=== instruction_encoder_flat ===
$ cat src/rtl/instruction_encoder_pkg.sv
// Shared opcode constants, format/state enums and immediate range helpers for the RV32I encoder.
// The immediate check helpers are only referenced when IMM_RANGE_CHECK_EN is defined.
package rv_encode_pkg;

    localparam logic [6:0] OP_R      = 7'b0110011;
    localparam logic [6:0] OP_IMM    = 7'b0010011;
    localparam logic [6:0] OP_LOAD   = 7'b0000011;
    localparam logic [6:0] OP_JALR   = 7'b1100111;
    localparam logic [6:0] OP_SYSTEM = 7'b1110011;
    localparam logic [6:0] OP_STORE  = 7'b0100011;
    localparam logic [6:0] OP_BRANCH = 7'b1100011;
    localparam logic [6:0] OP_LUI    = 7'b0110111;
    localparam logic [6:0] OP_AUIPC  = 7'b0010111;
    localparam logic [6:0] OP_JAL    = 7'b1101111;

    typedef enum logic [2:0] {
        FMT_R,
        FMT_I,
        FMT_S,
        FMT_B,
        FMT_U,
        FMT_J,
        FMT_ILL
    } fmt_e;

    typedef enum logic [1:0] {
        ST_EMPTY,
        ST_HOLD,
        ST_FULL
    } enc_state_e;

    function automatic fmt_e opcode_fmt(input logic [6:0] opcode);
        fmt_e fmt;
        case (opcode)
            OP_R:                                 fmt = FMT_R;
            OP_IMM, OP_LOAD, OP_JALR, OP_SYSTEM:  fmt = FMT_I;
            OP_STORE:                             fmt = FMT_S;
            OP_BRANCH:                            fmt = FMT_B;
            OP_LUI, OP_AUIPC:                     fmt = FMT_U;
            OP_JAL:                               fmt = FMT_J;
            default:                              fmt = FMT_ILL;
        endcase
        return fmt;
    endfunction

    // True when every bit above the sign bit of a 'bits'-wide field equals that sign bit.
    function automatic logic fits_signed(input logic [31:0] imm, input int unsigned bits);
        logic [31:0] hi;
        hi = 32'($signed(imm) >>> (bits - 1));
        return (hi == '0) || (hi == '1);
    endfunction

    function automatic logic imm_out_of_range(input fmt_e fmt, input logic is_shift,
                                              input logic [31:0] imm);
        logic bad;
        case (fmt)
            FMT_I:   bad = is_shift ? (imm[31:5] != '0) : !fits_signed(imm, 12);
            FMT_S:   bad = !fits_signed(imm, 12);
            FMT_B:   bad = !fits_signed(imm, 13) || imm[0];
            FMT_U:   bad = (imm[11:0] != '0);
            FMT_J:   bad = !fits_signed(imm, 21) || imm[0];
            default: bad = 1'b0;
        endcase
        return bad;
    endfunction

endpackage

$ cat src/rtl/instruction_encoder_if.sv
// Field-bundle input, memory-write output and status signals of the instruction encoder.
// slave is the encoder's view, master is the loader/memory side.
interface instruction_encoder_if #(
    parameter int ADDR_W = 10
);
    logic              clear;
    logic              in_valid;
    logic              in_ready;
    logic [6:0]        in_opcode;
    logic [2:0]        in_funct3;
    logic [6:0]        in_funct7;
    logic [4:0]        in_rd;
    logic [4:0]        in_rs1;
    logic [4:0]        in_rs2;
    logic [31:0]       in_imm;
    logic              out_valid;
    logic              out_ready;
    logic [31:0]       out_inst;
    logic [ADDR_W-1:0] out_addr;
    logic [ADDR_W:0]   count;
    logic              full;
    logic              illegal;
    logic              imm_err;

    modport slave (
        input  clear, in_valid, in_opcode, in_funct3, in_funct7, in_rd, in_rs1, in_rs2, in_imm,
        input  out_ready,
        output in_ready, out_valid, out_inst, out_addr, count, full, illegal, imm_err
    );

    modport master (
        output clear, in_valid, in_opcode, in_funct3, in_funct7, in_rd, in_rs1, in_rs2, in_imm,
        output out_ready,
        input  in_ready, out_valid, out_inst, out_addr, count, full, illegal, imm_err
    );
endinterface

$ cat src/rtl/instruction_encoder_inst_pack.sv
// Combinational RV32I field packer: opcode selects the format, fields are placed into the word.
// imm_bad is driven only when IMM_RANGE_CHECK_EN is defined; otherwise it is tied low.
module inst_pack
    import rv_encode_pkg::*;
(
    input  logic [6:0]  i_opcode,
    input  logic [2:0]  i_funct3,
    input  logic [6:0]  i_funct7,
    input  logic [4:0]  i_rd,
    input  logic [4:0]  i_rs1,
    input  logic [4:0]  i_rs2,
    input  logic [31:0] i_imm,
    output fmt_e        o_fmt,
    output logic [31:0] o_word,
    output logic        o_imm_bad
);

    logic w_shift;

    assign o_fmt   = opcode_fmt(i_opcode);
    assign w_shift = (i_opcode == OP_IMM) && ((i_funct3 == 3'b001) || (i_funct3 == 3'b101));

    always_comb begin
        // NOTE: default assigned before the case so every path drives o_word and no latch is inferred.
        o_word = '0;
        unique case (o_fmt)
            FMT_R: o_word = {i_funct7, i_rs2, i_rs1, i_funct3, i_rd, i_opcode};
            FMT_I: begin
                if (w_shift) o_word = {i_funct7, i_imm[4:0], i_rs1, i_funct3, i_rd, i_opcode};
                else         o_word = {i_imm[11:0], i_rs1, i_funct3, i_rd, i_opcode};
            end
            FMT_S: o_word = {i_imm[11:5], i_rs2, i_rs1, i_funct3, i_imm[4:0], i_opcode};
            FMT_B: o_word = {i_imm[12], i_imm[10:5], i_rs2, i_rs1, i_funct3,
                             i_imm[4:1], i_imm[11], i_opcode};
            FMT_U: o_word = {i_imm[31:12], i_rd, i_opcode};
            FMT_J: o_word = {i_imm[20], i_imm[10:1], i_imm[11], i_imm[19:12], i_rd, i_opcode};
            default: o_word = '0;
        endcase
    end

`ifdef IMM_RANGE_CHECK_EN
    assign o_imm_bad = imm_out_of_range(o_fmt, w_shift, i_imm);
`else
    assign o_imm_bad = 1'b0;
`endif

endmodule

$ cat src/rtl/instruction_encoder.sv
// RV32I instruction encoder: packs field bundles into words and streams them with sequential
// word addresses through a 1-entry output buffer; optional immediate check via IMM_RANGE_CHECK_EN.
module instruction_encoder
    import rv_encode_pkg::*;
#(
    parameter int ADDR_W    = 10,
    parameter int BASE_ADDR = 0,
    parameter int DEPTH     = 1024
) (
    input  logic                  clk,
    input  logic                  rst_n,
    instruction_encoder_if.slave  bus
);

    localparam logic [ADDR_W-1:0] BASE    = ADDR_W'(BASE_ADDR);
    localparam logic [ADDR_W:0]   DEPTH_C = (ADDR_W + 1)'(DEPTH);

    fmt_e              w_fmt;
    logic [31:0]       w_word;
    logic              w_imm_bad;

    enc_state_e        r_state;
    enc_state_e        w_next;
    logic [31:0]       r_inst;
    logic [ADDR_W-1:0] r_addr;
    logic [ADDR_W:0]   r_count;
    logic              r_illegal;
    logic              r_imm_err;

    logic              w_out_valid;
    logic              w_room;
    logic              w_in_ready;
    logic              w_accept;
    logic              w_handoff;
    logic              w_emit;
    logic              w_last;

    inst_pack u_pack (
        .i_opcode  (bus.in_opcode),
        .i_funct3  (bus.in_funct3),
        .i_funct7  (bus.in_funct7),
        .i_rd      (bus.in_rd),
        .i_rs1     (bus.in_rs1),
        .i_rs2     (bus.in_rs2),
        .i_imm     (bus.in_imm),
        .o_fmt     (w_fmt),
        .o_word    (w_word),
        .o_imm_bad (w_imm_bad)
    );

    assign w_out_valid = (r_state == ST_HOLD);
    // A held word already claims one slot, so it counts against DEPTH before it is handed off.
    assign w_room      = ({1'b0, r_count} + (ADDR_W + 2)'(w_out_valid)) < {1'b0, DEPTH_C};
    assign w_in_ready  = !bus.clear && (!w_out_valid || bus.out_ready) && w_room;
    assign w_accept    = bus.in_valid && w_in_ready;
    assign w_handoff   = !bus.clear && w_out_valid && bus.out_ready;
    assign w_emit      = w_accept && (w_fmt != FMT_ILL) && !w_imm_bad;
    assign w_last      = (r_count == DEPTH_C - 1'b1);

    always_ff @(posedge clk or negedge rst_n) begin
        if (!rst_n) r_state <= ST_EMPTY;
        else        r_state <= w_next;
    end

    always_comb begin
        w_next = r_state;
        if (bus.clear) begin
            w_next = ST_EMPTY;
        end else begin
            unique case (r_state)
                ST_EMPTY: if (w_emit) w_next = ST_HOLD;
                ST_HOLD: begin
                    if (w_handoff) begin
                        if (w_last)       w_next = ST_FULL;
                        else if (!w_emit) w_next = ST_EMPTY;
                    end
                end
                ST_FULL:  w_next = ST_FULL;
                default:  w_next = ST_EMPTY;
            endcase
        end
    end

    always_ff @(posedge clk or negedge rst_n) begin
        // NOTE: non-blocking assignments so every register samples the same pre-edge values.
        if (!rst_n) begin
            r_inst    <= '0;
            r_addr    <= BASE;
            r_count   <= '0;
            r_illegal <= 1'b0;
            r_imm_err <= 1'b0;
        end else if (bus.clear) begin
            r_addr    <= BASE;
            r_count   <= '0;
            r_illegal <= 1'b0;
            r_imm_err <= 1'b0;
        end else begin
            if (w_handoff) begin
                r_addr  <= r_addr + 1'b1;
                r_count <= r_count + 1'b1;
            end
            if (w_emit) r_inst <= w_word;
            r_illegal <= w_accept && (w_fmt == FMT_ILL);
            r_imm_err <= w_accept && (w_fmt != FMT_ILL) && w_imm_bad;
        end
    end

    assign bus.in_ready  = w_in_ready;
    assign bus.out_valid = w_out_valid;
    assign bus.out_inst  = r_inst;
    assign bus.out_addr  = r_addr;
    assign bus.count     = r_count;
    assign bus.full      = (r_count == DEPTH_C);
    assign bus.illegal   = r_illegal;
    assign bus.imm_err   = r_imm_err;

endmodule

$ cat src/flat_wrapper.sv
// flat-port wrapper written by rule: the top's interface ports become plain ports
module instruction_encoder_flat import rv_encode_pkg::*;
#(
    parameter int ADDR_W    = 10,
    parameter int BASE_ADDR = 0,
    parameter int DEPTH     = 1024
)
  (clk, rst_n, bus_clear, bus_in_valid, bus_in_opcode, bus_in_funct3, bus_in_funct7, bus_in_rd, bus_in_rs1, bus_in_rs2, bus_in_imm, bus_out_ready, bus_in_ready, bus_out_valid, bus_out_inst, bus_out_addr, bus_count, bus_full, bus_illegal, bus_imm_err);
  instruction_encoder_if #(.ADDR_W(ADDR_W)) bus_i ();
  input  logic clk;
  input  logic rst_n;
  input wire logic [$bits(bus_i.clear)-1:0] bus_clear;
  input wire logic [$bits(bus_i.in_valid)-1:0] bus_in_valid;
  input wire logic [$bits(bus_i.in_opcode)-1:0] bus_in_opcode;
  input wire logic [$bits(bus_i.in_funct3)-1:0] bus_in_funct3;
  input wire logic [$bits(bus_i.in_funct7)-1:0] bus_in_funct7;
  input wire logic [$bits(bus_i.in_rd)-1:0] bus_in_rd;
  input wire logic [$bits(bus_i.in_rs1)-1:0] bus_in_rs1;
  input wire logic [$bits(bus_i.in_rs2)-1:0] bus_in_rs2;
  input wire logic [$bits(bus_i.in_imm)-1:0] bus_in_imm;
  input wire logic [$bits(bus_i.out_ready)-1:0] bus_out_ready;
  output wire logic [$bits(bus_i.in_ready)-1:0] bus_in_ready;
  output wire logic [$bits(bus_i.out_valid)-1:0] bus_out_valid;
  output wire logic [$bits(bus_i.out_inst)-1:0] bus_out_inst;
  output wire logic [$bits(bus_i.out_addr)-1:0] bus_out_addr;
  output wire logic [$bits(bus_i.count)-1:0] bus_count;
  output wire logic [$bits(bus_i.full)-1:0] bus_full;
  output wire logic [$bits(bus_i.illegal)-1:0] bus_illegal;
  output wire logic [$bits(bus_i.imm_err)-1:0] bus_imm_err;
  assign bus_i.clear = bus_clear;
  assign bus_i.in_valid = bus_in_valid;
  assign bus_i.in_opcode = bus_in_opcode;
  assign bus_i.in_funct3 = bus_in_funct3;
  assign bus_i.in_funct7 = bus_in_funct7;
  assign bus_i.in_rd = bus_in_rd;
  assign bus_i.in_rs1 = bus_in_rs1;
  assign bus_i.in_rs2 = bus_in_rs2;
  assign bus_i.in_imm = bus_in_imm;
  assign bus_i.out_ready = bus_out_ready;
  assign bus_in_ready = bus_i.in_ready;
  assign bus_out_valid = bus_i.out_valid;
  assign bus_out_inst = bus_i.out_inst;
  assign bus_out_addr = bus_i.out_addr;
  assign bus_count = bus_i.count;
  assign bus_full = bus_i.full;
  assign bus_illegal = bus_i.illegal;
  assign bus_imm_err = bus_i.imm_err;
  instruction_encoder #(.ADDR_W(ADDR_W), .BASE_ADDR(BASE_ADDR), .DEPTH(DEPTH)) u_core (.clk(clk), .rst_n(rst_n), .bus(bus_i));
endmodule
$ cat config.mk
export PLATFORM = sky130hd
export DESIGN_NAME = instruction_encoder_flat
export DESIGN_NICKNAME = d
export VERILOG_FILES = /design/src/rtl/instruction_encoder_pkg.sv /design/src/rtl/instruction_encoder_if.sv /design/src/rtl/instruction_encoder_inst_pack.sv /design/src/rtl/instruction_encoder.sv /design/src/flat_wrapper.sv
export SDC_FILE = /design/constraint.sdc
export NUM_CORES = 1
export LEC_CHECK = 0
export CELL_PAD_IN_SITES_DETAIL_PLACEMENT = 0
export CELL_PAD_IN_SITES_GLOBAL_PLACEMENT = 1
export CORE_ASPECT_RATIO = 2
export CORE_MARGIN = 2
export CORE_UTILIZATION = 33
export DETAILED_ROUTE_END_ITERATION = 12
export PLACE_DENSITY_LB_ADDON = 0.05
export SETUP_SLACK_MARGIN = 0.15
export SLEW_MARGIN = 5
export SYNTH_ARGS = -nofsm -noshare
export SYNTH_HDL_FRONTEND = slang
export SYNTH_SLANG_ARGS = --single-unit
export TNS_END_PERCENT = 20
$ cat constraint.sdc
create_clock -name clk -period 2.35 [get_ports clk]
set_clock_uncertainty 0.1 [all_clocks]
set_input_delay 0.3525 -clock clk [delete_from_list [all_inputs] [get_ports clk]]
set_output_delay 0.3525 -clock clk [all_outputs]
set_load 0.05 [all_outputs]
Figure 1. Cell classes on the final placement (instruction_encoder_flat).
Scale: 2 px per um.
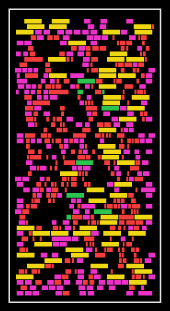
other buffers and delay cells -> magenta  # cells 192, share of their area 35%
clock drivers and dummy loads -> green  # cells 8, share of their area 2.8%
all other logic -> red  # cells 271, share of their area 36%
flip-flops -> yellow  # cells 56, share of their area 27%
Rows: 51
final core utilization: 55.6%
flop share of the area: 25.8%

==> results.toml <==
# flow metrics
[layout]
buffer_area_share_pct = 33.6
comb_share_pct = 34.3
final-clk-cell-share_pct = 2.67

[synthesis]
ys_async_sr_fraction_pct = 100
avgSynthCellArea_um2 = 9.63
synthAdderAreaFrac_pct = 1.51
syn_nets = 417
ys_warn_count = 0
compound_area_share_pct = 20.7

[timing]
setup_ws_ps = 114
hold_viol_final = 0
fin_crit_sh_pct = 95.2

[critical_path]
worst_path_max_delay_cell = "clkdlybuf4s50_1"
arrival_ps = 1780
crit_family = "buffers and inverters"
path_buffers = 1

[run_status]
outcome = "completed"

[grt]
grt_pass1_wl_um = 18100
grtUsageTotal_pct = 21.7

[power]
internal_power_mw = 1.90
swShare_pct = 35.8
powerDensity_nw_per_um2 = 547

[clock_network]
cts_tree = "built"

[floorplan]
fp.dieH_um = 146
die_width_um = 74.9
Figure 2. Cell placement (instruction_encoder_flat).
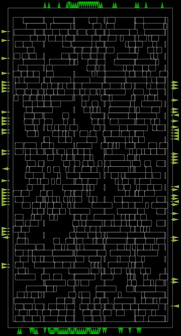
CORE AREA: 9760 um2
Layout Cells excl Fill: 659
Flop Count: 56
Tap Count: 132

==> metal layers <==
metal / track usage (%) / vias up / share of wire, % / routed length, um
met5: 0 / - / 0 / 0
met4: 9.73 / 0 / 4.0 / 451
met3: 2.77 / 26 / 4.2 / 470
met2: 41.1 / 102 / 58 / 6500
met1: 21.9 / 1604 / 34 / 3820
li1: - / 1617 / - / -
==> state kept, by name, summed over array words and instances, names as in the netlist <==
| register | count |
|---|---|
| u_core.bus.count | 11 |
| u_core.r_state | 2 |
| u_core.bus.out_inst | 32 |
| u_core.bus.illegal | 1 |
| u_core.bus.out_addr | 10 |

=== uart_tx_framer ===
$ cat config.mk
export PLATFORM = sky130hd
export DESIGN_NAME = uart_tx_framer
export DESIGN_NICKNAME = d
export VERILOG_FILES = /design/src/rtl/uart_tx_framer.sv
export SDC_FILE = /design/constraint.sdc
export NUM_CORES = 1
export LEC_CHECK = 0
export CAP_MARGIN = 20
export CORE_MARGIN = 2
export CORE_UTILIZATION = 46
export DETAILED_ROUTE_END_ITERATION = 8
export PLACE_DENSITY_LB_ADDON = 0.08
export SYNTH_ARGS = -nofsm -noshare
export SYNTH_HDL_FRONTEND = slang
export SYNTH_SLANG_ARGS = --single-unit
$ cat constraint.sdc
create_clock -name clk -period 1.6 [get_ports clk]
set_input_delay 0.32 -clock clk [delete_from_list [all_inputs] [get_ports clk]]
set_output_delay 0.32 -clock clk [all_outputs]
set_load 0.05 [all_outputs]
$ cat src/rtl/uart_tx_framer.sv
// UART transmit framer: start, DATA_BITS data (LSB first), optional parity, STOP_BITS stop bits
// on an external baud_tick grid. Define UART_TX_PARITY_EN to add parity (PARITY_ODD selects odd).
module uart_tx_framer #(
  parameter int DATA_BITS  = 8,
  parameter int STOP_BITS  = 1,
  parameter int PARITY_ODD = 0
) (
  input  logic                 clk,
  input  logic                 reset,
  input  logic                 baud_tick,
  input  logic [DATA_BITS-1:0] tx_data,
  input  logic                 tx_valid,
  output logic                 tx_ready,
  output logic                 tx,
  output logic                 tx_busy,
  output logic                 tx_done
);
  localparam int               IDX_W     = $clog2(DATA_BITS);
  localparam logic [IDX_W-1:0] LAST_IDX  = IDX_W'(DATA_BITS - 1);
  localparam logic             STOP_LAST = 1'(STOP_BITS - 1);

  typedef enum logic [2:0] {
    IDLE  = 3'd0,
    SYNC  = 3'd1,
    START = 3'd2,
    DATA  = 3'd3,
`ifdef UART_TX_PARITY_EN
    PARITY = 3'd4,
`endif
    STOP  = 3'd5
  } state_t;

  state_t               state_q;
  logic [DATA_BITS-1:0] shift_q;
  logic [IDX_W-1:0]     bit_idx_q;
  logic                 stop_cnt_q;
  logic                 tx_q;
  logic                 ready_q;
  logic                 busy_q;
  logic                 done_q;
  logic                 accept;

  assign accept = tx_valid & ready_q;

`ifdef UART_TX_PARITY_EN
  // Parity is captured with the byte because the shift register is consumed while sending.
  logic par_q;
  logic par_d;
  assign par_d = (^tx_data) ^ (PARITY_ODD != 0);
`else
  logic unused_parity_cfg;
  assign unused_parity_cfg = (PARITY_ODD != 0);
`endif

  always_ff @(posedge clk or posedge reset) begin
    if (reset) begin
      state_q    <= IDLE;
      shift_q    <= '0;
      bit_idx_q  <= '0;
      stop_cnt_q <= 1'b0;
      tx_q       <= 1'b1;
      ready_q    <= 1'b1;
      busy_q     <= 1'b0;
      done_q     <= 1'b0;
`ifdef UART_TX_PARITY_EN
      par_q      <= 1'b0;
`endif
    end else begin
      done_q <= 1'b0;
      case (state_q)
        IDLE: begin
          if (accept) begin
            shift_q <= tx_data;
`ifdef UART_TX_PARITY_EN
            par_q   <= par_d;
`endif
            ready_q <= 1'b0;
            busy_q  <= 1'b1;
            state_q <= SYNC;
          end
        end
        SYNC: begin
          if (baud_tick) begin
            tx_q    <= 1'b0;
            state_q <= START;
          end
        end
        START: begin
          if (baud_tick) begin
            tx_q      <= shift_q[0];
            bit_idx_q <= '0;
            state_q   <= DATA;
          end
        end
        DATA: begin
          if (baud_tick) begin
            if (bit_idx_q < LAST_IDX) begin
              bit_idx_q <= bit_idx_q + IDX_W'(1);
              shift_q   <= shift_q >> 1;
              tx_q      <= shift_q[1];
            end else begin
`ifdef UART_TX_PARITY_EN
              tx_q    <= par_q;
              state_q <= PARITY;
`else
              tx_q       <= 1'b1;
              stop_cnt_q <= 1'b0;
              state_q    <= STOP;
`endif
            end
          end
        end
`ifdef UART_TX_PARITY_EN
        PARITY: begin
          if (baud_tick) begin
            tx_q       <= 1'b1;
            stop_cnt_q <= 1'b0;
            state_q    <= STOP;
          end
        end
`endif
        STOP: begin
          if (baud_tick) begin
            if (stop_cnt_q == STOP_LAST) begin
              state_q <= IDLE;
              done_q  <= 1'b1;
              busy_q  <= 1'b0;
              ready_q <= 1'b1;
            end else begin
              stop_cnt_q <= 1'b1;
            end
          end
        end
        default: state_q <= IDLE;
      endcase
    end
  end

  assign tx       = tx_q;
  assign tx_ready = ready_q;
  assign tx_busy  = busy_q;
  assign tx_done  = done_q;

endmodule
Figure 3. Cell placement (uart_tx_framer).
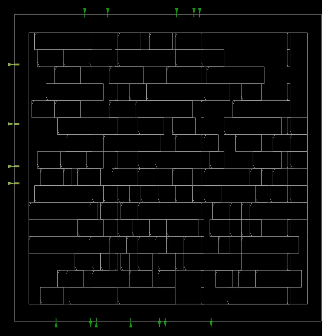
final core utilization: 68.3%
Tap Count: 27
fill cell count: 143
Rows: 16

Figure 4. Metal layers overlaid (uart_tx_framer).
Scale: 8 px per um. Two of the layers only.
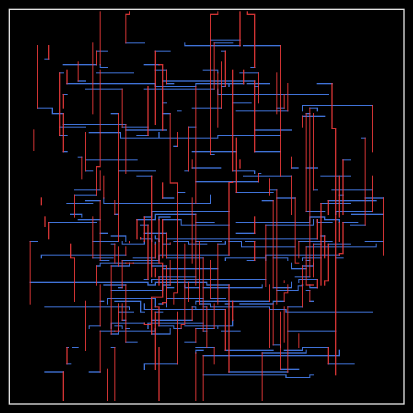
met2 -> red  # wire length 868 um
met1 -> blue  # wire length 853 um

routing by layer:
metal | vias up | share of wire (%) | global-route usage [%]
met2 | 12 | 49 | 25.0
met1 | 353 | 48 | 23.4
li1 | 358 | - | -
met3 | 2 | 2.6 | 2.76
met5 | - | 0 | 0
met4 | 0 | 0.73 | 8.57
layout make-up:
class	instances	area share, %
flip-flops and latches	18	34.2
multi-input cells	54	33.4
repair buffers	36	26.2
clock buffers	4	2.74
well taps	27	2.55
inverters	3	0.849
report_power, final:
part / switching, mW / internal [mW]
Sequential: 0.126 / 0.651
Clock: 0.140 / 0.138
Combinational: 0.542 / 0.852
Total: 0.809 / 1.64
==> results.toml <==
# flow metrics
[critical_path]
cpPeakStageDelay_ps = 440
crit_family = "flip-flops"

[worst_hold_path]
hp-class = "input pin to asynchronous set/reset pin"

[synthesis]
yosys-top-cells-count = "16 x dfrtp_1, 14 x mux2_2, 5 x o21ai_0"
syn-cell-area_um2 = 938
ff_type = "dfrtp_1"
synth_cell_types = 28
compound_area_share_pct = 13.7
yosysMostFrequentCell = "dfrtp_1"

[layout]
final_cells = 142

[clock_network]
cts_tree = "built"
cts-resized-gates = 0
cts-root-buf = "clkbuf_4"
cts_setup_buffers = 0

[timing]
fin_crit_sh_pct = 96.3
hold_viol_final = 0

[routing]
detail-route-antenna-nets = 0

[run_status]
outcome = "completed"

=== mc_control_fsm_flat ===
Figure 5. Register map, names as in the netlist (mc_control_fsm_flat).
Scale: 6 px per um. Other cells in grey.
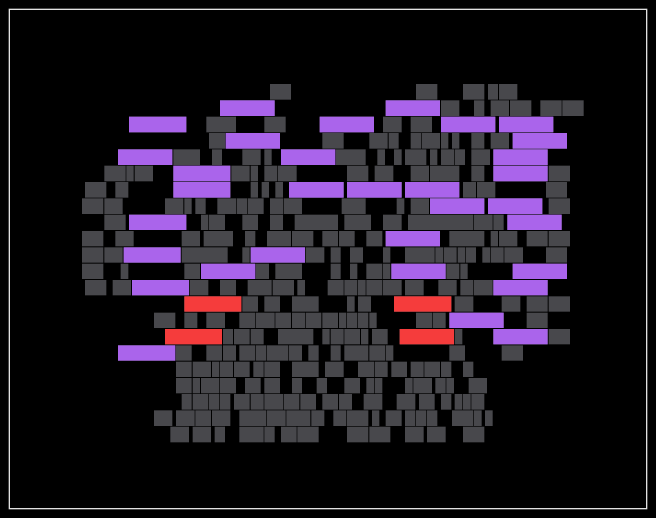
<file path="config.mk">
export PLATFORM = sky130hd
export DESIGN_NAME = mc_control_fsm_flat
export DESIGN_NICKNAME = d
export VERILOG_FILES = /design/src/rtl/mc_control_fsm_pkg.sv /design/src/rtl/mc_control_fsm_if.sv /design/src/rtl/mc_control_outdec.sv /design/src/rtl/mc_control_fsm.sv /design/src/flat_wrapper.sv
export SDC_FILE = /design/constraint.sdc
export NUM_CORES = 1
export LEC_CHECK = 0
export CAP_MARGIN = 15
export CORE_AREA = 10 10 96 73
export CTS_BUF_LIST = sky130_fd_sc_hd__clkbuf_4 sky130_fd_sc_hd__clkbuf_8
export DETAILED_ROUTE_END_ITERATION = 10
export DIE_AREA = 0 0 106 83
export PLACE_DENSITY = 0.81
export SYNTH_ARGS = -nofsm -noshare
export SYNTH_HDL_FRONTEND = slang
export SYNTH_SLANG_ARGS = --single-unit
</file>
<file path="constraint.sdc">
create_clock -name clk -period 2.4 [get_ports clk]
set_clock_uncertainty 0.15 [all_clocks]
set_input_delay 0.6 -clock clk [delete_from_list [all_inputs] [get_ports clk]]
set_output_delay 0.6 -clock clk [all_outputs]
set_load 0.02 [all_outputs]
</file>
<file path="src/rtl/mc_control_fsm_pkg.sv">
// mc_control_fsm_pkg: opcodes, state encoding, select codes and control bundle for the multicycle MIPS controller.
package mc_control_fsm_pkg;
    localparam logic [5:0] OP_R = 6'd0, OP_LW = 6'd35, OP_SW = 6'd43, OP_BEQ = 6'd4, OP_J = 6'd2, OP_ADDI = 6'd8;
    typedef enum logic [3:0] {
        FETCH = 4'd0, DECODE = 4'd1, MEMADR = 4'd2, MEMRD = 4'd3, MEMWB = 4'd4, MEMWR = 4'd5,
        EXEC = 4'd6, RWB = 4'd7, BRANCH = 4'd8, JUMP = 4'd9, ADDI_EX = 4'd10, ADDI_WB = 4'd11
    } state_e;
    localparam logic [1:0] ALUOP_ADD = 2'b00, ALUOP_SUB = 2'b01, ALUOP_FUNCT = 2'b10;
    localparam logic [1:0] SRCB_B = 2'b00, SRCB_4 = 2'b01, SRCB_IMM = 2'b10, SRCB_SHL2 = 2'b11;
    localparam logic [1:0] PCSRC_ALU = 2'b00, PCSRC_ALUOUT = 2'b01, PCSRC_JUMP = 2'b10;
    typedef struct packed {
        logic       pc_write;
        logic       pc_write_cond;
        logic       iord;
        logic       mem_read;
        logic       mem_write;
        logic       ir_write;
        logic       mem_to_reg;
        logic       reg_dst;
        logic       reg_write;
        logic       alu_src_a;
        logic [1:0] alu_src_b;
        logic [1:0] alu_op;
        logic [1:0] pc_source;
        logic       illegal_op;
    } ctrl_t;
    // FETCH out of DECODE doubles as the unsupported-opcode indication
    function automatic state_e decode_next(input logic [5:0] op);
        return op == OP_R ? EXEC :
               (op == OP_LW || op == OP_SW) ? MEMADR :
               op == OP_BEQ ? BRANCH :
               op == OP_J ? JUMP :
               op == OP_ADDI ? ADDI_EX : FETCH;
    endfunction
endpackage

</file>
<file path="src/rtl/mc_control_fsm_if.sv">
// mc_control_fsm_if: instruction/memory inputs and datapath control outputs of the main control unit.
interface mc_control_fsm_if #(parameter int CNT_W = 32);
    logic [5:0]       opcode;
    logic             memReady;
    logic             PCWrite;
    logic             PCWriteCond;
    logic             IorD;
    logic             MemRead;
    logic             MemWrite;
    logic             IRWrite;
    logic             MemtoReg;
    logic             RegDst;
    logic             RegWrite;
    logic             ALUSrcA;
    logic [1:0]       ALUSrcB;
    logic [1:0]       ALUOp;
    logic [1:0]       PCSource;
    logic             illegalOp;
    logic [3:0]       state;
    logic [CNT_W-1:0] instrCount;
    modport master (
        input  opcode, memReady,
        output PCWrite, PCWriteCond, IorD, MemRead, MemWrite, IRWrite, MemtoReg, RegDst,
               RegWrite, ALUSrcA, ALUSrcB, ALUOp, PCSource, illegalOp, state, instrCount
    );
    modport slave (
        output opcode, memReady,
        input  PCWrite, PCWriteCond, IorD, MemRead, MemWrite, IRWrite, MemtoReg, RegDst,
               RegWrite, ALUSrcA, ALUSrcB, ALUOp, PCSource, illegalOp, state, instrCount
    );
endinterface

</file>
<file path="src/rtl/mc_control_outdec.sv">
// mc_control_outdec: combinational decode of current state (plus memReady and reset) into datapath controls.
module mc_control_outdec
    import mc_control_fsm_pkg::*;
(
    input  state_e     st,
    input  logic       mr,
    input  logic       reset,
    input  logic [5:0] opcode,
    output ctrl_t      ctrl
);
    always_comb begin
        ctrl = '0;
        ctrl.alu_src_b = SRCB_B;
        ctrl.alu_op = ALUOP_ADD;
        ctrl.pc_source = PCSRC_ALU;
        case (st)
            FETCH: begin
                ctrl.mem_read = 1'b1;
                ctrl.alu_src_b = SRCB_4;
                ctrl.ir_write = mr;
                ctrl.pc_write = mr;
            end
            DECODE: begin
                ctrl.alu_src_b = SRCB_SHL2;
                ctrl.illegal_op = decode_next(opcode) == FETCH;
            end
            MEMADR, ADDI_EX: begin
                ctrl.alu_src_a = 1'b1;
                ctrl.alu_src_b = SRCB_IMM;
            end
            MEMRD: begin
                ctrl.mem_read = 1'b1;
                ctrl.iord = 1'b1;
            end
            MEMWB: begin
                ctrl.reg_write = 1'b1;
                ctrl.mem_to_reg = 1'b1;
            end
            MEMWR: begin
                ctrl.mem_write = 1'b1;
                ctrl.iord = 1'b1;
            end
            EXEC: begin
                ctrl.alu_src_a = 1'b1;
                ctrl.alu_op = ALUOP_FUNCT;
            end
            RWB: begin
                ctrl.reg_write = 1'b1;
                ctrl.reg_dst = 1'b1;
            end
            BRANCH: begin
                ctrl.alu_src_a = 1'b1;
                ctrl.alu_op = ALUOP_SUB;
                ctrl.pc_write_cond = 1'b1;
                ctrl.pc_source = PCSRC_ALUOUT;
            end
            JUMP: begin
                ctrl.pc_write = 1'b1;
                ctrl.pc_source = PCSRC_JUMP;
            end
            ADDI_WB: ctrl.reg_write = 1'b1;
            default: ;
        endcase
        // reset silences every strobe and parks the selects at their FETCH values
        if (reset) begin
            ctrl = '0;
            ctrl.alu_src_b = SRCB_4;
        end
    end
endmodule

</file>
<file path="src/rtl/mc_control_fsm.sv">
// mc_control_fsm: multicycle MIPS main control FSM with memReady stalls and a retired-instruction counter.
module mc_control_fsm
    import mc_control_fsm_pkg::*;
#(
    parameter bit MEM_WAIT_EN = 1'b1,
    parameter int CNT_W       = 32
) (
    input  logic               clk,
    input  logic               reset,
    mc_control_fsm_if.master   bus
);
    state_e           st, nxt;
    logic             mr, retire;
    logic [CNT_W-1:0] cnt;
    ctrl_t            c;

    assign mr = MEM_WAIT_EN ? bus.memReady : 1'b1;
    assign retire = (st inside {MEMWB, RWB, BRANCH, JUMP, ADDI_WB}) || (st == MEMWR && mr);

    always_comb begin
        nxt = FETCH;
        case (st)
            FETCH:   nxt = mr ? DECODE : FETCH;
            DECODE:  nxt = decode_next(bus.opcode);
            MEMADR:  nxt = bus.opcode == OP_LW ? MEMRD : MEMWR;
            MEMRD:   nxt = mr ? MEMWB : MEMRD;
            MEMWR:   nxt = mr ? FETCH : MEMWR;
            EXEC:    nxt = RWB;
            ADDI_EX: nxt = ADDI_WB;
            default: nxt = FETCH;
        endcase
    end

    always_ff @(posedge clk or posedge reset) begin
        if (reset) begin
            st <= FETCH;
            cnt <= '0;
        end else begin
            st <= nxt;
            if (retire) cnt <= cnt + CNT_W'(1);
        end
    end

    mc_control_outdec u_outdec (
        .st     (st),
        .mr     (mr),
        .reset  (reset),
        .opcode (bus.opcode),
        .ctrl   (c)
    );

    assign bus.PCWrite     = c.pc_write;
    assign bus.PCWriteCond = c.pc_write_cond;
    assign bus.IorD        = c.iord;
    assign bus.MemRead     = c.mem_read;
    assign bus.MemWrite    = c.mem_write;
    assign bus.IRWrite     = c.ir_write;
    assign bus.MemtoReg    = c.mem_to_reg;
    assign bus.RegDst      = c.reg_dst;
    assign bus.RegWrite    = c.reg_write;
    assign bus.ALUSrcA     = c.alu_src_a;
    assign bus.ALUSrcB     = c.alu_src_b;
    assign bus.ALUOp       = c.alu_op;
    assign bus.PCSource    = c.pc_source;
    assign bus.illegalOp   = c.illegal_op;
    assign bus.state       = st;
    assign bus.instrCount  = cnt;
endmodule

</file>
<file path="src/flat_wrapper.sv">
// flat-port wrapper written by rule: the top's interface ports become plain ports
module mc_control_fsm_flat import mc_control_fsm_pkg::*;
#(
    parameter bit MEM_WAIT_EN = 1'b1,
    parameter int CNT_W       = 32
)
  (clk, reset, bus_opcode, bus_memReady, bus_PCWrite, bus_PCWriteCond, bus_IorD, bus_MemRead, bus_MemWrite, bus_IRWrite, bus_MemtoReg, bus_RegDst, bus_RegWrite, bus_ALUSrcA, bus_ALUSrcB, bus_ALUOp, bus_PCSource, bus_illegalOp, bus_state, bus_instrCount);
  mc_control_fsm_if #(.CNT_W(CNT_W)) bus_i ();
  input  logic clk;
  input  logic reset;
  input wire logic [$bits(bus_i.opcode)-1:0] bus_opcode;
  input wire logic [$bits(bus_i.memReady)-1:0] bus_memReady;
  output wire logic [$bits(bus_i.PCWrite)-1:0] bus_PCWrite;
  output wire logic [$bits(bus_i.PCWriteCond)-1:0] bus_PCWriteCond;
  output wire logic [$bits(bus_i.IorD)-1:0] bus_IorD;
  output wire logic [$bits(bus_i.MemRead)-1:0] bus_MemRead;
  output wire logic [$bits(bus_i.MemWrite)-1:0] bus_MemWrite;
  output wire logic [$bits(bus_i.IRWrite)-1:0] bus_IRWrite;
  output wire logic [$bits(bus_i.MemtoReg)-1:0] bus_MemtoReg;
  output wire logic [$bits(bus_i.RegDst)-1:0] bus_RegDst;
  output wire logic [$bits(bus_i.RegWrite)-1:0] bus_RegWrite;
  output wire logic [$bits(bus_i.ALUSrcA)-1:0] bus_ALUSrcA;
  output wire logic [$bits(bus_i.ALUSrcB)-1:0] bus_ALUSrcB;
  output wire logic [$bits(bus_i.ALUOp)-1:0] bus_ALUOp;
  output wire logic [$bits(bus_i.PCSource)-1:0] bus_PCSource;
  output wire logic [$bits(bus_i.illegalOp)-1:0] bus_illegalOp;
  output wire logic [$bits(bus_i.state)-1:0] bus_state;
  output wire logic [$bits(bus_i.instrCount)-1:0] bus_instrCount;
  assign bus_i.opcode = bus_opcode;
  assign bus_i.memReady = bus_memReady;
  assign bus_PCWrite = bus_i.PCWrite;
  assign bus_PCWriteCond = bus_i.PCWriteCond;
  assign bus_IorD = bus_i.IorD;
  assign bus_MemRead = bus_i.MemRead;
  assign bus_MemWrite = bus_i.MemWrite;
  assign bus_IRWrite = bus_i.IRWrite;
  assign bus_MemtoReg = bus_i.MemtoReg;
  assign bus_RegDst = bus_i.RegDst;
  assign bus_RegWrite = bus_i.RegWrite;
  assign bus_ALUSrcA = bus_i.ALUSrcA;
  assign bus_ALUSrcB = bus_i.ALUSrcB;
  assign bus_ALUOp = bus_i.ALUOp;
  assign bus_PCSource = bus_i.PCSource;
  assign bus_illegalOp = bus_i.illegalOp;
  assign bus_state = bus_i.state;
  assign bus_instrCount = bus_i.instrCount;
  mc_control_fsm #(.MEM_WAIT_EN(MEM_WAIT_EN), .CNT_W(CNT_W)) u_core (.clk(clk), .reset(reset), .bus(bus_i));
endmodule
</file>
==> results.toml <==
# flow metrics
[synthesis]
xor_area_share_pct = 14.8
ys_sh_simple_pct = 30.9
edf_count = 0
synthAdderAreaFrac_pct = 0.623
ys_warn_count = 0

[placed_design]
preCtsSetupSlack_ps = -755
gp_congestion = 0.882
placed_area_um2 = 2970
place_hpwl_um = 4500
port_buffers = 61

[clock_network]
cts-resized-gates = 53
cts-root-buf = "clkbuf_8"
cts_buffer_depth = 2

[grt]
busiest_layer = "met2"
grt_max_degree = 37

[layout]
design.seq.count = 36
nNonClkBuffers = 101
buffer_area_share_pct = 28.6
seq_area_um2 = 913
seq_share_pct = 29.7

[critical_path]
cpPeakStageDelay_ps = 350
critPathRequiredTime_ps = 1650

[power]
cellLeakagePower_nw = 1.45
p_sw_mw = 0.428

[flow_run]
cap_violations = 0

[run_status]
outcome = "complete, but fails checks"
violations = "negative setup slack"

[floorplan]
die_area_um2 = 8800
fp.dieH_um = 83

[timing]
setup_ws_ps = -36.7
finalSetupViolCount = 1
Notes on Figure 5 above:
`u_core.bus.state` -> red  # placed flops 4
`u_core.bus.instrCount` -> purple  # placed flops 32
final core utilization: 60.0%
Seq. pwr: 0.678 mW

-- final timing paths --
kind                                              to                       from  slack, ps  depth (start not counted)
hold / removal             u_core.bus.instrCount[31]  u_core.bus.instrCount[31]        330                          1
setup reg to reg           u_core.bus.instrCount[27]   u_core.bus.instrCount[9]        110                          5
max in group asynchronous        u_core.bus.state[2]                      reset       1090                          4
setup / recovery                       bus_illegalOp              bus_opcode[1]        -40                          5
min in group asynchronous   u_core.bus.instrCount[0]                      reset        660                          4
hold reg to reg            u_core.bus.instrCount[31]  u_core.bus.instrCount[31]        330                          1

=== decode ===
Figure 6. Register map, names as in the netlist (decode).
Scale: 6 px per um. Other sequential cells in the stronger grey, the rest of the logic in the fainter grey.
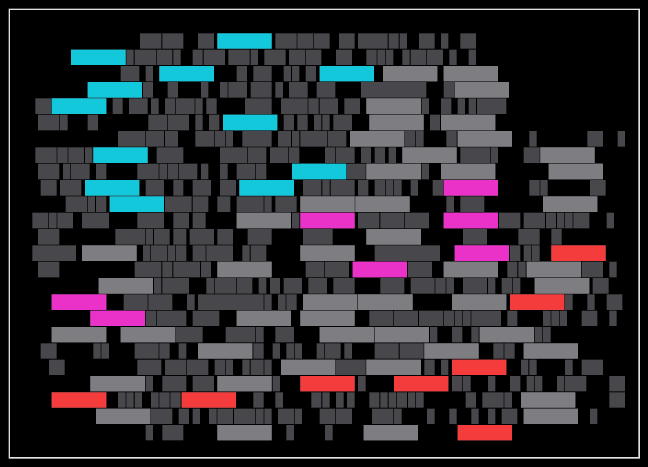
Figure 7. Cell classes on the final placement (decode).
Scale: 3 px per um.
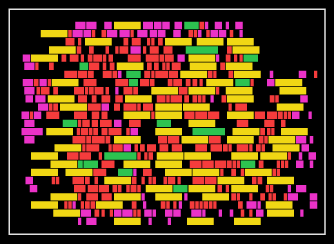
### config.mk
export PLATFORM = sky130hd
export DESIGN_NAME = decode
export DESIGN_NICKNAME = d
export VERILOG_FILES = /design/src/rtl/decode.sv
export SDC_FILE = /design/constraint.sdc
export NUM_CORES = 1
export LEC_CHECK = 0
export CAP_MARGIN = 10
export CORE_ASPECT_RATIO = 0.7
export CORE_MARGIN = 2
export CORE_UTILIZATION = 50
export CTS_CLUSTER_DIAMETER = 80
export CTS_CLUSTER_SIZE = 14
export DETAILED_ROUTE_END_ITERATION = 7
export PLACE_DENSITY = 0.8
export RECOVER_POWER = 50
export SYNTH_ARGS = -nofsm -noshare
export SYNTH_HDL_FRONTEND = slang
export SYNTH_SLANG_ARGS = --single-unit
### constraint.sdc
create_clock -name clk -period 3.3 [get_ports clk]
set_input_delay 0.66 -clock clk [delete_from_list [all_inputs] [get_ports clk]]
set_output_delay 0.66 -clock clk [all_outputs]
set_load 0.1 [all_outputs]
### src/rtl/decode.sv
// decode -- instruction decode/issue stage sitting directly upstream of execute.
//
// Assembles 1-3 byte instructions from the fetch byte stream, then holds the
// decoded operation on registered outputs while execute_en is high, until
// execute accepts it. Tracks the PC and redirects it on a branch flush.
//
// Byte 0: [7:4] op, [3:2] fmt, [1] reserved (must be 0), [0] src1 MSB.
//   fmt 00: 1 byte, no operands
//   fmt 01: R, 2 bytes  byte1 = {dst[2:0], src0[2:0], src1[1:0]}
//   fmt 10: I, 3 bytes  byte1 as R, byte2 = immediate
//   fmt 11: A, 3 bytes  byte1 = {dst[2:0], reserved, addr[11:8]}, byte2 = addr[7:0]
//
// Optional build macro: DECODE_ILLEGAL_TRAP_EN
//   defined   : a set reserved bit raises illegal_insn for that issue and
//               forces a NOP with all operand fields zero (length from fmt).
//   undefined : illegal_insn is tied to 0, reserved bits are ignored.
//
// Ports:
//   clk, reset_       clock, asynchronous active-low reset
//   fetch_addr        current PC (address of next byte to fetch)
//   i_data/i_valid    instruction byte from fetch; i_ready = decode accepts it
//   flush/tgt_addr    taken branch from execute; redirect PC to tgt_addr
//   execute_en        decoded instruction valid toward execute
//   exec_ready        execute accepts the instruction
//   exec_ctrl         opcode
//   dst_reg           destination register
//   src0_sel/src1_sel register-file read selects
//   imm_data          immediate byte
//   dst_addr          absolute address operand
//   next_addr         PC after the last byte of the most recently assembled instruction
//   illegal_insn      reserved-bit violation flag
module decode #(
    parameter logic [11:0] RESET_PC = 12'h000
) (
    input  logic        clk,
    input  logic        reset_,
    output logic [11:0] fetch_addr,
    input  logic [7:0]  i_data,
    input  logic        i_valid,
    output logic        i_ready,
    input  logic        flush,
    input  logic [11:0] tgt_addr,
    output logic        execute_en,
    input  logic        exec_ready,
    output logic [3:0]  exec_ctrl,
    output logic [2:0]  dst_reg,
    output logic [2:0]  src0_sel,
    output logic [2:0]  src1_sel,
    output logic [7:0]  imm_data,
    output logic [11:0] dst_addr,
    output logic [11:0] next_addr,
    output logic        illegal_insn
);

    typedef enum logic [1:0] {B0, B1, B2, ISSUE} state_t;

    state_t      state_q, state_d;
    logic [11:0] pc_q, pc_d;
    logic [11:0] nxt_q, nxt_d;
    logic [7:0]  byte0_q, byte0_d;
    logic [7:0]  byte1_q, byte1_d;
    logic [3:0]  op_q, op_d;
    logic [2:0]  dst_q, dst_d;
    logic [2:0]  src0_q, src0_d;
    logic [2:0]  src1_q, src1_d;
    logic [7:0]  imm_q, imm_d;
    logic [11:0] addr_q, addr_d;
    logic        ill_q, ill_d;

    logic        accept;
    logic        last;
    logic [7:0]  b0, b1;
    logic [1:0]  fmt;
    logic        rsvd_bad;
    logic [3:0]  dec_op;
    logic [2:0]  dec_dst, dec_src0, dec_src1;
    logic [7:0]  dec_imm;
    logic [11:0] dec_addr;
    logic        dec_ill;

    assign i_ready = (state_q != ISSUE) && !flush;
    assign accept  = i_valid && i_ready;

    // Bytes still arriving are taken straight from i_data so the instruction
    // can be decoded in the same cycle its last byte is accepted.
    assign b0  = (state_q == B0) ? i_data : byte0_q;
    assign b1  = (state_q == B1) ? i_data : byte1_q;
    assign fmt = b0[3:2];

    assign last = accept && (((state_q == B0) && (fmt == 2'b00)) ||
                             ((state_q == B1) && (fmt == 2'b01)) ||
                             (state_q == B2));

    assign rsvd_bad = b0[1] || ((fmt == 2'b11) && b1[4]);

    always_comb begin
        dec_op   = b0[7:4];
        dec_dst  = 3'd0;
        dec_src0 = 3'd0;
        dec_src1 = 3'd0;
        dec_imm  = 8'd0;
        dec_addr = 12'd0;
        dec_ill  = 1'b0;
        case (fmt)
            2'b01: begin
                dec_dst  = b1[7:5];
                dec_src0 = b1[4:2];
                dec_src1 = {b0[0], b1[1:0]};
            end
            2'b10: begin
                dec_dst  = b1[7:5];
                dec_src0 = b1[4:2];
                dec_src1 = {b0[0], b1[1:0]};
                dec_imm  = i_data;
            end
            2'b11: begin
                dec_dst  = b1[7:5];
                dec_src0 = b1[7:5];
                dec_addr = {b1[3:0], i_data};
            end
            default: ;
        endcase
`ifdef DECODE_ILLEGAL_TRAP_EN
        if (rsvd_bad) begin
            dec_op   = 4'h0;
            dec_dst  = 3'd0;
            dec_src0 = 3'd0;
            dec_src1 = 3'd0;
            dec_imm  = 8'd0;
            dec_addr = 12'd0;
            dec_ill  = 1'b1;
        end
`endif
    end

`ifndef DECODE_ILLEGAL_TRAP_EN
    logic rsvd_unused;
    assign rsvd_unused = rsvd_bad;
`endif

    always_comb begin
        state_d = state_q;
        pc_d    = pc_q;
        nxt_d   = nxt_q;
        byte0_d = byte0_q;
        byte1_d = byte1_q;
        op_d    = op_q;
        dst_d   = dst_q;
        src0_d  = src0_q;
        src1_d  = src1_q;
        imm_d   = imm_q;
        addr_d  = addr_q;
        ill_d   = ill_q;

        if (flush) begin
            // Drop whatever is partial or pending; no byte is accepted now.
            state_d = B0;
            pc_d    = tgt_addr;
        end else begin
            case (state_q)
                B0: if (accept) begin
                    byte0_d = i_data;
                    state_d = (fmt == 2'b00) ? ISSUE : B1;
                end
                B1: if (accept) begin
                    byte1_d = i_data;
                    state_d = (fmt == 2'b01) ? ISSUE : B2;
                end
                B2: if (accept) state_d = ISSUE;
                ISSUE: if (exec_ready) state_d = B0;
                default: state_d = B0;
            endcase
            if (accept) pc_d = pc_q + 12'd1;
            if (last) begin
                nxt_d  = pc_q + 12'd1;
                op_d   = dec_op;
                dst_d  = dec_dst;
                src0_d = dec_src0;
                src1_d = dec_src1;
                imm_d  = dec_imm;
                addr_d = dec_addr;
                ill_d  = dec_ill;
            end
        end
    end

    always_ff @(posedge clk or negedge reset_) begin
        if (!reset_) begin
            state_q <= B0;
            pc_q    <= RESET_PC;
            nxt_q   <= RESET_PC;
            byte0_q <= 8'd0;
            byte1_q <= 8'd0;
            op_q    <= 4'd0;
            dst_q   <= 3'd0;
            src0_q  <= 3'd0;
            src1_q  <= 3'd0;
            imm_q   <= 8'd0;
            addr_q  <= 12'd0;
            ill_q   <= 1'b0;
        end else begin
            state_q <= state_d;
            pc_q    <= pc_d;
            nxt_q   <= nxt_d;
            byte0_q <= byte0_d;
            byte1_q <= byte1_d;
            op_q    <= op_d;
            dst_q   <= dst_d;
            src0_q  <= src0_d;
            src1_q  <= src1_d;
            imm_q   <= imm_d;
            addr_q  <= addr_d;
            ill_q   <= ill_d;
        end
    end

    assign fetch_addr   = pc_q;
    assign execute_en   = (state_q == ISSUE);
    assign exec_ctrl    = op_q;
    assign dst_reg      = dst_q;
    assign src0_sel     = src0_q;
    assign src1_sel     = src1_q;
    assign imm_data     = imm_q;
    assign dst_addr     = addr_q;
    assign next_addr    = nxt_q;
    assign illegal_insn = ill_q;

endmodule

==> results.toml <==
# flow metrics
[layout]
nNetsFinal = 464
antennaDiodeCount = 0
fin_util_pct = 65.1
fillers = 580

[synthesis]
synthMuxAreaShare_pct = 9.48
ys_seq_share_pct = 52.1
ys_warn_count = 0

[timing]
whs_ps = 469
finalMaxSlewViolations = 29
setup_tns_ps = 0

[routing]
vias = 2765
drc = 0

[worst_hold_path]
min_from = "dst_addr[4]"
hp-class = "flip-flop to flip-flop"
min_to = "dst_addr[4]"

[critical_path]
arrival_ps = 3000
cp-start-kind = "flip-flop"
crit_cells = 8

[run_status]
outcome = "complete, but fails checks"
violations = "max-capacitance violations, max-slew violations"

[clock_network]
cts_buffers = 9
htreeDepth = 3
cts-root-buf = "clkbuf_8"
cts_tree = "built"

[flow_run]
cap_violations = 1
Notes on Figure 6 above:
`byte0_q` -> magenta  # placed flops 7
`imm_data` -> red  # placed flops 8
`fetch_addr` -> cyan  # placed flops 12
not coloured = 47

Notes on Figure 7 above:
clock drivers and dummy loads -> green  # cells 16, share of their area 5.8%
flip-flops -> yellow  # cells 74, share of their area 43%
all other logic -> red  # cells 254, share of their area 36%
other buffers and delay cells -> magenta  # cells 91, share of their area 15%

[worst reg2reg max path, stage by stage, from the launching register on]
cell      delay (ps)
dfrtp_1          410
inv_1            120
ha_1             260
mux2i_1          340
ha_1             280
nand2_1          120
a21boi_2         820
nand3_1          180
nand2_1          120
[per-stage QoR]
step	area (um2)	setup slack (ps)
finish	4440	587
global route	4440	343
CTS	4550	605
detailed placement	4300	289
global placement	4300	353
floorplan	3550	236

=== icache_refill_bridge ===
===== src/rtl/icache_defs.sv =====
// ============================================================================
// Module   : icache_defs (package)
// Purpose  : Line geometry and refill FSM encodings shared by ICache and bridge.
// Revision : 1.0
// ============================================================================
`default_nettype none

package icache_defs;

  localparam int BLK_LEN  = 4;
  localparam int WORD_W   = 32;
  localparam int BLK_SIZE = BLK_LEN * WORD_W;
  localparam int ADDR_W   = 32;

  localparam int STATE_W = 2;
  localparam logic [STATE_W-1:0] ST_IDLE  = 2'd0;
  localparam logic [STATE_W-1:0] ST_ISSUE = 2'd1;
  localparam logic [STATE_W-1:0] ST_WAIT  = 2'd2;
  localparam logic [STATE_W-1:0] ST_DONE  = 2'd3;

endpackage

`default_nettype wire


===== src/rtl/icache_refill_bridge.sv =====
// ============================================================================
// Module   : icache_refill_bridge
// Purpose  : Splits one ICache line refill into BLK_LEN word reads and returns the assembled line.
// Revision : 1.0
// ============================================================================
`default_nettype none

module icache_refill_bridge #(
  parameter int BLK_LEN  = 4,
  parameter int BLK_SIZE = 128,
  parameter int ADDR_W   = 32
) (
  input  logic                cpu_clk,
  input  logic                cpu_rst,
  input  logic [3:0]          mem_ren,
  input  logic [ADDR_W-1:0]   mem_raddr,
  output logic                mem_rrdy,
  output logic                mem_rvalid,
  output logic [BLK_SIZE-1:0] mem_rdata,
  output logic                bus_req,
  output logic [ADDR_W-1:0]   bus_addr,
  input  logic                bus_gnt,
  input  logic                bus_rvalid,
  input  logic [31:0]         bus_rdata
);

  import icache_defs::*;

  localparam int OFF_W  = $clog2(BLK_LEN * 4);
  localparam int BEAT_W = $clog2(BLK_LEN);

  logic [STATE_W-1:0]      state;
  logic [STATE_W-1:0]      state_nxt;
  logic [ADDR_W-OFF_W-1:0] r_base;
  logic [ADDR_W-OFF_W-1:0] w_base_nxt;
  logic [BEAT_W-1:0]       r_beat;
  logic [BEAT_W-1:0]       w_beat_nxt;
  logic                    w_ren;
  logic                    w_last;
  logic                    w_slot_we;
  logic                    w_rrdy_nxt;
  logic                    w_rvalid_nxt;
  logic                    w_req_nxt;
  logic [ADDR_W-1:0]       w_addr_nxt;

  assign w_ren  = |mem_ren;
  assign w_last = (r_beat == BEAT_W'(BLK_LEN - 1));

  always_ff @(posedge cpu_clk or posedge cpu_rst) begin
    if (cpu_rst) begin
      state      <= ST_IDLE;
      r_base     <= '0;
      r_beat     <= '0;
      mem_rrdy   <= 1'b1;
      mem_rvalid <= 1'b0;
      mem_rdata  <= '0;
      bus_req    <= 1'b0;
      bus_addr   <= '0;
    end else begin
      state      <= state_nxt;
      r_base     <= w_base_nxt;
      r_beat     <= w_beat_nxt;
      mem_rrdy   <= w_rrdy_nxt;
      mem_rvalid <= w_rvalid_nxt;
      bus_req    <= w_req_nxt;
      bus_addr   <= w_addr_nxt;
      if (w_slot_we) begin
        mem_rdata[r_beat * WORD_W +: WORD_W] <= bus_rdata;
      end
    end
  end

  always_comb begin
    state_nxt = state;
    case (state)
      ST_IDLE:  if (w_ren)      state_nxt = ST_ISSUE;
      ST_ISSUE: if (bus_gnt)    state_nxt = ST_WAIT;
      ST_WAIT:  if (bus_rvalid) state_nxt = w_last ? ST_DONE : ST_ISSUE;
      ST_DONE:                  state_nxt = ST_IDLE;
      default:                  state_nxt = ST_IDLE;
    endcase
  end

  // Outputs are registered, so they are derived from the state being entered.
  always_comb begin
    w_base_nxt = r_base;
    w_beat_nxt = r_beat;
    w_slot_we  = 1'b0;
    if (state == ST_IDLE && w_ren) begin
      w_base_nxt = mem_raddr[ADDR_W-1:OFF_W];
      w_beat_nxt = '0;
    end
    if (state == ST_WAIT && bus_rvalid) begin
      w_slot_we = 1'b1;
      if (!w_last) w_beat_nxt = r_beat + 1'b1;
    end
    w_rrdy_nxt   = (state_nxt == ST_IDLE);
    w_rvalid_nxt = (state_nxt == ST_DONE);
    w_req_nxt    = (state_nxt == ST_ISSUE);
    // Line-aligned base plus beat offset can never carry out of the line.
    w_addr_nxt   = w_req_nxt ? {w_base_nxt, w_beat_nxt, 2'b00} : bus_addr;
  end

endmodule

`default_nettype wire


===== config.mk =====
export PLATFORM = sky130hd
export DESIGN_NAME = icache_refill_bridge
export DESIGN_NICKNAME = d
export VERILOG_FILES = /design/src/rtl/icache_defs.sv /design/src/rtl/icache_refill_bridge.sv
export SDC_FILE = /design/constraint.sdc
export NUM_CORES = 1
export LEC_CHECK = 0
export CAP_MARGIN = 20
export CORE_MARGIN = 5
export CORE_UTILIZATION = 50
export DETAILED_ROUTE_END_ITERATION = 8
export GPL_TIMING_DRIVEN = 0
export PLACE_DENSITY = 0.91
export SETUP_SLACK_MARGIN = 0.1
export SYNTH_ARGS = -nofsm -noshare
export SYNTH_HDL_FRONTEND = slang
export SYNTH_SLANG_ARGS = --single-unit

===== constraint.sdc =====
create_clock -name cpu_clk -period 15.3 [get_ports cpu_clk]
set_input_delay 3.06 -clock cpu_clk [delete_from_list [all_inputs] [get_ports cpu_clk]]
set_output_delay 3.06 -clock cpu_clk [all_outputs]
set_load 0.05 [all_outputs]

Figure 8. Register map, names as in the netlist (icache_refill_bridge).
Scale: 4 px per um. Other sequential cells in the stronger grey, the rest of the logic in the fainter grey.
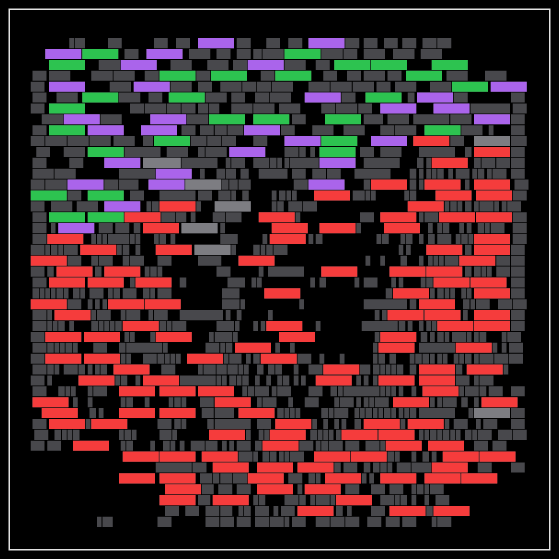
`mem_rdata` -> red  # placed flops 128
`r_base` -> green  # placed flops 28
`bus_addr` -> purple  # placed flops 30, where a band across the top
not coloured = 7
storage element area: 4830 um2
Seq. pwr: 0.690 mW

Figure 9. Cell classes on the final placement (icache_refill_bridge).
Scale: 2 px per um.
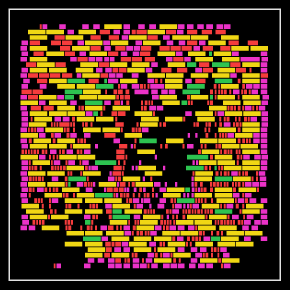
other buffers and delay cells -> magenta  # cells 276, share of their area 24%
all other logic -> red  # cells 465, share of their area 25%
flip-flops -> yellow  # cells 193, share of their area 45%
clock drivers and dummy loads -> green  # cells 32, share of their area 5.6%
final core utilization: 71.9%
flop share of the area: 44.1%
CORE AREA: 15,300 um2

Figure 10. Metal layers overlaid (icache_refill_bridge).
Scale: 3 px per um. Two of the layers only.
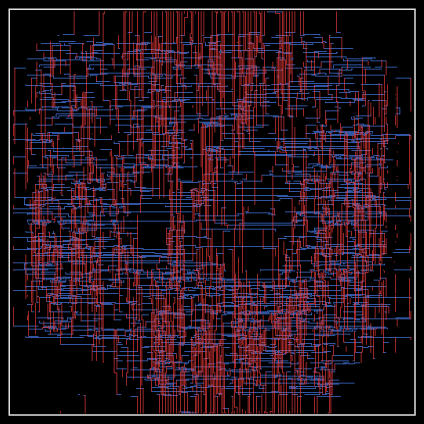
met2 -> red  # wire length 11,100 um
met1 -> blue  # wire length 8,560 um
DR vias: 6,139
WL final: 22,200 um
drt wl/cell: 18.9 um
Total Routing Usage GR: 25.1%

==> results.toml <==
# flow metrics
[run_status]
outcome = "completed"

[clock_network]
cts_tree = "built"
cts-root-buf = "clkbuf_16"
clkLatencyLatePin_ps = 420
cts-resized-gates = 0
cts_buffer_depth = 2
cts_buffers = 17

[critical_path]
timing.rr.end = "mem_rdata[74]"
cp-start-kind = "flip-flop"
r2r_start = "r_beat[0]"
critPathCapture = "mem_rrdy"
cp-startpoint = "mem_rrdy"
critPathRequiredTime_ps = 12240
path_buffers = 1
crit_chain = "clkdlybuf4s50_1"
arrival_ps = 1760
cpPeakStageDelay_ps = 810
critical_path_class = "flip-flop to output port"
crit_path_end_kind = "output port"

[floorplan]
nWellTaps = 211
die_area_um2 = 18200
fp.dieH_um = 135
rows = 45
die_width_um = 135

[synthesis]
yosys_area_um2 = 7780
syn-cell-area_um2 = 7780
compound_area_share_pct = 9.29
ys_cells = 704
ys_ff = 193
edf_count = 0
synthTopLogicFamily = "simple AND/OR/NAND/NOR gates"
syn_inst = 704
avgSynthCellArea_um2 = 11.1
top_area_share_pct = 61.7
yosysMostFrequentCell = "nand2_1"
synthAdderAreaFrac_pct = 0.804
top_cells_by_area = "dfrtp_1 62%, nand2_1 12%, mux2_4 11%"

[routing]
detail-route-antenna-nets = 0
drtIter0Drc = 369
highest_layer = "met4"
wl_met1_um = 8560
dr.pass1.iters = 5

[flow_run]
warnings = 36

[timing]
hold_viol_final = 0
fin_crit_sh_pct = 31.5
rsz0062_at_grt = "no"
worstMarginPinSlew_ps = 582
finalMaxSlewViolations = 0

[layout]
buffer_area_share_pct = 23.4
largest_reg_flops = 128
synthToLayoutAreaGrowth_pct = 40.9
fillers = 1047
final_cell_mix = "245 x nand2_1, 228 x clkdlybuf4s50_1, 192 x dfrtp_1, 113 x o21ai_0, 56 x mux2_4"
drive_above_1_share_pct = 11.2
largestClassByArea = "flip-flops and latches"
final_cells = 1177
reg.largest.list = "mem_rdata x128, bus_addr x30, r_base x28"

[power]
ir_drop_v = 0.000157

[worst_hold_path]
hp-class = "flip-flop to flip-flop"
worstHoldPathCells = 2
min_to = "mem_rdata[4]"

[placed_design]
placed_area_um2 = 10400
gp_congestion = 0.798

[grt]
grt_overflow = 0
grtUsageMet2_pct = 41.9
gr-usage-met3_pct = 7.71
grt_max_degree = 115
-- per-stage QoR --
stage | hold slack, ps | setup slack, ps
finish | 480 | 10490
global route | 501 | 10450
CTS | 484 | 10460
detailed placement | 469 | 10150
global placement | 461 | 4680
floorplan | 467 | 6990
-- worst register-to-register path, cell delays in order, from the launching register on --
cell	delay, ps
dfrtp_1	450
inv_1	150
ha_1	330
inv_1	100
nor4_2	550
clkbuf_1	510
nand2_1	130
o21ai_0	160
-- report_power, final --
| part | internal [mW] | switching, mW |
|---|---|---|
| clock network | 0.258 | 0.185 |
| registers | 0.630 | 0.0599 |
| logic | 0.398 | 0.549 |

=== rom_streamer ===
Figure 11. Cell classes on the final placement (rom_streamer).
Scale: 4 px per um.
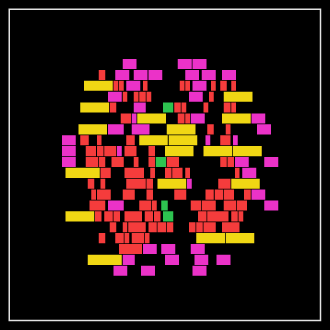
Figure 12. M3 wires (rom_streamer).
Scale: 4 px per um.
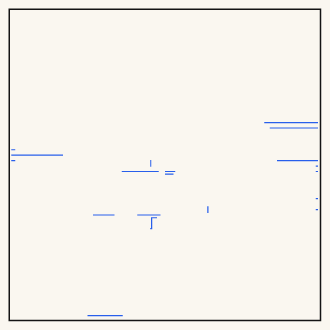
Figure 13. Register map, names as in the netlist (rom_streamer).
Scale: 8 px per um. Other sequential cells in the stronger grey, the rest of the logic in the fainter grey.
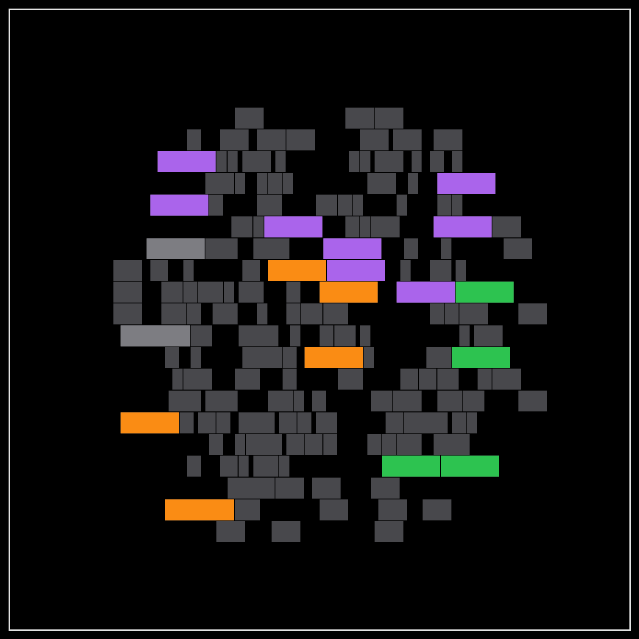
$ cat src/rtl/rom_streamer.sv
// Streams a run of characters from an external combinational ROM through a
// valid/ready handshake. Optional STREAM_LOOP_EN adds a `loop` input that replays the stream.
module rom_streamer #(
   parameter int ADDR_W = 4,
   parameter int DATA_W = 8
) (
   input  logic              clk,
   input  logic              rst,
   input  logic              start,
   input  logic [ADDR_W-1:0] start_addr,
   input  logic [ADDR_W:0]   len,
   input  logic              abort,
`ifdef STREAM_LOOP_EN
   input  logic              loop,
`endif
   output logic [ADDR_W-1:0] rom_addr,
   input  logic [DATA_W-1:0] rom_data,
   output logic [DATA_W-1:0] char_out,
   output logic              char_valid,
   input  logic              char_ready,
   output logic              busy,
   output logic              done
);

   typedef enum logic [1:0] {IDLE, FETCH, SEND, DONE} state_t;

   localparam logic [ADDR_W:0] FULL_CNT = {1'b1, {ADDR_W{1'b0}}};
   localparam logic [ADDR_W:0] ONE_CNT  = (ADDR_W+1)'(1);

   state_t              state_q, state_d;
   logic [ADDR_W-1:0]   addr_q, addr_d;
   logic [ADDR_W:0]     cnt_q, cnt_d;
   logic [DATA_W-1:0]   char_q, char_d;
`ifdef STREAM_LOOP_EN
   // Stream parameters kept so a looping stream can be replayed from DONE.
   logic [ADDR_W-1:0]   base_addr_q, base_addr_d;
   logic [ADDR_W:0]     base_cnt_q, base_cnt_d;
   logic                loop_q, loop_d;
`endif

   always_comb begin
      state_d = state_q;
      addr_d  = addr_q;
      cnt_d   = cnt_q;
      char_d  = char_q;
`ifdef STREAM_LOOP_EN
      base_addr_d = base_addr_q;
      base_cnt_d  = base_cnt_q;
      loop_d      = loop_q;
`endif
      case (state_q)
         IDLE: begin
            if (start) begin
               addr_d  = start_addr;
               cnt_d   = (len == '0) ? FULL_CNT : len;
`ifdef STREAM_LOOP_EN
               base_addr_d = start_addr;
               base_cnt_d  = (len == '0) ? FULL_CNT : len;
`endif
               state_d = FETCH;
            end
         end
         FETCH: begin
            char_d  = rom_data;
            state_d = abort ? IDLE : SEND;
         end
         SEND: begin
            // abort wins over a handshake in the same cycle
            if (abort) begin
               state_d = IDLE;
            end else if (char_ready) begin
               if (cnt_q > ONE_CNT) begin
                  cnt_d   = cnt_q - ONE_CNT;
                  addr_d  = addr_q + ADDR_W'(1);
                  state_d = FETCH;
               end else begin
`ifdef STREAM_LOOP_EN
                  loop_d = loop;
`endif
                  state_d = DONE;
               end
            end
         end
         DONE: begin
`ifdef STREAM_LOOP_EN
            if (loop_q) begin
               addr_d  = base_addr_q;
               cnt_d   = base_cnt_q;
               state_d = FETCH;
            end else begin
               state_d = IDLE;
            end
`else
            state_d = IDLE;
`endif
         end
         default: state_d = IDLE;
      endcase
   end

   always_ff @(posedge clk) begin
      if (rst) begin
         state_q <= IDLE;
         addr_q  <= '0;
         cnt_q   <= '0;
         char_q  <= '0;
`ifdef STREAM_LOOP_EN
         base_addr_q <= '0;
         base_cnt_q  <= '0;
         loop_q      <= 1'b0;
`endif
      end else begin
         state_q <= state_d;
         addr_q  <= addr_d;
         cnt_q   <= cnt_d;
         char_q  <= char_d;
`ifdef STREAM_LOOP_EN
         base_addr_q <= base_addr_d;
         base_cnt_q  <= base_cnt_d;
         loop_q      <= loop_d;
`endif
      end
   end

   assign rom_addr   = addr_q;
   assign char_out   = char_q;
   assign char_valid = (state_q == SEND);
   assign busy       = (state_q != IDLE);
   assign done       = (state_q == DONE);

endmodule

$ cat config.mk
export PLATFORM = sky130hd
export DESIGN_NAME = rom_streamer
export DESIGN_NICKNAME = d
export VERILOG_FILES = /design/src/rtl/rom_streamer.sv
export SDC_FILE = /design/constraint.sdc
export NUM_CORES = 1
export LEC_CHECK = 0
export ABC_CLOCK_PERIOD_IN_PS = 1700
export CAP_MARGIN = 20
export CORE_MARGIN = 10
export CORE_UTILIZATION = 30
export DETAILED_ROUTE_END_ITERATION = 12
export GPL_TIMING_DRIVEN = 0
export SETUP_SLACK_MARGIN = 0.1
export SYNTH_ARGS = -nofsm -noshare
export SYNTH_HDL_FRONTEND = slang
export SYNTH_SLANG_ARGS = --single-unit
export TNS_END_PERCENT = 5
$ cat constraint.sdc
create_clock -name clk -period 1.7 [get_ports clk]
set_input_delay 0.255 -clock clk [delete_from_list [all_inputs] [get_ports clk]]
set_output_delay 0.255 -clock clk [all_outputs]
set_load 0.005 [all_outputs]
==> results.toml <==
# flow metrics
[clock_network]
clk_pin_slew_ps = 120
cts_buffer_depth = 2
cts_buffers = 3

[flow_run]
cap_violations = 0
warnings = 30

[placed_design]
preCtsSetupSlack_ps = -182

[critical_path]
worst_path_max_delay_cell = "or4b_4"

[power]
ir_drop_v = 0.000243
power_mw = 0.984

[grt]
grt_overflow = 0
grt_pass1_wl_um = 4770

[worst_hold_path]
min_to = "char_out[1]"

[synthesis]
top_area_share_pct = 38.4
avgSynthCellArea_um2 = 8.11
synthMuxAreaShare_pct = 1.01
yosys_area_um2 = 990
top_area_cell = "dfxtp_1"
synth_cell_types = 39

[layout]
nNonClkBuffers = 43
synthToLayoutAreaGrowth_pct = 48.8
antennaDiodeCount = 0
lay_top_count = "clkdlybuf4s50_1"

[run_status]
violations = "negative setup slack"
outcome = "complete, but fails checks"

[timing]
finalSetupViolCount = 6
setup_ws_ps = -42.3
whs_ps = 460
slew_headroom_pct = 66.4

[routing]
vias_per_cell = 5.00
routed_wirelength_um = 2920
## Picture notes: Figure 11
all other logic -> red  # cells 96, share of their area 42%
clock drivers and dummy loads -> green  # cells 4, share of their area 1.9%
other buffers and delay cells -> magenta  # cells 43, share of their area 28%
flip-flops -> yellow  # cells 19, share of their area 27%
Rows: 20
CORE AREA: 3100 um2
final core utilization: 47.5%
Design Area, Final: 1470 um2
flop share of the area: 26.3%

## Picture notes: Figure 12
share of all routed wire = 3.0%
longest straight run = 13.1 um
nets with wire on the layer = 18

## Picture notes: Figure 13
`char_out` -> purple  # placed flops 8
`cnt_q` -> orange  # placed flops 5, where middle
`rom_addr` -> green  # placed flops 4
not coloured = 2

routing by layer:
| metal | vias to the layer above | GRT usage (%) | part of all wire (%) |
|---|---|---|---|
| li1 | 521 | - | - |
| met1 | 481 | 10.6 | 44 |
| met2 | 26 | 17.2 | 52 |
| met3 | 2 | 1.50 | 3.0 |
| met4 | 0 | 5.11 | 1.2 |
| met5 | - | 0 | 0 |
where the power goes:
group | switching (mW) | internal [mW]
combinational | 0.106 | 0.137
sequential | 0.0268 | 0.474
clock | 0.152 | 0.0877
total | 0.285 | 0.699

=== control_sequencer ===
Figure 14. Metal layers overlaid (control_sequencer).
Scale: 6 px per um. Two of the layers only.
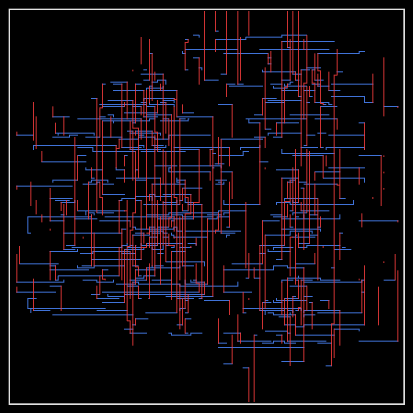
Figure 15. M3 wires (control_sequencer).
Scale: 6 px per um.
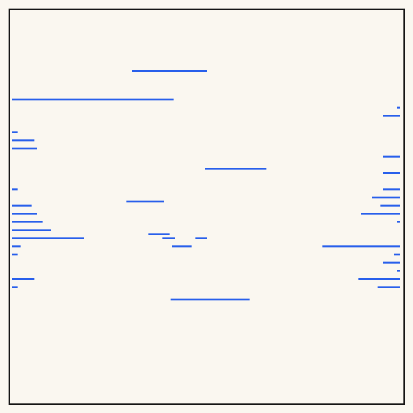
Figure 16. Cell classes on the final placement (control_sequencer).
Scale: 4 px per um.
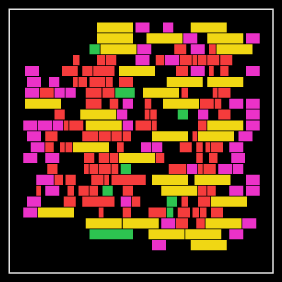
<file path="src/rtl/control_sequencer.sv">
// ============================================================================
// Module   : control_sequencer
// Purpose  : Multi-cycle instruction control FSM. Steps each instruction
//            through FETCH / LOADIR / DECODE / EXEC / MEM / WB and issues
//            one-cycle strobes to the datapath.
//            Halts on an illegal opcode.
//            Counts retired instructions.
// Revision : 1.0 - initial release
// ============================================================================
`default_nettype none

module control_sequencer (
    input  logic        clk,
    input  logic        rst_n,
    input  logic        run_i,
    input  logic [5:0]  opcode_i,
    input  logic        beq_taken_i,
    output logic        inst_rd_o,
    output logic        ir_ld_o,
    output logic        pc_incr_o,
    output logic        pc_ld_o,
    output logic        reg_rd_o,
    output logic        reg_wr_o,
    output logic        dc_rd_o,
    output logic        dc_wr_o,
    output logic        halted_o,
    output logic        illegal_o,
    output logic [2:0]  state_o,
    output logic [15:0] inst_count_o
);

    typedef enum logic [2:0] {
        S_IDLE   = 3'd0,
        S_FETCH  = 3'd1,
        S_LOADIR = 3'd2,
        S_DECODE = 3'd3,
        S_EXEC   = 3'd4,
        S_MEM    = 3'd5,
        S_WB     = 3'd6,
        S_HALT   = 3'd7
    } state_t;

    // Only legal opcodes (1..7) are ever captured, so three bits suffice.
    localparam logic [2:0] C_OP_LOAD  = 3'd5;
    localparam logic [2:0] C_OP_STORE = 3'd6;
    localparam logic [2:0] C_OP_BEQ   = 3'd7;

    state_t      state_q, state_d;
    logic [2:0]  opc_q;
    logic [2:0]  opc_next_w;
    logic        retire_w;
    logic        illegal_set_w;
    logic        op_illegal_w;

    logic        inst_rd_q, ir_ld_q, pc_incr_q, reg_rd_q, reg_wr_q;
    logic        dc_rd_q, dc_wr_q, halted_q, illegal_q, beq_exec_q;
    logic [15:0] inst_count_q;

    // Opcode is only meaningful while in DECODE; elsewhere the captured copy
    // steers the EXEC/MEM/WB paths.
    assign op_illegal_w  = (opcode_i == 6'd0) || (opcode_i > 6'd7);
    assign opc_next_w    = (state_q == S_DECODE) ? opcode_i[2:0] : opc_q;
    assign illegal_set_w = (state_q == S_DECODE) && op_illegal_w;

    // Next-state and retire decision from the current state and captured opcode.
    always_comb begin
        state_d  = state_q;
        retire_w = 1'b0;
        case (state_q)
            S_IDLE: begin
                if (run_i) state_d = S_FETCH;
            end
            S_FETCH:  state_d = S_LOADIR;
            S_LOADIR: state_d = S_DECODE;
            S_DECODE: begin
                state_d = op_illegal_w ? S_HALT : S_EXEC;
            end
            S_EXEC: begin
                if (opc_q == C_OP_BEQ) begin
                    retire_w = 1'b1;
                    state_d  = run_i ? S_FETCH : S_IDLE;
                end else if ((opc_q == C_OP_LOAD) || (opc_q == C_OP_STORE)) begin
                    state_d = S_MEM;
                end else if (opc_q != 3'd0) begin
                    state_d = S_WB;
                end else begin
                    state_d = S_HALT;
                end
            end
            S_MEM: begin
                if (opc_q == C_OP_STORE) begin
                    retire_w = 1'b1;
                    state_d  = run_i ? S_FETCH : S_IDLE;
                end else begin
                    state_d = S_WB;
                end
            end
            S_WB: begin
                retire_w = 1'b1;
                state_d  = run_i ? S_FETCH : S_IDLE;
            end
            S_HALT:  state_d = S_HALT;
            default: state_d = S_IDLE;
        endcase
    end

    // State register, opcode capture, counter and registered Moore strobes.
    // Strobes are decoded from the next state so each one is aligned with
    // the cycle in which the FSM occupies the corresponding state.
    always_ff @(posedge clk or negedge rst_n) begin
        if (!rst_n) begin
            state_q      <= S_IDLE;
            opc_q        <= 3'd0;
            inst_rd_q    <= 1'b0;
            ir_ld_q      <= 1'b0;
            pc_incr_q    <= 1'b0;
            reg_rd_q     <= 1'b0;
            reg_wr_q     <= 1'b0;
            dc_rd_q      <= 1'b0;
            dc_wr_q      <= 1'b0;
            halted_q     <= 1'b0;
            illegal_q    <= 1'b0;
            beq_exec_q   <= 1'b0;
            inst_count_q <= 16'd0;
        end else begin
            state_q <= state_d;
            if ((state_q == S_DECODE) && !op_illegal_w) begin
                opc_q <= opcode_i[2:0];
            end
            inst_rd_q    <= (state_d == S_FETCH);
            ir_ld_q      <= (state_d == S_LOADIR);
            pc_incr_q    <= (state_d == S_LOADIR);
            reg_rd_q     <= (state_d == S_DECODE);
            reg_wr_q     <= (state_d == S_WB);
            dc_rd_q      <= (state_d == S_MEM) && (opc_next_w == C_OP_LOAD);
            dc_wr_q      <= (state_d == S_MEM) && (opc_next_w == C_OP_STORE);
            halted_q     <= (state_d == S_HALT);
            illegal_q    <= illegal_q | illegal_set_w;
            beq_exec_q   <= (state_d == S_EXEC) && (opc_next_w == C_OP_BEQ);
            inst_count_q <= inst_count_q + {15'd0, retire_w};
        end
    end

    // The branch outcome only becomes valid during EXEC, so pc_ld is the
    // registered "beq in EXEC" qualifier gated by the comparator result.
    assign pc_ld_o      = beq_exec_q & beq_taken_i;
    assign inst_rd_o    = inst_rd_q;
    assign ir_ld_o      = ir_ld_q;
    assign pc_incr_o    = pc_incr_q;
    assign reg_rd_o     = reg_rd_q;
    assign reg_wr_o     = reg_wr_q;
    assign dc_rd_o      = dc_rd_q;
    assign dc_wr_o      = dc_wr_q;
    assign halted_o     = halted_q;
    assign illegal_o    = illegal_q;
    assign state_o      = state_q;
    assign inst_count_o = inst_count_q;

endmodule

`default_nettype wire

</file>
<file path="config.mk">
export PLATFORM = sky130hd
export DESIGN_NAME = control_sequencer
export DESIGN_NICKNAME = d
export VERILOG_FILES = /design/src/rtl/control_sequencer.sv
export SDC_FILE = /design/constraint.sdc
export NUM_CORES = 1
export LEC_CHECK = 0
export ABC_AREA = 0
export CAP_MARGIN = 30
export CORE_MARGIN = 3
export CORE_UTILIZATION = 43
export CTS_CLUSTER_DIAMETER = 200
export DETAILED_ROUTE_END_ITERATION = 12
export GPL_TIMING_DRIVEN = 1
export PLACE_DENSITY = 0.71
export REMOVE_ABC_BUFFERS = 1
export SYNTH_ARGS = -nofsm -noshare
export SYNTH_HDL_FRONTEND = slang
export SYNTH_SLANG_ARGS = --single-unit
</file>
<file path="constraint.sdc">
create_clock -name clk -period 2.16 [get_ports clk]
set_clock_uncertainty 0.05 [all_clocks]
set_input_delay 0.432 -clock clk [delete_from_list [all_inputs] [get_ports clk]]
set_output_delay 0.432 -clock clk [all_outputs]
set_load 0.03 [all_outputs]
</file>
==> results.toml <==
# flow metrics
[critical_path]
cp-startpoint = "state_o[0]"
cp-start-kind = "flip-flop"
r2r_cells = 8
critical_path_class = "flip-flop to output port"
critPathMaxFanout = 9
critPathCapture = "state_o[0]"
timing.rr.end = "inst_count_o[8]"

[power]
p_sw_mw = 1.05
clkPwrFrac_pct = 18.3
p_comb_mw = 1.30
pwr-share-seq_pct = 31.9
seq-power_mw = 0.835
maxPowerGroup = "combinational logic"

[grt]
grt_overflow = 0

[layout]
synthToLayoutAreaGrowth_pct = 37.8
final_cell_mix = "36 x clkdlybuf4s50_1, 31 x dfrtp_1, 14 x buf_4, 12 x xnor2_1, 9 x nand2_1"
nNonClkBuffers = 51
final-clk-cell-share_pct = 4.10
antennaDiodeCount = 0
largestClassByArea = "flip-flops and latches"
seq_area_um2 = 776
nMultiInputCombCells = 94

[floorplan]
core-area_um2 = 3390
die_area_um2 = 4300
rows = 21

[timing]
finalSetupViolCount = 0
setup_ws_ps = 66.1
min_period_ps = 2090
worstMarginPinSlew_ps = 597

[clock_network]
htreeDepth = 2
cts_buffers = 5
cts-root-buf = "clkbuf_4"
hold_buffers = 0

[placed_design]
place_hpwl_um = 2320

[synthesis]
top_cells_by_area = "dfrtp_1 51%, xnor2_1 6.9%, mux2_2 3.7%"
avgSynthCellArea_um2 = 11.4
syn-cell-area_um2 = 1530

[routing]
drtIter0Drc = 60

[run_status]
outcome = "completed"
About Figure 14:
met1 -> blue  # wire length 1,380 um
met2 -> red  # wire length 1,520 um
drt wl/cell: 13.4 um
DR vias: 1,195
WL final: 3120 um
Total Routing Usage GR: 16.3%

About Figure 15:
wire length on this layer = 172 um
longest straight run = 26.7 um
main direction = horizontal
met3 usage: 5.47%

About Figure 16:
all other logic -> red  # cells 96, share of their area 34%
flip-flops -> yellow  # cells 31, share of their area 38%
other buffers and delay cells -> magenta  # cells 51, share of their area 23%
clock drivers and dummy loads -> green  # cells 8, share of their area 4.2%

worst max-delay path: stages (launching register included):
cell	delay, ps
dfrtp_1	400
buf_4	200
clkdlybuf4s50_1	690
logic make-up after synthesis:
group,synth area share (%)
DFF,50.8
and+or+nand+nor,22.2
muxes,3.69
xor gates and xnor gates,8.61
buffers and inverters,3.77
adders and majority gates,1.64
AOI/OAI and AO/OA,9.26
metal layers:
| metal | part of all wire, % | global-route usage [%] |
|---|---|---|
| met1 | 44 | 18.9 |
| met2 | 49 | 27.1 |
| met3 | 5.5 | 5.47 |
| met4 | 1.7 | 7.77 |
| met5 | 0 | 0 |

=== craft_cipher_core ===
### src/rtl/craft_cipher_core.sv
// Iterative CRAFT tweakable block cipher: 64-bit block, 128-bit key, 64-bit tweak, 32 rounds.
// Define CRAFT_DEC_EN to compile in decryption (selected by `mode` at accept); otherwise encrypt only.

module craft_key_schedule (
    input  logic [127:0] key,
    input  logic [63:0]  tweak,
    input  logic [1:0]   r,
    output logic [63:0]  tk
);
    // Tweak nibble permutation Q; nibble 0 sits in bits [63:60].
    localparam logic [63:0] Q_TAB = 64'hcaf5_e892_b374_601d;

    function automatic logic [63:0] permute_q(input logic [63:0] t);
        logic [63:0] o;
        int          q;
        o = '0;
        for (int i = 0; i < 16; i++) begin
            q = int'(Q_TAB[63-4*i -: 4]);
            o[63-4*i -: 4] = t[63-4*q -: 4];
        end
        return o;
    endfunction

    logic [63:0] tweak_q;

    assign tweak_q = permute_q(tweak);

    always_comb begin
        tk = '0;
        case (r)
            2'd0: tk = key[127:64] ^ tweak;
            2'd1: tk = key[63:0]   ^ tweak;
            2'd2: tk = key[127:64] ^ tweak_q;
            2'd3: tk = key[63:0]   ^ tweak_q;
            default: tk = '0;
        endcase
    end
endmodule

module craft_cipher_core #(
    parameter int ROUNDS_PER_CYCLE = 1
) (
    input  logic         clk,
    input  logic         rst,
    input  logic         in_valid,
    output logic         in_ready,
    input  logic         mode,
    input  logic [127:0] key,
    input  logic [63:0]  tweak,
    input  logic [63:0]  din,
    output logic         out_valid,
    input  logic         out_ready,
    output logic [63:0]  dout,
    output logic         busy
);
    if (!(ROUNDS_PER_CYCLE == 1 || ROUNDS_PER_CYCLE == 2 || ROUNDS_PER_CYCLE == 4 ||
          ROUNDS_PER_CYCLE == 8 || ROUNDS_PER_CYCLE == 16 || ROUNDS_PER_CYCLE == 32)) begin : g_bad_rpc
        $error("craft_cipher_core: ROUNDS_PER_CYCLE must be 1, 2, 4, 8, 16 or 32");
    end

    localparam logic [7:0]  LAST_RND = 8'(32 - ROUNDS_PER_CYCLE);
    localparam logic [7:0]  STEP     = 8'(ROUNDS_PER_CYCLE);
    localparam logic [63:0] P_TAB    = 64'hfcde_a98b_6547_1230;

    typedef enum logic [1:0] {IDLE, RUN, DONE} state_t;

    state_t        state;
    logic [7:0]    rnd;
    logic [63:0]   blk;
    logic [127:0]  key_reg;
    logic [63:0]   tweak_reg;
    logic [63:0]   chain [ROUNDS_PER_CYCLE+1];

    // Rows are 16-bit slices, so column-wise nibble XORs become row-wide XORs.
    function automatic logic [63:0] mix_column(input logic [63:0] s);
        return {s[63:48] ^ s[31:16] ^ s[15:0], s[47:32] ^ s[15:0], s[31:0]};
    endfunction

    function automatic logic [63:0] permute_nibbles(input logic [63:0] s);
        logic [63:0] o;
        int          p;
        o = '0;
        for (int i = 0; i < 16; i++) begin
            p = int'(P_TAB[63-4*i -: 4]);
            o[63-4*i -: 4] = s[63-4*p -: 4];
        end
        return o;
    endfunction

    function automatic logic [3:0] sbox(input logic [3:0] x);
        logic [3:0] y;
        case (x)
            4'h0: y = 4'hc;  4'h1: y = 4'ha;  4'h2: y = 4'hd;  4'h3: y = 4'h3;
            4'h4: y = 4'he;  4'h5: y = 4'hb;  4'h6: y = 4'hf;  4'h7: y = 4'h7;
            4'h8: y = 4'h8;  4'h9: y = 4'h9;  4'ha: y = 4'h1;  4'hb: y = 4'h5;
            4'hc: y = 4'h0;  4'hd: y = 4'h2;  4'he: y = 4'h4;  default: y = 4'h6;
        endcase
        return y;
    endfunction

    function automatic logic [63:0] sbox_layer(input logic [63:0] s);
        logic [63:0] o;
        o = '0;
        for (int i = 0; i < 16; i++) begin
            o[4*i +: 4] = sbox(s[4*i +: 4]);
        end
        return o;
    endfunction

    // RC[i] = {a_i, b_i} from the 4-bit and 3-bit round-constant LFSRs.
    function automatic logic [7:0] round_const(input logic [4:0] i);
        logic [7:0] c;
        case (i)
            5'd0:  c = 8'h11;  5'd1:  c = 8'h84;  5'd2:  c = 8'h42;  5'd3:  c = 8'h25;
            5'd4:  c = 8'h96;  5'd5:  c = 8'hc7;  5'd6:  c = 8'h63;  5'd7:  c = 8'hb1;
            5'd8:  c = 8'h54;  5'd9:  c = 8'ha2;  5'd10: c = 8'hd5;  5'd11: c = 8'he6;
            5'd12: c = 8'hf7;  5'd13: c = 8'h73;  5'd14: c = 8'h31;  5'd15: c = 8'h14;
            5'd16: c = 8'h82;  5'd17: c = 8'h45;  5'd18: c = 8'h26;  5'd19: c = 8'h97;
            5'd20: c = 8'hc3;  5'd21: c = 8'h61;  5'd22: c = 8'hb4;  5'd23: c = 8'h52;
            5'd24: c = 8'ha5;  5'd25: c = 8'hd6;  5'd26: c = 8'he7;  5'd27: c = 8'hf3;
            5'd28: c = 8'h71;  5'd29: c = 8'h34;  5'd30: c = 8'h12;  default: c = 8'h85;
        endcase
        return c;
    endfunction

    function automatic logic [63:0] craft_round(input logic [63:0] s, input logic [7:0] rc,
                                                input logic [63:0] tk, input logic last);
        logic [63:0] t;
        t = mix_column(s) ^ {16'h0, rc, 40'h0} ^ tk;
        return last ? t : sbox_layer(permute_nibbles(t));
    endfunction

`ifdef CRAFT_DEC_EN
    logic mode_reg;
`else
    logic unused_mode;
    assign unused_mode = mode;
`endif

    assign chain[0] = blk;

    for (genvar j = 0; j < ROUNDS_PER_CYCLE; j++) begin : g_round
        logic [4:0]  ridx;
        logic [1:0]  ks_r;
        logic [4:0]  cidx;
        logic [63:0] tk_raw;
        logic [63:0] tk;

        assign ridx = rnd[4:0] + 5'(j);
`ifdef CRAFT_DEC_EN
        // Decryption replays the same round with reversed constants and MixColumn-ed tweakeys.
        assign ks_r = mode_reg ? (2'd3 - ridx[1:0]) : ridx[1:0];
        assign cidx = mode_reg ? (5'd31 - ridx) : ridx;
        assign tk   = mode_reg ? mix_column(tk_raw) : tk_raw;
`else
        assign ks_r = ridx[1:0];
        assign cidx = ridx;
        assign tk   = tk_raw;
`endif

        craft_key_schedule u_ks (
            .key   (key_reg),
            .tweak (tweak_reg),
            .r     (ks_r),
            .tk    (tk_raw)
        );

        assign chain[j+1] = craft_round(chain[j], round_const(cidx), tk, ridx == 5'd31);
    end

    assign in_ready = (state == IDLE) & ~rst;
    assign dout     = blk;

    always_ff @(posedge clk) begin
        if (rst) begin
            state     <= IDLE;
            rnd       <= '0;
            blk       <= '0;
            out_valid <= 1'b0;
            busy      <= 1'b0;
        end else begin
            unique case (state)
                IDLE: begin
                    if (in_valid) begin
                        state <= RUN;
                        rnd   <= '0;
                        blk   <= din;
                        busy  <= 1'b1;
                    end
                end
                RUN: begin
                    blk <= chain[ROUNDS_PER_CYCLE];
                    if (rnd == LAST_RND) begin
                        state     <= DONE;
                        rnd       <= '0;
                        out_valid <= 1'b1;
                    end else begin
                        rnd <= rnd + STEP;
                    end
                end
                DONE: begin
                    if (out_ready) begin
                        state     <= IDLE;
                        out_valid <= 1'b0;
                        busy      <= 1'b0;
                    end
                end
                default: state <= IDLE;
            endcase
        end
    end

    // Operands are captured only on accept and held for the whole operation.
    always_ff @(posedge clk) begin
        if (in_ready && in_valid) begin
            key_reg   <= key;
            tweak_reg <= tweak;
`ifdef CRAFT_DEC_EN
            mode_reg  <= mode;
`endif
        end
    end
endmodule

### config.mk
export PLATFORM = sky130hd
export DESIGN_NAME = craft_cipher_core
export DESIGN_NICKNAME = d
export VERILOG_FILES = /design/src/rtl/craft_cipher_core.sv
export SDC_FILE = /design/constraint.sdc
export NUM_CORES = 1
export LEC_CHECK = 0
export CAP_MARGIN = 20
export CORE_MARGIN = 5
export CORE_UTILIZATION = 41
export DETAILED_ROUTE_END_ITERATION = 16
export HOLD_SLACK_MARGIN = 0.05
export PLACE_DENSITY = 0.78
export SLEW_MARGIN = 20
export SYNTH_ARGS = -nofsm -noshare
export SYNTH_HDL_FRONTEND = slang
export SYNTH_HIERARCHICAL = 1
export SYNTH_SLANG_ARGS = --single-unit
### constraint.sdc
create_clock -name clk -period 6.2 [get_ports clk]
set_input_delay 0.62 -clock clk [delete_from_list [all_inputs] [get_ports clk]]
set_output_delay 0.62 -clock clk [all_outputs]
set_load 0.02 [all_outputs]
Figure 17. Metal layers overlaid (craft_cipher_core).
Scale: 2 px per um. Two of the layers only.
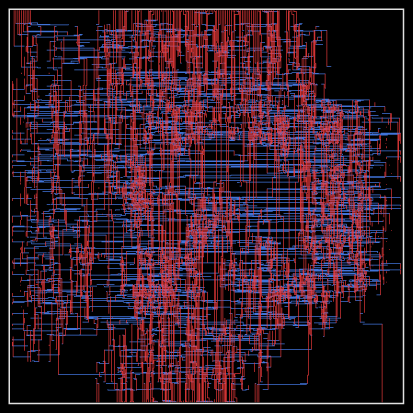
met1 -> blue  # wire length 19,700 um
met2 -> red  # wire length 22.9 mm

Figure 18. M3 wires (craft_cipher_core).
Scale: 2 px per um.
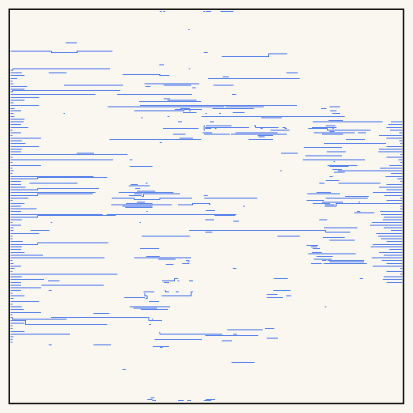
share of all routed wire = 8.8%
wire length on this layer = 4,240 um
longest straight run = 78.2 um
nets with wire on the layer = 280
main direction = horizontal
DR vias: 11.1k
WL final: 48,300 um
met3 usage: 5.81%

Figure 19. Cell classes on the final placement (craft_cipher_core).
Scale: 1.5 px per um.
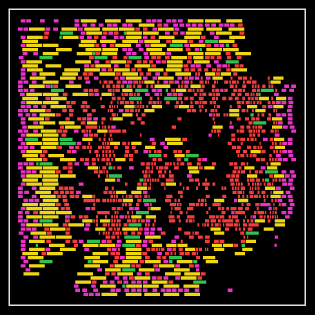
clock drivers and dummy loads -> green  # cells 54, share of their area 5.3%
all other logic -> red  # cells 865, share of their area 35%
flip-flops -> yellow  # cells 275, share of their area 41%
other buffers and delay cells -> magenta  # cells 337, share of their area 18%

==> results.toml <==
# flow metrics
[run_status]
outcome = "completed"

[layout]
largestClassByArea = "flip-flops and latches"
nNetsFinal = 1780
lay_top_count = "clkdlybuf4s50_1"
drive_above_1_share_pct = 5.23
synthToLayoutAreaGrowth_pct = 31.5
nNonClkBuffers = 337

[clock_network]
clkLatencyLatePin_ps = 570
cts-resized-gates = 0
cts_setup_buffers = 0
cts_buffers = 30
cts-root-buf = "clkbuf_16"
clkSinkCount = 275

[critical_path]
crit_family = "simple AND/OR/NAND/NOR gates"
crit_path_end_kind = "flip-flop"
cpPeakStageDelay_ps = 870

[power]
clock_net_power_mw = 1.77
powerDensity_nw_per_um2 = 317

[timing]
setup_ws_ps = 2460
finalSetupViolCount = 0
fin_crit_sh_pct = 60.3
hold_viol_final = 0
min_period_ps = 3740

[grt]
grtUsageMet2_pct = 39.7
antenna_found_initial = 9
grt_pass1_wl_um = 70300

[synthesis]
ys_seq_share_pct = 52.2
avgSynthCellArea_um2 = 11.7
syn_inst = 1214
ys_warn_count = 6
compound_area_share_pct = 17.0
ys_ff = 275
ys_async_sr_fraction_pct = 0
top_area_cell = "edfxtp_1"
syn-cell-area_um2 = 14200

[placed_design]
dp_cells = 1932
gp_congestion = 0.879

[routing]
detail-route-antenna-nets = 0

[floorplan]
die_area_um2 = 38600
[worst paths after layout]
kind	end	start
min reg2reg	dout[56]	dout[56]
max	dout[11]	rnd[1]
max reg2reg	dout[11]	rnd[1]
min	dout[56]	dout[56]
[Yosys cell counts, drive strengths merged (7+ instances only)]
cell type / instances
o21a: 13
mux2i: 138
nand2: 34
buf: 34
o22ai: 19
nor2: 40
inv: 17
xor2: 119
clkbuf: 40
o221ai: 12
o21ai: 106
a21oi: 138
dfxtp: 83
ha: 10
edfxtp: 192
a221o: 12
nor3: 11
a31oi: 7
a211oi: 10
o211ai: 19
xnor2: 83
a221oi: 31

=== if_fetch_stage_flat ===
Figure 20. Cell placement (if_fetch_stage_flat).
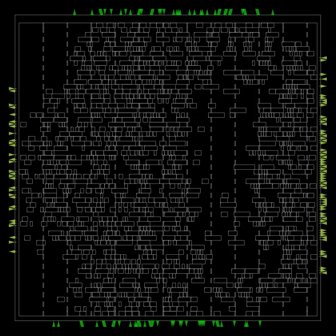
File: src/rtl/pipeline_pkg.sv
// Shared pipeline definitions: reset/NOP defaults, fetch FSM states and the
// IF/ID register bundle handed from fetch to decode.
package pipeline_pkg;

  localparam logic [31:0] RESET_PC_DEFAULT = 32'h0000_0000;
  localparam logic [31:0] NOP_INST_DEFAULT = 32'h0000_0000;

  typedef enum logic [1:0] {
    FETCH    = 2'd0,
    BUFFERED = 2'd1,
    DRAIN    = 2'd2
  } fetch_state_e;

  typedef struct packed {
    logic [31:0] pc;
    logic [31:0] inst;
    logic        valid;
  } if_id_t;

  // Sequential successor of a fetch address; wraps modulo 2^32.
  function automatic logic [31:0] next_pc(input logic [31:0] pc);
    return pc + 32'd4;
  endfunction

endpackage

File: src/rtl/if_fetch_stage_if.sv
// Instruction-memory request/ready bus between the fetch stage (master)
// and the instruction memory (slave).
interface if_fetch_stage_if;

  logic        imem_req;
  logic [31:0] imem_addr;
  logic [31:0] imem_rdata;
  logic        imem_ready;

  modport master (
    output imem_req,
    output imem_addr,
    input  imem_rdata,
    input  imem_ready
  );

  modport slave (
    input  imem_req,
    input  imem_addr,
    output imem_rdata,
    output imem_ready
  );

endinterface

File: src/rtl/if_skid_buffer.sv
// One-entry {pc, inst} holding register. Catches a completed fetch while
// decode is frozen so the memory access never has to be cancelled.
module if_skid_buffer (
  input  logic        clk,
  input  logic        rst,
  input  logic        load,
  input  logic        unload,
  input  logic        clear,
  input  logic [31:0] pc_in,
  input  logic [31:0] inst_in,
  output logic [31:0] pc_out,
  output logic [31:0] inst_out,
  output logic        full
);

  logic [31:0] pc_r;
  logic [31:0] inst_r;
  logic        full_r;

  // Entry storage: clear/unload empty it, load captures a word.
  always_ff @(posedge clk) begin
    if (rst) begin
      pc_r   <= 32'h0000_0000;
      inst_r <= 32'h0000_0000;
      full_r <= 1'b0;
    end else if (clear || unload) begin
      full_r <= 1'b0;
    end else if (load) begin
      pc_r   <= pc_in;
      inst_r <= inst_in;
      full_r <= 1'b1;
    end else begin
      full_r <= full_r;
    end
  end

  assign pc_out   = pc_r;
  assign inst_out = inst_r;
  assign full     = full_r;

endmodule

File: src/rtl/if_fetch_stage.sv
// Instruction-fetch stage: owns the PC, issues fetches over the imem
// req/ready bus and drives the IF/ID register for decode. A frozen decode
// parks a completed word in the skid buffer; a branch flushes IF/ID and, if
// a fetch is still outstanding, drains it before fetching from the target.
module if_fetch_stage
  import pipeline_pkg::*;
#(
  parameter logic [31:0] RESET_PC = RESET_PC_DEFAULT,
  parameter logic [31:0] NOP_INST = NOP_INST_DEFAULT
) (
  input  logic                     clk,
  input  logic                     rst,
  input  logic                     freeze,
  input  logic                     branch_taken,
  input  logic [31:0]              branch_target,
  if_fetch_stage_if.master         imem,
  output logic [31:0]              pc_out,
  output logic [31:0]              inst,
  output logic                     inst_valid
);

  fetch_state_e state_r, state_nxt_s;
  logic [31:0]  pc_r, pc_nxt_s;
  logic [31:0]  stale_addr_r, stale_addr_nxt_s;
  if_id_t       ifid_r, ifid_nxt_s;
  if_id_t       flush_s;
  logic [31:0]  pc_inc_s;

  logic         skid_load_s;
  logic         skid_unload_s;
  logic         skid_clear_s;
  logic [31:0]  skid_pc_s;
  logic [31:0]  skid_inst_s;
  logic         skid_full_s;

  assign pc_inc_s = next_pc(pc_r);
  assign flush_s  = '{pc: 32'h0000_0000, inst: NOP_INST, valid: 1'b0};

  if_skid_buffer u_skid (
    .clk      (clk),
    .rst      (rst),
    .load     (skid_load_s),
    .unload   (skid_unload_s),
    .clear    (skid_clear_s),
    .pc_in    (pc_inc_s),
    .inst_in  (imem.imem_rdata),
    .pc_out   (skid_pc_s),
    .inst_out (skid_inst_s),
    .full     (skid_full_s)
  );

  // State, PC, drain address and IF/ID registers.
  always_ff @(posedge clk) begin
    if (rst) begin
      state_r      <= FETCH;
      pc_r         <= RESET_PC;
      stale_addr_r <= RESET_PC;
      ifid_r       <= flush_s;
    end else begin
      state_r      <= state_nxt_s;
      pc_r         <= pc_nxt_s;
      stale_addr_r <= stale_addr_nxt_s;
      ifid_r       <= ifid_nxt_s;
    end
  end

  // Next-state logic; a branch redirect wins over freeze and imem_ready.
  always_comb begin
    state_nxt_s      = state_r;
    pc_nxt_s         = pc_r;
    stale_addr_nxt_s = stale_addr_r;
    ifid_nxt_s       = ifid_r;
    skid_load_s      = 1'b0;
    skid_unload_s    = 1'b0;
    skid_clear_s     = 1'b0;
    if (branch_taken) begin
      pc_nxt_s     = branch_target;
      ifid_nxt_s   = flush_s;
      skid_clear_s = 1'b1;
      case (state_r)
        FETCH: begin
          if (imem.imem_ready) begin
            state_nxt_s = FETCH;
          end else begin
            // Access still in flight: keep its address on the bus until it completes.
            state_nxt_s      = DRAIN;
            stale_addr_nxt_s = pc_r;
          end
        end
        BUFFERED: state_nxt_s = FETCH;
        DRAIN:    state_nxt_s = DRAIN;
        default:  state_nxt_s = FETCH;
      endcase
    end else begin
      case (state_r)
        FETCH: begin
          if (imem.imem_ready) begin
            pc_nxt_s = pc_inc_s;
            if (!freeze) begin
              ifid_nxt_s  = '{pc: pc_inc_s, inst: imem.imem_rdata, valid: 1'b1};
              state_nxt_s = FETCH;
            end else begin
              skid_load_s = 1'b1;
              state_nxt_s = BUFFERED;
            end
          end else begin
            state_nxt_s = FETCH;
          end
        end
        BUFFERED: begin
          if (!freeze) begin
            ifid_nxt_s    = '{pc: skid_pc_s, inst: skid_inst_s, valid: skid_full_s};
            skid_unload_s = 1'b1;
            state_nxt_s   = FETCH;
          end else begin
            state_nxt_s = BUFFERED;
          end
        end
        DRAIN: begin
          if (imem.imem_ready) begin
            state_nxt_s = FETCH;
          end else begin
            state_nxt_s = DRAIN;
          end
        end
        default: state_nxt_s = FETCH;
      endcase
    end
  end

  // Request muxing: idle while a word is parked, stale address while draining.
  always_comb begin
    imem.imem_req  = 1'b1;
    imem.imem_addr = pc_r;
    case (state_r)
      FETCH: begin
        imem.imem_req  = 1'b1;
        imem.imem_addr = pc_r;
      end
      BUFFERED: begin
        imem.imem_req  = 1'b0;
        imem.imem_addr = pc_r;
      end
      DRAIN: begin
        imem.imem_req  = 1'b1;
        imem.imem_addr = stale_addr_r;
      end
      default: begin
        imem.imem_req  = 1'b1;
        imem.imem_addr = pc_r;
      end
    endcase
  end

  assign pc_out     = ifid_r.pc;
  assign inst       = ifid_r.inst;
  assign inst_valid = ifid_r.valid;

endmodule

File: src/flat_wrapper.sv
// flat-port wrapper written by rule: the top's interface ports become plain ports
module if_fetch_stage_flat import pipeline_pkg::*;
#(
  parameter logic [31:0] RESET_PC = RESET_PC_DEFAULT,
  parameter logic [31:0] NOP_INST = NOP_INST_DEFAULT
)
  (clk, rst, freeze, branch_taken, branch_target, pc_out, inst, inst_valid, imem_imem_req, imem_imem_addr, imem_imem_rdata, imem_imem_ready);
  if_fetch_stage_if imem_i ();
  input  logic clk;
  input  logic rst;
  input  logic freeze;
  input  logic branch_taken;
  input  logic [31:0] branch_target;
  output logic [31:0] pc_out;
  output logic [31:0] inst;
  output logic inst_valid;
  output wire logic [$bits(imem_i.imem_req)-1:0] imem_imem_req;
  output wire logic [$bits(imem_i.imem_addr)-1:0] imem_imem_addr;
  input wire logic [$bits(imem_i.imem_rdata)-1:0] imem_imem_rdata;
  input wire logic [$bits(imem_i.imem_ready)-1:0] imem_imem_ready;
  assign imem_imem_req = imem_i.imem_req;
  assign imem_imem_addr = imem_i.imem_addr;
  assign imem_i.imem_rdata = imem_imem_rdata;
  assign imem_i.imem_ready = imem_imem_ready;
  if_fetch_stage #(.RESET_PC(RESET_PC), .NOP_INST(NOP_INST)) u_core (.clk(clk), .rst(rst), .freeze(freeze), .branch_taken(branch_taken), .branch_target(branch_target), .imem(imem_i), .pc_out(pc_out), .inst(inst), .inst_valid(inst_valid));
endmodule
File: config.mk
export PLATFORM = sky130hd
export DESIGN_NAME = if_fetch_stage_flat
export DESIGN_NICKNAME = d
export VERILOG_FILES = /design/src/rtl/pipeline_pkg.sv /design/src/rtl/if_fetch_stage_if.sv /design/src/rtl/if_skid_buffer.sv /design/src/rtl/if_fetch_stage.sv /design/src/flat_wrapper.sv
export SDC_FILE = /design/constraint.sdc
export NUM_CORES = 1
export LEC_CHECK = 0
export CAP_MARGIN = 20
export CORE_MARGIN = 2
export CORE_UTILIZATION = 30
export DETAILED_ROUTE_END_ITERATION = 10
export GPL_TIMING_DRIVEN = 0
export PLACE_DENSITY_LB_ADDON = 0.25
export REMOVE_ABC_BUFFERS = 1
export SLEW_MARGIN = 20
export SYNTH_ARGS = -nofsm -noshare
export SYNTH_HDL_FRONTEND = slang
export SYNTH_SLANG_ARGS = --single-unit
File: constraint.sdc
create_clock -name clk -period 2.52 [get_ports clk]
set_input_delay 0.504 -clock clk [delete_from_list [all_inputs] [get_ports clk]]
set_output_delay 0.504 -clock clk [all_outputs]
set_load 0.005 [all_outputs]
==> results.toml <==
# flow metrics
[run_status]
outcome = "completed"

[layout]
nNetsFinal = 1323
lay_top_count = "nand2_1"
inverters_excl_clock = 19
drive_above_1_share_pct = 10.8
clkbuf_count = 18
design.seq.count = 196
antennaDiodeCount = 0
nNonClkBuffers = 217
largestClassByArea = "combinational gates"
nMultiInputCombCells = 802

[critical_path]
critPathRequiredTime_ps = 2020
critPathMaxFanout = 24
cp-start-kind = "flip-flop"

[routing]
drc = 0
detail-route-antenna-nets = 0
routed_wirelength_um = 26500
wl_per_cell_um = 16.1

[flow_run]
cap_violations = 0

[timing]
worstMarginPinSlew_ps = 960
finalSetupViolCount = 0
fin_crit_sh_pct = 97.2

[synthesis]
xor_area_share_pct = 4.84
ys_cells = 1123
synthAdderAreaFrac_pct = 0.141
top_area_cell = "dfxtp_1"
ys_seq_share_pct = 44.2
avgSynthCellArea_um2 = 7.90
ys_ff = 196

[power]
p_sw_mw = 1.86
maxPowerGroup = "sequential cells"
ir_drop_v = 0.000498

[placed_design]
place_hpwl_um = 18100
placed_area_um2 = 11000
port_buffers = 166

[floorplan]
die_width_um = 176
die_area_um2 = 31000
ioPinCount = 167

[grt]
met1_usage_pct = 23.1

[clock_network]
clk_pin_slew_ps = 80

[worst_hold_path]
hp-class = "input pin to flip-flop"
## Picture notes: Figure 20
flop share of the area: 33.1%
Layout Cells excl Fill: 1,650
CORE AREA: 28,900 um2
final core utilization: 41.1%
Tap Count: 384

critical path, cell delays in order, from the launching register on:
cell and delay (ps):
dfxtp_4 340, buf_4 140, nor2b_4 170, buf_12 210
mux2_2 360, dlygate4sd2_1 270
per-layer routing:
layer | vias up | share of wire [%]
li1 | 4113 | -
met2 | 176 | 47
met4 | 0 | 1.5
met3 | 21 | 4.5
met1 | 3666 | 47
met5 | - | 0
timing repair:
item                                    in CTS  in global routing
cloned                                       1                  1
hold buffers                                 0                  0
gates resized                               47                 15
pin swaps                                    4                  1
hold endpoints to repair                     0                  0
endpoints found under the setup margin     156                 19
buffers inserted                            22                  0

=== sa_fault_tester ===
Figure 21. M3 wires (sa_fault_tester).
Scale: 6 px per um.
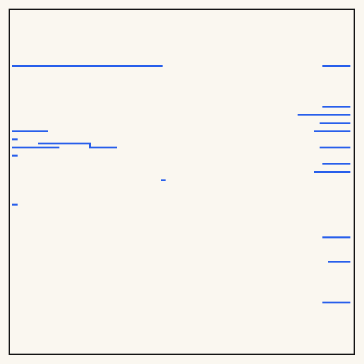
Figure 22. Register map, names as in the netlist (sa_fault_tester).
Scale: 10 px per um. Other sequential cells in the stronger grey, the rest of the logic in the fainter grey.
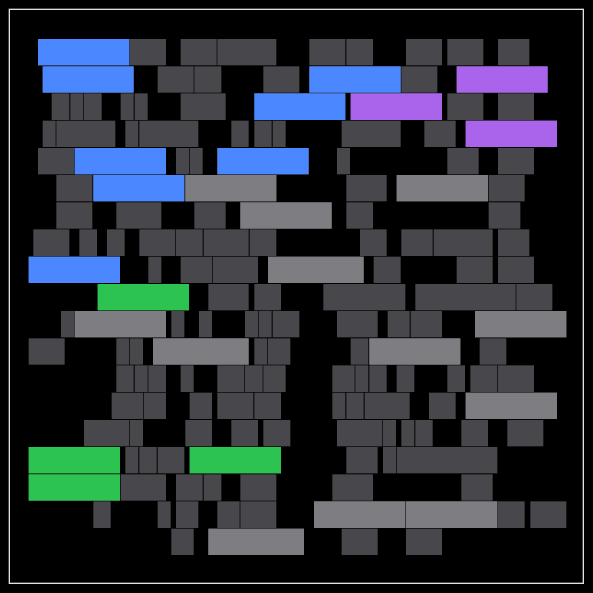
--- src/rtl/sa_test_pkg.sv ---
// sa_test_pkg: shared types, constants and golden full-adder function for the stuck-at fault tester.
package sa_test_pkg;
   typedef enum logic [1:0] {IDLE, SETTLE, SAMPLE, DONE} state_e;
   localparam int NUM_VEC = 8;
   // Returns {carry,sum} for vector {a,b,c}; a is the MSB.
   function automatic logic [1:0] golden_fa(input logic [2:0] vec);
      return {vec[2] & vec[1] | vec[0] & (vec[2] ^ vec[1]), ^vec};
   endfunction
endpackage

--- src/rtl/fa_golden.sv ---
// fa_golden: combinational reference full adder.
//  a, b, c   in  operand bits
//  sum       out a^b^c
//  carry     out majority(a,b,c)
module fa_golden (
   input  logic a,
   input  logic b,
   input  logic c,
   output logic sum,
   output logic carry
);
   assign sum   = a ^ b ^ c;
   assign carry = a & b | c & (a ^ b);
endmodule

--- src/rtl/sa_fault_tester.sv ---
// sa_fault_tester: drives all 8 full-adder input vectors into a circuit and checks {F1,F0} against a golden adder.
//  clk, rst_n           clock, async active-low reset
//  start                begin a run (IDLE only)
//  dut_a/b/c            registered vector driven to the circuit (A is MSB)
//  dut_f0/f1            circuit sum/carry, sampled only in SAMPLE
//  busy, done           run in progress / one-cycle end pulse
//  fault_detected       any vector failed
//  fail_mask/count      per-vector failure bits and their count
//  first_fail_vec/obs   lowest failing vector and the {F1,F0} seen there
module sa_fault_tester
   import sa_test_pkg::*;
#(
   parameter int SETTLE_CYCLES = 1
) (
   input  logic       clk,
   input  logic       rst_n,
   input  logic       start,
   output logic       dut_a,
   output logic       dut_b,
   output logic       dut_c,
   input  logic       dut_f0,
   input  logic       dut_f1,
   output logic       busy,
   output logic       done,
   output logic       fault_detected,
   output logic [7:0] fail_mask,
   output logic [3:0] fail_count,
   output logic [2:0] first_fail_vec,
   output logic [1:0] first_fail_obs
);
   state_e      state_q, state_d;
   logic [2:0]  vec_q, vec_d;
   logic [3:0]  cnt_q, cnt_d;
   logic        busy_q, busy_d;
   logic [7:0]  mask_q, mask_d;
   logic [3:0]  count_q, count_d;
   logic [2:0]  ffv_q, ffv_d;
   logic [1:0]  ffo_q, ffo_d;
   logic        gold_sum, gold_carry;
   logic        mismatch;

   fa_golden u_gold (
      .a     (vec_q[2]),
      .b     (vec_q[1]),
      .c     (vec_q[0]),
      .sum   (gold_sum),
      .carry (gold_carry)
   );

   assign mismatch = {dut_f1, dut_f0} != {gold_carry, gold_sum};

   always_comb begin
      state_d = state_q;
      vec_d   = vec_q;
      cnt_d   = cnt_q;
      busy_d  = busy_q;
      mask_d  = mask_q;
      count_d = count_q;
      ffv_d   = ffv_q;
      ffo_d   = ffo_q;
      case (state_q)
         IDLE: if (start) begin
            state_d = SETTLE;
            vec_d   = '0;
            cnt_d   = '0;
            busy_d  = 1'b1;
            mask_d  = '0;
            count_d = '0;
            ffv_d   = '0;
            ffo_d   = '0;
         end
         SETTLE: begin
            cnt_d = cnt_q + 4'd1;
            if (cnt_q == 4'(SETTLE_CYCLES - 1)) state_d = SAMPLE;
         end
         SAMPLE: begin
            if (mismatch) begin
               mask_d[vec_q] = 1'b1;
               count_d       = count_q + 4'd1;
               // count still zero means this is the lowest failing vector
               if (count_q == 4'd0) begin
                  ffv_d = vec_q;
                  ffo_d = {dut_f1, dut_f0};
               end
            end
            if (vec_q == 3'(NUM_VEC - 1)) begin
               state_d = DONE;
               busy_d  = 1'b0;
            end else begin
               state_d = SETTLE;
               vec_d   = vec_q + 3'd1;
               cnt_d   = '0;
            end
         end
         default: state_d = IDLE;
      endcase
   end

   always_ff @(posedge clk or negedge rst_n) begin
      if (!rst_n) begin
         state_q <= IDLE;
         vec_q   <= '0;
         cnt_q   <= '0;
         busy_q  <= 1'b0;
         mask_q  <= '0;
         count_q <= '0;
         ffv_q   <= '0;
         ffo_q   <= '0;
      end else begin
         state_q <= state_d;
         vec_q   <= vec_d;
         cnt_q   <= cnt_d;
         busy_q  <= busy_d;
         mask_q  <= mask_d;
         count_q <= count_d;
         ffv_q   <= ffv_d;
         ffo_q   <= ffo_d;
      end
   end

   assign {dut_a, dut_b, dut_c} = vec_q;
   assign busy           = busy_q;
   assign done           = state_q == DONE;
   assign fault_detected = |mask_q;
   assign fail_mask      = mask_q;
   assign fail_count     = count_q;
   assign first_fail_vec = ffv_q;
   assign first_fail_obs = ffo_q;
endmodule

--- config.mk ---
export PLATFORM = sky130hd
export DESIGN_NAME = sa_fault_tester
export DESIGN_NICKNAME = d
export VERILOG_FILES = /design/src/rtl/sa_test_pkg.sv /design/src/rtl/fa_golden.sv /design/src/rtl/sa_fault_tester.sv
export SDC_FILE = /design/constraint.sdc
export NUM_CORES = 1
export LEC_CHECK = 0
export ABC_AREA = 0
export CORE_MARGIN = 1.5
export CORE_UTILIZATION = 45
export CTS_CLUSTER_DIAMETER = 30
export CTS_CLUSTER_SIZE = 14
export DETAILED_ROUTE_END_ITERATION = 6
export PLACE_DENSITY_LB_ADDON = 0.05
export SKIP_LAST_GASP = 1
export SLEW_MARGIN = 20
export SYNTH_ARGS = -nofsm -noshare
export SYNTH_HDL_FRONTEND = slang
export SYNTH_HIERARCHICAL = 1
export SYNTH_SLANG_ARGS = --single-unit
--- constraint.sdc ---
create_clock -name clk -period 1.87 [get_ports clk]
set_clock_uncertainty 0.05 [all_clocks]
set_input_delay 0.374 -clock clk [delete_from_list [all_inputs] [get_ports clk]]
set_output_delay 0.374 -clock clk [all_outputs]
set_load 0.01 [all_outputs]
==> results.toml <==
# flow metrics
[run_status]
outcome = "complete, but fails checks"
violations = "negative setup slack"

[synthesis]
top_area_share_pct = 51.0
edf_count = 0
synthAdderAreaFrac_pct = 7.18

[timing]
finalSetupViolCount = 12
rsz0062_at_grt = "yes"
setup_ws_ps = -130
slew_headroom_pct = 63.2

[layout]
largestClassByArea = "combinational gates"
nNonClkBuffers = 39
finalInstanceArea_um2 = 1830
fillers = 247

[power]
power_mw = 2.30

[critical_path]
timing.rr.end = "first_fail_vec[1]"

[flow_run]
warnings = 31

[clock_network]
cts_setup_buffers = 4
cts-root-buf = "clkbuf_4"

[grt]
antenna_found_initial = 0

[worst_hold_path]
hp-class = "input pin to asynchronous set/reset pin"

[floorplan]
die_area_um2 = 3280

[routing]
wl_per_cell_um = 15.0
## Picture notes: Figure 21
main direction = horizontal
nets with wire on the layer = 18

## Picture notes: Figure 22
`fail_mask` -> blue  # placed flops 8
`cnt_q` -> green  # placed flops 4, where bottom left
`first_fail_vec` -> purple  # placed flops 3
flop share of the area: 37.2%
Seq. pwr: 0.834 mW
storage element area: 679 um2
final core utilization: 65.7%

## critical path: cells and delay by family (launching register included)
kind,cells,cell delay (ps)
AND-OR/OR-AND,3,710
XOR/XNOR,1,80
flip-flops,1,450
adder cells (fa/ha/maj),1,620
## kinds of logic after synthesis
group / Yosys count
xor gates and xnor gates: 2
AOI/OAI and AO/OA: 34
muxes: 2
DFF: 27
adders and majority gates: 7
and+or+nand+nor: 42
buffers and inverters: 11

=== intersection_controller_flat ===
<file path="config.mk">
export PLATFORM = sky130hd
export DESIGN_NAME = intersection_controller_flat
export DESIGN_NICKNAME = d
export VERILOG_FILES = /design/src/rtl/intersection_controller_pkg.sv /design/src/rtl/intersection_controller_if.sv /design/src/rtl/intersection_controller_conflict_filter.sv /design/src/rtl/intersection_controller.sv /design/src/flat_wrapper.sv
export SDC_FILE = /design/constraint.sdc
export NUM_CORES = 1
export LEC_CHECK = 0
export CAP_MARGIN = 20
export CORE_UTILIZATION = 30
export DETAILED_ROUTE_END_ITERATION = 16
export PLACE_DENSITY_LB_ADDON = 0.08
export SLEW_MARGIN = 30
export SYNTH_ARGS = -nofsm -noshare
export SYNTH_HDL_FRONTEND = slang
export SYNTH_SLANG_ARGS = --single-unit
</file>
<file path="constraint.sdc">
create_clock -name in_clock -period 3 [get_ports in_clock]
set_clock_uncertainty 0.2 [all_clocks]
set_input_delay 0.75 -clock in_clock [delete_from_list [all_inputs] [get_ports in_clock]]
set_output_delay 0.75 -clock in_clock [all_outputs]
set_load 0.03 [all_outputs]
</file>
<file path="src/rtl/intersection_controller_pkg.sv">
// intersection_controller_pkg: shared state codes, fault codes and light-machine reset targets
package intersection_controller_pkg;
  typedef enum logic [1:0] {
    INIT    = 2'd0,
    RUN     = 2'd1,
    FAULT   = 2'd2,
    RECOVER = 2'd3
  } ctrl_state_t;
  typedef enum logic [1:0] {
    FAULT_NONE     = 2'b00,
    FAULT_CONFLICT = 2'b01,
    FAULT_MAINT    = 2'b10
  } fault_code_t;
  localparam logic RESET_TO_RED             = 1'b0;
  localparam logic RESET_TO_GREEN_LEFT_TURN = 1'b1;
endpackage

</file>
<file path="src/rtl/intersection_controller_if.sv">
// intersection_controller_if: light-state inputs, operator controls and light-machine drives
interface intersection_controller_if;
  logic       in_fault_clear;
  logic       in_force_flash;
  logic       in_ns_green;
  logic       in_ns_yellow;
  logic       in_ns_left;
  logic       in_ew_green;
  logic       in_ew_yellow;
  logic       in_ew_left;
  logic       out_ns_reset;
  logic       out_ns_reset_state;
  logic       out_ns_issue;
  logic       out_ew_reset;
  logic       out_ew_reset_state;
  logic       out_ew_issue;
  logic       out_fault;
  logic [1:0] out_fault_code;
  logic [1:0] out_state;
  modport master (
    output in_fault_clear, in_force_flash, in_ns_green, in_ns_yellow, in_ns_left,
           in_ew_green, in_ew_yellow, in_ew_left,
    input  out_ns_reset, out_ns_reset_state, out_ns_issue, out_ew_reset, out_ew_reset_state,
           out_ew_issue, out_fault, out_fault_code, out_state
  );
  modport slave (
    input  in_fault_clear, in_force_flash, in_ns_green, in_ns_yellow, in_ns_left,
           in_ew_green, in_ew_yellow, in_ew_left,
    output out_ns_reset, out_ns_reset_state, out_ns_issue, out_ew_reset, out_ew_reset_state,
           out_ew_issue, out_fault, out_fault_code, out_state
  );
endinterface

</file>
<file path="src/rtl/intersection_controller_conflict_filter.sv">
// intersection_controller_conflict_filter: saturating debounce of the conflict signal, cleared when disabled
module intersection_controller_conflict_filter #(
  parameter int TICKS = 3
) (
  input  logic in_clock,
  input  logic in_reset_n,
  input  logic in_enable,
  input  logic in_conflict,
  output logic out_trip
);
  logic [31:0] count;
  assign out_trip = in_enable & in_conflict & (count == 32'(TICKS - 1));
  always_ff @(posedge in_clock) begin
    if (!in_reset_n || !in_enable || !in_conflict) count <= '0;
    else if (~&count) count <= count + 32'd1;
  end
endmodule

</file>
<file path="src/rtl/intersection_controller.sv">
// intersection_controller: sequences NS/EW light-machine resets and forces flashing red on conflict or maintenance
module intersection_controller
  import intersection_controller_pkg::*;
#(
  parameter int RESET_HOLD_TICKS      = 5,
  parameter int CONFLICT_FILTER_TICKS = 3
) (
  input logic                      in_clock,
  input logic                      in_reset_n,
  intersection_controller_if.slave bus
);
  ctrl_state_t state, next_state;
  fault_code_t code, next_code;
  logic [31:0] count;
  logic        lights_reset, fault_r, conflict, trip, hold_done;
  assign conflict  = (bus.in_ns_green | bus.in_ns_yellow | bus.in_ns_left) &
                     (bus.in_ew_green | bus.in_ew_yellow | bus.in_ew_left);
  assign hold_done = count == 32'(RESET_HOLD_TICKS - 1);
  intersection_controller_conflict_filter #(.TICKS(CONFLICT_FILTER_TICKS)) u_filter (
    .in_clock   (in_clock),
    .in_reset_n (in_reset_n),
    .in_enable  (state == RUN),
    .in_conflict(conflict),
    .out_trip   (trip)
  );
  always_comb begin
    next_state = state;
    next_code  = code;
    case (state)
      INIT: next_state = hold_done ? RUN : INIT;
      RUN:
        if (trip) begin
          next_state = FAULT;
          next_code  = FAULT_CONFLICT;
        end else if (bus.in_force_flash) begin
          next_state = FAULT;
          next_code  = FAULT_MAINT;
        end
      FAULT: next_state = (bus.in_fault_clear && !bus.in_force_flash) ? RECOVER : FAULT;
      RECOVER:
        if (bus.in_force_flash) begin
          next_state = FAULT;
          next_code  = FAULT_MAINT;
        end else if (hold_done) next_state = RUN;
    endcase
  end
  // Outputs are registered from next_state so they switch on the same edge as the state.
  always_ff @(posedge in_clock) begin
    if (!in_reset_n) begin
      state        <= INIT;
      code         <= FAULT_NONE;
      count        <= '0;
      lights_reset <= 1'b1;
      fault_r      <= 1'b0;
    end else begin
      state        <= next_state;
      code         <= next_code;
      count        <= (next_state != state) ? '0 : (&count ? count : count + 32'd1);
      lights_reset <= (next_state == INIT) || (next_state == RECOVER);
      fault_r      <= next_state == FAULT;
    end
  end
  assign bus.out_ns_reset       = lights_reset;
  assign bus.out_ew_reset       = lights_reset;
  assign bus.out_ns_reset_state = RESET_TO_GREEN_LEFT_TURN;
  assign bus.out_ew_reset_state = RESET_TO_RED;
  assign bus.out_ns_issue       = fault_r;
  assign bus.out_ew_issue       = fault_r;
  assign bus.out_fault          = fault_r;
  assign bus.out_fault_code     = code;
  assign bus.out_state          = state;
endmodule

</file>
<file path="src/flat_wrapper.sv">
// flat-port wrapper written by rule: the top's interface ports become plain ports
module intersection_controller_flat import intersection_controller_pkg::*;
#(
  parameter int RESET_HOLD_TICKS      = 5,
  parameter int CONFLICT_FILTER_TICKS = 3
)
  (in_clock, in_reset_n, bus_in_fault_clear, bus_in_force_flash, bus_in_ns_green, bus_in_ns_yellow, bus_in_ns_left, bus_in_ew_green, bus_in_ew_yellow, bus_in_ew_left, bus_out_ns_reset, bus_out_ns_reset_state, bus_out_ns_issue, bus_out_ew_reset, bus_out_ew_reset_state, bus_out_ew_issue, bus_out_fault, bus_out_fault_code, bus_out_state);
  intersection_controller_if bus_i ();
  input logic in_clock;
  input logic in_reset_n;
  input wire logic [$bits(bus_i.in_fault_clear)-1:0] bus_in_fault_clear;
  input wire logic [$bits(bus_i.in_force_flash)-1:0] bus_in_force_flash;
  input wire logic [$bits(bus_i.in_ns_green)-1:0] bus_in_ns_green;
  input wire logic [$bits(bus_i.in_ns_yellow)-1:0] bus_in_ns_yellow;
  input wire logic [$bits(bus_i.in_ns_left)-1:0] bus_in_ns_left;
  input wire logic [$bits(bus_i.in_ew_green)-1:0] bus_in_ew_green;
  input wire logic [$bits(bus_i.in_ew_yellow)-1:0] bus_in_ew_yellow;
  input wire logic [$bits(bus_i.in_ew_left)-1:0] bus_in_ew_left;
  output wire logic [$bits(bus_i.out_ns_reset)-1:0] bus_out_ns_reset;
  output wire logic [$bits(bus_i.out_ns_reset_state)-1:0] bus_out_ns_reset_state;
  output wire logic [$bits(bus_i.out_ns_issue)-1:0] bus_out_ns_issue;
  output wire logic [$bits(bus_i.out_ew_reset)-1:0] bus_out_ew_reset;
  output wire logic [$bits(bus_i.out_ew_reset_state)-1:0] bus_out_ew_reset_state;
  output wire logic [$bits(bus_i.out_ew_issue)-1:0] bus_out_ew_issue;
  output wire logic [$bits(bus_i.out_fault)-1:0] bus_out_fault;
  output wire logic [$bits(bus_i.out_fault_code)-1:0] bus_out_fault_code;
  output wire logic [$bits(bus_i.out_state)-1:0] bus_out_state;
  assign bus_i.in_fault_clear = bus_in_fault_clear;
  assign bus_i.in_force_flash = bus_in_force_flash;
  assign bus_i.in_ns_green = bus_in_ns_green;
  assign bus_i.in_ns_yellow = bus_in_ns_yellow;
  assign bus_i.in_ns_left = bus_in_ns_left;
  assign bus_i.in_ew_green = bus_in_ew_green;
  assign bus_i.in_ew_yellow = bus_in_ew_yellow;
  assign bus_i.in_ew_left = bus_in_ew_left;
  assign bus_out_ns_reset = bus_i.out_ns_reset;
  assign bus_out_ns_reset_state = bus_i.out_ns_reset_state;
  assign bus_out_ns_issue = bus_i.out_ns_issue;
  assign bus_out_ew_reset = bus_i.out_ew_reset;
  assign bus_out_ew_reset_state = bus_i.out_ew_reset_state;
  assign bus_out_ew_issue = bus_i.out_ew_issue;
  assign bus_out_fault = bus_i.out_fault;
  assign bus_out_fault_code = bus_i.out_fault_code;
  assign bus_out_state = bus_i.out_state;
  intersection_controller #(.RESET_HOLD_TICKS(RESET_HOLD_TICKS), .CONFLICT_FILTER_TICKS(CONFLICT_FILTER_TICKS)) u_core (.in_clock(in_clock), .in_reset_n(in_reset_n), .bus(bus_i));
endmodule
</file>
==> results.toml <==
# flow metrics
[critical_path]
critical_path_class = "input pin to flip-flop"
timing.rr.end = "u_core.count[2]"
cp-startpoint = "bus_in_ns_yellow"
crit_path_end_kind = "flip-flop"
cp-start-kind = "input pin"
r2r_start = "u_core.count[24]"

[synthesis]
syn_nets = 469
yosys-top-cells-count = "70 x dfxtp_1, 40 x nor2_1, 30 x a21oi_1"
yosysMostFrequentCell = "dfxtp_1"
synthAdderAreaFrac_pct = 1.64
ys_ff = 70
edf_count = 0
synthTopLogicFamily = "simple AND/OR/NAND/NOR gates"
ys_seq_share_pct = 36.7
syn-cell-area_um2 = 3820
ys_warn_count = 0
compound_area_share_pct = 15.8

[layout]
clkbuf_count = 14
nNetsFinal = 489
logic_area_um2 = 2250
seq_area_um2 = 1400
final_cells = 646
final_cell_mix = "70 x dfxtp_1, 40 x nor2_1, 30 x a21oi_1, 26 x nand2_1"
largestClassByArea = "combinational gates"
nNonClkBuffers = 29

[clock_network]
cts-root-buf = "clkbuf_16"
hold_buffers = 0
cts_setup_buffers = 0
cts_buffers = 9
cts-resized-gates = 0
clkLatencyLatePin_ps = 330
htreeDepth = 3

[power]
pwr-share-seq_pct = 46.1
swShare_pct = 22.7
powerDensity_nw_per_um2 = 462
p_comb_share_pct = 5.6
clkPwrFrac_pct = 48.2
ir_drop_v = 0.000240
cellLeakagePower_nw = 1.37
internal_power_mw = 1.59

[floorplan]
fp.dieH_um = 115
ioPinCount = 21
die_area_um2 = 13200
core-area_um2 = 12200
fp-utilization_pct = 31.3

[run_status]
outcome = "completed"

[flow_run]
warnings = 28

[routing]
routed-wl-met2_um = 3800
wl_met3_um = 342
drtIter0Drc = 174

[timing]
finalMaxSlewViolations = 0
fin_crit_sh_pct = 91.6
hold_viol_final = 0
rsz0062_at_grt = "no"

[grt]
grt_max_degree = 19
grt_pass1_wl_um = 16000
grt_overflow = 0

[placed_design]
port_buffers = 18
placed_area_um2 = 4190
place_hpwl_um = 6910

[worst_hold_path]
min_to = "u_core.bus.out_fault_code[0]"
registers in the layout, summed over array words and instances (netlist names):
name	cells
u_core.bus.out_ew_issue	1
u_core.bus.out_ew_reset	1
u_core.bus.out_fault_code	2
u_core.bus.out_state	2
u_core.count	32
u_core.u_filter.count	32
critical path: stages:
cell             delay [ps]
clkdlybuf4s50_1         460
nor3_1                   50
or4b_4                  550
nor3_1                  280
nor2b_1                 100
nor3_1                  190
ha_1                    250
nand2b_1                130
per-layer routing:
metal / track usage (%) / up-vias
met5: 0 / -
met4: 5.19 / 0
met3: 3.43 / 7
met2: 21.6 / 49
met1: 23.4 / 1633
li1: - / 1756
Figure 23. Metal layers overlaid (intersection_controller_flat).
Scale: 3 px per um. Two of the layers only.
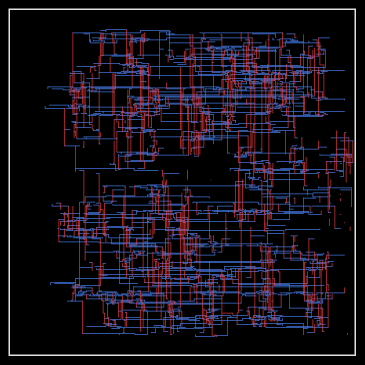
met2 -> red  # wire length 3,800 um
met1 -> blue  # wire length 5,270 um
Total Routing Usage GR: 15.6%
DR vias: 3,445
WL final: 9500 um
drt wl/cell: 14.7 um

Figure 24. M3 wires (intersection_controller_flat).
Scale: 3 px per um.
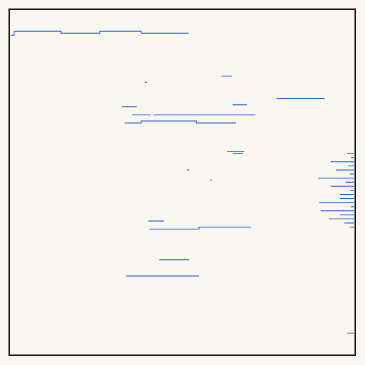
share of all routed wire = 3.6%
wire length on this layer = 342 um
main direction = horizontal
longest straight run = 33.6 um

Figure 25. Cell placement (intersection_controller_flat).
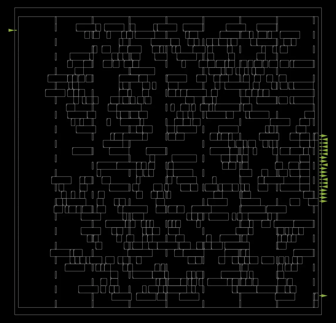
flop share of the area: 31.4%
Rows: 40
Flop Count: 70
Tap Count: 168
fill cell count: 1,296


=== icache_dm ===
Figure 26. Metal layers overlaid (icache_dm).
Scale: 1 px per um. Two of the layers only.
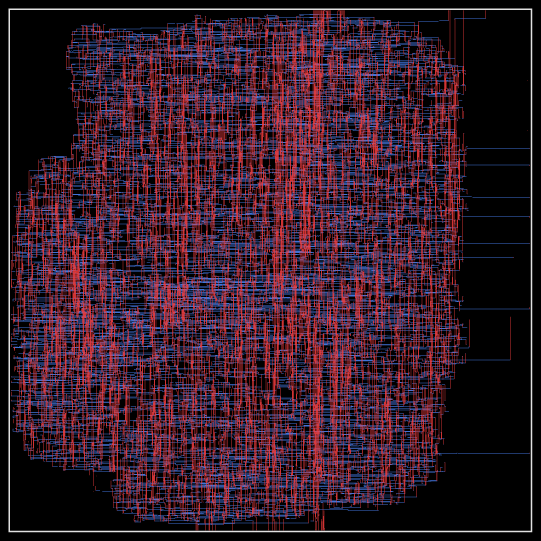
Figure 27. Cell classes on the final placement (icache_dm).
Scale: 1 px per um.
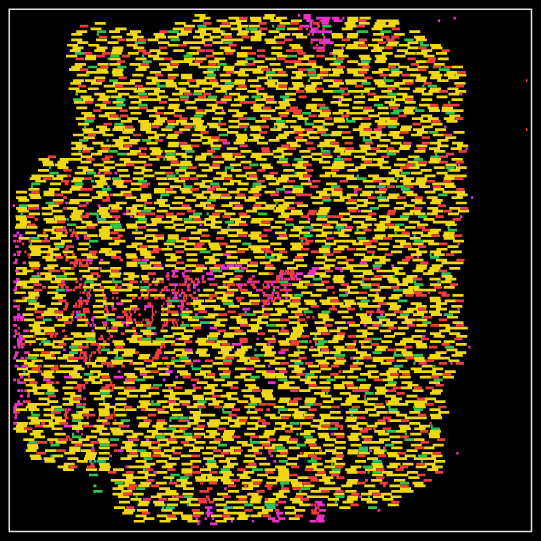
Figure 28. Register map, names as in the netlist (icache_dm).
Scale: 1 px per um. Other sequential cells in the stronger grey, the rest of the logic in the fainter grey.
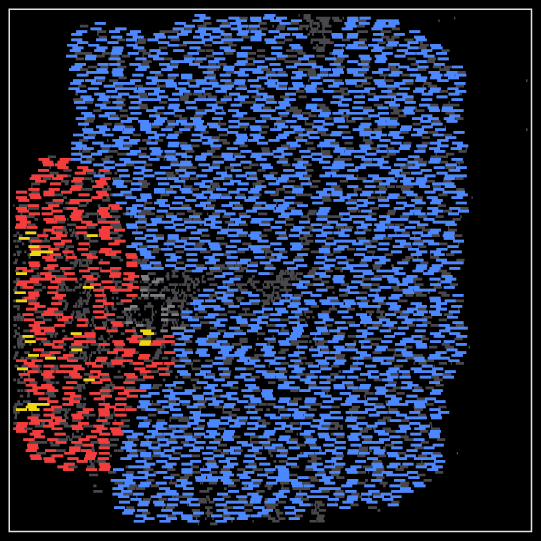
<file path="src/rtl/icache_pkg.sv">
// Shared types and constants for the direct-mapped instruction cache.
//   stateE     : refill controller state (IDLE / REFILL)
//   NOP        : instruction returned whenever the lookup misses
//   tagSize()  : tag width derived from index/offset widths (32-bit byte
//                addresses, word granularity)
package icache_pkg;

  typedef enum logic [0:0] {
    IDLE   = 1'b0,
    REFILL = 1'b1
  } stateE;

  localparam logic [31:0] NOP = 32'h0000_0013;

  function automatic int tagSize(input int indexSize, input int offsetSize);
    return 30 - indexSize - offsetSize;
  endfunction

endpackage

</file>
<file path="src/rtl/icache_array.sv">
// Valid/tag/data storage for the direct-mapped instruction cache.
// Flop arrays with a combinational read port.
//   clk, reset  : clock, synchronous active-high reset (clears valid bits only)
//   flush       : clears every valid bit at the clock edge (wins over validSet)
//   rdIndex/rdOffset/rdTag -> rdHit, rdData : combinational lookup
//   wrEn, wrIndex, wrOffset, wrData         : one refill word write
//   tagWrEn, wrTag                          : tag write at end of refill
//   validSet                                : mark line wrIndex valid
module icache_array
  import icache_pkg::*;
#(
  parameter int INDEX_SIZE  = 4,
  parameter int OFFSET_SIZE = 2,
  localparam int TAG_SIZE   = tagSize(INDEX_SIZE, OFFSET_SIZE)
) (
  input  logic                   clk,
  input  logic                   reset,
  input  logic                   flush,
  input  logic [INDEX_SIZE-1:0]  rdIndex,
  input  logic [OFFSET_SIZE-1:0] rdOffset,
  input  logic [TAG_SIZE-1:0]    rdTag,
  output logic                   rdHit,
  output logic [31:0]            rdData,
  input  logic                   wrEn,
  input  logic [INDEX_SIZE-1:0]  wrIndex,
  input  logic [OFFSET_SIZE-1:0] wrOffset,
  input  logic [31:0]            wrData,
  input  logic                   tagWrEn,
  input  logic [TAG_SIZE-1:0]    wrTag,
  input  logic                   validSet
);

  localparam int LINES = 1 << INDEX_SIZE;
  localparam int WORDS = 1 << OFFSET_SIZE;

  logic [LINES-1:0]    validQ;
  logic [TAG_SIZE-1:0] tagMem  [LINES];
  logic [31:0]         dataMem [LINES][WORDS];

  always_ff @(posedge clk) begin
    if (reset || flush) begin
      validQ <= '0;
    end else if (validSet) begin
      validQ[wrIndex] <= 1'b1;
    end
  end

  // Tag and data contents are never reset; validQ alone qualifies them.
  always_ff @(posedge clk) begin
    if (tagWrEn) begin
      tagMem[wrIndex] <= wrTag;
    end
    if (wrEn) begin
      dataMem[wrIndex][wrOffset] <= wrData;
    end
  end

  assign rdHit  = validQ[rdIndex] && (tagMem[rdIndex] == rdTag);
  assign rdData = dataMem[rdIndex][rdOffset];

endmodule

</file>
<file path="src/rtl/icache_dm.sv">
// Direct-mapped read-only instruction cache.
// Hits return the instruction combinationally with imem_wait=0; a miss
// stalls the core and refills the whole line, word 0 first, one word per
// mem_ack.
//   clk, reset           : clock, synchronous active-high reset
//   imem_req             : core fetch request
//   imem_pc_addr[31:0]   : fetch byte address (bits [1:0] ignored)
//   imem_instn[31:0]     : instruction (NOP on miss)
//   imem_wait            : core must stall this cycle
//   icache_flush         : one-cycle pulse, invalidates all lines
//   mem_req, mem_addr    : backing-memory word read request / address
//   mem_ack, mem_rdata   : request accepted, refill word valid this cycle
module icache_dm
  import icache_pkg::*;
#(
  parameter int INDEX_SIZE  = 4,
  parameter int OFFSET_SIZE = 2
) (
  input  logic        clk,
  input  logic        reset,
  input  logic        imem_req,
  input  logic [31:0] imem_pc_addr,
  output logic [31:0] imem_instn,
  output logic        imem_wait,
  input  logic        icache_flush,
  output logic        mem_req,
  output logic [31:0] mem_addr,
  input  logic        mem_ack,
  input  logic [31:0] mem_rdata
);

  localparam int TAG_SIZE = tagSize(INDEX_SIZE, OFFSET_SIZE);
  localparam int BASE_W   = 30 - OFFSET_SIZE;
  localparam logic [OFFSET_SIZE-1:0] LAST_BEAT = '1;

  stateE                  state, stateNext;
  logic [OFFSET_SIZE-1:0] beat, beatNext;
  logic [BASE_W-1:0]      lineBase, lineBaseNext;
  logic                   flushSeen, flushSeenNext;

  logic [OFFSET_SIZE-1:0] pcOffset;
  logic [INDEX_SIZE-1:0]  pcIndex;
  logic [TAG_SIZE-1:0]    pcTag;
  logic                   arrayHit;
  logic [31:0]            arrayData;
  logic                   hit;
  logic                   beatAck;
  logic                   lastBeat;
  logic                   unusedPcBits;

  assign pcOffset     = imem_pc_addr[OFFSET_SIZE+1:2];
  assign pcIndex      = imem_pc_addr[OFFSET_SIZE+INDEX_SIZE+1:OFFSET_SIZE+2];
  assign pcTag        = imem_pc_addr[31:32-TAG_SIZE];
  assign unusedPcBits = ^imem_pc_addr[1:0];

  // Everything misses while reset is held.
  assign hit      = arrayHit && !reset;
  assign beatAck  = mem_req && mem_ack;
  assign lastBeat = beatAck && (beat == LAST_BEAT);

  icache_array #(
    .INDEX_SIZE (INDEX_SIZE),
    .OFFSET_SIZE(OFFSET_SIZE)
  ) uArray (
    .clk     (clk),
    .reset   (reset),
    .flush   (icache_flush),
    .rdIndex (pcIndex),
    .rdOffset(pcOffset),
    .rdTag   (pcTag),
    .rdHit   (arrayHit),
    .rdData  (arrayData),
    .wrEn    (beatAck),
    .wrIndex (lineBase[INDEX_SIZE-1:0]),
    .wrOffset(beat),
    .wrData  (mem_rdata),
    .tagWrEn (lastBeat),
    .wrTag   (lineBase[BASE_W-1:INDEX_SIZE]),
    // A flush seen at any point during this refill leaves the line invalid.
    .validSet(lastBeat && !icache_flush && !flushSeen)
  );

  always_ff @(posedge clk) begin
    if (reset) begin
      state     <= IDLE;
      beat      <= '0;
      flushSeen <= 1'b0;
    end else begin
      state     <= stateNext;
      beat      <= beatNext;
      flushSeen <= flushSeenNext;
    end
  end

  always_ff @(posedge clk) begin
    lineBase <= lineBaseNext;
  end

  always_comb begin
    stateNext     = state;
    beatNext      = beat;
    lineBaseNext  = lineBase;
    flushSeenNext = flushSeen;
    mem_req       = 1'b0;
    mem_addr      = '0;
    imem_wait     = imem_req && (!hit || (state != IDLE));
    imem_instn    = hit ? arrayData : NOP;

    unique case (state)
      IDLE: begin
        if (imem_req && !hit && !icache_flush) begin
          stateNext     = REFILL;
          beatNext      = '0;
          lineBaseNext  = imem_pc_addr[31:OFFSET_SIZE+2];
          flushSeenNext = 1'b0;
        end
      end
      REFILL: begin
        mem_req  = !reset;
        mem_addr = reset ? 32'h0 : {lineBase, beat, 2'b00};
        if (icache_flush) begin
          flushSeenNext = 1'b1;
        end
        // Once started, the line always completes, regardless of imem_req
        // or address changes.
        if (beatAck) begin
          beatNext = beat + OFFSET_SIZE'(1);
          if (beat == LAST_BEAT) begin
            stateNext = IDLE;
          end
        end
      end
      default: stateNext = IDLE;
    endcase
  end

endmodule

</file>
<file path="config.mk">
export PLATFORM = sky130hd
export DESIGN_NAME = icache_dm
export DESIGN_NICKNAME = d
export VERILOG_FILES = /design/src/rtl/icache_pkg.sv /design/src/rtl/icache_array.sv /design/src/rtl/icache_dm.sv
export SDC_FILE = /design/constraint.sdc
export NUM_CORES = 2
export LEC_CHECK = 0
export CORE_MARGIN = 3
export CORE_UTILIZATION = 36
export CTS_BUF_LIST = sky130_fd_sc_hd__clkbuf_16
export CTS_CLUSTER_SIZE = 12
export DETAILED_ROUTE_END_ITERATION = 7
export HOLD_SLACK_MARGIN = 0.05
export PLACE_DENSITY_LB_ADDON = 0.15
export RECOVER_POWER = 50
export SLEW_MARGIN = 20
export SYNTH_ARGS = -nofsm -noshare
export SYNTH_HDL_FRONTEND = slang
export SYNTH_SLANG_ARGS = --single-unit
export TNS_END_PERCENT = 20
</file>
<file path="constraint.sdc">
create_clock -name clk -period 4.95 [get_ports clk]
set_input_delay 0.495 -clock clk [delete_from_list [all_inputs] [get_ports clk]]
set_output_delay 0.495 -clock clk [all_outputs]
set_load 0.1 [all_outputs]
</file>
==> results.toml <==
# flow metrics
[layout]
nNonClkBuffers = 333
comb_share_pct = 18.5
logic_area_um2 = 20500
lay_top_count = "edfxtp_1"
design.seq.count = 2480
largestClassByArea = "flip-flops and latches"
final-clk-cell-share_pct = 7.21
finalInstanceArea_um2 = 111000
buffer_area_share_pct = 3.04
nNetsFinal = 4393

[timing]
finalMaxSlewViolations = 2093
slew_headroom_pct = -91.3
fin_skew_ps = 56.5
worstMarginPinSlew_ps = 2870
hold_viol_final = 0
whs_ps = 172

[clock_network]
clk_pin_slew_ps = 50
cts_buffer_depth = 4
cts-root-buf = "clkbuf_16"
clkSinkCount = 2480
hold_buffers = 0
clkLatencyLatePin_ps = 930

[placed_design]
dp_cells = 7550
port_buffers = 130

[run_status]
outcome = "complete, but fails checks"
violations = "max-capacitance violations, max-slew violations"

[synthesis]
ys_cells = 3917
ff_type = "edfxtp_1"
synthMuxAreaShare_pct = 18.4
yosysMostFrequentCell = "edfxtp_1"
ys_seq_share_pct = 77.9
xor_area_share_pct = 0.340
avgSynthCellArea_um2 = 24.4
edf_count = 2460
ys_sh_simple_pct = 1.50

[floorplan]
fp-utilization_pct = 36.3
die_width_um = 521
nWellTaps = 3515

[power]
p_sw_mw = 9.13
swShare_pct = 20.9
p_comb_share_pct = 4.6
powerDensity_nw_per_um2 = 395
clock_net_power_mw = 18.5
pwr-share-seq_pct = 53.1
internal_power_mw = 34.5
maxPowerGroup = "sequential cells"

[routing]
vias = 43600
wl_met1_um = 111000
routed_wirelength_um = 253000

[critical_path]
cpPeakStageDelay_ps = 530
path_buffers = 4
critPathRequiredTime_ps = 4450
crit_cells = 12
r2r_cells = 4

[worst_hold_path]
worstHoldPathCells = 1
min_from = "imem_pc_addr[7]"
hp-class = "input pin to flip-flop"

[flow_run]
cap_violations = 33

[grt]
grt_pass1_vias = 45400
gr-usage-met3_pct = 2.74
About Figure 26:
met2 -> red  # wire length 123 mm
met1 -> blue  # wire length 111 mm

About Figure 27:
other buffers and delay cells -> magenta  # cells 333, share of their area 3.2%
flip-flops -> yellow  # cells 2,480, share of their area 70%
clock drivers and dummy loads -> green  # cells 456, share of their area 7.5%
all other logic -> red  # cells 1,223, share of their area 19%

About Figure 28:
`uArray.dataMem` -> blue  # placed flops 2,048
`uArray.tagMem` -> red  # placed flops 384
`lineBase` -> yellow  # placed flops 28

[metrics by stage]
step	setup TNS, ps	utilization, %	worst slack (ps)
3_5_place_dp	0	39.0	67.4
2_1_floorplan	-4340	-	-668
3_3_place_gp	0	39.0	53.1
4_1_cts	0	42.0	12.7
6_report	0	42.0	150
5_1_grt	0	42.0	14.1
[state kept, by name, indices dropped and copies added (netlist names)]
signal          flops
uArray.validQ      16
beat                2
flushSeen           1
state               1
lineBase           28
uArray.tagMem     384
uArray.dataMem   2048

=== fepow_seq ===
===== src/rtl/fepow_seq.sv =====
// fepow_seq: drives one external femul to compute x^EXPONENT mod p with left-to-right square-and-multiply.
// Optional macro FEPOW_OPCOUNT_EN adds op_count, the number of femul ops issued in the current run.
module fepow_seq #(
  parameter int unsigned         WIDTH    = 255,
  parameter int unsigned         EXP_BITS = 255,
  parameter logic [EXP_BITS-1:0] EXPONENT =
    255'h7fffffff_ffffffff_ffffffff_ffffffff_ffffffff_ffffffff_ffffffff_ffffffeb
) (
  input  logic             clock,
  input  logic             reset_n,
  input  logic             start,
  input  logic [WIDTH-1:0] x,
  output logic             busy,
  output logic             done,
  output logic [WIDTH-1:0] out,
  output logic             mul_start,
  output logic [WIDTH-1:0] mul_a,
  output logic [WIDTH-1:0] mul_b,
  input  logic             mul_done,
  input  logic [WIDTH-1:0] mul_out
`ifdef FEPOW_OPCOUNT_EN
  ,
  output logic [9:0]       op_count
`endif
);

  localparam int unsigned     IdxW     = (EXP_BITS > 1) ? $clog2(EXP_BITS) : 1;
  localparam logic [IdxW-1:0] IdxStart = IdxW'((EXP_BITS > 1) ? (EXP_BITS - 2) : 0);

  typedef enum logic [2:0] {
    StIdle,
    StSqr,
    StMul,
    StGap,
    StSqw,
    StMlw,
    StFin
  } state_e;

  state_e            state_q, state_d;
  logic [WIDTH-1:0]  xr_q, xr_d;
  logic [WIDTH-1:0]  acc_q, acc_d;
  logic [IdxW-1:0]   idx_q, idx_d;
  logic              gap_mul_q, gap_mul_d;
  logic              busy_q, busy_d;
  logic              done_q, done_d;
  logic [WIDTH-1:0]  out_q, out_d;
  logic              mul_start_q, mul_start_d;
  logic [WIDTH-1:0]  mul_a_q, mul_a_d;
  logic [WIDTH-1:0]  mul_b_q, mul_b_d;
  logic              accept;

  // A start landing on the done cycle is dropped so the caller sees a clean handshake.
  assign accept = (state_q == StIdle) && start && !done_q;

  always_comb begin
    state_d     = state_q;
    xr_d        = xr_q;
    acc_d       = acc_q;
    idx_d       = idx_q;
    gap_mul_d   = gap_mul_q;
    busy_d      = busy_q;
    done_d      = 1'b0;
    out_d       = out_q;
    mul_start_d = 1'b0;
    mul_a_d     = mul_a_q;
    mul_b_d     = mul_b_q;
    unique case (state_q)
      StIdle: begin
        if (accept) begin
          xr_d    = x;
          acc_d   = x;
          idx_d   = IdxStart;
          busy_d  = 1'b1;
          state_d = (EXP_BITS == 1) ? StFin : StSqr;
        end
      end
      StSqr: begin
        mul_start_d = 1'b1;
        mul_a_d     = acc_q;
        mul_b_d     = acc_q;
        gap_mul_d   = 1'b0;
        state_d     = StGap;
      end
      StMul: begin
        mul_start_d = 1'b1;
        mul_a_d     = acc_q;
        mul_b_d     = xr_q;
        gap_mul_d   = 1'b1;
        state_d     = StGap;
      end
      // mul_done may still be high from the previous op while femul latches the new one.
      StGap: begin
        state_d = gap_mul_q ? StMlw : StSqw;
      end
      StSqw: begin
        if (mul_done) begin
          acc_d = mul_out;
          if (EXPONENT[idx_q]) begin
            state_d = StMul;
          end else if (idx_q == '0) begin
            state_d = StFin;
          end else begin
            idx_d   = idx_q - IdxW'(1);
            state_d = StSqr;
          end
        end
      end
      StMlw: begin
        if (mul_done) begin
          acc_d = mul_out;
          if (idx_q == '0) begin
            state_d = StFin;
          end else begin
            idx_d   = idx_q - IdxW'(1);
            state_d = StSqr;
          end
        end
      end
      StFin: begin
        out_d   = acc_q;
        done_d  = 1'b1;
        busy_d  = 1'b0;
        state_d = StIdle;
      end
      default: state_d = StIdle;
    endcase
  end

  always_ff @(posedge clock or negedge reset_n) begin
    if (!reset_n) begin
      state_q     <= StIdle;
      xr_q        <= '0;
      acc_q       <= '0;
      idx_q       <= '0;
      gap_mul_q   <= 1'b0;
      busy_q      <= 1'b0;
      done_q      <= 1'b0;
      out_q       <= '0;
      mul_start_q <= 1'b0;
      mul_a_q     <= '0;
      mul_b_q     <= '0;
    end else begin
      state_q     <= state_d;
      xr_q        <= xr_d;
      acc_q       <= acc_d;
      idx_q       <= idx_d;
      gap_mul_q   <= gap_mul_d;
      busy_q      <= busy_d;
      done_q      <= done_d;
      out_q       <= out_d;
      mul_start_q <= mul_start_d;
      mul_a_q     <= mul_a_d;
      mul_b_q     <= mul_b_d;
    end
  end

  assign busy      = busy_q;
  assign done      = done_q;
  assign out       = out_q;
  assign mul_start = mul_start_q;
  assign mul_a     = mul_a_q;
  assign mul_b     = mul_b_q;

`ifdef FEPOW_OPCOUNT_EN
  logic [9:0] op_count_q, op_count_d;

  always_comb begin
    op_count_d = op_count_q;
    if (accept) begin
      op_count_d = '0;
    end else if (mul_start_d) begin
      op_count_d = op_count_q + 10'd1;
    end
  end

  always_ff @(posedge clock or negedge reset_n) begin
    if (!reset_n) begin
      op_count_q <= '0;
    end else begin
      op_count_q <= op_count_d;
    end
  end

  assign op_count = op_count_q;
`endif

endmodule


===== config.mk =====
export PLATFORM = sky130hd
export DESIGN_NAME = fepow_seq
export DESIGN_NICKNAME = d
export VERILOG_FILES = /design/src/rtl/fepow_seq.sv
export SDC_FILE = /design/constraint.sdc
export NUM_CORES = 2
export LEC_CHECK = 0
export CAP_MARGIN = 10
export CORE_AREA = 2 2 503 505
export DETAILED_ROUTE_END_ITERATION = 10
export DIE_AREA = 0 0 505 507
export GPL_ROUTABILITY_DRIVEN = 0
export RECOVER_POWER = 100
export SETUP_SLACK_MARGIN = 0.05
export SLEW_MARGIN = 20
export SYNTH_ARGS = -nofsm -noshare
export SYNTH_HDL_FRONTEND = slang
export SYNTH_SLANG_ARGS = --single-unit

===== constraint.sdc =====
create_clock -name clock -period 4.8 [get_ports clock]
set_input_delay 0.48 -clock clock [delete_from_list [all_inputs] [get_ports clock]]
set_output_delay 0.48 -clock clock [all_outputs]
set_load 0.05 [all_outputs]

Figure 29. Metal layers overlaid (fepow_seq).
Scale: 1 px per um. Two of the layers only.
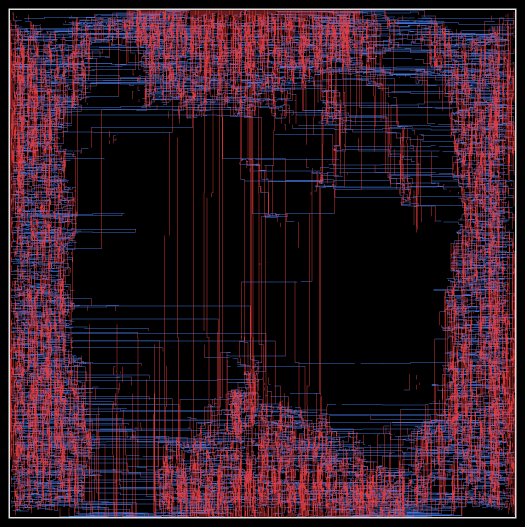
met1 -> blue  # wire length 96.3 mm
met2 -> red  # wire length 110 mm

==> results.toml <==
# flow metrics
[critical_path]
cp-start-kind = "flip-flop"
r2r_start = "state_q[2]"
crit_path_end_kind = "flip-flop"
critPathCapture = "xr_q[158]"

[timing]
worstMarginPinSlew_ps = 2580
fin_skew_ps = 34.8
finalSetupViolCount = 0
finalMaxSlewViolations = 1489
timing.fmax_mhz = 263
min_period_ps = 3810

[placed_design]
place_hpwl_um = 178000
preCtsSetupSlack_ps = 1710

[routing]
vias_per_cell = 4.40
wl_met3_um = 23600
vias = 46200
drc = 0

[clock_network]
cts-root-buf = "clkbuf_16"
clkSinkCount = 1290
cts_tree = "built"
cts_buffer_depth = 3
hold_buffers = 1

[synthesis]
compound_area_share_pct = 5.79
synth_cell_types = 37
syn_inst = 5819
xor_area_share_pct = 0.0167
top_area_cell = "dfrtp_1"
ys_ff = 1290

[flow_run]
cap_violations = 21
warnings = 55

[grt]
met1_usage_pct = 22.5
gr-usage-met3_pct = 6.23
grt_pass1_vias = 46000

[run_status]
outcome = "complete, but fails checks"
violations = "max-capacitance violations, max-slew violations"

[layout]
final_cells = 10500

[power]
ir_drop_v = 0.000910
-- final cells by class --
class / count / area, um2 / area share [%]
Clock buffer: 209 / 4280 / 5.77
Multi-Input combinational cell: 4147 / 18300 / 24.7
Clock inverter: 62 / 871 / 1.18
Tap cell: 3348 / 4190 / 5.66
Antenna cell: 35 / 87.6 / 0.118
Inverter: 8 / 45.0 / 0.0608
Sequential cell: 1290 / 32300 / 43.6
Timing Repair Buffer: 1399 / 14000 / 18.9
-- worst max-delay path, stage by stage (launching register included) --
cell and delay [ps]:
dfrtp_1 490, or4b_1 680, nor2_1 840, buf_12 320
clkbuf_2 1010, nand2_1 140, nand2_1 100

=== cache_bus_arbiter ===
Figure 30. Register map, names as in the netlist (cache_bus_arbiter).
Scale: 1.5 px per um. Other sequential cells in the stronger grey, the rest of the logic in the fainter grey.
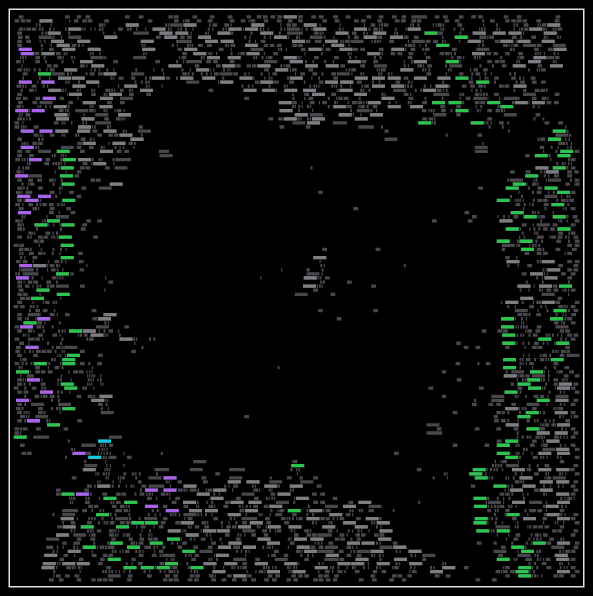
**config.mk**
```make
export PLATFORM = sky130hd
export DESIGN_NAME = cache_bus_arbiter
export DESIGN_NICKNAME = d
export VERILOG_FILES = /design/src/rtl/cache_bus_pkg.sv /design/src/rtl/rr_arbiter2.sv /design/src/rtl/cache_bus_arbiter.sv
export SDC_FILE = /design/constraint.sdc
export NUM_CORES = 1
export LEC_CHECK = 0
export ABC_AREA = 1
export ABC_CLOCK_PERIOD_IN_PS = 23200
export CORE_AREA = 2 2 380 382
export CTS_CLUSTER_DIAMETER = 40
export DETAILED_ROUTE_END_ITERATION = 7
export DIE_AREA = 0 0 382 384
export GPL_TIMING_DRIVEN = 0
export MAX_ROUTING_LAYER = met4
export PLACE_DENSITY = 0.45
export SETUP_SLACK_MARGIN = 0.15
export SLEW_MARGIN = 20
export SYNTH_ARGS = -nofsm -noshare
export SYNTH_HDL_FRONTEND = slang
export SYNTH_SLANG_ARGS = --single-unit
```
**constraint.sdc**
```tcl
create_clock -name clk -period 23.2 [get_ports clk]
set_clock_uncertainty 0.2 [all_clocks]
set_input_delay 4.64 -clock clk [delete_from_list [all_inputs] [get_ports clk]]
set_output_delay 4.64 -clock clk [all_outputs]
set_load 0.01 [all_outputs]
```
**src/rtl/cache_bus_pkg.sv**
```systemverilog
// Shared definitions for the two-client cache bus arbiter: state encoding and
// default address/line widths.
package cache_bus_pkg;
  localparam int DEF_ADDR_W = 32;
  localparam int DEF_LINE_W = 128;

  typedef enum logic [1:0] {
    IDLE     = 2'd0,
    WRITE    = 2'd1,
    READ     = 2'd2,
    WAIT_RET = 2'd3
  } bus_state_t;
endpackage

```
**src/rtl/rr_arbiter2.sv**
```systemverilog
// Two-way round-robin grant: the pointed-to client wins when it requests,
// otherwise the other one does. Grant is one-hot or zero.
module rr_arbiter2 (
  input  logic [1:0] req,
  input  logic       ptr,
  output logic [1:0] gnt
);
  always_comb begin
    gnt = 2'b00;
    if (req[ptr])       gnt[ptr]  = 1'b1;
    else if (req[~ptr]) gnt[~ptr] = 1'b1;
  end
endmodule

```
**src/rtl/cache_bus_arbiter.sv**
```systemverilog
// Arbitrates two cache clients onto a single memory port. A granted client's
// write-back is issued before its refill; the refill line is returned one cycle
// after memory presents it.
module cache_bus_arbiter
  import cache_bus_pkg::*;
#(
  parameter int ADDR_W = DEF_ADDR_W,
  parameter int LINE_W = DEF_LINE_W
) (
  input  logic              clk,
  input  logic              rst,
  input  logic              c0_rd_req,
  input  logic [ADDR_W-1:0] c0_rd_addr,
  output logic              c0_rd_rdy,
  input  logic              c0_wr_req,
  input  logic [ADDR_W-1:0] c0_wr_addr,
  input  logic [LINE_W-1:0] c0_wr_data,
  output logic              c0_wr_rdy,
  output logic              c0_ret_valid,
  output logic [LINE_W-1:0] c0_ret_data,
  input  logic              c1_rd_req,
  input  logic [ADDR_W-1:0] c1_rd_addr,
  output logic              c1_rd_rdy,
  input  logic              c1_wr_req,
  input  logic [ADDR_W-1:0] c1_wr_addr,
  input  logic [LINE_W-1:0] c1_wr_data,
  output logic              c1_wr_rdy,
  output logic              c1_ret_valid,
  output logic [LINE_W-1:0] c1_ret_data,
  output logic              m_rd_req,
  output logic [ADDR_W-1:0] m_rd_addr,
  input  logic              m_rd_rdy,
  output logic              m_wr_req,
  output logic [ADDR_W-1:0] m_wr_addr,
  output logic [LINE_W-1:0] m_wr_data,
  input  logic              m_wr_rdy,
  input  logic              m_ret_valid,
  input  logic [LINE_W-1:0] m_ret_data
);
  bus_state_t              state, state_nx;
  logic                    ptr, owner, rd_pend, done, gidx;
  logic [1:0]              req, gnt, ret_valid;
  logic [1:0][LINE_W-1:0]  ret_data;

  assign req  = {c1_rd_req | c1_wr_req, c0_rd_req | c0_wr_req};
  assign gidx = gnt[1];

  rr_arbiter2 u_arb (
    .req (req),
    .ptr (ptr),
    .gnt (gnt)
  );

  // done marks the last handshake of a grant; the pointer moves on there.
  always_comb begin
    state_nx = state;
    done     = 1'b0;
    case (state)
      IDLE:
        if (|gnt) state_nx = (gidx ? c1_wr_req : c0_wr_req) ? WRITE : READ;
      WRITE:
        if (m_wr_rdy) begin
          state_nx = rd_pend ? READ : IDLE;
          done     = !rd_pend;
        end
      READ:
        if (m_rd_rdy) state_nx = WAIT_RET;
      WAIT_RET:
        if (m_ret_valid) begin
          state_nx = IDLE;
          done     = 1'b1;
        end
      default: state_nx = IDLE;
    endcase
  end

  always_ff @(posedge clk or posedge rst) begin
    if (rst) begin
      state     <= IDLE;
      ptr       <= 1'b0;
      owner     <= 1'b0;
      rd_pend   <= 1'b0;
      m_rd_addr <= '0;
      m_wr_addr <= '0;
      m_wr_data <= '0;
      ret_valid <= '0;
      ret_data  <= '0;
    end else begin
      state     <= state_nx;
      ret_valid <= '0;
      if (done) ptr <= ~owner;
      // Everything the memory side sees is captured here, so clients may
      // change their inputs freely once granted.
      if (state == IDLE && |gnt) begin
        owner     <= gidx;
        rd_pend   <= gidx ? c1_rd_req  : c0_rd_req;
        m_rd_addr <= gidx ? c1_rd_addr : c0_rd_addr;
        m_wr_addr <= gidx ? c1_wr_addr : c0_wr_addr;
        m_wr_data <= gidx ? c1_wr_data : c0_wr_data;
      end
      if (state == WAIT_RET && m_ret_valid) begin
        ret_valid[owner] <= 1'b1;
        ret_data[owner]  <= m_ret_data;
      end
    end
  end

  assign m_wr_req     = (state == WRITE);
  assign m_rd_req     = (state == READ);
  assign c0_wr_rdy    = m_wr_req && m_wr_rdy && !owner;
  assign c1_wr_rdy    = m_wr_req && m_wr_rdy &&  owner;
  assign c0_rd_rdy    = m_rd_req && m_rd_rdy && !owner;
  assign c1_rd_rdy    = m_rd_req && m_rd_rdy &&  owner;
  assign c0_ret_valid = ret_valid[0];
  assign c1_ret_valid = ret_valid[1];
  assign c0_ret_data  = ret_data[0];
  assign c1_ret_data  = ret_data[1];
endmodule

```
==> results.toml <==
# flow metrics
[power]
internal_power_mw = 3.31
clkPwrFrac_pct = 29.9

[grt]
grt_pass1_wl_um = 170000

[timing]
setup_ws_ps = 12120
finalMaxSlewViolations = 0

[layout]
antennaDiodeCount = 9

[routing]
vias = 19400
drc = 0
highest_layer = "met4"
dr.pass1.iters = 5

[run_status]
outcome = "completed"

[critical_path]
critical_path_class = "input pin to output port"
crit_chain = "clkdlybuf4s50_1 -> inv_1 -> nor2_1 -> inv_1 -> nor2_1 -> clkdlybuf4s50_1"
critPathMaxFanout = 2
cp-startpoint = "m_wr_rdy"

[synthesis]
top_area_share_pct = 61.7
ff_type = "dfrtp_1"
edf_count = 0
top_area_cell = "dfrtp_1"

[clock_network]
cts_tree = "built"
cts_buffers = 106

[worst_hold_path]
worstHoldPathCells = 2

[floorplan]
ioPinCount = 977
## Picture notes: Figure 30
`m_rd_addr` -> purple  # placed flops 32, where a column on the left
`state` -> cyan  # placed flops 2
`m_wr_data` -> green  # placed flops 128, where spread over the die
not coloured = 293
storage element area: 11,400 um2
final core utilization: 24.3%
flop share of the area: 32.9%
Seq. pwr: 1.47 mW

[flip-flops by register name, indices dropped and copies added, names as in the netlist]
register / cells
c0_ret_data: 128
m_wr_data: 128
ptr: 1
rd_pend: 1
state: 2
m_wr_addr: 32
owner: 1
c1_ret_data: 128
ret_valid: 2
m_rd_addr: 32
[logic make-up (layout without fill, tap and decap cells)]
family | after synthesis | count (layout) | synth area share, %
other | 0 | 9 | 0
DFF | 455 | 455 | 61.7
AOI/OAI and AO/OA | 649 | 649 | 17.6
and+or+nand+nor | 682 | 682 | 14.0
buffers and inverters | 284 | 1465 | 6.69

=== multicycle_ctrl ===
Figure 31. Metal layers overlaid (multicycle_ctrl).
Scale: 4 px per um. Two of the layers only.
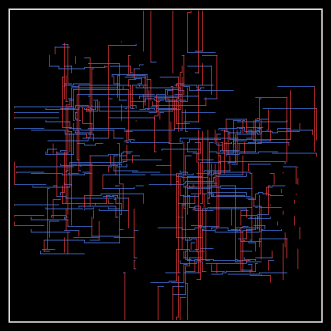
Figure 32. Cell classes on the final placement (multicycle_ctrl).
Scale: 4 px per um.
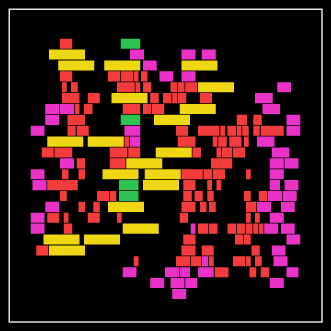
`config.mk`:
```
export PLATFORM = sky130hd
export DESIGN_NAME = multicycle_ctrl
export DESIGN_NICKNAME = d
export VERILOG_FILES = /design/src/rtl/mc_pkg.sv /design/src/rtl/mc_out_decode.sv /design/src/rtl/multicycle_ctrl.sv
export SDC_FILE = /design/constraint.sdc
export NUM_CORES = 1
export LEC_CHECK = 0
export CORE_MARGIN = 5
export CORE_UTILIZATION = 29
export DETAILED_ROUTE_END_ITERATION = 7
export GPL_TIMING_DRIVEN = 0
export MAX_ROUTING_LAYER = met4
export PLACE_DENSITY = 0.52
export SLEW_MARGIN = 20
export SYNTH_ARGS = -nofsm -noshare
export SYNTH_HDL_FRONTEND = slang
export SYNTH_SLANG_ARGS = --single-unit
```
`constraint.sdc`:
```
create_clock -name clk -period 3.5 [get_ports clk]
set_clock_uncertainty 0.2 [all_clocks]
set_input_delay 0.875 -clock clk [delete_from_list [all_inputs] [get_ports clk]]
set_output_delay 0.875 -clock clk [all_outputs]
set_load 0.01 [all_outputs]
```
`src/rtl/mc_pkg.sv`:
```
// Shared encodings for the multicycle control FSM: states, opcodes,
// datapath mux/ALU codes and the bundled control word.
package mc_pkg;

  typedef enum logic [3:0] {
    ST_IDLE   = 4'd0,
    ST_FETCH  = 4'd1,
    ST_DECODE = 4'd2,
    ST_MEMADR = 4'd3,
    ST_MEMRD  = 4'd4,
    ST_MEMWB  = 4'd5,
    ST_MEMWR  = 4'd6,
    ST_EXEC   = 4'd7,
    ST_RWB    = 4'd8,
    ST_BRANCH = 4'd9,
    ST_JUMP   = 4'd10
  } state_t;

  // Supported instruction opcodes (instr[31:26])
  localparam logic [5:0] OP_RTYPE = 6'h00;
  localparam logic [5:0] OP_LW    = 6'h23;
  localparam logic [5:0] OP_SW    = 6'h2B;
  localparam logic [5:0] OP_BEQ   = 6'h04;
  localparam logic [5:0] OP_J     = 6'h02;

  // ALU B-operand select
  localparam logic [1:0] SRCB_RT      = 2'b00;
  localparam logic [1:0] SRCB_FOUR    = 2'b01;
  localparam logic [1:0] SRCB_IMM     = 2'b10;
  localparam logic [1:0] SRCB_IMM_SH2 = 2'b11;

  // ALU operation class
  localparam logic [1:0] ALUOP_ADD   = 2'b00;
  localparam logic [1:0] ALUOP_SUB   = 2'b01;
  localparam logic [1:0] ALUOP_FUNCT = 2'b10;

  // Next-PC source select
  localparam logic [1:0] PCSRC_ALU    = 2'b00;
  localparam logic [1:0] PCSRC_ALUOUT = 2'b01;
  localparam logic [1:0] PCSRC_JUMP   = 2'b10;

  // Every datapath strobe the controller drives, bundled as one word
  typedef struct packed {
    logic       pc_write;
    logic       pc_write_cond;
    logic       iord;
    logic       mem_read;
    logic       mem_write;
    logic       ir_write;
    logic       mem_to_reg;
    logic       reg_dst;
    logic       reg_write;
    logic       alu_src_a;
    logic [1:0] alu_src_b;
    logic [1:0] alu_op;
    logic [1:0] pc_source;
    logic       illegal;
  } ctrl_t;

  // True for the five opcodes the datapath can execute
  function automatic logic op_legal(input logic [5:0] op);
    return (op == OP_RTYPE) || (op == OP_LW) || (op == OP_SW) ||
           (op == OP_BEQ)   || (op == OP_J);
  endfunction

endpackage

```
`src/rtl/mc_out_decode.sv`:
```
// Pure combinational decode of the current FSM state into the datapath
// control word. Only FETCH looks at mem_ready, only DECODE looks at opcode.
module mc_out_decode
  import mc_pkg::*;
(
  input  state_t     state,
  input  logic [5:0] opcode,
  input  logic       mem_ready,
  output ctrl_t      ctrl
);

  // Every strobe defaults low; each state raises only what it needs
  always_comb begin
    ctrl = '0;
    case (state)
      ST_FETCH: begin
        ctrl.mem_read  = 1'b1;
        ctrl.alu_src_b = SRCB_FOUR;
        ctrl.alu_op    = ALUOP_ADD;
        ctrl.pc_source = PCSRC_ALU;
        ctrl.ir_write  = mem_ready;
        ctrl.pc_write  = mem_ready;
      end
      ST_DECODE: begin
        ctrl.alu_src_b = SRCB_IMM_SH2;
        ctrl.illegal   = ~op_legal(opcode);
      end
      ST_MEMADR: begin
        ctrl.alu_src_a = 1'b1;
        ctrl.alu_src_b = SRCB_IMM;
      end
      ST_MEMRD: begin
        ctrl.mem_read = 1'b1;
        ctrl.iord     = 1'b1;
      end
      ST_MEMWB: begin
        ctrl.mem_to_reg = 1'b1;
        ctrl.reg_write  = 1'b1;
      end
      ST_MEMWR: begin
        ctrl.mem_write = 1'b1;
        ctrl.iord      = 1'b1;
      end
      ST_EXEC: begin
        ctrl.alu_src_a = 1'b1;
        ctrl.alu_op    = ALUOP_FUNCT;
      end
      ST_RWB: begin
        ctrl.reg_dst   = 1'b1;
        ctrl.reg_write = 1'b1;
      end
      ST_BRANCH: begin
        ctrl.alu_src_a     = 1'b1;
        ctrl.alu_op        = ALUOP_SUB;
        ctrl.pc_write_cond = 1'b1;
        ctrl.pc_source     = PCSRC_ALUOUT;
      end
      ST_JUMP: begin
        ctrl.pc_write  = 1'b1;
        ctrl.pc_source = PCSRC_JUMP;
      end
      default: ctrl = '0;
    endcase
  end

endmodule

```
`src/rtl/multicycle_ctrl.sv`:
```
// Multicycle processor controller: state register, next-state sequencing
// with memory wait states, and a wrapping retired-instruction counter.
module multicycle_ctrl
  import mc_pkg::*;
#(
  parameter int CNT_W = 16
) (
  input  logic             clk,
  input  logic             reset,
  input  logic [5:0]       opcode,
  input  logic             mem_ready,
  output logic             pc_write,
  output logic             pc_write_cond,
  output logic             iord,
  output logic             mem_read,
  output logic             mem_write,
  output logic             ir_write,
  output logic             mem_to_reg,
  output logic             reg_dst,
  output logic             reg_write,
  output logic             alu_src_a,
  output logic [1:0]       alu_src_b,
  output logic [1:0]       alu_op,
  output logic [1:0]       pc_source,
  output logic [3:0]       state,
  output logic             illegal,
  output logic [CNT_W-1:0] instr_count
);

  state_t           state_q;
  state_t           state_d;
  ctrl_t            ctrl;
  logic             retire;
  logic [CNT_W-1:0] count_q;

  // State register; reset drops straight to IDLE so no strobe outlives it
  always_ff @(posedge clk or posedge reset) begin
    if (reset) begin
      state_q <= ST_IDLE;
    end else begin
      state_q <= state_d;
    end
  end

  // Next-state sequencing; FETCH/MEMRD/MEMWR hold until memory completes
  always_comb begin
    state_d = state_q;
    case (state_q)
      ST_IDLE:   state_d = ST_FETCH;
      ST_FETCH:  if (mem_ready) state_d = ST_DECODE;
      ST_DECODE: begin
        case (opcode)
          OP_LW, OP_SW: state_d = ST_MEMADR;
          OP_RTYPE:     state_d = ST_EXEC;
          OP_BEQ:       state_d = ST_BRANCH;
          OP_J:         state_d = ST_JUMP;
          default:      state_d = ST_FETCH;
        endcase
      end
      ST_MEMADR: state_d = (opcode == OP_LW) ? ST_MEMRD : ST_MEMWR;
      ST_MEMRD:  if (mem_ready) state_d = ST_MEMWB;
      ST_MEMWR:  if (mem_ready) state_d = ST_FETCH;
      ST_EXEC:   state_d = ST_RWB;
      ST_MEMWB:  state_d = ST_FETCH;
      ST_RWB:    state_d = ST_FETCH;
      ST_BRANCH: state_d = ST_FETCH;
      ST_JUMP:   state_d = ST_FETCH;
      default:   state_d = ST_IDLE;
    endcase
  end

  // An instruction retires whenever the machine returns to FETCH from any
  // state other than IDLE or a FETCH stall (DECODE only does so when illegal)
  always_comb begin
    retire = (state_d == ST_FETCH) &&
             (state_q != ST_IDLE) && (state_q != ST_FETCH);
  end

  // Retired-instruction counter, wraps naturally at its width
  always_ff @(posedge clk or posedge reset) begin
    if (reset) begin
      count_q <= '0;
    end else if (retire) begin
      count_q <= count_q + 1'b1;
    end
  end

  mc_out_decode u_out_decode (
    .state     (state_q),
    .opcode    (opcode),
    .mem_ready (mem_ready),
    .ctrl      (ctrl)
  );

  assign pc_write      = ctrl.pc_write;
  assign pc_write_cond = ctrl.pc_write_cond;
  assign iord          = ctrl.iord;
  assign mem_read      = ctrl.mem_read;
  assign mem_write     = ctrl.mem_write;
  assign ir_write      = ctrl.ir_write;
  assign mem_to_reg    = ctrl.mem_to_reg;
  assign reg_dst       = ctrl.reg_dst;
  assign reg_write     = ctrl.reg_write;
  assign alu_src_a     = ctrl.alu_src_a;
  assign alu_src_b     = ctrl.alu_src_b;
  assign alu_op        = ctrl.alu_op;
  assign pc_source     = ctrl.pc_source;
  assign illegal       = ctrl.illegal;
  assign state         = state_q;
  assign instr_count   = count_q;

endmodule

```
==> results.toml <==
# flow metrics
[run_status]
outcome = "completed"

[synthesis]
ys_sh_simple_pct = 36.2
syn_nets = 149
ff_type = "dfrtp_1"
syn_inst = 139
top_cells_by_area = "dfrtp_1 38%, xor2_1 9.2%, nor4_2 4.7%"
ys_warn_count = 0
synthAdderAreaFrac_pct = 0.939
yosys-top-cells-count = "20 x dfrtp_1, 14 x xor2_1, 10 x nand2_1, 10 x nor3_1, 9 x nor2_1"
ys_async_sr_fraction_pct = 100
compound_area_share_pct = 8.17

[timing]
hold_viol_final = 0
fin_crit_sh_pct = 96.7
finalMaxSlewViolations = 0
timing.fmax_mhz = 295
rsz0062_at_grt = "no"
worstMarginPinSlew_ps = 740

[clock_network]
clkLatencyLatePin_ps = 260
clkSinkCount = 20
clk_pin_slew_ps = 70
cts_setup_buffers = 0
hold_buffers = 0

[power]
clock_net_power_mw = 0.175
pwr-share-seq_pct = 28.3
ir_drop_v = 0.000365
cellLeakagePower_nw = 0.717
clkPwrFrac_pct = 12.3
p_comb_share_pct = 59.4

[layout]
final_cells = 240
largestClassByArea = "combinational gates"
nNonClkBuffers = 52
final_cell_mix = "39 x clkdlybuf4s50_1, 20 x dfrtp_1, 14 x xor2_1, 10 x nand2_1, 9 x nor2_1"
design.seq.count = 20
drive_above_1_share_pct = 16.0
fillers = 426
buffer_area_share_pct = 26.5
inverters_excl_clock = 4
nNetsFinal = 199
antennaDiodeCount = 0

[routing]
routed-wl-met2_um = 1540
vias_per_cell = 5.12
dr.pass1.iters = 4
wl_met1_um = 1730
wl_met3_um = 205

[critical_path]
critical_path_class = "input pin to output port"
crit_family = "buffers and inverters"
cp-start-kind = "input pin"
worst_path_max_delay_cell = "clkdlybuf4s50_1"
arrival_ps = 2310

[placed_design]
port_buffers = 45

[grt]
grt_pass1_wl_um = 5960
met1_usage_pct = 16.4
busiest_layer = "met2"
grtUsageMet2_pct = 18.0
grt_pass1_vias = 1208
grt_max_degree = 21

[worst_hold_path]
min_to = "instr_count[15]"
min_from = "instr_count[15]"

[flow_run]
cap_violations = 0

[floorplan]
nWellTaps = 52
die_width_um = 77.8
About Figure 31:
met2 -> red  # wire length 1,540 um
met1 -> blue  # wire length 1,730 um
Total Routing Usage GR: 12.2%
drt wl/cell: 14.7 um
WL final: 3520 um
DR vias: 1,228

About Figure 32:
other buffers and delay cells -> magenta  # cells 52, share of their area 27%
all other logic -> red  # cells 112, share of their area 43%
clock drivers and dummy loads -> green  # cells 4, share of their area 3.0%
flip-flops -> yellow  # cells 20, share of their area 27%
final core utilization: 43.7%
CORE AREA: 4410 um2
Design Area, Final: 1930 um2

-- how the worst max path moves through the flow --
stage / to / slack [ps] / cells after the start
5_1_grt: illegal / 30 / 5
3_3_place_gp: pc_write / -160 / 6
2_1_floorplan: pc_write / 850 / 4
4_1_cts: illegal / 8 / 5
3_5_place_dp: pc_write / -200 / 6
6_report: illegal / 110 / 5
-- flip-flops by register name (all words and copies together), names as in the netlist --
signal,cells
instr_count,16
state,4
-- logic make-up after synthesis --
kind of cell / Yosys count
flops: 20
buf+inv: 11
xor+xnor: 17
fa+ha+maj: 1
mux: 1
simple gates: 75
compound gates: 14

=== obstacle_field_flat ===
Figure 33. Cell classes on the final placement (obstacle_field_flat).
Scale: 3 px per um.
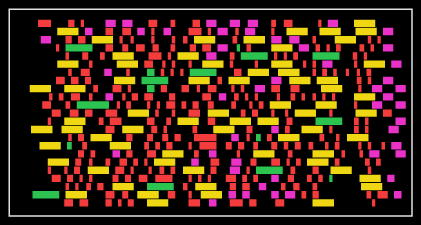
Figure 34. Metal layers overlaid (obstacle_field_flat).
Scale: 4 px per um. Two of the layers only.
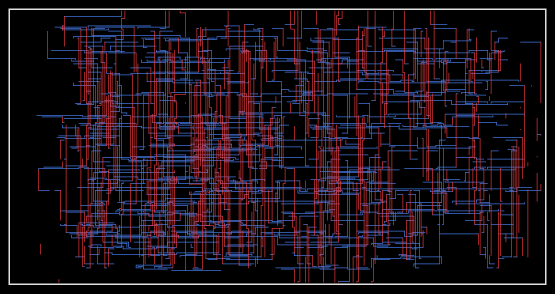
===== src/rtl/obstacle_field_if.sv =====
// rtl/obstacle_field_if.sv - spawn request / lane handshake between obstacle field and lane RNG
interface obstacle_field_if;
   logic       spawn_req;
   logic [1:0] lane_in;

   modport master (output spawn_req, input lane_in);
   modport slave  (input spawn_req, output lane_in);
endinterface


===== src/rtl/obstacle_field.sv =====
// rtl/obstacle_field.sv - scrolling 3-lane obstacle field with collision, score and lives
module obstacle_field #(
   parameter int ROWS      = 8,
   parameter int TICK_DIV  = 25000000,
   parameter int SPAWN_GAP = 2,
   parameter int LIVES     = 3,
   parameter int SCORE_W   = 10
) (
   input  logic                clk,
   input  logic                rst,
   obstacle_field_if.master    rng,
   input  logic                start,
   input  logic [1:0]          player_lane,
   output logic [3*ROWS-1:0]   field,
   output logic                hit,
   output logic [SCORE_W-1:0]  score,
   output logic [1:0]          lives,
   output logic                running,
   output logic                game_over
);

   localparam int DIV_W = $clog2(TICK_DIV);
   localparam int GAP_W = (SPAWN_GAP > 1) ? $clog2(SPAWN_GAP) : 1;
   localparam logic [DIV_W-1:0] DIV_LAST = DIV_W'(TICK_DIV - 1);
   // spawn_req is registered, so it is decided one cycle before div_cnt==TICK_DIV-2
   localparam logic [DIV_W-1:0] DIV_PRE  = DIV_W'(TICK_DIV - 3);
   localparam logic [GAP_W-1:0] GAP_LAST = GAP_W'(SPAWN_GAP - 1);

   typedef enum logic [1:0] {S_IDLE, S_RUN, S_OVER} state_t;

   state_t           state;
   state_t           state_next;
   logic [DIV_W-1:0] div_cnt;
   logic [GAP_W-1:0] gap_cnt;
   logic             tick;
   logic             occupied;
   logic             collide;
   logic             last_life;
   logic             restart;
   logic [2:0]       bottom;
   logic [2:0]       new_row;

   // tick detection, bottom-row collision test and the row entering at the top
   always_comb begin
      tick      = (state == S_RUN) && (div_cnt == DIV_LAST);
      restart   = start && (state != S_RUN);
      bottom    = field[3*(ROWS-1) +: 3];
      occupied  = |bottom;
      last_life = (lives == 2'd1);
      collide   = 1'b0;
      case (player_lane)
         2'd0:    collide = bottom[0];
         2'd1:    collide = bottom[1];
         2'd2:    collide = bottom[2];
         default: collide = 1'b0;
      endcase
      new_row = 3'b000;
      if (gap_cnt == '0) begin
         case (rng.lane_in)
            2'd0:    new_row = 3'b001;
            2'd1:    new_row = 3'b010;
            2'd2:    new_row = 3'b100;
            default: new_row = 3'b000;
         endcase
      end
   end

   // state register
   always_ff @(posedge clk) begin
      if (rst) state <= S_IDLE;
      else     state <= state_next;
   end

   // next-state: start leaves IDLE/OVER, losing the last life ends the run
   always_comb begin
      state_next = state;
      case (state)
         S_IDLE:  if (start) state_next = S_RUN;
         S_RUN:   if (tick && collide && last_life) state_next = S_OVER;
         S_OVER:  if (start) state_next = S_RUN;
         default: state_next = S_IDLE;
      endcase
   end

   // state-decoded status outputs
   always_comb begin
      running   = (state == S_RUN);
      game_over = (state == S_OVER);
   end

   // divider, spawn gap, field shift, score and lives; everything freezes outside RUN
   always_ff @(posedge clk) begin
      if (rst || restart) begin
         field         <= '0;
         score         <= '0;
         lives         <= 2'(LIVES);
         div_cnt       <= '0;
         gap_cnt       <= '0;
         rng.spawn_req <= 1'b0;
         hit           <= 1'b0;
      end else begin
         hit           <= tick && collide;
         rng.spawn_req <= (state == S_RUN) && (div_cnt == DIV_PRE) && (gap_cnt == '0);
         if (state == S_RUN) begin
            div_cnt <= tick ? '0 : div_cnt + 1'b1;
         end
         if (tick) begin
            field   <= {field[3*(ROWS-1)-1:0], new_row};
            gap_cnt <= (gap_cnt == GAP_LAST) ? '0 : gap_cnt + 1'b1;
            if (collide) begin
               lives <= lives - 1'b1;
            end else if (occupied && (score != '1)) begin
               score <= score + 1'b1;
            end
         end
      end
   end

endmodule

===== src/flat_wrapper.sv =====
// flat-port wrapper written by rule: the top's interface ports become plain ports
module obstacle_field_flat 
#(
   parameter int ROWS      = 8,
   parameter int TICK_DIV  = 25000000,
   parameter int SPAWN_GAP = 2,
   parameter int LIVES     = 3,
   parameter int SCORE_W   = 10
)
  (clk, rst, start, player_lane, field, hit, score, lives, running, game_over, rng_spawn_req, rng_lane_in);
  obstacle_field_if rng_i ();
  input  logic clk;
  input  logic rst;
  input  logic start;
  input  logic [1:0] player_lane;
  output logic [3*ROWS-1:0] field;
  output logic hit;
  output logic [SCORE_W-1:0] score;
  output logic [1:0] lives;
  output logic running;
  output logic game_over;
  output wire logic [$bits(rng_i.spawn_req)-1:0] rng_spawn_req;
  input wire logic [$bits(rng_i.lane_in)-1:0] rng_lane_in;
  assign rng_spawn_req = rng_i.spawn_req;
  assign rng_i.lane_in = rng_lane_in;
  obstacle_field #(.ROWS(ROWS), .TICK_DIV(TICK_DIV), .SPAWN_GAP(SPAWN_GAP), .LIVES(LIVES), .SCORE_W(SCORE_W)) u_core (.clk(clk), .rst(rst), .rng(rng_i), .start(start), .player_lane(player_lane), .field(field), .hit(hit), .score(score), .lives(lives), .running(running), .game_over(game_over));
endmodule

===== config.mk =====
export PLATFORM = sky130hd
export DESIGN_NAME = obstacle_field_flat
export DESIGN_NICKNAME = d
export VERILOG_FILES = /design/src/rtl/obstacle_field_if.sv /design/src/rtl/obstacle_field.sv /design/src/flat_wrapper.sv
export SDC_FILE = /design/constraint.sdc
export NUM_CORES = 1
export LEC_CHECK = 0
export CELL_PAD_IN_SITES_DETAIL_PLACEMENT = 2
export CELL_PAD_IN_SITES_GLOBAL_PLACEMENT = 2
export CORE_ASPECT_RATIO = 0.5
export CORE_MARGIN = 1.5
export CORE_UTILIZATION = 34
export CTS_CLUSTER_DIAMETER = 120
export DETAILED_ROUTE_END_ITERATION = 16
export PLACE_DENSITY = 0.84
export SYNTH_ARGS = -nofsm -noshare
export SYNTH_HDL_FRONTEND = slang
export SYNTH_SLANG_ARGS = --single-unit
export TNS_END_PERCENT = 1

===== constraint.sdc =====
create_clock -name clk -period 3.52 [get_ports clk]
set_clock_uncertainty 0.05 [all_clocks]
set_input_delay 0.704 -clock clk [delete_from_list [all_inputs] [get_ports clk]]
set_output_delay 0.704 -clock clk [all_outputs]
set_load 0.1 [all_outputs]

==> results.toml <==
# flow metrics
[layout]
logic_area_um2 = 1490
nNonClkBuffers = 53
regMostFlops = "u_core.div_cnt"
buffer_area_share_pct = 12.9
final_cells = 513

[timing]
setup_ws_ps = 863
slew_headroom_pct = 33.3
hold_viol_final = 0

[clock_network]
cts-resized-gates = 0

[routing]
vias = 2793

[run_status]
outcome = "completed"

[critical_path]
cpPeakStageDelay_ps = 630
critPathRequiredTime_ps = 3720
arrival_ps = 2860
worst_path_max_delay_cell = "nor2_1"
crit_cells = 5
cp-start-kind = "flip-flop"
timing.rr.end = "u_core.div_cnt[24]"
crit_family = "simple AND/OR/NAND/NOR gates"
reg2reg_slack_ps = 860

[synthesis]
yosysMostFrequentCell = "dfxtp_1"
top_area_share_pct = 45.5
syn_inst = 346

[grt]
met1_usage_pct = 26.9
antenna_found_initial = 0
grt_max_degree = 31

[worst_hold_path]
min_from = "u_core.field[14]"

[floorplan]
fp-utilization_pct = 35.7
About Figure 33:
clock drivers and dummy loads -> green  # cells 16, share of their area 8.0%
all other logic -> red  # cells 266, share of their area 42%
other buffers and delay cells -> magenta  # cells 53, share of their area 13%
flip-flops -> yellow  # cells 66, share of their area 37%
final core utilization: 46.0%
flop share of the area: 35.2%
Design Area, Final: 3750 um2

About Figure 34:
met1 -> blue  # wire length 4,460 um
met2 -> red  # wire length 5,400 um

==> cell usage in the layout, fill, tap and decap left out, drive strengths merged, types with 2 or more instances in the layout <==
cell type and instances:
clkbuf 11, and2 2, nand3 16, clkinvlp 2, mux2i 2, or3 10, dfxtp 66, a21o 4
a31o 4, xor2 14, buf 19, xnor2 4, nor2 29, ha 4, clkinv 2, nor4 11
o21ai 11, and4 3, o211ai 2, or2 2, nand4 12, clkdlybuf4s50 34, nand2 64, nor3 4
inv 7, a21oi 37, and3 5, or4 4, nand2b 3, o21a 2

=== mult_div_unit ===
Figure 35. Cell classes on the final placement (mult_div_unit).
Scale: 1.5 px per um.
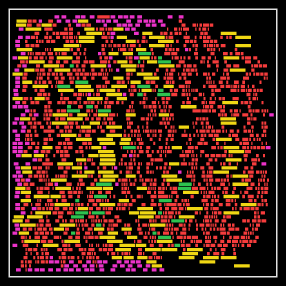
Figure 36. Register map, names as in the netlist (mult_div_unit).
Scale: 3 px per um. Other sequential cells in the stronger grey, the rest of the logic in the fainter grey.
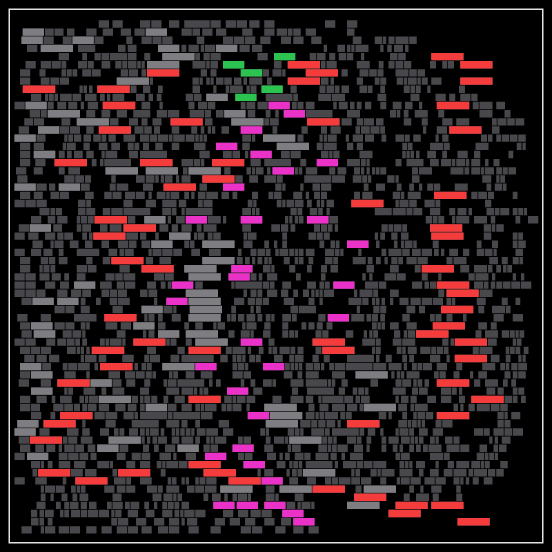
Figure 37. Cell placement (mult_div_unit).
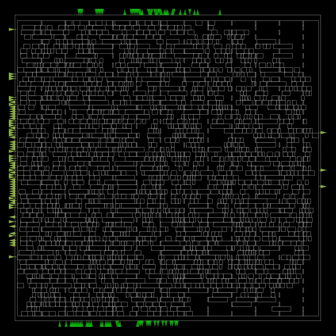
## src/rtl/mult_div_unit_pkg.sv

```systemverilog
// Shared definitions for the multiply/divide unit: op encodings seen on the
// op port and the iteration FSM state encoding.
package mult_div_unit_pkg;

   typedef enum logic [2:0] {
      MDU_MULT  = 3'd0,
      MDU_MULTU = 3'd1,
      MDU_DIV   = 3'd2,
      MDU_DIVU  = 3'd3,
      MDU_MTHI  = 3'd4,
      MDU_MTLO  = 3'd5
   } mdu_op_e;

   typedef enum logic [1:0] {
      ST_IDLE = 2'd0,
      ST_RUN  = 2'd1,
      ST_FIX  = 2'd2
   } mdu_state_e;

endpackage

```

## src/rtl/mult_div_unit_step_core.sv

```systemverilog
// Single iteration of the unsigned datapath: one shift-add multiply step or
// one restoring subtract-shift divide step on the 2W+1 bit accumulator.
module mult_div_unit_step_core #(
   parameter int WIDTH = 32
) (
   input  logic [2*WIDTH:0]  acc_i,
   input  logic [WIDTH-1:0]  operand_i,
   input  logic              is_div_i,
   output logic [2*WIDTH:0]  acc_o
);

   logic [WIDTH:0] add_sum;
   logic [WIDTH:0] rem_sh;
   logic [WIDTH:0] rem_sub;
   logic           rem_ge;

   always_comb begin
      add_sum = acc_i[2*WIDTH:WIDTH] + (acc_i[0] ? {1'b0, operand_i} : {(WIDTH+1){1'b0}});
      // Divide: remainder lives in the upper half, quotient bits shift in at bit 0.
      rem_sh  = acc_i[2*WIDTH-1:WIDTH-1];
      rem_ge  = (rem_sh >= {1'b0, operand_i});
      rem_sub = rem_sh - {1'b0, operand_i};
      if (is_div_i) begin
         acc_o = rem_ge ? {rem_sub, acc_i[WIDTH-2:0], 1'b1}
                        : {rem_sh,  acc_i[WIDTH-2:0], 1'b0};
      end else begin
         acc_o = {1'b0, add_sum, acc_i[WIDTH-1:1]};
      end
   end

endmodule

```

## src/rtl/mult_div_unit.sv

```systemverilog
// Iterative MULT/MULTU/DIV/DIVU unit plus MTHI/MTLO writes; owns the HI/LO
// registers read by the register file and raises busy while iterating.
module mult_div_unit
   import mult_div_unit_pkg::*;
#(
   parameter int WIDTH = 32,
   parameter int ITER  = 32
) (
   input  logic             clk,
   input  logic             rst,
   input  logic             start,
   input  logic [2:0]       op,
   input  logic [WIDTH-1:0] operand_a,
   input  logic [WIDTH-1:0] operand_b,
   output logic [WIDTH-1:0] hi_reg,
   output logic [WIDTH-1:0] lo_reg,
   output logic             busy,
   output logic             done
);

   localparam int CW = (ITER > 1) ? $clog2(ITER) : 1;

   function automatic logic [WIDTH-1:0] magnitude(input logic signed [WIDTH-1:0] v,
                                                  input logic is_signed);
      return (is_signed && v[WIDTH-1]) ? (~v + 1'b1) : v;
   endfunction

   function automatic logic [WIDTH-1:0] cond_neg(input logic [WIDTH-1:0] v, input logic neg);
      return neg ? (~v + 1'b1) : v;
   endfunction

   function automatic logic [2*WIDTH-1:0] cond_neg_wide(input logic [2*WIDTH-1:0] v,
                                                        input logic neg);
      return neg ? (~v + 1'b1) : v;
   endfunction

   mdu_state_e        state_q, state_d;
   logic [CW-1:0]     cnt_q, cnt_d;
   logic              busy_q, busy_d, done_q, done_d;
   logic [WIDTH-1:0]  hi_q, hi_d, lo_q, lo_d;
   logic [2*WIDTH:0]  acc_q, acc_d, acc_step;
   logic [WIDTH-1:0]  opnd_q, opnd_d;
   logic              is_div_q, is_div_d, neg_q, neg_d, neg_rem_q, neg_rem_d, div0_q, div0_d;
   logic              op_signed, a_neg, b_neg;
   logic [WIDTH-1:0]  mag_a, mag_b;
   logic [2*WIDTH-1:0] product;

   mult_div_unit_step_core #(.WIDTH(WIDTH)) u_step (
      .acc_i     (acc_q),
      .operand_i (opnd_q),
      .is_div_i  (is_div_q),
      .acc_o     (acc_step)
   );

   always_comb begin
      state_d   = state_q;
      cnt_d     = cnt_q;
      busy_d    = busy_q;
      done_d    = 1'b0;
      hi_d      = hi_q;
      lo_d      = lo_q;
      acc_d     = acc_q;
      opnd_d    = opnd_q;
      is_div_d  = is_div_q;
      neg_d     = neg_q;
      neg_rem_d = neg_rem_q;
      div0_d    = div0_q;
      op_signed = (op == MDU_MULT) || (op == MDU_DIV);
      a_neg     = op_signed & operand_a[WIDTH-1];
      b_neg     = op_signed & operand_b[WIDTH-1];
      mag_a     = magnitude(operand_a, op_signed);
      mag_b     = magnitude(operand_b, op_signed);
      product   = cond_neg_wide(acc_q[2*WIDTH-1:0], neg_q);
      case (state_q)
         ST_IDLE: begin
            if (start) begin
               case (op)
                  MDU_MULT, MDU_MULTU: begin
                     state_d  = ST_RUN;
                     busy_d   = 1'b1;
                     cnt_d    = '0;
                     is_div_d = 1'b0;
                     div0_d   = 1'b0;
                     opnd_d   = mag_a;
                     acc_d    = {{(WIDTH+1){1'b0}}, mag_b};
                     neg_d    = a_neg ^ b_neg;
                     neg_rem_d = a_neg;
                  end
                  MDU_DIV, MDU_DIVU: begin
                     state_d  = ST_RUN;
                     busy_d   = 1'b1;
                     cnt_d    = '0;
                     is_div_d = 1'b1;
                     div0_d   = (operand_b == '0);
                     opnd_d   = mag_b;
                     acc_d    = {{(WIDTH+1){1'b0}}, mag_a};
                     neg_d    = a_neg ^ b_neg;
                     neg_rem_d = a_neg;
                  end
                  MDU_MTHI: hi_d = operand_a;
                  MDU_MTLO: lo_d = operand_a;
                  default: ;
               endcase
            end
         end
         ST_RUN: begin
            acc_d = acc_step;
            cnt_d = cnt_q + 1'b1;
            if (cnt_q == CW'(ITER-1)) state_d = ST_FIX;
         end
         ST_FIX: begin
            state_d = ST_IDLE;
            busy_d  = 1'b0;
            done_d  = 1'b1;
            // A zero divisor leaves the dividend magnitude as remainder, so only LO needs overriding.
            if (is_div_q) begin
               lo_d = div0_q ? '1 : cond_neg(acc_q[WIDTH-1:0], neg_q);
               hi_d = cond_neg(acc_q[2*WIDTH-1:WIDTH], neg_rem_q);
            end else begin
               hi_d = product[2*WIDTH-1:WIDTH];
               lo_d = product[WIDTH-1:0];
            end
         end
         default: state_d = ST_IDLE;
      endcase
   end

   always_ff @(posedge clk) begin
      if (rst) begin
         state_q <= ST_IDLE;
         cnt_q   <= '0;
         busy_q  <= 1'b0;
         done_q  <= 1'b0;
         hi_q    <= '0;
         lo_q    <= '0;
      end else begin
         state_q <= state_d;
         cnt_q   <= cnt_d;
         busy_q  <= busy_d;
         done_q  <= done_d;
         hi_q    <= hi_d;
         lo_q    <= lo_d;
      end
   end

   always_ff @(posedge clk) begin
      acc_q     <= acc_d;
      opnd_q    <= opnd_d;
      is_div_q  <= is_div_d;
      neg_q     <= neg_d;
      neg_rem_q <= neg_rem_d;
      div0_q    <= div0_d;
   end

   assign hi_reg = hi_q;
   assign lo_reg = lo_q;
   assign busy   = busy_q;
   assign done   = done_q;

endmodule

```

## config.mk

```make
export PLATFORM = sky130hd
export DESIGN_NAME = mult_div_unit
export DESIGN_NICKNAME = d
export VERILOG_FILES = /design/src/rtl/mult_div_unit_pkg.sv /design/src/rtl/mult_div_unit_step_core.sv /design/src/rtl/mult_div_unit.sv
export SDC_FILE = /design/constraint.sdc
export NUM_CORES = 1
export LEC_CHECK = 0
export CORE_UTILIZATION = 50
export DETAILED_ROUTE_END_ITERATION = 12
export PLACE_DENSITY_LB_ADDON = 0.15
export SYNTH_ARGS = -nofsm -noshare
export SYNTH_HDL_FRONTEND = slang
export SYNTH_HIERARCHICAL = 1
export SYNTH_SLANG_ARGS = --single-unit
```

## constraint.sdc

```tcl
create_clock -name clk -period 11.1 [get_ports clk]
set_clock_uncertainty 0.15 [all_clocks]
set_input_delay 2.775 -clock clk [delete_from_list [all_inputs] [get_ports clk]]
set_output_delay 2.775 -clock clk [all_outputs]
set_load 0.01 [all_outputs]
```

==> results.toml <==
# flow metrics
[run_status]
outcome = "completed"

[layout]
finalInstanceArea_um2 = 17600
fillers = 2768
final_cell_mix = "148 x nor2_1, 134 x clkdlybuf4s50_1, 133 x a21oi_1, 104 x nand2_1, 101 x edfxtp_1"
seq_area_um2 = 4490

[floorplan]
fp.dieH_um = 177
rows = 63
core-area_um2 = 30000

[routing]
wl_met1_um = 22800
wl_per_cell_um = 24.0
routed-wl-met2_um = 24600

[flow_run]
cap_violations = 0

[critical_path]
crit_path_end_kind = "flip-flop"
crit_family = "simple AND/OR/NAND/NOR gates"
r2r_cells = 13
crit_cells = 7

[synthesis]
ys_async_sr_fraction_pct = 0
edf_count = 101
yosys-top-cells-count = "149 x nor2_1, 134 x a21oi_1, 104 x nand2_1"
yosysMostFrequentCell = "nor2_1"
syn_nets = 1929
ys_ff = 174
avgSynthCellArea_um2 = 8.61

[placed_design]
place_hpwl_um = 39900

[timing]
worstMarginPinSlew_ps = 1110
setup_tns_ps = 0

[power]
clock_net_power_mw = 0.642
Notes on Figure 35 above:
clock drivers and dummy loads -> green  # cells 32, share of their area 3.5%
other buffers and delay cells -> magenta  # cells 155, share of their area 8.8%
flip-flops -> yellow  # cells 174, share of their area 26%
all other logic -> red  # cells 1,515, share of their area 61%

Notes on Figure 36 above:
`hi_reg` -> magenta  # placed flops 32, where a column down the middle
`cnt_q` -> green  # placed flops 5, where top middle
`acc_q` -> red  # placed flops 65, where spread over the die
not coloured = 72
final core utilization: 58.6%
Seq. pwr: 0.802 mW

Notes on Figure 37 above:
Flop Count: 174
Layout Cells excl Fill: 2,266

## metrics by stage
step | worst slack, ps | power, mW
5_1_grt | 5340 | 2.16
2_1_floorplan | 4830 | 1.24
3_3_place_gp | 5280 | 1.43
4_1_cts | 5620 | 2.06
6_report | 5490 | 2.08
3_5_place_dp | 5200 | 1.43
## logic make-up (layout without fill, tap and decap cells)
family	after synthesis	after routing	share of synthesized area [%]
muxes	143	143	9.66
adders and majority gates	72	72	5.96
buffers and inverters	162	251	4.40
and+or+nand+nor	559	559	19.1
AOI/OAI and AO/OA	512	512	22.2
xor gates and xnor gates	165	165	9.40
DFF	174	174	29.2

=== present_sbox_layer_ctrl ===
Figure 38. Metal layers overlaid (present_sbox_layer_ctrl).
Scale: 1.5 px per um. Two of the layers only.
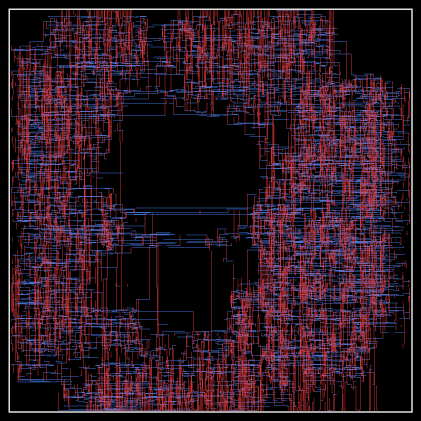
**src/rtl/present_sbox_layer_ctrl.sv**
```systemverilog
// present_sbox_layer_ctrl
// Serial sequencer feeding the 16 nibbles of a 3-share 64-bit state through one
// shared, 3-stage, 2nd-order masked PRESENT S-box. Fresh randomness is delayed so
// that each slice lands on the S-box stage that consumes it. The recycled rs value
// is chained from one nibble to the next. Results are gathered into a shadow buffer
// and published to state_out* in one step when the run completes.
//
// Handshake: a PRNG word is consumed in every cycle where rnd_valid & rnd_ready
// are both high. rnd_ready is high for the whole FEED phase and low otherwise.
// Each consumed word is one nibble issue. A FEED cycle without rnd_valid issues
// a bubble, which carries zero data and zero randomness.
module present_sbox_layer_ctrl #(
    parameter int SBOX_LAT = 3,
    parameter int RF_DLY   = 1,
    parameter int RG_DLY   = 2
) (
    input  logic        clk,
    input  logic        rst_n,
    input  logic        start,
    output logic        busy,
    output logic        done,
    input  logic [63:0] state_in1,
    input  logic [63:0] state_in2,
    input  logic [63:0] state_in3,
    output logic [63:0] state_out1,
    output logic [63:0] state_out2,
    output logic [63:0] state_out3,
    input  logic        rnd_valid,
    output logic        rnd_ready,
    input  logic [52:0] rnd_data,
    output logic [3:0]  sbox_in1,
    output logic [3:0]  sbox_in2,
    output logic [3:0]  sbox_in3,
    output logic [44:0] sbox_r,
    output logic [7:0]  sbox_rs_in,
    input  logic [7:0]  sbox_rs_out,
    input  logic [3:0]  sbox_out1,
    input  logic [3:0]  sbox_out2,
    input  logic [3:0]  sbox_out3,
    output logic [1:0]  dbg_state
);

    typedef enum logic [1:0] {
        ST_IDLE  = 2'd0,
        ST_FEED  = 2'd1,
        ST_DRAIN = 2'd2,
        ST_DONE  = 2'd3
    } state_t;

    state_t      r_state;
    logic        r_busy;
    logic        r_done;
    logic        r_rnd_ready;
    logic [3:0]  r_issue_cnt;

    // Input snapshot taken on start, so later state_in* changes do not matter
    logic [63:0] r_sh1;
    logic [63:0] r_sh2;
    logic [63:0] r_sh3;

    // Result collection buffer and the published copy
    logic [63:0] r_buf1;
    logic [63:0] r_buf2;
    logic [63:0] r_buf3;
    logic [63:0] r_out1;
    logic [63:0] r_out2;
    logic [63:0] r_out3;

    // Per-slot bookkeeping that travels alongside the S-box pipeline.
    // Index 0 is the slot one cycle after issue.
    logic [SBOX_LAT-1:0] r_vld_pipe;
    logic [3:0]          r_tag_pipe [SBOX_LAT];
    logic [26:0]         r_rf_pipe  [RF_DLY];
    logic [7:0]          r_rs_pipe  [RF_DLY];
    logic [17:0]         r_rg_pipe  [RG_DLY];
    logic [7:0]          r_rs_hold;

    logic        w_issue;
    logic [5:0]  w_sel_idx;
    logic        w_tail_vld;
    logic [5:0]  w_tail_idx;
    logic        w_pipe_upstream_empty;
    logic        w_f_vld;
    logic [3:0]  w_f_tag;
    logic [63:0] w_buf1_nxt;
    logic [63:0] w_buf2_nxt;
    logic [63:0] w_buf3_nxt;

    // A nibble is issued in every FEED cycle that has a PRNG word available
    assign w_issue   = (r_state == ST_FEED) && rnd_valid;
    assign w_sel_idx = {r_issue_cnt, 2'b00};

    assign w_tail_vld = r_vld_pipe[SBOX_LAT-1];
    assign w_tail_idx = {r_tag_pipe[SBOX_LAT-1], 2'b00};

    // Only the tail slot is still in flight once every earlier slot is empty
    assign w_pipe_upstream_empty = (r_vld_pipe[SBOX_LAT-2:0] == '0);

    assign w_f_vld = r_vld_pipe[RF_DLY-1];
    assign w_f_tag = r_tag_pipe[RF_DLY-1];

    // Nibble shares for the issue cycle; zero on bubbles and outside FEED
    always_comb begin
        sbox_in1 = 4'h0;
        sbox_in2 = 4'h0;
        sbox_in3 = 4'h0;
        if (w_issue) begin
            sbox_in1 = r_sh1[w_sel_idx +: 4];
            sbox_in2 = r_sh2[w_sel_idx +: 4];
            sbox_in3 = r_sh3[w_sel_idx +: 4];
        end
    end

    // F-stage rs: the first nibble takes its own seed, later nibbles take the
    // rs_out left behind by the previous nibble
    always_comb begin
        sbox_rs_in = 8'h00;
        if (w_f_vld) begin
            if (w_f_tag == 4'd0) begin
                sbox_rs_in = r_rs_pipe[RF_DLY-1];
            end else begin
                sbox_rs_in = r_rs_hold;
            end
        end
    end

    assign sbox_r = {r_rg_pipe[RG_DLY-1], r_rf_pipe[RF_DLY-1]};

    // Merge the S-box result arriving at the pipe tail into the collection buffer
    always_comb begin
        w_buf1_nxt = r_buf1;
        w_buf2_nxt = r_buf2;
        w_buf3_nxt = r_buf3;
        if (w_tail_vld) begin
            w_buf1_nxt[w_tail_idx +: 4] = sbox_out1;
            w_buf2_nxt[w_tail_idx +: 4] = sbox_out2;
            w_buf3_nxt[w_tail_idx +: 4] = sbox_out3;
        end
    end

    // Run control: snapshot on start, count issues, drain, publish results
    always_ff @(posedge clk or negedge rst_n) begin
        if (!rst_n) begin
            r_state     <= ST_IDLE;
            r_busy      <= 1'b0;
            r_done      <= 1'b0;
            r_rnd_ready <= 1'b0;
            r_issue_cnt <= 4'd0;
            r_sh1       <= 64'h0;
            r_sh2       <= 64'h0;
            r_sh3       <= 64'h0;
            r_out1      <= 64'h0;
            r_out2      <= 64'h0;
            r_out3      <= 64'h0;
        end else begin
            case (r_state)
                ST_IDLE: begin
                    r_done <= 1'b0;
                    if (start) begin
                        r_sh1       <= state_in1;
                        r_sh2       <= state_in2;
                        r_sh3       <= state_in3;
                        r_issue_cnt <= 4'd0;
                        r_busy      <= 1'b1;
                        r_rnd_ready <= 1'b1;
                        r_state     <= ST_FEED;
                    end
                end
                ST_FEED: begin
                    if (rnd_valid) begin
                        if (r_issue_cnt == 4'd15) begin
                            r_rnd_ready <= 1'b0;
                            r_state     <= ST_DRAIN;
                        end else begin
                            r_issue_cnt <= r_issue_cnt + 4'd1;
                        end
                    end
                end
                ST_DRAIN: begin
                    // The last result is merged at this same edge, so publish the merged view
                    if (w_pipe_upstream_empty) begin
                        r_out1  <= w_buf1_nxt;
                        r_out2  <= w_buf2_nxt;
                        r_out3  <= w_buf3_nxt;
                        r_done  <= 1'b1;
                        r_state <= ST_DONE;
                    end
                end
                ST_DONE: begin
                    r_done  <= 1'b0;
                    r_busy  <= 1'b0;
                    r_state <= ST_IDLE;
                end
                default: begin
                    r_state <= ST_IDLE;
                end
            endcase
        end
    end

    // Slot pipeline: valid/tag plus stage-aligned randomness, zero on bubbles
    always_ff @(posedge clk or negedge rst_n) begin
        if (!rst_n) begin
            r_vld_pipe <= '0;
            for (int i = 0; i < SBOX_LAT; i++) begin
                r_tag_pipe[i] <= 4'd0;
            end
            for (int i = 0; i < RF_DLY; i++) begin
                r_rf_pipe[i] <= 27'd0;
                r_rs_pipe[i] <= 8'd0;
            end
            for (int i = 0; i < RG_DLY; i++) begin
                r_rg_pipe[i] <= 18'd0;
            end
        end else begin
            r_vld_pipe    <= {r_vld_pipe[SBOX_LAT-2:0], w_issue};
            r_tag_pipe[0] <= w_issue ? r_issue_cnt : 4'd0;
            for (int i = 1; i < SBOX_LAT; i++) begin
                r_tag_pipe[i] <= r_tag_pipe[i-1];
            end
            r_rf_pipe[0] <= w_issue ? rnd_data[26:0]  : 27'd0;
            r_rs_pipe[0] <= w_issue ? rnd_data[52:45] : 8'd0;
            for (int i = 1; i < RF_DLY; i++) begin
                r_rf_pipe[i] <= r_rf_pipe[i-1];
                r_rs_pipe[i] <= r_rs_pipe[i-1];
            end
            r_rg_pipe[0] <= w_issue ? rnd_data[44:27] : 18'd0;
            for (int i = 1; i < RG_DLY; i++) begin
                r_rg_pipe[i] <= r_rg_pipe[i-1];
            end
        end
    end

    // Remember the rs_out of the nibble now in the F stage for the next nibble
    always_ff @(posedge clk or negedge rst_n) begin
        if (!rst_n) begin
            r_rs_hold <= 8'd0;
        end else if (w_f_vld) begin
            r_rs_hold <= sbox_rs_out;
        end
    end

    // Collection buffer follows the merged view every cycle
    always_ff @(posedge clk or negedge rst_n) begin
        if (!rst_n) begin
            r_buf1 <= 64'h0;
            r_buf2 <= 64'h0;
            r_buf3 <= 64'h0;
        end else begin
            r_buf1 <= w_buf1_nxt;
            r_buf2 <= w_buf2_nxt;
            r_buf3 <= w_buf3_nxt;
        end
    end

    assign busy       = r_busy;
    assign done       = r_done;
    assign rnd_ready  = r_rnd_ready;
    assign state_out1 = r_out1;
    assign state_out2 = r_out2;
    assign state_out3 = r_out3;
    assign dbg_state  = r_state;

endmodule

```
**config.mk**
```make
export PLATFORM = sky130hd
export DESIGN_NAME = present_sbox_layer_ctrl
export DESIGN_NICKNAME = d
export VERILOG_FILES = /design/src/rtl/present_sbox_layer_ctrl.sv
export SDC_FILE = /design/constraint.sdc
export NUM_CORES = 1
export LEC_CHECK = 0
export ABC_AREA = 0
export CORE_MARGIN = 1
export CORE_UTILIZATION = 40
export CTS_BUF_LIST = sky130_fd_sc_hd__clkbuf_16
export DETAILED_ROUTE_END_ITERATION = 10
export PLACE_DENSITY = 0.72
export SLEW_MARGIN = 20
export SYNTH_ARGS = -nofsm -noshare
export SYNTH_HDL_FRONTEND = slang
export SYNTH_SLANG_ARGS = --single-unit
```
**constraint.sdc**
```tcl
create_clock -name clk -period 5.5 [get_ports clk]
set_input_delay 1.65 -clock clk [delete_from_list [all_inputs] [get_ports clk]]
set_output_delay 1.65 -clock clk [all_outputs]
set_load 0.1 [all_outputs]
```
==> results.toml <==
# flow metrics
[layout]
nNonClkBuffers = 575
largestClassByArea = "flip-flops and latches"
synthToLayoutAreaGrowth_pct = 29.8
fin_util_pct = 52.9

[power]
power_mw = 19.2

[critical_path]
critical_path_class = "flip-flop to output port"
crit_chain = "buf_4 -> mux2_2 -> o22ai_1 -> or3_1 -> a21oi_1 -> buf_12"

[timing]
setup_ws_ps = 769

[synthesis]
ff_type = "dfrtp_1"
yosys-top-cells-count = "679 x dfrtp_1, 317 x mux2_2, 181 x nand2_1"
syn_nets = 2491

[run_status]
outcome = "completed"

[clock_network]
clkSinkCount = 679
cts_buffers = 74
cts-root-buf = "clkbuf_16"

[grt]
antenna_found_initial = 7
met1_usage_pct = 28.1
About Figure 38:
met2 -> red  # wire length 40.0 mm
met1 -> blue  # wire length 31.5 mm

[sequential cells by signal, summed over array words and instances (netlist names), 2 cells and up]
signal and flops:
dbg_state 2, r_buf1 64, r_buf2 64, r_buf3 64
r_issue_cnt 4, r_rf_pipe 27, r_rg_pipe 18, r_rs_hold 8
r_rs_pipe 8, r_sh1 64, r_sh2 64, r_sh3 64
r_tag_pipe 8, r_vld_pipe 3, sbox_r 18, state_out1 64
state_out2 64, state_out3 64, w_f_tag 4
[power breakdown]
part | switching, mW | internal, mW
combinational | 4.67 | 2.74
clock | 2.05 | 2.70
sequential | 0.801 | 6.21

=== mbed_instr_rx ===
Figure 39. M3 wires (mbed_instr_rx).
Scale: 4 px per um.
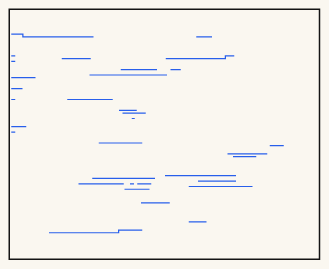
Figure 40. Register map, names as in the netlist (mbed_instr_rx).
Scale: 8 px per um. Other sequential cells in the stronger grey, the rest of the logic in the fainter grey.
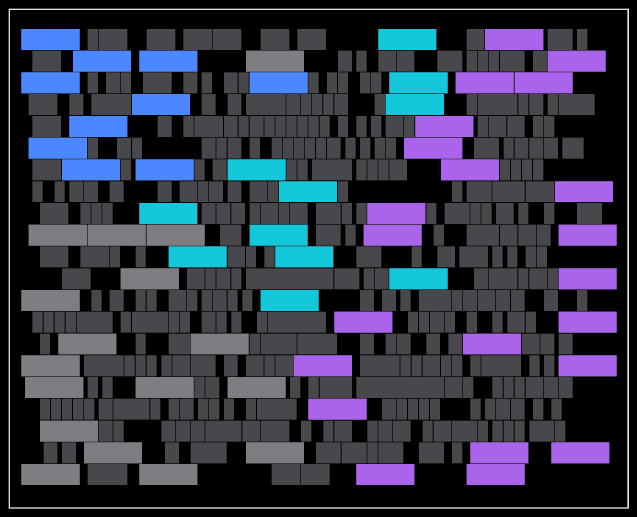
Figure 41. Metal layers overlaid (mbed_instr_rx).
Scale: 4 px per um. Two of the layers only.
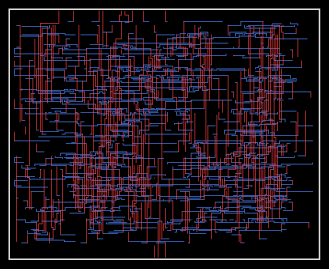
## src/rtl/mbed_instr_rx.sv

```systemverilog
// Serial instruction receiver for the MBED link: synchronized strobe/data,
// MSB-first frame with trailing even parity, held until the controller clears it.
module mbed_instr_rx #(
    parameter int INSTR_W     = 10,
    parameter int TIMEOUT_CYC = 2500000,
    parameter int SYNC_STAGES = 2
) (
    input  logic               clk,
    input  logic               reset,
    input  logic               enable,
    input  logic               data_in,
    input  logic               confirm_in,
    input  logic               clear,
    output logic [INSTR_W-1:0] instr,
    output logic               ready,
    output logic               busy,
    output logic               parity_err,
    output logic               timeout
);

    localparam int CNT_W   = $clog2(INSTR_W + 2);
    localparam int TCNT_W  = $clog2(TIMEOUT_CYC + 1);
    localparam int PRIME_W = $clog2(SYNC_STAGES + 1);

    typedef enum logic [1:0] {
        IDLE  = 2'd0,
        SHIFT = 2'd1,
        CHECK = 2'd2,
        HOLD  = 2'd3
    } state_t;

    state_t state_reg, state_next;

    logic [SYNC_STAGES-1:0] data_sync_reg;
    logic [SYNC_STAGES-1:0] conf_sync_reg;
    logic                   conf_prev_reg;
    logic [PRIME_W-1:0]     prime_cnt_reg;
    logic                   data_s;
    logic                   conf_s;
    logic                   primed;
    logic                   confirm_edge;

    logic [INSTR_W:0]       shift_reg;
    logic [CNT_W-1:0]       bit_cnt_reg;
    logic [TCNT_W-1:0]      tcnt_reg;
    logic [INSTR_W-1:0]     instr_reg;
    logic                   ready_reg;
    logic                   busy_reg;
    logic                   parity_err_reg;
    logic                   timeout_reg;

    logic                   start_frame;
    logic                   shift_en;
    logic                   load_instr;
    logic                   perr_set;
    logic                   tout_set;
    logic                   parity_ok;

    // Equal-depth synchronizers keep data and strobe aligned.
    always_ff @(posedge clk) begin
        if (reset) begin
            data_sync_reg[0] <= 1'b0;
            conf_sync_reg[0] <= 1'b0;
        end else begin
            data_sync_reg[0] <= data_in;
            conf_sync_reg[0] <= confirm_in;
        end
    end

    generate
        for (genvar gi = 1; gi < SYNC_STAGES; gi++) begin : g_sync
            always_ff @(posedge clk) begin
                if (reset) begin
                    data_sync_reg[gi] <= 1'b0;
                    conf_sync_reg[gi] <= 1'b0;
                end else begin
                    data_sync_reg[gi] <= data_sync_reg[gi-1];
                    conf_sync_reg[gi] <= conf_sync_reg[gi-1];
                end
            end
        end
    endgenerate

    assign data_s = data_sync_reg[SYNC_STAGES-1];
    assign conf_s = conf_sync_reg[SYNC_STAGES-1];
    assign primed = (prime_cnt_reg == PRIME_W'(SYNC_STAGES));

    // Until the synchronizers have refilled after reset, the previous-level
    // copy is pinned high so a strobe already asserted cannot look like an edge.
    always_ff @(posedge clk) begin
        if (reset) begin
            prime_cnt_reg <= '0;
            conf_prev_reg <= 1'b1;
        end else if (!primed) begin
            prime_cnt_reg <= prime_cnt_reg + PRIME_W'(1);
            conf_prev_reg <= 1'b1;
        end else begin
            conf_prev_reg <= conf_s;
        end
    end

    assign confirm_edge = primed & conf_s & ~conf_prev_reg;
    assign parity_ok    = ~(^shift_reg);

    always_ff @(posedge clk) begin
        if (reset) state_reg <= IDLE;
        else       state_reg <= state_next;
    end

    always_comb begin
        state_next  = state_reg;
        start_frame = 1'b0;
        shift_en    = 1'b0;
        load_instr  = 1'b0;
        perr_set    = 1'b0;
        tout_set    = 1'b0;
        case (state_reg)
            IDLE: begin
                if (!clear && enable && confirm_edge) begin
                    start_frame = 1'b1;
                    state_next  = SHIFT;
                end
            end
            SHIFT: begin
                if (clear || !enable) begin
                    state_next = IDLE;
                end else if (confirm_edge) begin
                    shift_en = 1'b1;
                    if (bit_cnt_reg == CNT_W'(INSTR_W)) state_next = CHECK;
                end else if (tcnt_reg == TCNT_W'(TIMEOUT_CYC - 1)) begin
                    tout_set   = 1'b1;
                    state_next = IDLE;
                end
            end
            CHECK: begin
                if (clear) begin
                    state_next = IDLE;
                end else if (parity_ok) begin
                    load_instr = 1'b1;
                    state_next = HOLD;
                end else begin
                    perr_set   = 1'b1;
                    state_next = IDLE;
                end
            end
            HOLD: begin
                if (clear) state_next = IDLE;
            end
            default: state_next = IDLE;
        endcase
    end

    always_ff @(posedge clk) begin
        if (reset) begin
            shift_reg   <= '0;
            bit_cnt_reg <= '0;
            tcnt_reg    <= '0;
        end else if (start_frame) begin
            shift_reg   <= {{INSTR_W{1'b0}}, data_s};
            bit_cnt_reg <= CNT_W'(1);
            tcnt_reg    <= '0;
        end else if (shift_en) begin
            shift_reg   <= {shift_reg[INSTR_W-1:0], data_s};
            bit_cnt_reg <= bit_cnt_reg + CNT_W'(1);
            tcnt_reg    <= '0;
        end else if (state_next == IDLE) begin
            shift_reg   <= '0;
            bit_cnt_reg <= '0;
            tcnt_reg    <= '0;
        end else if (state_reg == SHIFT) begin
            tcnt_reg    <= tcnt_reg + TCNT_W'(1);
        end
    end

    // Outputs are registered from the next-state decision.
    always_ff @(posedge clk) begin
        if (reset) begin
            instr_reg      <= '0;
            ready_reg      <= 1'b0;
            busy_reg       <= 1'b0;
            parity_err_reg <= 1'b0;
            timeout_reg    <= 1'b0;
        end else begin
            if (load_instr) instr_reg <= shift_reg[INSTR_W:1];
            ready_reg      <= (state_next == HOLD);
            busy_reg       <= (state_next == SHIFT) || (state_next == CHECK);
            parity_err_reg <= perr_set;
            timeout_reg    <= tout_set;
        end
    end

    assign instr      = instr_reg;
    assign ready      = ready_reg;
    assign busy       = busy_reg;
    assign parity_err = parity_err_reg;
    assign timeout    = timeout_reg;

endmodule

```

## config.mk

```make
export PLATFORM = sky130hd
export DESIGN_NAME = mbed_instr_rx
export DESIGN_NICKNAME = d
export VERILOG_FILES = /design/src/rtl/mbed_instr_rx.sv
export SDC_FILE = /design/constraint.sdc
export NUM_CORES = 1
export LEC_CHECK = 0
export ABC_AREA = 1
export CORE_ASPECT_RATIO = 0.8
export CORE_UTILIZATION = 62
export DETAILED_ROUTE_END_ITERATION = 10
export PLACE_DENSITY_LB_ADDON = 0.05
export SYNTH_ARGS = -nofsm -noshare
export SYNTH_HDL_FRONTEND = slang
export SYNTH_SLANG_ARGS = --single-unit
```

## constraint.sdc

```tcl
create_clock -name clk -period 6.1 [get_ports clk]
set_input_delay 0.915 -clock clk [delete_from_list [all_inputs] [get_ports clk]]
set_output_delay 0.915 -clock clk [all_outputs]
set_load 0.1 [all_outputs]
```

==> results.toml <==
# flow metrics
[run_status]
outcome = "completed"

[grt]
busiest_layer = "met2"
antenna_found_initial = 0
grt_pass1_vias = 2253

[floorplan]
ioPinCount = 20
core-area_um2 = 4260
die_area_um2 = 4800

[clock_network]
htreeDepth = 3
clkLatencyLatePin_ps = 330

[layout]
comb_share_pct = 41.7
largest_reg_flops = 22
clkbuf_count = 11
seq_area_um2 = 1200
inverters_excl_clock = 55
buffer_area_share_pct = 5.88

[critical_path]
crit_path_end_kind = "flip-flop"
cp-startpoint = "clear"
cp-start-kind = "input pin"
critPathCapture = "tcnt_reg[11]"
crit_cells = 13
critPathMaxFanout = 31
r2r_cells = 13

[worst_hold_path]
min_from = "conf_sync_reg[0]"
worstHoldPathCells = 2
min_to = "conf_s"

[timing]
min_period_ps = 4150
rsz0062_at_grt = "no"

[power]
internal_power_mw = 0.648
clkPwrFrac_pct = 48.0
powerDensity_nw_per_um2 = 253
cellLeakagePower_nw = 1.19

[synthesis]
ff_type = "dfxtp_1"
ys_seq_share_pct = 42.8
edf_count = 0

[flow_run]
warnings = 28
About Figure 39:
main direction = horizontal
longest straight run = 19.1 um
WL final: 5760 um
met3 usage: 8.82%
DR vias: 2,372

About Figure 40:
`instr` -> blue  # placed flops 10, where top left
`shift_reg` -> cyan  # placed flops 11
`tcnt_reg` -> purple  # placed flops 22

About Figure 41:
met1 -> blue  # wire length 2,750 um
met2 -> red  # wire length 2,690 um
Total Routing Usage GR: 27.1%
drt wl/cell: 12.5 um

through the flow:
step | std cells | util [%] | power, mW | setup WS, ps | instance area (um2)
after CTS | 462 | 75.9 | 0.825 | 2000 | 3230
after global routing | 462 | 75.9 | 0.847 | 1570 | 3230
final | 462 | 75.9 | 0.818 | 1950 | 3230
after global placement | 446 | 70.8 | 0.431 | 1840 | 3020
after detailed placement | 446 | 70.8 | 0.435 | 1650 | 3020
after floorplan | 379 | - | 0.425 | 3700 | 2800
worst min-delay path: stages (launching register included):
cell and delay (ps):
dfxtp_1 300, inv_1 40, nor2_1 30

=== covar_estimator ===
[src/rtl/covar_pkg.sv]
// rtl/covar_pkg.sv - shared states, widths and saturation helpers for covar_estimator
package covar_pkg;

  typedef enum logic [3:0] {
    S_IDLE,
    S_XX,
    S_YY,
    S_XY,
    S_MEAN,
    S_FXX,
    S_FYY,
    S_FXY,
    S_OUT
  } state_e;

  // Finalize differences are formed at this width; it covers ACC2_W for LOG2N up to 8.
  localparam int DIFF_W = 48;

  function automatic logic [15:0] sat16u(input logic signed [DIFF_W-1:0] v);
    if (v < 0) begin
      return 16'h0000;
    end else if (v > 48'sd65535) begin
      return 16'hFFFF;
    end else begin
      return v[15:0];
    end
  endfunction

  function automatic logic [15:0] sat16s(input logic signed [DIFF_W-1:0] v);
    if (v < -48'sd32768) begin
      return 16'h8000;
    end else if (v > 48'sd32767) begin
      return 16'h7FFF;
    end else begin
      return v[15:0];
    end
  endfunction

endpackage

[src/rtl/dsp_mul16s.sv]
// rtl/dsp_mul16s.sv - combinational signed 16x16 multiply, maps to one SB_MAC16
module dsp_mul16s (
  input  logic signed [15:0] a,
  input  logic signed [15:0] b,
  output logic signed [31:0] o
);

  assign o = a * b;

endmodule

[src/rtl/covar_estimator.sv]
// rtl/covar_estimator.sv - block variance/covariance estimator
// One shared multiplier is stepped through MAC and finalize states by the FSM.
module covar_estimator
  import covar_pkg::*;
#(
  parameter int LOG2N = 2,
  parameter int SW    = 16
) (
  input  logic          clk,
  input  logic          rst_n,
  input  logic          in_valid,
  output logic          in_ready,
  input  logic [SW-1:0] x,
  input  logic [SW-1:0] y,
  output logic          out_valid,
  input  logic          out_ready,
  output logic [15:0]   var_x,
  output logic [15:0]   var_y,
  output logic [15:0]   covar_xy
);

  localparam int ACC1_W = 16 + LOG2N;
  localparam int ACC2_W = 32 + LOG2N;

  state_e                     state_q, state_d;
  logic [LOG2N:0]             cnt_q, cnt_d;
  logic signed [15:0]         x_q, x_d, y_q, y_d;
  logic signed [ACC1_W-1:0]   sx_q, sx_d, sy_q, sy_d;
  logic signed [ACC2_W-1:0]   sxx_q, sxx_d, syy_q, syy_d, sxy_q, sxy_d;
  logic signed [15:0]         mx_q, mx_d, my_q, my_d;
  logic [15:0]                res_x_q, res_x_d, res_y_q, res_y_d, res_xy_q, res_xy_d;
  logic [15:0]                var_x_q, var_x_d, var_y_q, var_y_d, covar_xy_q, covar_xy_d;
  logic                       out_valid_q, out_valid_d;
  logic                       in_ready_q, in_ready_d;

  logic signed [15:0]         mul_a, mul_b;
  logic signed [31:0]         prod;
  logic signed [ACC2_W-1:0]   fin_acc;
  logic signed [DIFF_W-1:0]   fin_diff;

  dsp_mul16s u_mul (
    .a (mul_a),
    .b (mul_b),
    .o (prod)
  );

  // Operand muxes depend on state only, so the DSP sees no handshake-dependent paths.
  always_comb begin
    mul_a   = '0;
    mul_b   = '0;
    fin_acc = sxy_q;
    case (state_q)
      S_XX:    begin mul_a = x_q;  mul_b = x_q; end
      S_YY:    begin mul_a = y_q;  mul_b = y_q; end
      S_XY:    begin mul_a = x_q;  mul_b = y_q; end
      S_FXX:   begin mul_a = mx_q; mul_b = mx_q; fin_acc = sxx_q; end
      S_FYY:   begin mul_a = my_q; mul_b = my_q; fin_acc = syy_q; end
      S_FXY:   begin mul_a = mx_q; mul_b = my_q; fin_acc = sxy_q; end
      default: begin mul_a = '0;   mul_b = '0; end
    endcase
    fin_diff = DIFF_W'(fin_acc >>> LOG2N) - DIFF_W'(prod);
  end

  always_comb begin
    state_d     = state_q;
    cnt_d       = cnt_q;
    x_d         = x_q;
    y_d         = y_q;
    sx_d        = sx_q;
    sy_d        = sy_q;
    sxx_d       = sxx_q;
    syy_d       = syy_q;
    sxy_d       = sxy_q;
    mx_d        = mx_q;
    my_d        = my_q;
    res_x_d     = res_x_q;
    res_y_d     = res_y_q;
    res_xy_d    = res_xy_q;
    var_x_d     = var_x_q;
    var_y_d     = var_y_q;
    covar_xy_d  = covar_xy_q;
    out_valid_d = out_valid_q;
    case (state_q)
      S_IDLE: begin
        if (in_valid && in_ready_q) begin
          x_d     = $signed(x);
          y_d     = $signed(y);
          sx_d    = sx_q + ACC1_W'($signed(x));
          sy_d    = sy_q + ACC1_W'($signed(y));
          state_d = S_XX;
        end
      end
      S_XX: begin
        sxx_d   = sxx_q + ACC2_W'(prod);
        state_d = S_YY;
      end
      S_YY: begin
        syy_d   = syy_q + ACC2_W'(prod);
        state_d = S_XY;
      end
      S_XY: begin
        sxy_d   = sxy_q + ACC2_W'(prod);
        cnt_d   = cnt_q + 1'b1;
        state_d = (cnt_q == (LOG2N+1)'((1 << LOG2N) - 1)) ? S_MEAN : S_IDLE;
      end
      S_MEAN: begin
        mx_d    = 16'(sx_q >>> LOG2N);
        my_d    = 16'(sy_q >>> LOG2N);
        state_d = S_FXX;
      end
      S_FXX: begin
        res_x_d = sat16u(fin_diff);
        state_d = S_FYY;
      end
      S_FYY: begin
        res_y_d = sat16u(fin_diff);
        state_d = S_FXY;
      end
      S_FXY: begin
        res_xy_d = sat16s(fin_diff);
        state_d  = S_OUT;
      end
      S_OUT: begin
        // First S_OUT cycle publishes the results; outputs only change here.
        if (!out_valid_q) begin
          var_x_d     = res_x_q;
          var_y_d     = res_y_q;
          covar_xy_d  = res_xy_q;
          out_valid_d = 1'b1;
        end else if (out_ready) begin
          out_valid_d = 1'b0;
          cnt_d       = '0;
          sx_d        = '0;
          sy_d        = '0;
          sxx_d       = '0;
          syy_d       = '0;
          sxy_d       = '0;
          state_d     = S_IDLE;
        end
      end
      default: state_d = S_IDLE;
    endcase
    in_ready_d = (state_d == S_IDLE);
  end

  always_ff @(posedge clk or negedge rst_n) begin
    if (!rst_n) begin
      state_q     <= S_IDLE;
      cnt_q       <= '0;
      x_q         <= '0;
      y_q         <= '0;
      sx_q        <= '0;
      sy_q        <= '0;
      sxx_q       <= '0;
      syy_q       <= '0;
      sxy_q       <= '0;
      mx_q        <= '0;
      my_q        <= '0;
      res_x_q     <= '0;
      res_y_q     <= '0;
      res_xy_q    <= '0;
      var_x_q     <= '0;
      var_y_q     <= '0;
      covar_xy_q  <= '0;
      out_valid_q <= 1'b0;
      in_ready_q  <= 1'b0;
    end else begin
      state_q     <= state_d;
      cnt_q       <= cnt_d;
      x_q         <= x_d;
      y_q         <= y_d;
      sx_q        <= sx_d;
      sy_q        <= sy_d;
      sxx_q       <= sxx_d;
      syy_q       <= syy_d;
      sxy_q       <= sxy_d;
      mx_q        <= mx_d;
      my_q        <= my_d;
      res_x_q     <= res_x_d;
      res_y_q     <= res_y_d;
      res_xy_q    <= res_xy_d;
      var_x_q     <= var_x_d;
      var_y_q     <= var_y_d;
      covar_xy_q  <= covar_xy_d;
      out_valid_q <= out_valid_d;
      in_ready_q  <= in_ready_d;
    end
  end

  assign in_ready  = in_ready_q;
  assign out_valid = out_valid_q;
  assign var_x     = var_x_q;
  assign var_y     = var_y_q;
  assign covar_xy  = covar_xy_q;

endmodule
[config.mk]
export PLATFORM = sky130hd
export DESIGN_NAME = covar_estimator
export DESIGN_NICKNAME = d
export VERILOG_FILES = /design/src/rtl/covar_pkg.sv /design/src/rtl/dsp_mul16s.sv /design/src/rtl/covar_estimator.sv
export SDC_FILE = /design/constraint.sdc
export NUM_CORES = 2
export LEC_CHECK = 0
export CORE_MARGIN = 5
export CORE_UTILIZATION = 50
export CTS_CLUSTER_SIZE = 25
export DETAILED_ROUTE_END_ITERATION = 8
export PLACE_DENSITY = 0.67
export REMOVE_ABC_BUFFERS = 1
export SLEW_MARGIN = 20
export SYNTH_ARGS = -nofsm -noshare
export SYNTH_HDL_FRONTEND = slang
export SYNTH_SLANG_ARGS = --single-unit
export TNS_END_PERCENT = 20
[constraint.sdc]
create_clock -name clk -period 12.6 [get_ports clk]
set_input_delay 1.89 -clock clk [delete_from_list [all_inputs] [get_ports clk]]
set_output_delay 1.89 -clock clk [all_outputs]
set_load 0.005 [all_outputs]
==> results.toml <==
# flow metrics
[routing]
wl_per_cell_um = 20.5
routed_wirelength_um = 87500

[placed_design]
preCtsSetupSlack_ps = 852

[layout]
final_cell_mix = "442 x nand2_1, 419 x inv_1, 307 x dfrtp_1, 268 x fa_1, 255 x nor2_1"
lay_top_count = "nand2_1"
synthToLayoutAreaGrowth_pct = 10.2

[synthesis]
ys_seq_share_pct = 25.3
compound_area_share_pct = 18.1
synthAdderAreaFrac_pct = 27.9
syn_inst = 3412

[grt]
grt_pass1_wl_um = 140000

[floorplan]
rows = 90

[run_status]
outcome = "completed"

[clock_network]
cts-resized-gates = 0
cts_setup_buffers = 0

[timing]
min_period_ps = 11930
[final timing paths]
path | from | endpoint | slack (ps) | cells past startpoint
worst max-delay path | state_q[2] | res_y_q[15] | 670 | 35
min in group asynchronous | rst_n | sy_q[1] | 1380 | 1
worst min register to register | res_x_q[0] | res_x_q[0] | 470 | 2
max in group asynchronous | rst_n | res_y_q[2] | 9000 | 3
worst min-delay path | res_x_q[0] | res_x_q[0] | 470 | 2
worst max register to register | state_q[2] | res_y_q[15] | 670 | 35
Figure 42. Cell placement (covar_estimator).
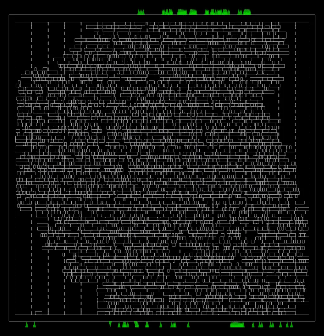
CORE AREA: 60,200 um2
Layout Cells excl Fill: 4,275

Figure 43. Cell classes on the final placement (covar_estimator).
Scale: 1 px per um.
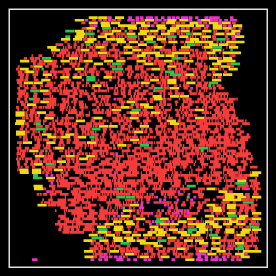
flip-flops -> yellow  # cells 307, share of their area 24%
other buffers and delay cells -> magenta  # cells 136, share of their area 3.8%
clock drivers and dummy loads -> green  # cells 66, share of their area 4.1%
all other logic -> red  # cells 2,983, share of their area 68%

Figure 44. M3 wires (covar_estimator).
Scale: 1.5 px per um.
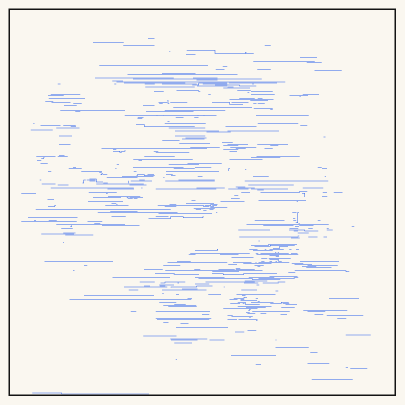
wire length on this layer = 6,220 um
share of all routed wire = 7.1%
met3 usage: 4.21%
DR vias: 25.1k


=== pad_mux_ctrl ===
[src/rtl/pad_mux_pkg.sv]
// rtl/pad_mux_pkg.sv - shared types and constants for the pad ownership controller
package pad_mux_pkg;

  localparam int CNT_W = 8;

  typedef enum logic [1:0] {
    IDLE   = 2'd0,
    BREAK  = 2'd1,
    COMMIT = 2'd2
  } pad_mux_state_e;

endpackage

[src/rtl/pad_mux_sync.sv]
// rtl/pad_mux_sync.sv - multi-stage flop synchroniser for asynchronous pad inputs
module pad_mux_sync #(
  parameter int WIDTH  = 32,
  parameter int STAGES = 2
) (
  input  logic             clk_i,
  input  logic             rst_ni,
  input  logic [WIDTH-1:0] d_i,
  output logic [WIDTH-1:0] q_o
);

  logic [STAGES-1:0][WIDTH-1:0] ff_q;

  // Shift the raw pad value through STAGES flops; only the last stage is used.
  always_ff @(posedge clk_i or negedge rst_ni) begin
    if (!rst_ni) begin
      ff_q <= '0;
    end else begin
      ff_q[0] <= d_i;
      for (int i = 1; i < STAGES; i++) begin
        ff_q[i] <= ff_q[i-1];
      end
    end
  end

  assign q_o = ff_q[STAGES-1];

endmodule

[src/rtl/pad_mux_ctrl.sv]
// rtl/pad_mux_ctrl.sv - break-before-make pad ownership sequencer and pad mux
module pad_mux_ctrl
  import pad_mux_pkg::*;
#(
  parameter int               NPADS        = 32,
  parameter int               BREAK_CYCLES = 4,
  parameter int               SYNC_STAGES  = 2,
  parameter logic [NPADS-1:0] RESET_SEL    = '0
) (
  input  logic             clk_i,
  input  logic             rst_ni,
  input  logic             cfg_valid_i,
  input  logic [NPADS-1:0] cfg_sel_i,
  output logic             cfg_ready_o,
  output logic [NPADS-1:0] sel_o,
  output logic             busy_o,
  input  logic [NPADS-1:0] gpio_out_i,
  input  logic [NPADS-1:0] gpio_oe_i,
  output logic [NPADS-1:0] gpio_in_o,
  input  logic [NPADS-1:0] alt_out_i,
  input  logic [NPADS-1:0] alt_oe_i,
  output logic [NPADS-1:0] alt_in_o,
  output logic [NPADS-1:0] pad_out_o,
  output logic [NPADS-1:0] pad_oe_o,
  input  logic [NPADS-1:0] pad_in_i
);

  pad_mux_state_e   state_q, state_d;
  logic [CNT_W-1:0] cnt_q, cnt_d;
  logic [NPADS-1:0] sel_q, sel_d;
  logic [NPADS-1:0] nsel_q, nsel_d;
  logic [NPADS-1:0] pend_q, pend_d;
  logic [NPADS-1:0] pad_in_sync;
  logic [NPADS-1:0] chg;

  assign chg = cfg_sel_i ^ sel_q;

  // Sequencer registers; reset drops any in-flight switch and restores RESET_SEL.
  always_ff @(posedge clk_i or negedge rst_ni) begin
    if (!rst_ni) begin
      state_q <= IDLE;
      cnt_q   <= '0;
      sel_q   <= RESET_SEL;
      nsel_q  <= RESET_SEL;
      pend_q  <= '0;
    end else begin
      state_q <= state_d;
      cnt_q   <= cnt_d;
      sel_q   <= sel_d;
      nsel_q  <= nsel_d;
      pend_q  <= pend_d;
    end
  end

  // Next state: a mask that changes nothing is absorbed in IDLE without a break.
  always_comb begin
    state_d = state_q;
    cnt_d   = cnt_q;
    sel_d   = sel_q;
    nsel_d  = nsel_q;
    pend_d  = pend_q;
    unique case (state_q)
      IDLE: begin
        if (cfg_valid_i && (chg != '0)) begin
          pend_d  = chg;
          nsel_d  = cfg_sel_i;
          cnt_d   = CNT_W'(BREAK_CYCLES - 1);
          state_d = BREAK;
        end
      end
      BREAK: begin
        if (cnt_q == '0) begin
          state_d = COMMIT;
        end else begin
          cnt_d = cnt_q - 1'b1;
        end
      end
      COMMIT: begin
        sel_d   = nsel_q;
        pend_d  = '0;
        state_d = IDLE;
      end
      default: state_d = IDLE;
    endcase
  end

  pad_mux_sync #(
    .WIDTH  (NPADS),
    .STAGES (SYNC_STAGES)
  ) u_sync (
    .clk_i  (clk_i),
    .rst_ni (rst_ni),
    .d_i    (pad_in_i),
    .q_o    (pad_in_sync)
  );

  // Pad mux: pending pads are forced quiet; others follow the committed owner.
  always_comb begin
    pad_out_o = ~pend_q & ((sel_q & alt_out_i) | (~sel_q & gpio_out_i));
    pad_oe_o  = ~pend_q & ((sel_q & alt_oe_i)  | (~sel_q & gpio_oe_i));
    gpio_in_o = pad_in_sync & ~sel_q & ~pend_q;
    alt_in_o  = pad_in_sync &  sel_q & ~pend_q;
  end

  assign sel_o       = sel_q;
  assign cfg_ready_o = (state_q == IDLE);
  assign busy_o      = (state_q != IDLE);

endmodule

[config.mk]
export PLATFORM = sky130hd
export DESIGN_NAME = pad_mux_ctrl
export DESIGN_NICKNAME = d
export VERILOG_FILES = /design/src/rtl/pad_mux_pkg.sv /design/src/rtl/pad_mux_sync.sv /design/src/rtl/pad_mux_ctrl.sv
export SDC_FILE = /design/constraint.sdc
export NUM_CORES = 1
export LEC_CHECK = 0
export ABC_AREA = 1
export CAP_MARGIN = 20
export CORE_MARGIN = 2
export CORE_UTILIZATION = 42
export DETAILED_ROUTE_END_ITERATION = 8
export MAX_ROUTING_LAYER = met4
export PLACE_DENSITY = 0.88
export REMOVE_ABC_BUFFERS = 1
export SETUP_SLACK_MARGIN = 0.1
export SYNTH_ARGS = -nofsm -noshare
export SYNTH_HDL_FRONTEND = slang
export SYNTH_SLANG_ARGS = --single-unit
[constraint.sdc]
create_clock -name clk_i -period 1.81 [get_ports clk_i]
set_clock_uncertainty 0.05 [all_clocks]
set_input_delay 0.181 -clock clk_i [delete_from_list [all_inputs] [get_ports clk_i]]
set_output_delay 0.181 -clock clk_i [all_outputs]
set_load 0.005 [all_outputs]
Figure 45. Cell classes on the final placement (pad_mux_ctrl).
Scale: 2 px per um.
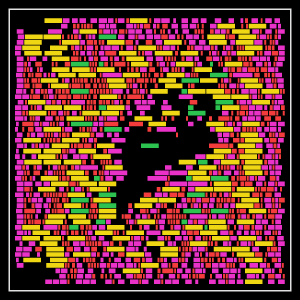
other buffers and delay cells -> magenta  # cells 536, share of their area 36%
flip-flops -> yellow  # cells 170, share of their area 31%
clock drivers and dummy loads -> green  # cells 32, share of their area 4.2%
all other logic -> red  # cells 766, share of their area 29%

==> results.toml <==
# flow metrics
[run_status]
outcome = "complete, but fails checks"
violations = "negative setup slack"

[grt]
antenna_found_initial = 0
grt_pass1_wl_um = 44900

[placed_design]
placed_area_um2 = 12400
gp_congestion = 0.901

[layout]
finalInstanceArea_um2 = 14000
nNetsFinal = 1688
drive_above_1_share_pct = 30.8

[synthesis]
ff_type = "dfrtp_1"
ys_warn_count = 0
yosys-top-cells-count = "323 x nand2_1, 170 x dfrtp_1, 100 x a21oi_1"
top_cells_by_area = "dfrtp_1 55%, nand2_1 16%, a21oi_1 6.4%"

[timing]
whs_ps = 142
timing.fmax_mhz = 524
slew_headroom_pct = 66.4
finalSetupViolCount = 63
setup_ws_ps = -99.0

[power]
powerDensity_nw_per_um2 = 1520

[flow_run]
cap_violations = 0

[floorplan]
die_width_um = 140
Figure 46. Metal layers overlaid (pad_mux_ctrl).
Scale: 3 px per um. Two of the layers only.
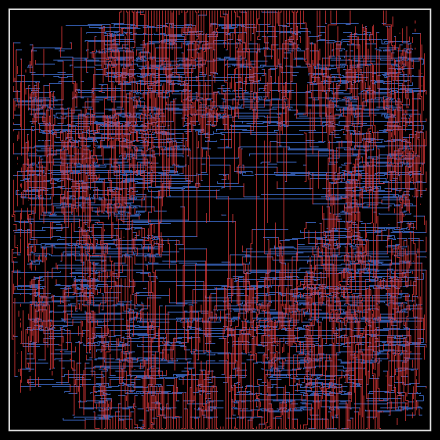
met2 -> red  # wire length 16,100 um
met1 -> blue  # wire length 11,700 um

kinds of logic after synthesis:
group           synth area share [%]
buf+inv                         7.11
compound gates                  8.38
xor+xnor                       0.564
simple gates                    28.8
flops                           54.8
fa+ha+maj                      0.322
power by group:
part | switching [mW] | internal, mW
registers | 1.44 | 5.01
clock network | 1.56 | 2.02
logic | 5.38 | 5.88
sequential cells by signal, summed over array words and instances (netlist names):
name / count
nsel_q: 32
state_q: 2
sel_o: 32
pend_q: 32
cnt_q: 8
u_sync.q_o: 32
u_sync.ff_q: 32

=== nclug_led_counter ===
**config.mk**
```make
export PLATFORM = sky130hd
export DESIGN_NAME = nclug_led_counter
export DESIGN_NICKNAME = d
export VERILOG_FILES = /design/src/rtl/nclug_led_counter.sv
export SDC_FILE = /design/constraint.sdc
export NUM_CORES = 1
export LEC_CHECK = 0
export CAP_MARGIN = 20
export CORE_MARGIN = 10
export CORE_UTILIZATION = 35
export DETAILED_ROUTE_END_ITERATION = 16
export GPL_TIMING_DRIVEN = 0
export SKIP_CTS_REPAIR_TIMING = 1
export SLEW_MARGIN = 20
export SYNTH_ARGS = -nofsm -noshare
export SYNTH_HDL_FRONTEND = slang
export SYNTH_SLANG_ARGS = --single-unit
```
**constraint.sdc**
```tcl
create_clock -name gclk10 -period 6.25 [get_ports gclk10]
set_input_delay 1.25 -clock gclk10 [delete_from_list [all_inputs] [get_ports gclk10]]
set_output_delay 1.25 -clock gclk10 [all_outputs]
set_load 0.01 [all_outputs]
```
**src/rtl/nclug_led_counter.sv**
```systemverilog
// nclug_led_counter: parametrised up/down LED counter with clock prescaler,
// count enable, synchronous parallel load and wrap/saturate/bounce end modes.
// count drives the LED bank directly; tick/wrap are registered 1-cycle pulses.
module nclug_led_counter #(
    parameter int WIDTH    = 8,
    parameter int PRESCALE = 1
) (
    input  logic             gclk10,
    input  logic             btn_center_n,
    input  logic             en,
    input  logic             dir,
    input  logic [1:0]       mode,
    input  logic             load,
    input  logic [WIDTH-1:0] load_val,
    output logic [WIDTH-1:0] count,
    output logic             tick,
    output logic             wrap
);
    // Prescaler needs at least one bit even when PRESCALE = 1 (ps then stays 0).
    localparam int               PS_W    = (PRESCALE > 1) ? $clog2(PRESCALE) : 1;
    localparam logic [PS_W-1:0]  PS_LAST = PS_W'(PRESCALE - 1);
    localparam logic [WIDTH-1:0] MAX     = {WIDTH{1'b1}};
    localparam logic [WIDTH-1:0] ZERO    = '0;
    localparam logic [WIDTH-1:0] ONE     = WIDTH'(1);
    localparam logic [1:0]       MODE_SAT = 2'b01;
    localparam logic [1:0]       MODE_BNC = 2'b10;

    logic            dir_m, dir_s;
    logic            rev;
    logic [PS_W-1:0] ps;
    logic            step;
    logic            bounce;
    logic            d;
    logic [WIDTH-1:0] count_nxt;
    logic            wrap_nxt;
    logic            rev_flip;

    assign step   = en && (ps == PS_LAST);
    assign bounce = (mode == MODE_BNC);
    // rev only ever becomes 1 in bounce mode, so d equals dir_s elsewhere.
    assign d      = dir_s ^ rev;

    // Next count value and end-of-range events, assuming a step happens.
    always_comb begin
        count_nxt = count;
        wrap_nxt  = 1'b0;
        rev_flip  = 1'b0;
        case (mode)
            MODE_SAT: begin
                if (dir_s) count_nxt = (count == ZERO) ? ZERO : count - ONE;
                else       count_nxt = (count == MAX)  ? MAX  : count + ONE;
            end
            MODE_BNC: begin
                if (!d && count == MAX) begin
                    count_nxt = MAX - ONE;
                    rev_flip  = 1'b1;
                    wrap_nxt  = 1'b1;
                end else if (d && count == ZERO) begin
                    count_nxt = ONE;
                    rev_flip  = 1'b1;
                    wrap_nxt  = 1'b1;
                end else begin
                    count_nxt = d ? count - ONE : count + ONE;
                end
            end
            default: begin
                // Wrap mode (00 and 11): natural modulo arithmetic.
                count_nxt = dir_s ? count - ONE : count + ONE;
                wrap_nxt  = dir_s ? (count == ZERO) : (count == MAX);
            end
        endcase
    end

    // State update: dir synchroniser, prescaler, count, bounce flag, pulses.
    always_ff @(posedge gclk10 or negedge btn_center_n) begin
        if (!btn_center_n) begin
            dir_m <= 1'b0;
            dir_s <= 1'b0;
            ps    <= '0;
            rev   <= 1'b0;
            count <= '0;
            tick  <= 1'b0;
            wrap  <= 1'b0;
        end else begin
            dir_m <= dir;
            dir_s <= dir_m;
            if (load) begin
                // Load wins over any coincident step; the step is dropped.
                count <= load_val;
                ps    <= '0;
                rev   <= 1'b0;
                tick  <= 1'b0;
                wrap  <= 1'b0;
            end else begin
                tick <= step;
                wrap <= step && wrap_nxt;
                if (step) count <= count_nxt;
                if (en)   ps    <= step ? '0 : ps + 1'b1;
                // Leaving bounce mode clears the reversal so counting follows dir again.
                rev  <= bounce && (rev ^ (step && rev_flip));
            end
        end
    end

endmodule

```
==> results.toml <==
# flow metrics
[routing]
wl_met1_um = 2700
routed-wl-met2_um = 2760
wl_per_cell_um = 19.0
vias_per_cell = 6.40

[flow_run]
warnings = 29
cap_violations = 0

[grt]
grt_pass1_vias = 2057
gr-usage-met3_pct = 3.24
grt_max_degree = 15
grtUsageMet2_pct = 22.9

[timing]
setup_tns_ps = 0
timing.fmax_mhz = 301
min_period_ps = 3320
hold_viol_final = 0
setup_ws_ps = 2930
finalSetupViolCount = 0

[run_status]
outcome = "completed"

[synthesis]
ys_sh_simple_pct = 28.2
ys_async_sr_fraction_pct = 100
yosys_area_um2 = 1730
ys_warn_count = 0
synth_cell_types = 60
syn_nets = 261
synthMuxAreaShare_pct = 2.46
synthAdderAreaFrac_pct = 3.61
yosysMostFrequentCell = "clkbuf_1"
yosys-top-cells-count = "21 x clkbuf_1, 20 x nor2_1, 18 x nand2_1"
top_area_share_pct = 20.2

[power]
clkPwrFrac_pct = 26.2
p_comb_share_pct = 44.8
seq-power_mw = 0.112
maxPowerGroup = "combinational logic"
pwr-share-seq_pct = 29.0
internal_power_mw = 0.223

[floorplan]
die_area_um2 = 8160
fp.dieH_um = 90.3
fp-utilization_pct = 36.4

[layout]
final_cell_mix = "24 x clkdlybuf4s50_1, 21 x clkbuf_1, 20 x nor2_1, 18 x nand2_1"
final-clk-cell-share_pct = 2.61
lay_top_count = "clkdlybuf4s50_1"
seq_area_um2 = 350
nNetsFinal = 290
nMultiInputCombCells = 189

[clock_network]
clkLatencyLatePin_ps = 270
clk_pin_slew_ps = 90

[critical_path]
cpPeakStageDelay_ps = 730
critical_path_class = "input pin to flip-flop"
arrival_ps = 3520

[placed_design]
port_buffers = 24
dp_cells = 332
gp_congestion = 0.968

[worst_hold_path]
hp-class = "flip-flop to flip-flop"
final timing paths:
| kind | from | endpoint | slack, ps | cells after the start |
|---|---|---|---|---|
| hold reg to reg | dir_m | dir_s | 350 | 0 |
| setup reg to reg | count[0] | count[4] | 3030 | 8 |
| max in group asynchronous | btn_center_n | count[3] | 4370 | 1 |
| hold / removal | dir_m | dir_s | 350 | 0 |
| min in group asynchronous | btn_center_n | count[4] | 1400 | 1 |
| setup / recovery | mode[0] | count[2] | 2930 | 8 |
registers in the layout (all words and copies together), names as in the netlist:
name and cells:
dir_m 1, count 8, ps 1, wrap 1, dir_s 1, rev 1, tick 1
Figure 47. Cell classes on the final placement (nclug_led_counter).
Scale: 3 px per um.
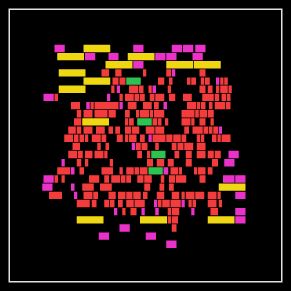
clock drivers and dummy loads -> green  # cells 4, share of their area 2.7%
other buffers and delay cells -> magenta  # cells 47, share of their area 17%
flip-flops -> yellow  # cells 14, share of their area 17%
all other logic -> red  # cells 204, share of their area 63%
CORE AREA: 4750 um2
Rows: 25
flop share of the area: 16.6%
final core utilization: 44.4%
Design Area, Final: 2110 um2

Figure 48. Metal layers overlaid (nclug_led_counter).
Scale: 4 px per um. Two of the layers only.
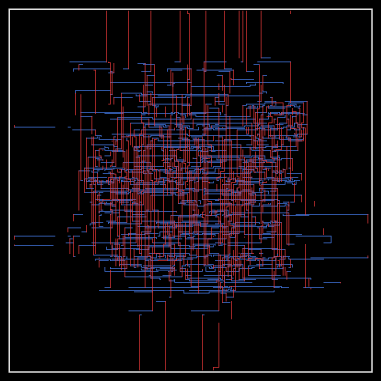
met1 -> blue  # wire length 2,700 um
met2 -> red  # wire length 2,760 um
WL final: 6400 um
Total Routing Usage GR: 15.3%
DR vias: 2,152


=== uart_tx_frame_flat ===
--- src/rtl/uart_tx_frame_if.sv ---
// Client-to-transmitter handshake bundle for uart_tx_frame.
// The client (master) offers a word with valid/data; the transmitter (slave)
// answers with ready, drives the serial line tx and reports busy.
interface uart_tx_frame_if #(
   parameter int DATA_BITS = 8
);
   logic [DATA_BITS-1:0] data;
   logic                 valid;
   logic                 ready;
   logic                 tx;
   logic                 busy;

   modport master (
      output data,
      output valid,
      input  ready,
      input  tx,
      input  busy
   );

   modport slave (
      input  data,
      input  valid,
      output ready,
      output tx,
      output busy
   );
endinterface

--- src/rtl/uart_tx_frame.sv ---
// Parametrised UART transmitter: start bit, DATA_BITS payload bits in the
// chosen order, optional even/odd parity bit, 1 or 2 stop bits. The word is
// captured on the accept cycle, so the client may change data afterwards.
module uart_tx_frame #(
   parameter int DATA_BITS    = 8,
   parameter int CLKS_PER_BIT = 4,
   parameter int PARITY       = 0,  // 0 none, 1 even, 2 odd
   parameter int STOP_BITS    = 1,
   parameter int MSB_FIRST    = 0
) (
   input logic           clk,
   input logic           rst_n,
   uart_tx_frame_if.slave uart
);

   // Parameter legality is checked once at elaboration.
   if (DATA_BITS < 5 || DATA_BITS > 9) begin : g_bad_data_bits
      $error("uart_tx_frame: DATA_BITS must be 5..9");
   end
   if (CLKS_PER_BIT < 1) begin : g_bad_clks_per_bit
      $error("uart_tx_frame: CLKS_PER_BIT must be >= 1");
   end
   if (PARITY < 0 || PARITY > 2) begin : g_bad_parity
      $error("uart_tx_frame: PARITY must be 0, 1 or 2");
   end
   if (STOP_BITS < 1 || STOP_BITS > 2) begin : g_bad_stop_bits
      $error("uart_tx_frame: STOP_BITS must be 1 or 2");
   end
   if (MSB_FIRST < 0 || MSB_FIRST > 1) begin : g_bad_msb_first
      $error("uart_tx_frame: MSB_FIRST must be 0 or 1");
   end

   localparam int BAUD_W = (CLKS_PER_BIT > 1) ? $clog2(CLKS_PER_BIT) : 1;
   localparam int BIT_W  = $clog2(DATA_BITS);

   localparam logic [BAUD_W-1:0] BAUD_LAST = BAUD_W'(CLKS_PER_BIT - 1);
   localparam logic [BIT_W-1:0]  DATA_LAST = BIT_W'(DATA_BITS - 1);
   localparam logic [BIT_W-1:0]  STOP_LAST = BIT_W'(STOP_BITS - 1);

   typedef enum logic [2:0] {
      S_IDLE,
      S_START,
      S_DATA,
      S_PARITY,
      S_STOP
   } state_t;

   state_t               state_q, state_d;
   logic [BAUD_W-1:0]    baud_q, baud_d;
   logic [BIT_W-1:0]     bit_q, bit_d;      // data-bit index, reused for stop bits
   logic [DATA_BITS-1:0] shift_q, shift_d;
   logic                 par_q, par_d;      // running parity of bits sent so far
   logic                 tx_q, tx_d;
   logic                 ready_q, ready_d;
   logic                 busy_q, busy_d;

   logic                 baud_tick;
   logic                 next_bit;
   logic [DATA_BITS-1:0] shift_next;

   assign baud_tick  = (baud_q == BAUD_LAST);
   assign next_bit   = (MSB_FIRST != 0) ? shift_q[DATA_BITS-1] : shift_q[0];
   assign shift_next = (MSB_FIRST != 0) ? {shift_q[DATA_BITS-2:0], 1'b0}
                                        : {1'b0, shift_q[DATA_BITS-1:1]};

   // State register and all datapath registers; reset abandons any frame.
   // NOTE: sequential state uses non-blocking assignments so every register
   // samples the pre-edge values, independent of statement order.
   always_ff @(posedge clk) begin
      if (!rst_n) begin
         state_q <= S_IDLE;
         baud_q  <= '0;
         bit_q   <= '0;
         shift_q <= '0;
         par_q   <= 1'b0;
         tx_q    <= 1'b1;
         ready_q <= 1'b1;
         busy_q  <= 1'b0;
      end else begin
         state_q <= state_d;
         baud_q  <= baud_d;
         bit_q   <= bit_d;
         shift_q <= shift_d;
         par_q   <= par_d;
         tx_q    <= tx_d;
         ready_q <= ready_d;
         busy_q  <= busy_d;
      end
   end

   // Next-state and next-output logic; each bit advances on the baud tick.
   // NOTE: every signal gets a hold default before the case, so no path
   // leaves a value unassigned and no latch is inferred.
   always_comb begin
      state_d = state_q;
      baud_d  = baud_q;
      bit_d   = bit_q;
      shift_d = shift_q;
      par_d   = par_q;
      tx_d    = tx_q;
      ready_d = ready_q;
      busy_d  = busy_q;

      if (state_q != S_IDLE) begin
         baud_d = baud_tick ? '0 : baud_q + 1'b1;
      end

      case (state_q)
         S_IDLE: begin
            if (uart.valid && ready_q) begin
               shift_d = uart.data;
               par_d   = (PARITY == 2);
               baud_d  = '0;
               tx_d    = 1'b0;
               ready_d = 1'b0;
               busy_d  = 1'b1;
               state_d = S_START;
            end
         end

         S_START: begin
            if (baud_tick) begin
               tx_d    = next_bit;
               par_d   = par_q ^ next_bit;
               shift_d = shift_next;
               bit_d   = '0;
               state_d = S_DATA;
            end
         end

         S_DATA: begin
            if (baud_tick) begin
               if (bit_q == DATA_LAST) begin
                  bit_d = '0;
                  if (PARITY != 0) begin
                     tx_d    = par_q;
                     state_d = S_PARITY;
                  end else begin
                     tx_d    = 1'b1;
                     state_d = S_STOP;
                  end
               end else begin
                  tx_d    = next_bit;
                  par_d   = par_q ^ next_bit;
                  shift_d = shift_next;
                  bit_d   = bit_q + 1'b1;
               end
            end
         end

         S_PARITY: begin
            if (baud_tick) begin
               tx_d    = 1'b1;
               bit_d   = '0;
               state_d = S_STOP;
            end
         end

         S_STOP: begin
            if (baud_tick) begin
               if (bit_q == STOP_LAST) begin
                  bit_d   = '0;
                  tx_d    = 1'b1;
                  ready_d = 1'b1;
                  busy_d  = 1'b0;
                  state_d = S_IDLE;
               end else begin
                  bit_d = bit_q + 1'b1;
               end
            end
         end

         default: begin
            tx_d    = 1'b1;
            ready_d = 1'b1;
            busy_d  = 1'b0;
            baud_d  = '0;
            bit_d   = '0;
            state_d = S_IDLE;
         end
      endcase
   end

   assign uart.tx    = tx_q;
   assign uart.ready = ready_q;
   assign uart.busy  = busy_q;

endmodule

--- src/flat_wrapper.sv ---
// flat-port wrapper written by rule: the top's interface ports become plain ports
module uart_tx_frame_flat 
#(
   parameter int DATA_BITS    = 8,
   parameter int CLKS_PER_BIT = 4,
   parameter int PARITY       = 0,                          
   parameter int STOP_BITS    = 1,
   parameter int MSB_FIRST    = 0
)
  (clk, rst_n, uart_data, uart_valid, uart_ready, uart_tx, uart_busy);
  uart_tx_frame_if #(.DATA_BITS(DATA_BITS)) uart_i ();
  input logic clk;
  input logic rst_n;
  input wire logic [$bits(uart_i.data)-1:0] uart_data;
  input wire logic [$bits(uart_i.valid)-1:0] uart_valid;
  output wire logic [$bits(uart_i.ready)-1:0] uart_ready;
  output wire logic [$bits(uart_i.tx)-1:0] uart_tx;
  output wire logic [$bits(uart_i.busy)-1:0] uart_busy;
  assign uart_i.data = uart_data;
  assign uart_i.valid = uart_valid;
  assign uart_ready = uart_i.ready;
  assign uart_tx = uart_i.tx;
  assign uart_busy = uart_i.busy;
  uart_tx_frame #(.DATA_BITS(DATA_BITS), .CLKS_PER_BIT(CLKS_PER_BIT), .PARITY(PARITY), .STOP_BITS(STOP_BITS), .MSB_FIRST(MSB_FIRST)) u_core (.clk(clk), .rst_n(rst_n), .uart(uart_i));
endmodule
--- config.mk ---
export PLATFORM = sky130hd
export DESIGN_NAME = uart_tx_frame_flat
export DESIGN_NICKNAME = d
export VERILOG_FILES = /design/src/rtl/uart_tx_frame_if.sv /design/src/rtl/uart_tx_frame.sv /design/src/flat_wrapper.sv
export SDC_FILE = /design/constraint.sdc
export NUM_CORES = 1
export LEC_CHECK = 0
export ABC_AREA = 1
export CAP_MARGIN = 15
export CELL_PAD_IN_SITES_DETAIL_PLACEMENT = 0
export CELL_PAD_IN_SITES_GLOBAL_PLACEMENT = 1
export CORE_ASPECT_RATIO = 0.75
export CORE_UTILIZATION = 41
export DETAILED_ROUTE_END_ITERATION = 12
export PLACE_DENSITY = 0.86
export RECOVER_POWER = 100
export SYNTH_ARGS = -nofsm -noshare
export SYNTH_HDL_FRONTEND = slang
export SYNTH_SLANG_ARGS = --single-unit
--- constraint.sdc ---
create_clock -name clk -period 3.2 [get_ports clk]
set_input_delay 0.96 -clock clk [delete_from_list [all_inputs] [get_ports clk]]
set_output_delay 0.96 -clock clk [all_outputs]
set_load 0.05 [all_outputs]
Figure 49. Metal layers overlaid (uart_tx_frame_flat).
Scale: 6 px per um. Two of the layers only.
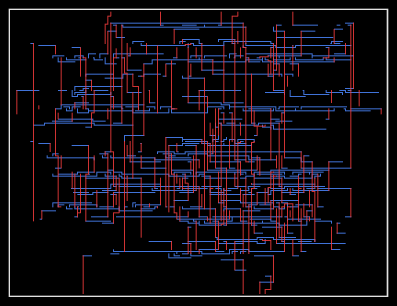
met1 -> blue  # wire length 1,310 um
met2 -> red  # wire length 1,020 um
drt wl/cell: 10.9 um
Total Routing Usage GR: 17.0%
WL final: 2450 um

==> results.toml <==
# flow metrics
[run_status]
outcome = "completed"

[clock_network]
clkSinkCount = 19
clk_pin_slew_ps = 70
cts_buffer_depth = 2

[worst_hold_path]
min_to = "u_core.uart.busy"
hp-class = "flip-flop to flip-flop"
worstHoldPathCells = 2

[synthesis]
yosys-top-cells-count = "54 x nand2_1, 24 x nor2_1, 20 x nand3_1"
ys_ff = 19
syn_inst = 175
edf_count = 0
top_cells_by_area = "dfxtp_1 33%, nand2_1 18%, nand3_1 8.8%"
ys_async_sr_fraction_pct = 0

[timing]
fin_crit_sh_pct = 80.9
whs_ps = 466
min_period_ps = 2590
hold_viol_final = 0

[critical_path]
critPathCapture = "u_core.shift_q[1]"
timing.rr.end = "u_core.shift_q[1]"
worst_path_max_delay_cell = "nor2_1"
cpPeakStageDelay_ps = 650
crit_family = "simple AND/OR/NAND/NOR gates"
arrival_ps = 2740
cp-startpoint = "uart_valid"

[layout]
synthToLayoutAreaGrowth_pct = 15.1
largest_reg_flops = 8
nNetsFinal = 205
reg.largest.list = "u_core.shift_q x8, u_core.bit_q x3, u_core.state_q x3"
fillers = 279
lay_top_count = "nand2_1"
final_cells = 225

[power]
ir_drop_v = 0.000353
clock_net_power_mw = 0.165
swShare_pct = 49.4
power_mw = 1.32
seq-power_mw = 0.398
p_comb_share_pct = 57.4

[placed_design]
place_hpwl_um = 1760
port_buffers = 13
placed_area_um2 = 1280

[floorplan]
die_area_um2 = 2990
rows = 16
fp.dieH_um = 47.6

[grt]
gr-usage-met3_pct = 5.00
antenna_found_initial = 0
busiest_layer = "met1"
grt_pass1_wl_um = 3860

[routing]
routed-wl-met2_um = 1020
vias = 1060
highest_layer = "met3"
kinds of logic after synthesis:
family	count (synthesis)	synth area share, %
flops	19	33.5
buf+inv	23	9.36
simple gates	110	43.6
compound gates	19	9.14
fa+ha+maj	4	4.41
cell type report:
| type | count | area (um2) | area share [%] |
|---|---|---|---|
| multi-input cells | 133 | 632 | 48.3 |
| well taps | 36 | 45.0 | 3.44 |
| repair buffers | 14 | 134 | 10.2 |
| clock buffers | 4 | 45.0 | 3.44 |
| flip-flops and latches | 19 | 380 | 29.1 |
| inverters | 19 | 71.3 | 5.45 |

=== hazard_ctrl ===
### config.mk
export PLATFORM = sky130hd
export DESIGN_NAME = hazard_ctrl
export DESIGN_NICKNAME = d
export VERILOG_FILES = /design/src/rtl/hazard_ctrl.sv
export SDC_FILE = /design/constraint.sdc
export NUM_CORES = 1
export LEC_CHECK = 0
export CORE_MARGIN = 2
export CORE_UTILIZATION = 26
export DETAILED_ROUTE_END_ITERATION = 10
export GPL_TIMING_DRIVEN = 0
export PLACE_DENSITY = 0.84
export SETUP_SLACK_MARGIN = 0.3
export SYNTH_ARGS = -nofsm -noshare
export SYNTH_HDL_FRONTEND = slang
export SYNTH_SLANG_ARGS = --single-unit
### constraint.sdc
create_clock -name vclk -period 1.7
set_input_delay 0.425 -clock vclk [all_inputs]
set_output_delay 0.425 -clock vclk [all_outputs]
set_load 0.05 [all_outputs]
### src/rtl/hazard_ctrl.sv
// hazard_ctrl -- hazard unit for a five-stage (F/D/E/M/W) pipeline.
//
// Produces the stall, flush and operand-forwarding controls for the pipeline
// registers. A two-state FSM (RUN / MEM_WAIT) tracks outstanding data-memory
// accesses. Every control output is combinational from the inputs, so it takes
// effect in the same cycle. The only registers are the FSM state and the
// optional stall counter.
//
// Ports
//   clk, reset            clock; asynchronous active-high reset
//   ra1d, ra2d            Decode-stage source register addresses
//   ra1e, ra2e, wa3e      Execute-stage source and destination addresses
//   wa3m, wa3w            Memory / Writeback destination addresses
//   regwritem, regwritew  register-file write enables in M and W
//   memtorege             the instruction in E is a load
//   pcsrcd/e/m/w          a PC write is in flight in that stage
//   branchtakene          the branch in E is taken
//   mem_req, mem_ready    data-memory request (M stage) and its completion
//   stallf/d/e/m          hold enables for the F, D, E and M pipeline registers
//   flushd/e/w            synchronous clears for the D, E and W pipeline registers
//   forwardae/be          ALU operand select: 00 regfile, 01 W result, 10 M result
//   stall_cnt             number of cycles with stallf high
//
// Configuration
//   HAZARD_PERF_EN        when defined, stall_cnt is a saturating counter of
//                         stallf cycles. When undefined, stall_cnt is tied to 0
//                         and no counter register is built.

module hazard_ctrl #(
  parameter int CNT_W = 16
) (
  input  logic             clk,
  input  logic             reset,
  input  logic [3:0]       ra1d,
  input  logic [3:0]       ra2d,
  input  logic [3:0]       ra1e,
  input  logic [3:0]       ra2e,
  input  logic [3:0]       wa3e,
  input  logic [3:0]       wa3m,
  input  logic [3:0]       wa3w,
  input  logic             regwritem,
  input  logic             regwritew,
  input  logic             memtorege,
  input  logic             pcsrcd,
  input  logic             pcsrce,
  input  logic             pcsrcm,
  input  logic             pcsrcw,
  input  logic             branchtakene,
  input  logic             mem_req,
  input  logic             mem_ready,
  output logic             stallf,
  output logic             stalld,
  output logic             stalle,
  output logic             stallm,
  output logic             flushd,
  output logic             flushe,
  output logic             flushw,
  output logic [1:0]       forwardae,
  output logic [1:0]       forwardbe,
  output logic [CNT_W-1:0] stall_cnt
);

  typedef enum logic {RUN, MEM_WAIT} state_t;

  state_t state_q, state_d;
  logic   memwait;
  logic   ldrstall;
  logic   pcpend;

  // The memory wait is taken straight from the handshake, whatever the state,
  // so a miss freezes the pipeline in the very cycle it is seen.
  assign memwait  = mem_req & ~mem_ready;
  assign ldrstall = memtorege & ((wa3e == ra1d) | (wa3e == ra2d));
  assign pcpend   = pcsrcd | pcsrce | pcsrcm;

  always_ff @(posedge clk or posedge reset) begin
    if (reset) state_q <= RUN;
    else       state_q <= state_d;
  end

  always_comb begin
    state_d = state_q;
    case (state_q)
      RUN:      if (mem_req && !mem_ready) state_d = MEM_WAIT;
      MEM_WAIT: if (mem_ready || !mem_req) state_d = RUN;
      default:  state_d = RUN;
    endcase
  end

  // Output decode. Reset forces every pipeline register to clear and nothing
  // to hold. While a memory wait is active, the flushes on D and E are
  // suppressed so that the held registers keep their contents (stall wins).
  always_comb begin
    stallf    = 1'b0;
    stalld    = 1'b0;
    stalle    = 1'b0;
    stallm    = 1'b0;
    flushd    = 1'b1;
    flushe    = 1'b1;
    flushw    = 1'b1;
    forwardae = 2'b00;
    forwardbe = 2'b00;
    if (!reset) begin
      stallf = ldrstall | pcpend | memwait;
      stalld = ldrstall | memwait;
      stalle = memwait;
      stallm = memwait;
      flushw = memwait;
      flushd = (pcpend | pcsrcw | branchtakene) & ~memwait;
      flushe = (ldrstall | branchtakene) & ~memwait;

      // The M stage holds the younger result, so it is checked before W.
      if (regwritem && (wa3m == ra1e))      forwardae = 2'b10;
      else if (regwritew && (wa3w == ra1e)) forwardae = 2'b01;

      if (regwritem && (wa3m == ra2e))      forwardbe = 2'b10;
      else if (regwritew && (wa3w == ra2e)) forwardbe = 2'b01;
    end
  end

`ifdef HAZARD_PERF_EN
  logic [CNT_W-1:0] cnt_q;

  // Saturates at all-ones, so a long run never wraps back to a small value.
  always_ff @(posedge clk or posedge reset) begin
    if (reset)                         cnt_q <= '0;
    else if (stallf && (cnt_q != '1))  cnt_q <= cnt_q + CNT_W'(1);
  end

  assign stall_cnt = cnt_q;
`else
  assign stall_cnt = '0;
`endif

endmodule

==> results.toml <==
# flow metrics
[run_status]
outcome = "complete, but fails checks"
violations = "negative setup slack"

[synthesis]
syn-cell-area_um2 = 504
synthAdderAreaFrac_pct = 0
yosys-top-cells-count = "22 x xor2_1, 17 x buf_4, 5 x nor3_1"
ys_cells = 70
yosys_area_um2 = 504
syn_inst = 70
top_cells_by_area = "xor2_1 38%, buf_4 25%, nor3_1 5.0%"

[floorplan]
fp-utilization_pct = 28.3

[layout]
nNonClkBuffers = 69
nNetsFinal = 178
finalInstanceArea_um2 = 1300
inverters_excl_clock = 0
synthToLayoutAreaGrowth_pct = 158
final-clk-cell-share_pct = 0
buffer_area_share_pct = 50.7
clkbuf_count = 0
largestClassByArea = "non-clock buffers"
nMultiInputCombCells = 67

[power]
cellLeakagePower_nw = 0.608
internal_power_mw = 0.174

[timing]
finalSetupViolCount = 5
setup_ws_ps = -250
timing.fmax_mhz = 513
min_period_ps = 1950
setup_tns_ps = -725

[critical_path]
worst_path_max_delay_cell = "nor4_4"
cpPeakStageDelay_ps = 320
critPathMaxFanout = 2

[worst_hold_path]
min_to = "stallf"

[flow_run]
cap_violations = 0

[clock_network]
hold_buffers = 0
cts-resized-gates = 220

[grt]
grt_overflow = 0
antenna_found_initial = 0
## routing by layer
| layer | vias up | GRT usage [%] | wire, um |
|---|---|---|---|
| met5 | - | 0 | 0 |
| met4 | 0 | 0 | 0 |
| met3 | 0 | 1.89 | 162 |
| met2 | 36 | 32.8 | 1050 |
| met1 | 278 | 12.1 | 515 |
| li1 | 330 | - | - |
## worst max-delay path, delay by kind of cell
kind            cells  cell delay, ps
compound gates      2             320
xor+xnor            1             180
buf+inv             2             270
simple gates        1             320
Figure 50. Cell placement (hazard_ctrl).
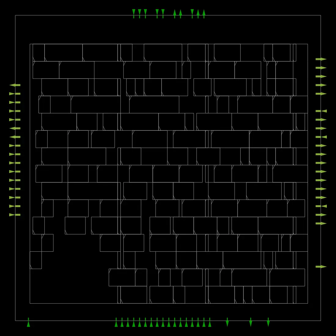
Flop Count: 0
final core utilization: 72.8%
Tap Count: 25

Figure 51. M3 wires (hazard_ctrl).
Scale: 8 px per um.
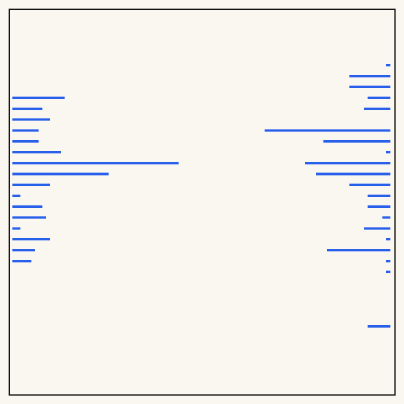
nets with wire on the layer = 36
wire length on this layer = 163 um



==> gallery <==
Placement density heat map.
image #1
25 x 25 tiles, from black (low) to pale yellow (high), 0 to 100% covered.
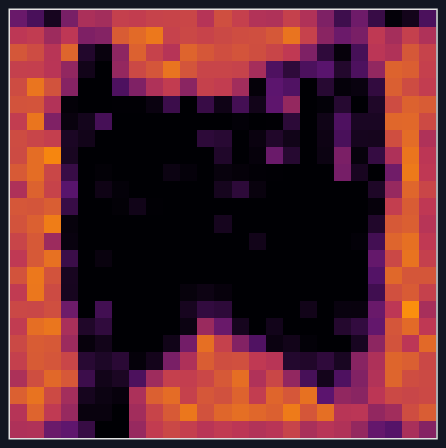
image #2
Scale: 3 px per um. 14 x 14 tiles, from black (low) to pale yellow (high), 0 to 100% covered.
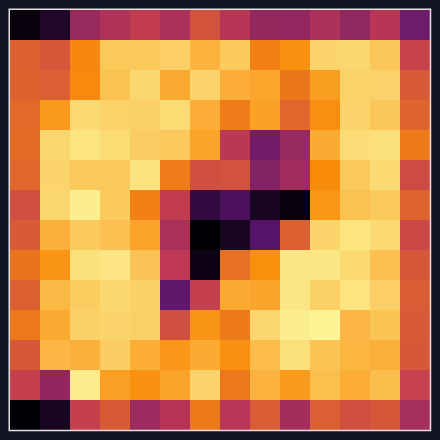
image #3
Scale: 1.5 px per um. 26 x 26 tiles, from black (low) to pale yellow (high), 0 to 100% covered.
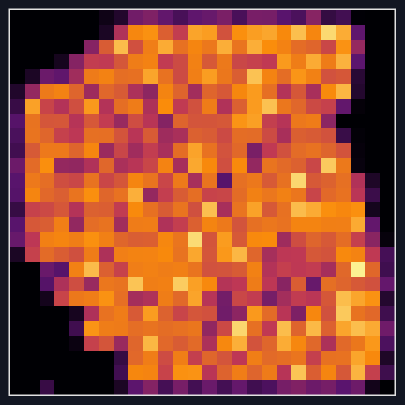
image #4
Scale: 2 px per um. 18 x 18 tiles, from black (low) to pale yellow (high), 0 to 100% covered.
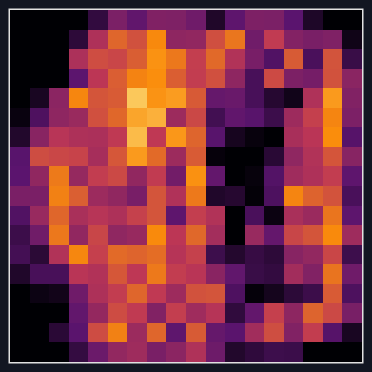
image #5
Scale: 8 px per um. 10 x 10 tiles, from black (low) to pale yellow (high), 0 to 100% covered.
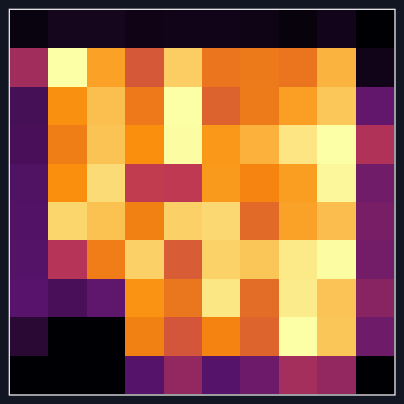
image #6
Scale: 4 px per um. 9 x 9 tiles, from black (low) to pale yellow (high), 0 to 100% covered.
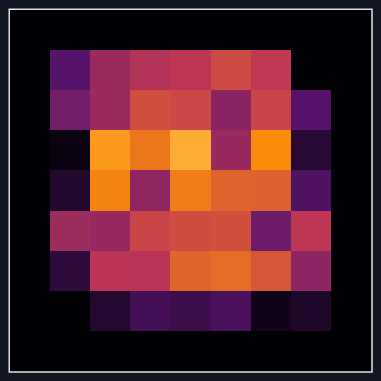
The one with the lowest utilization is image #1.
For if_fetch_stage_flat, see image #4.
For covar_estimator, see image #3.
For pad_mux_ctrl, see image #2.
For fepow_seq, see image #1.
For hazard_ctrl, see image #5.
For nclug_led_counter, see image #6.

Key to image #4:
tiles over 75% full = 4.0%
fullest tile = 88%
nearly empty tiles = 12%
mean over tiles = 37%
densest ninth of the die = top middle


## Gallery

Metal layers overlaid.
(a)
Scale: 4 px per um. Two of the layers only.
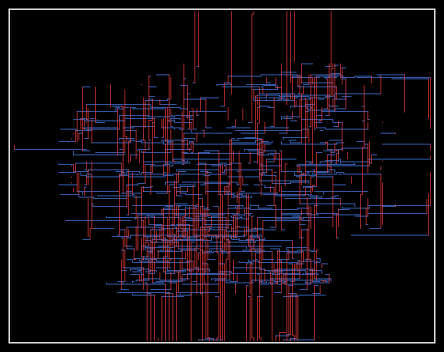
(b)
Scale: 1.5 px per um. Two of the layers only.
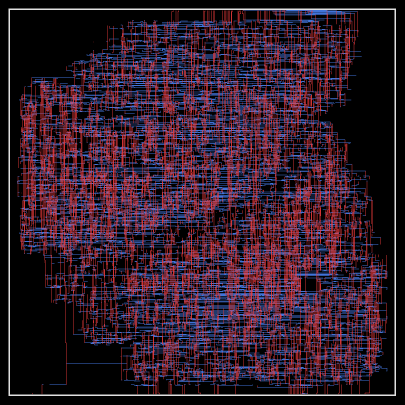
(c)
Scale: 2 px per um. Two of the layers only.
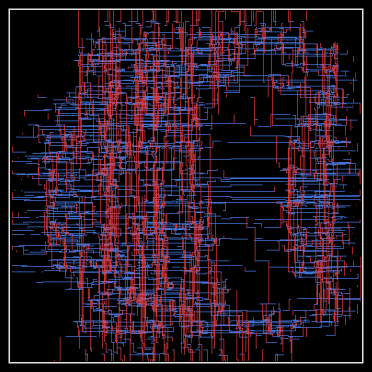
(d)
Scale: 4 px per um. Two of the layers only.
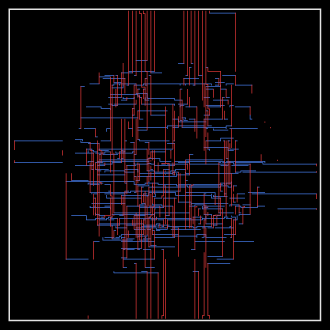
(e)
Scale: 6 px per um. Two of the layers only.
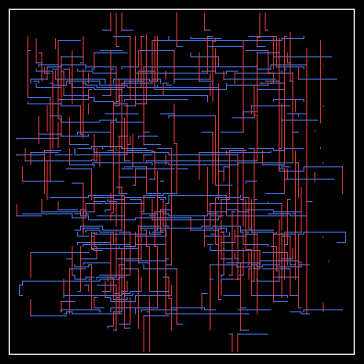
(f)
Scale: 8 px per um. Two of the layers only.
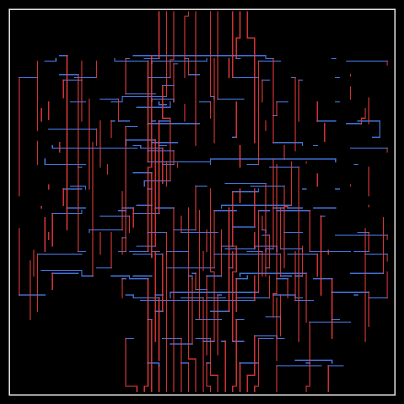
hazard_ctrl: (f)
if_fetch_stage_flat: (c)
mc_control_fsm_flat: (a)
sa_fault_tester: (e)
rom_streamer: (d)
covar_estimator: (b)

Key to (b):
met2 -> red  # wire length 39.1 mm
met1 -> blue  # wire length 40.1 mm

Power is estimated from default activity; no workload was simulated.
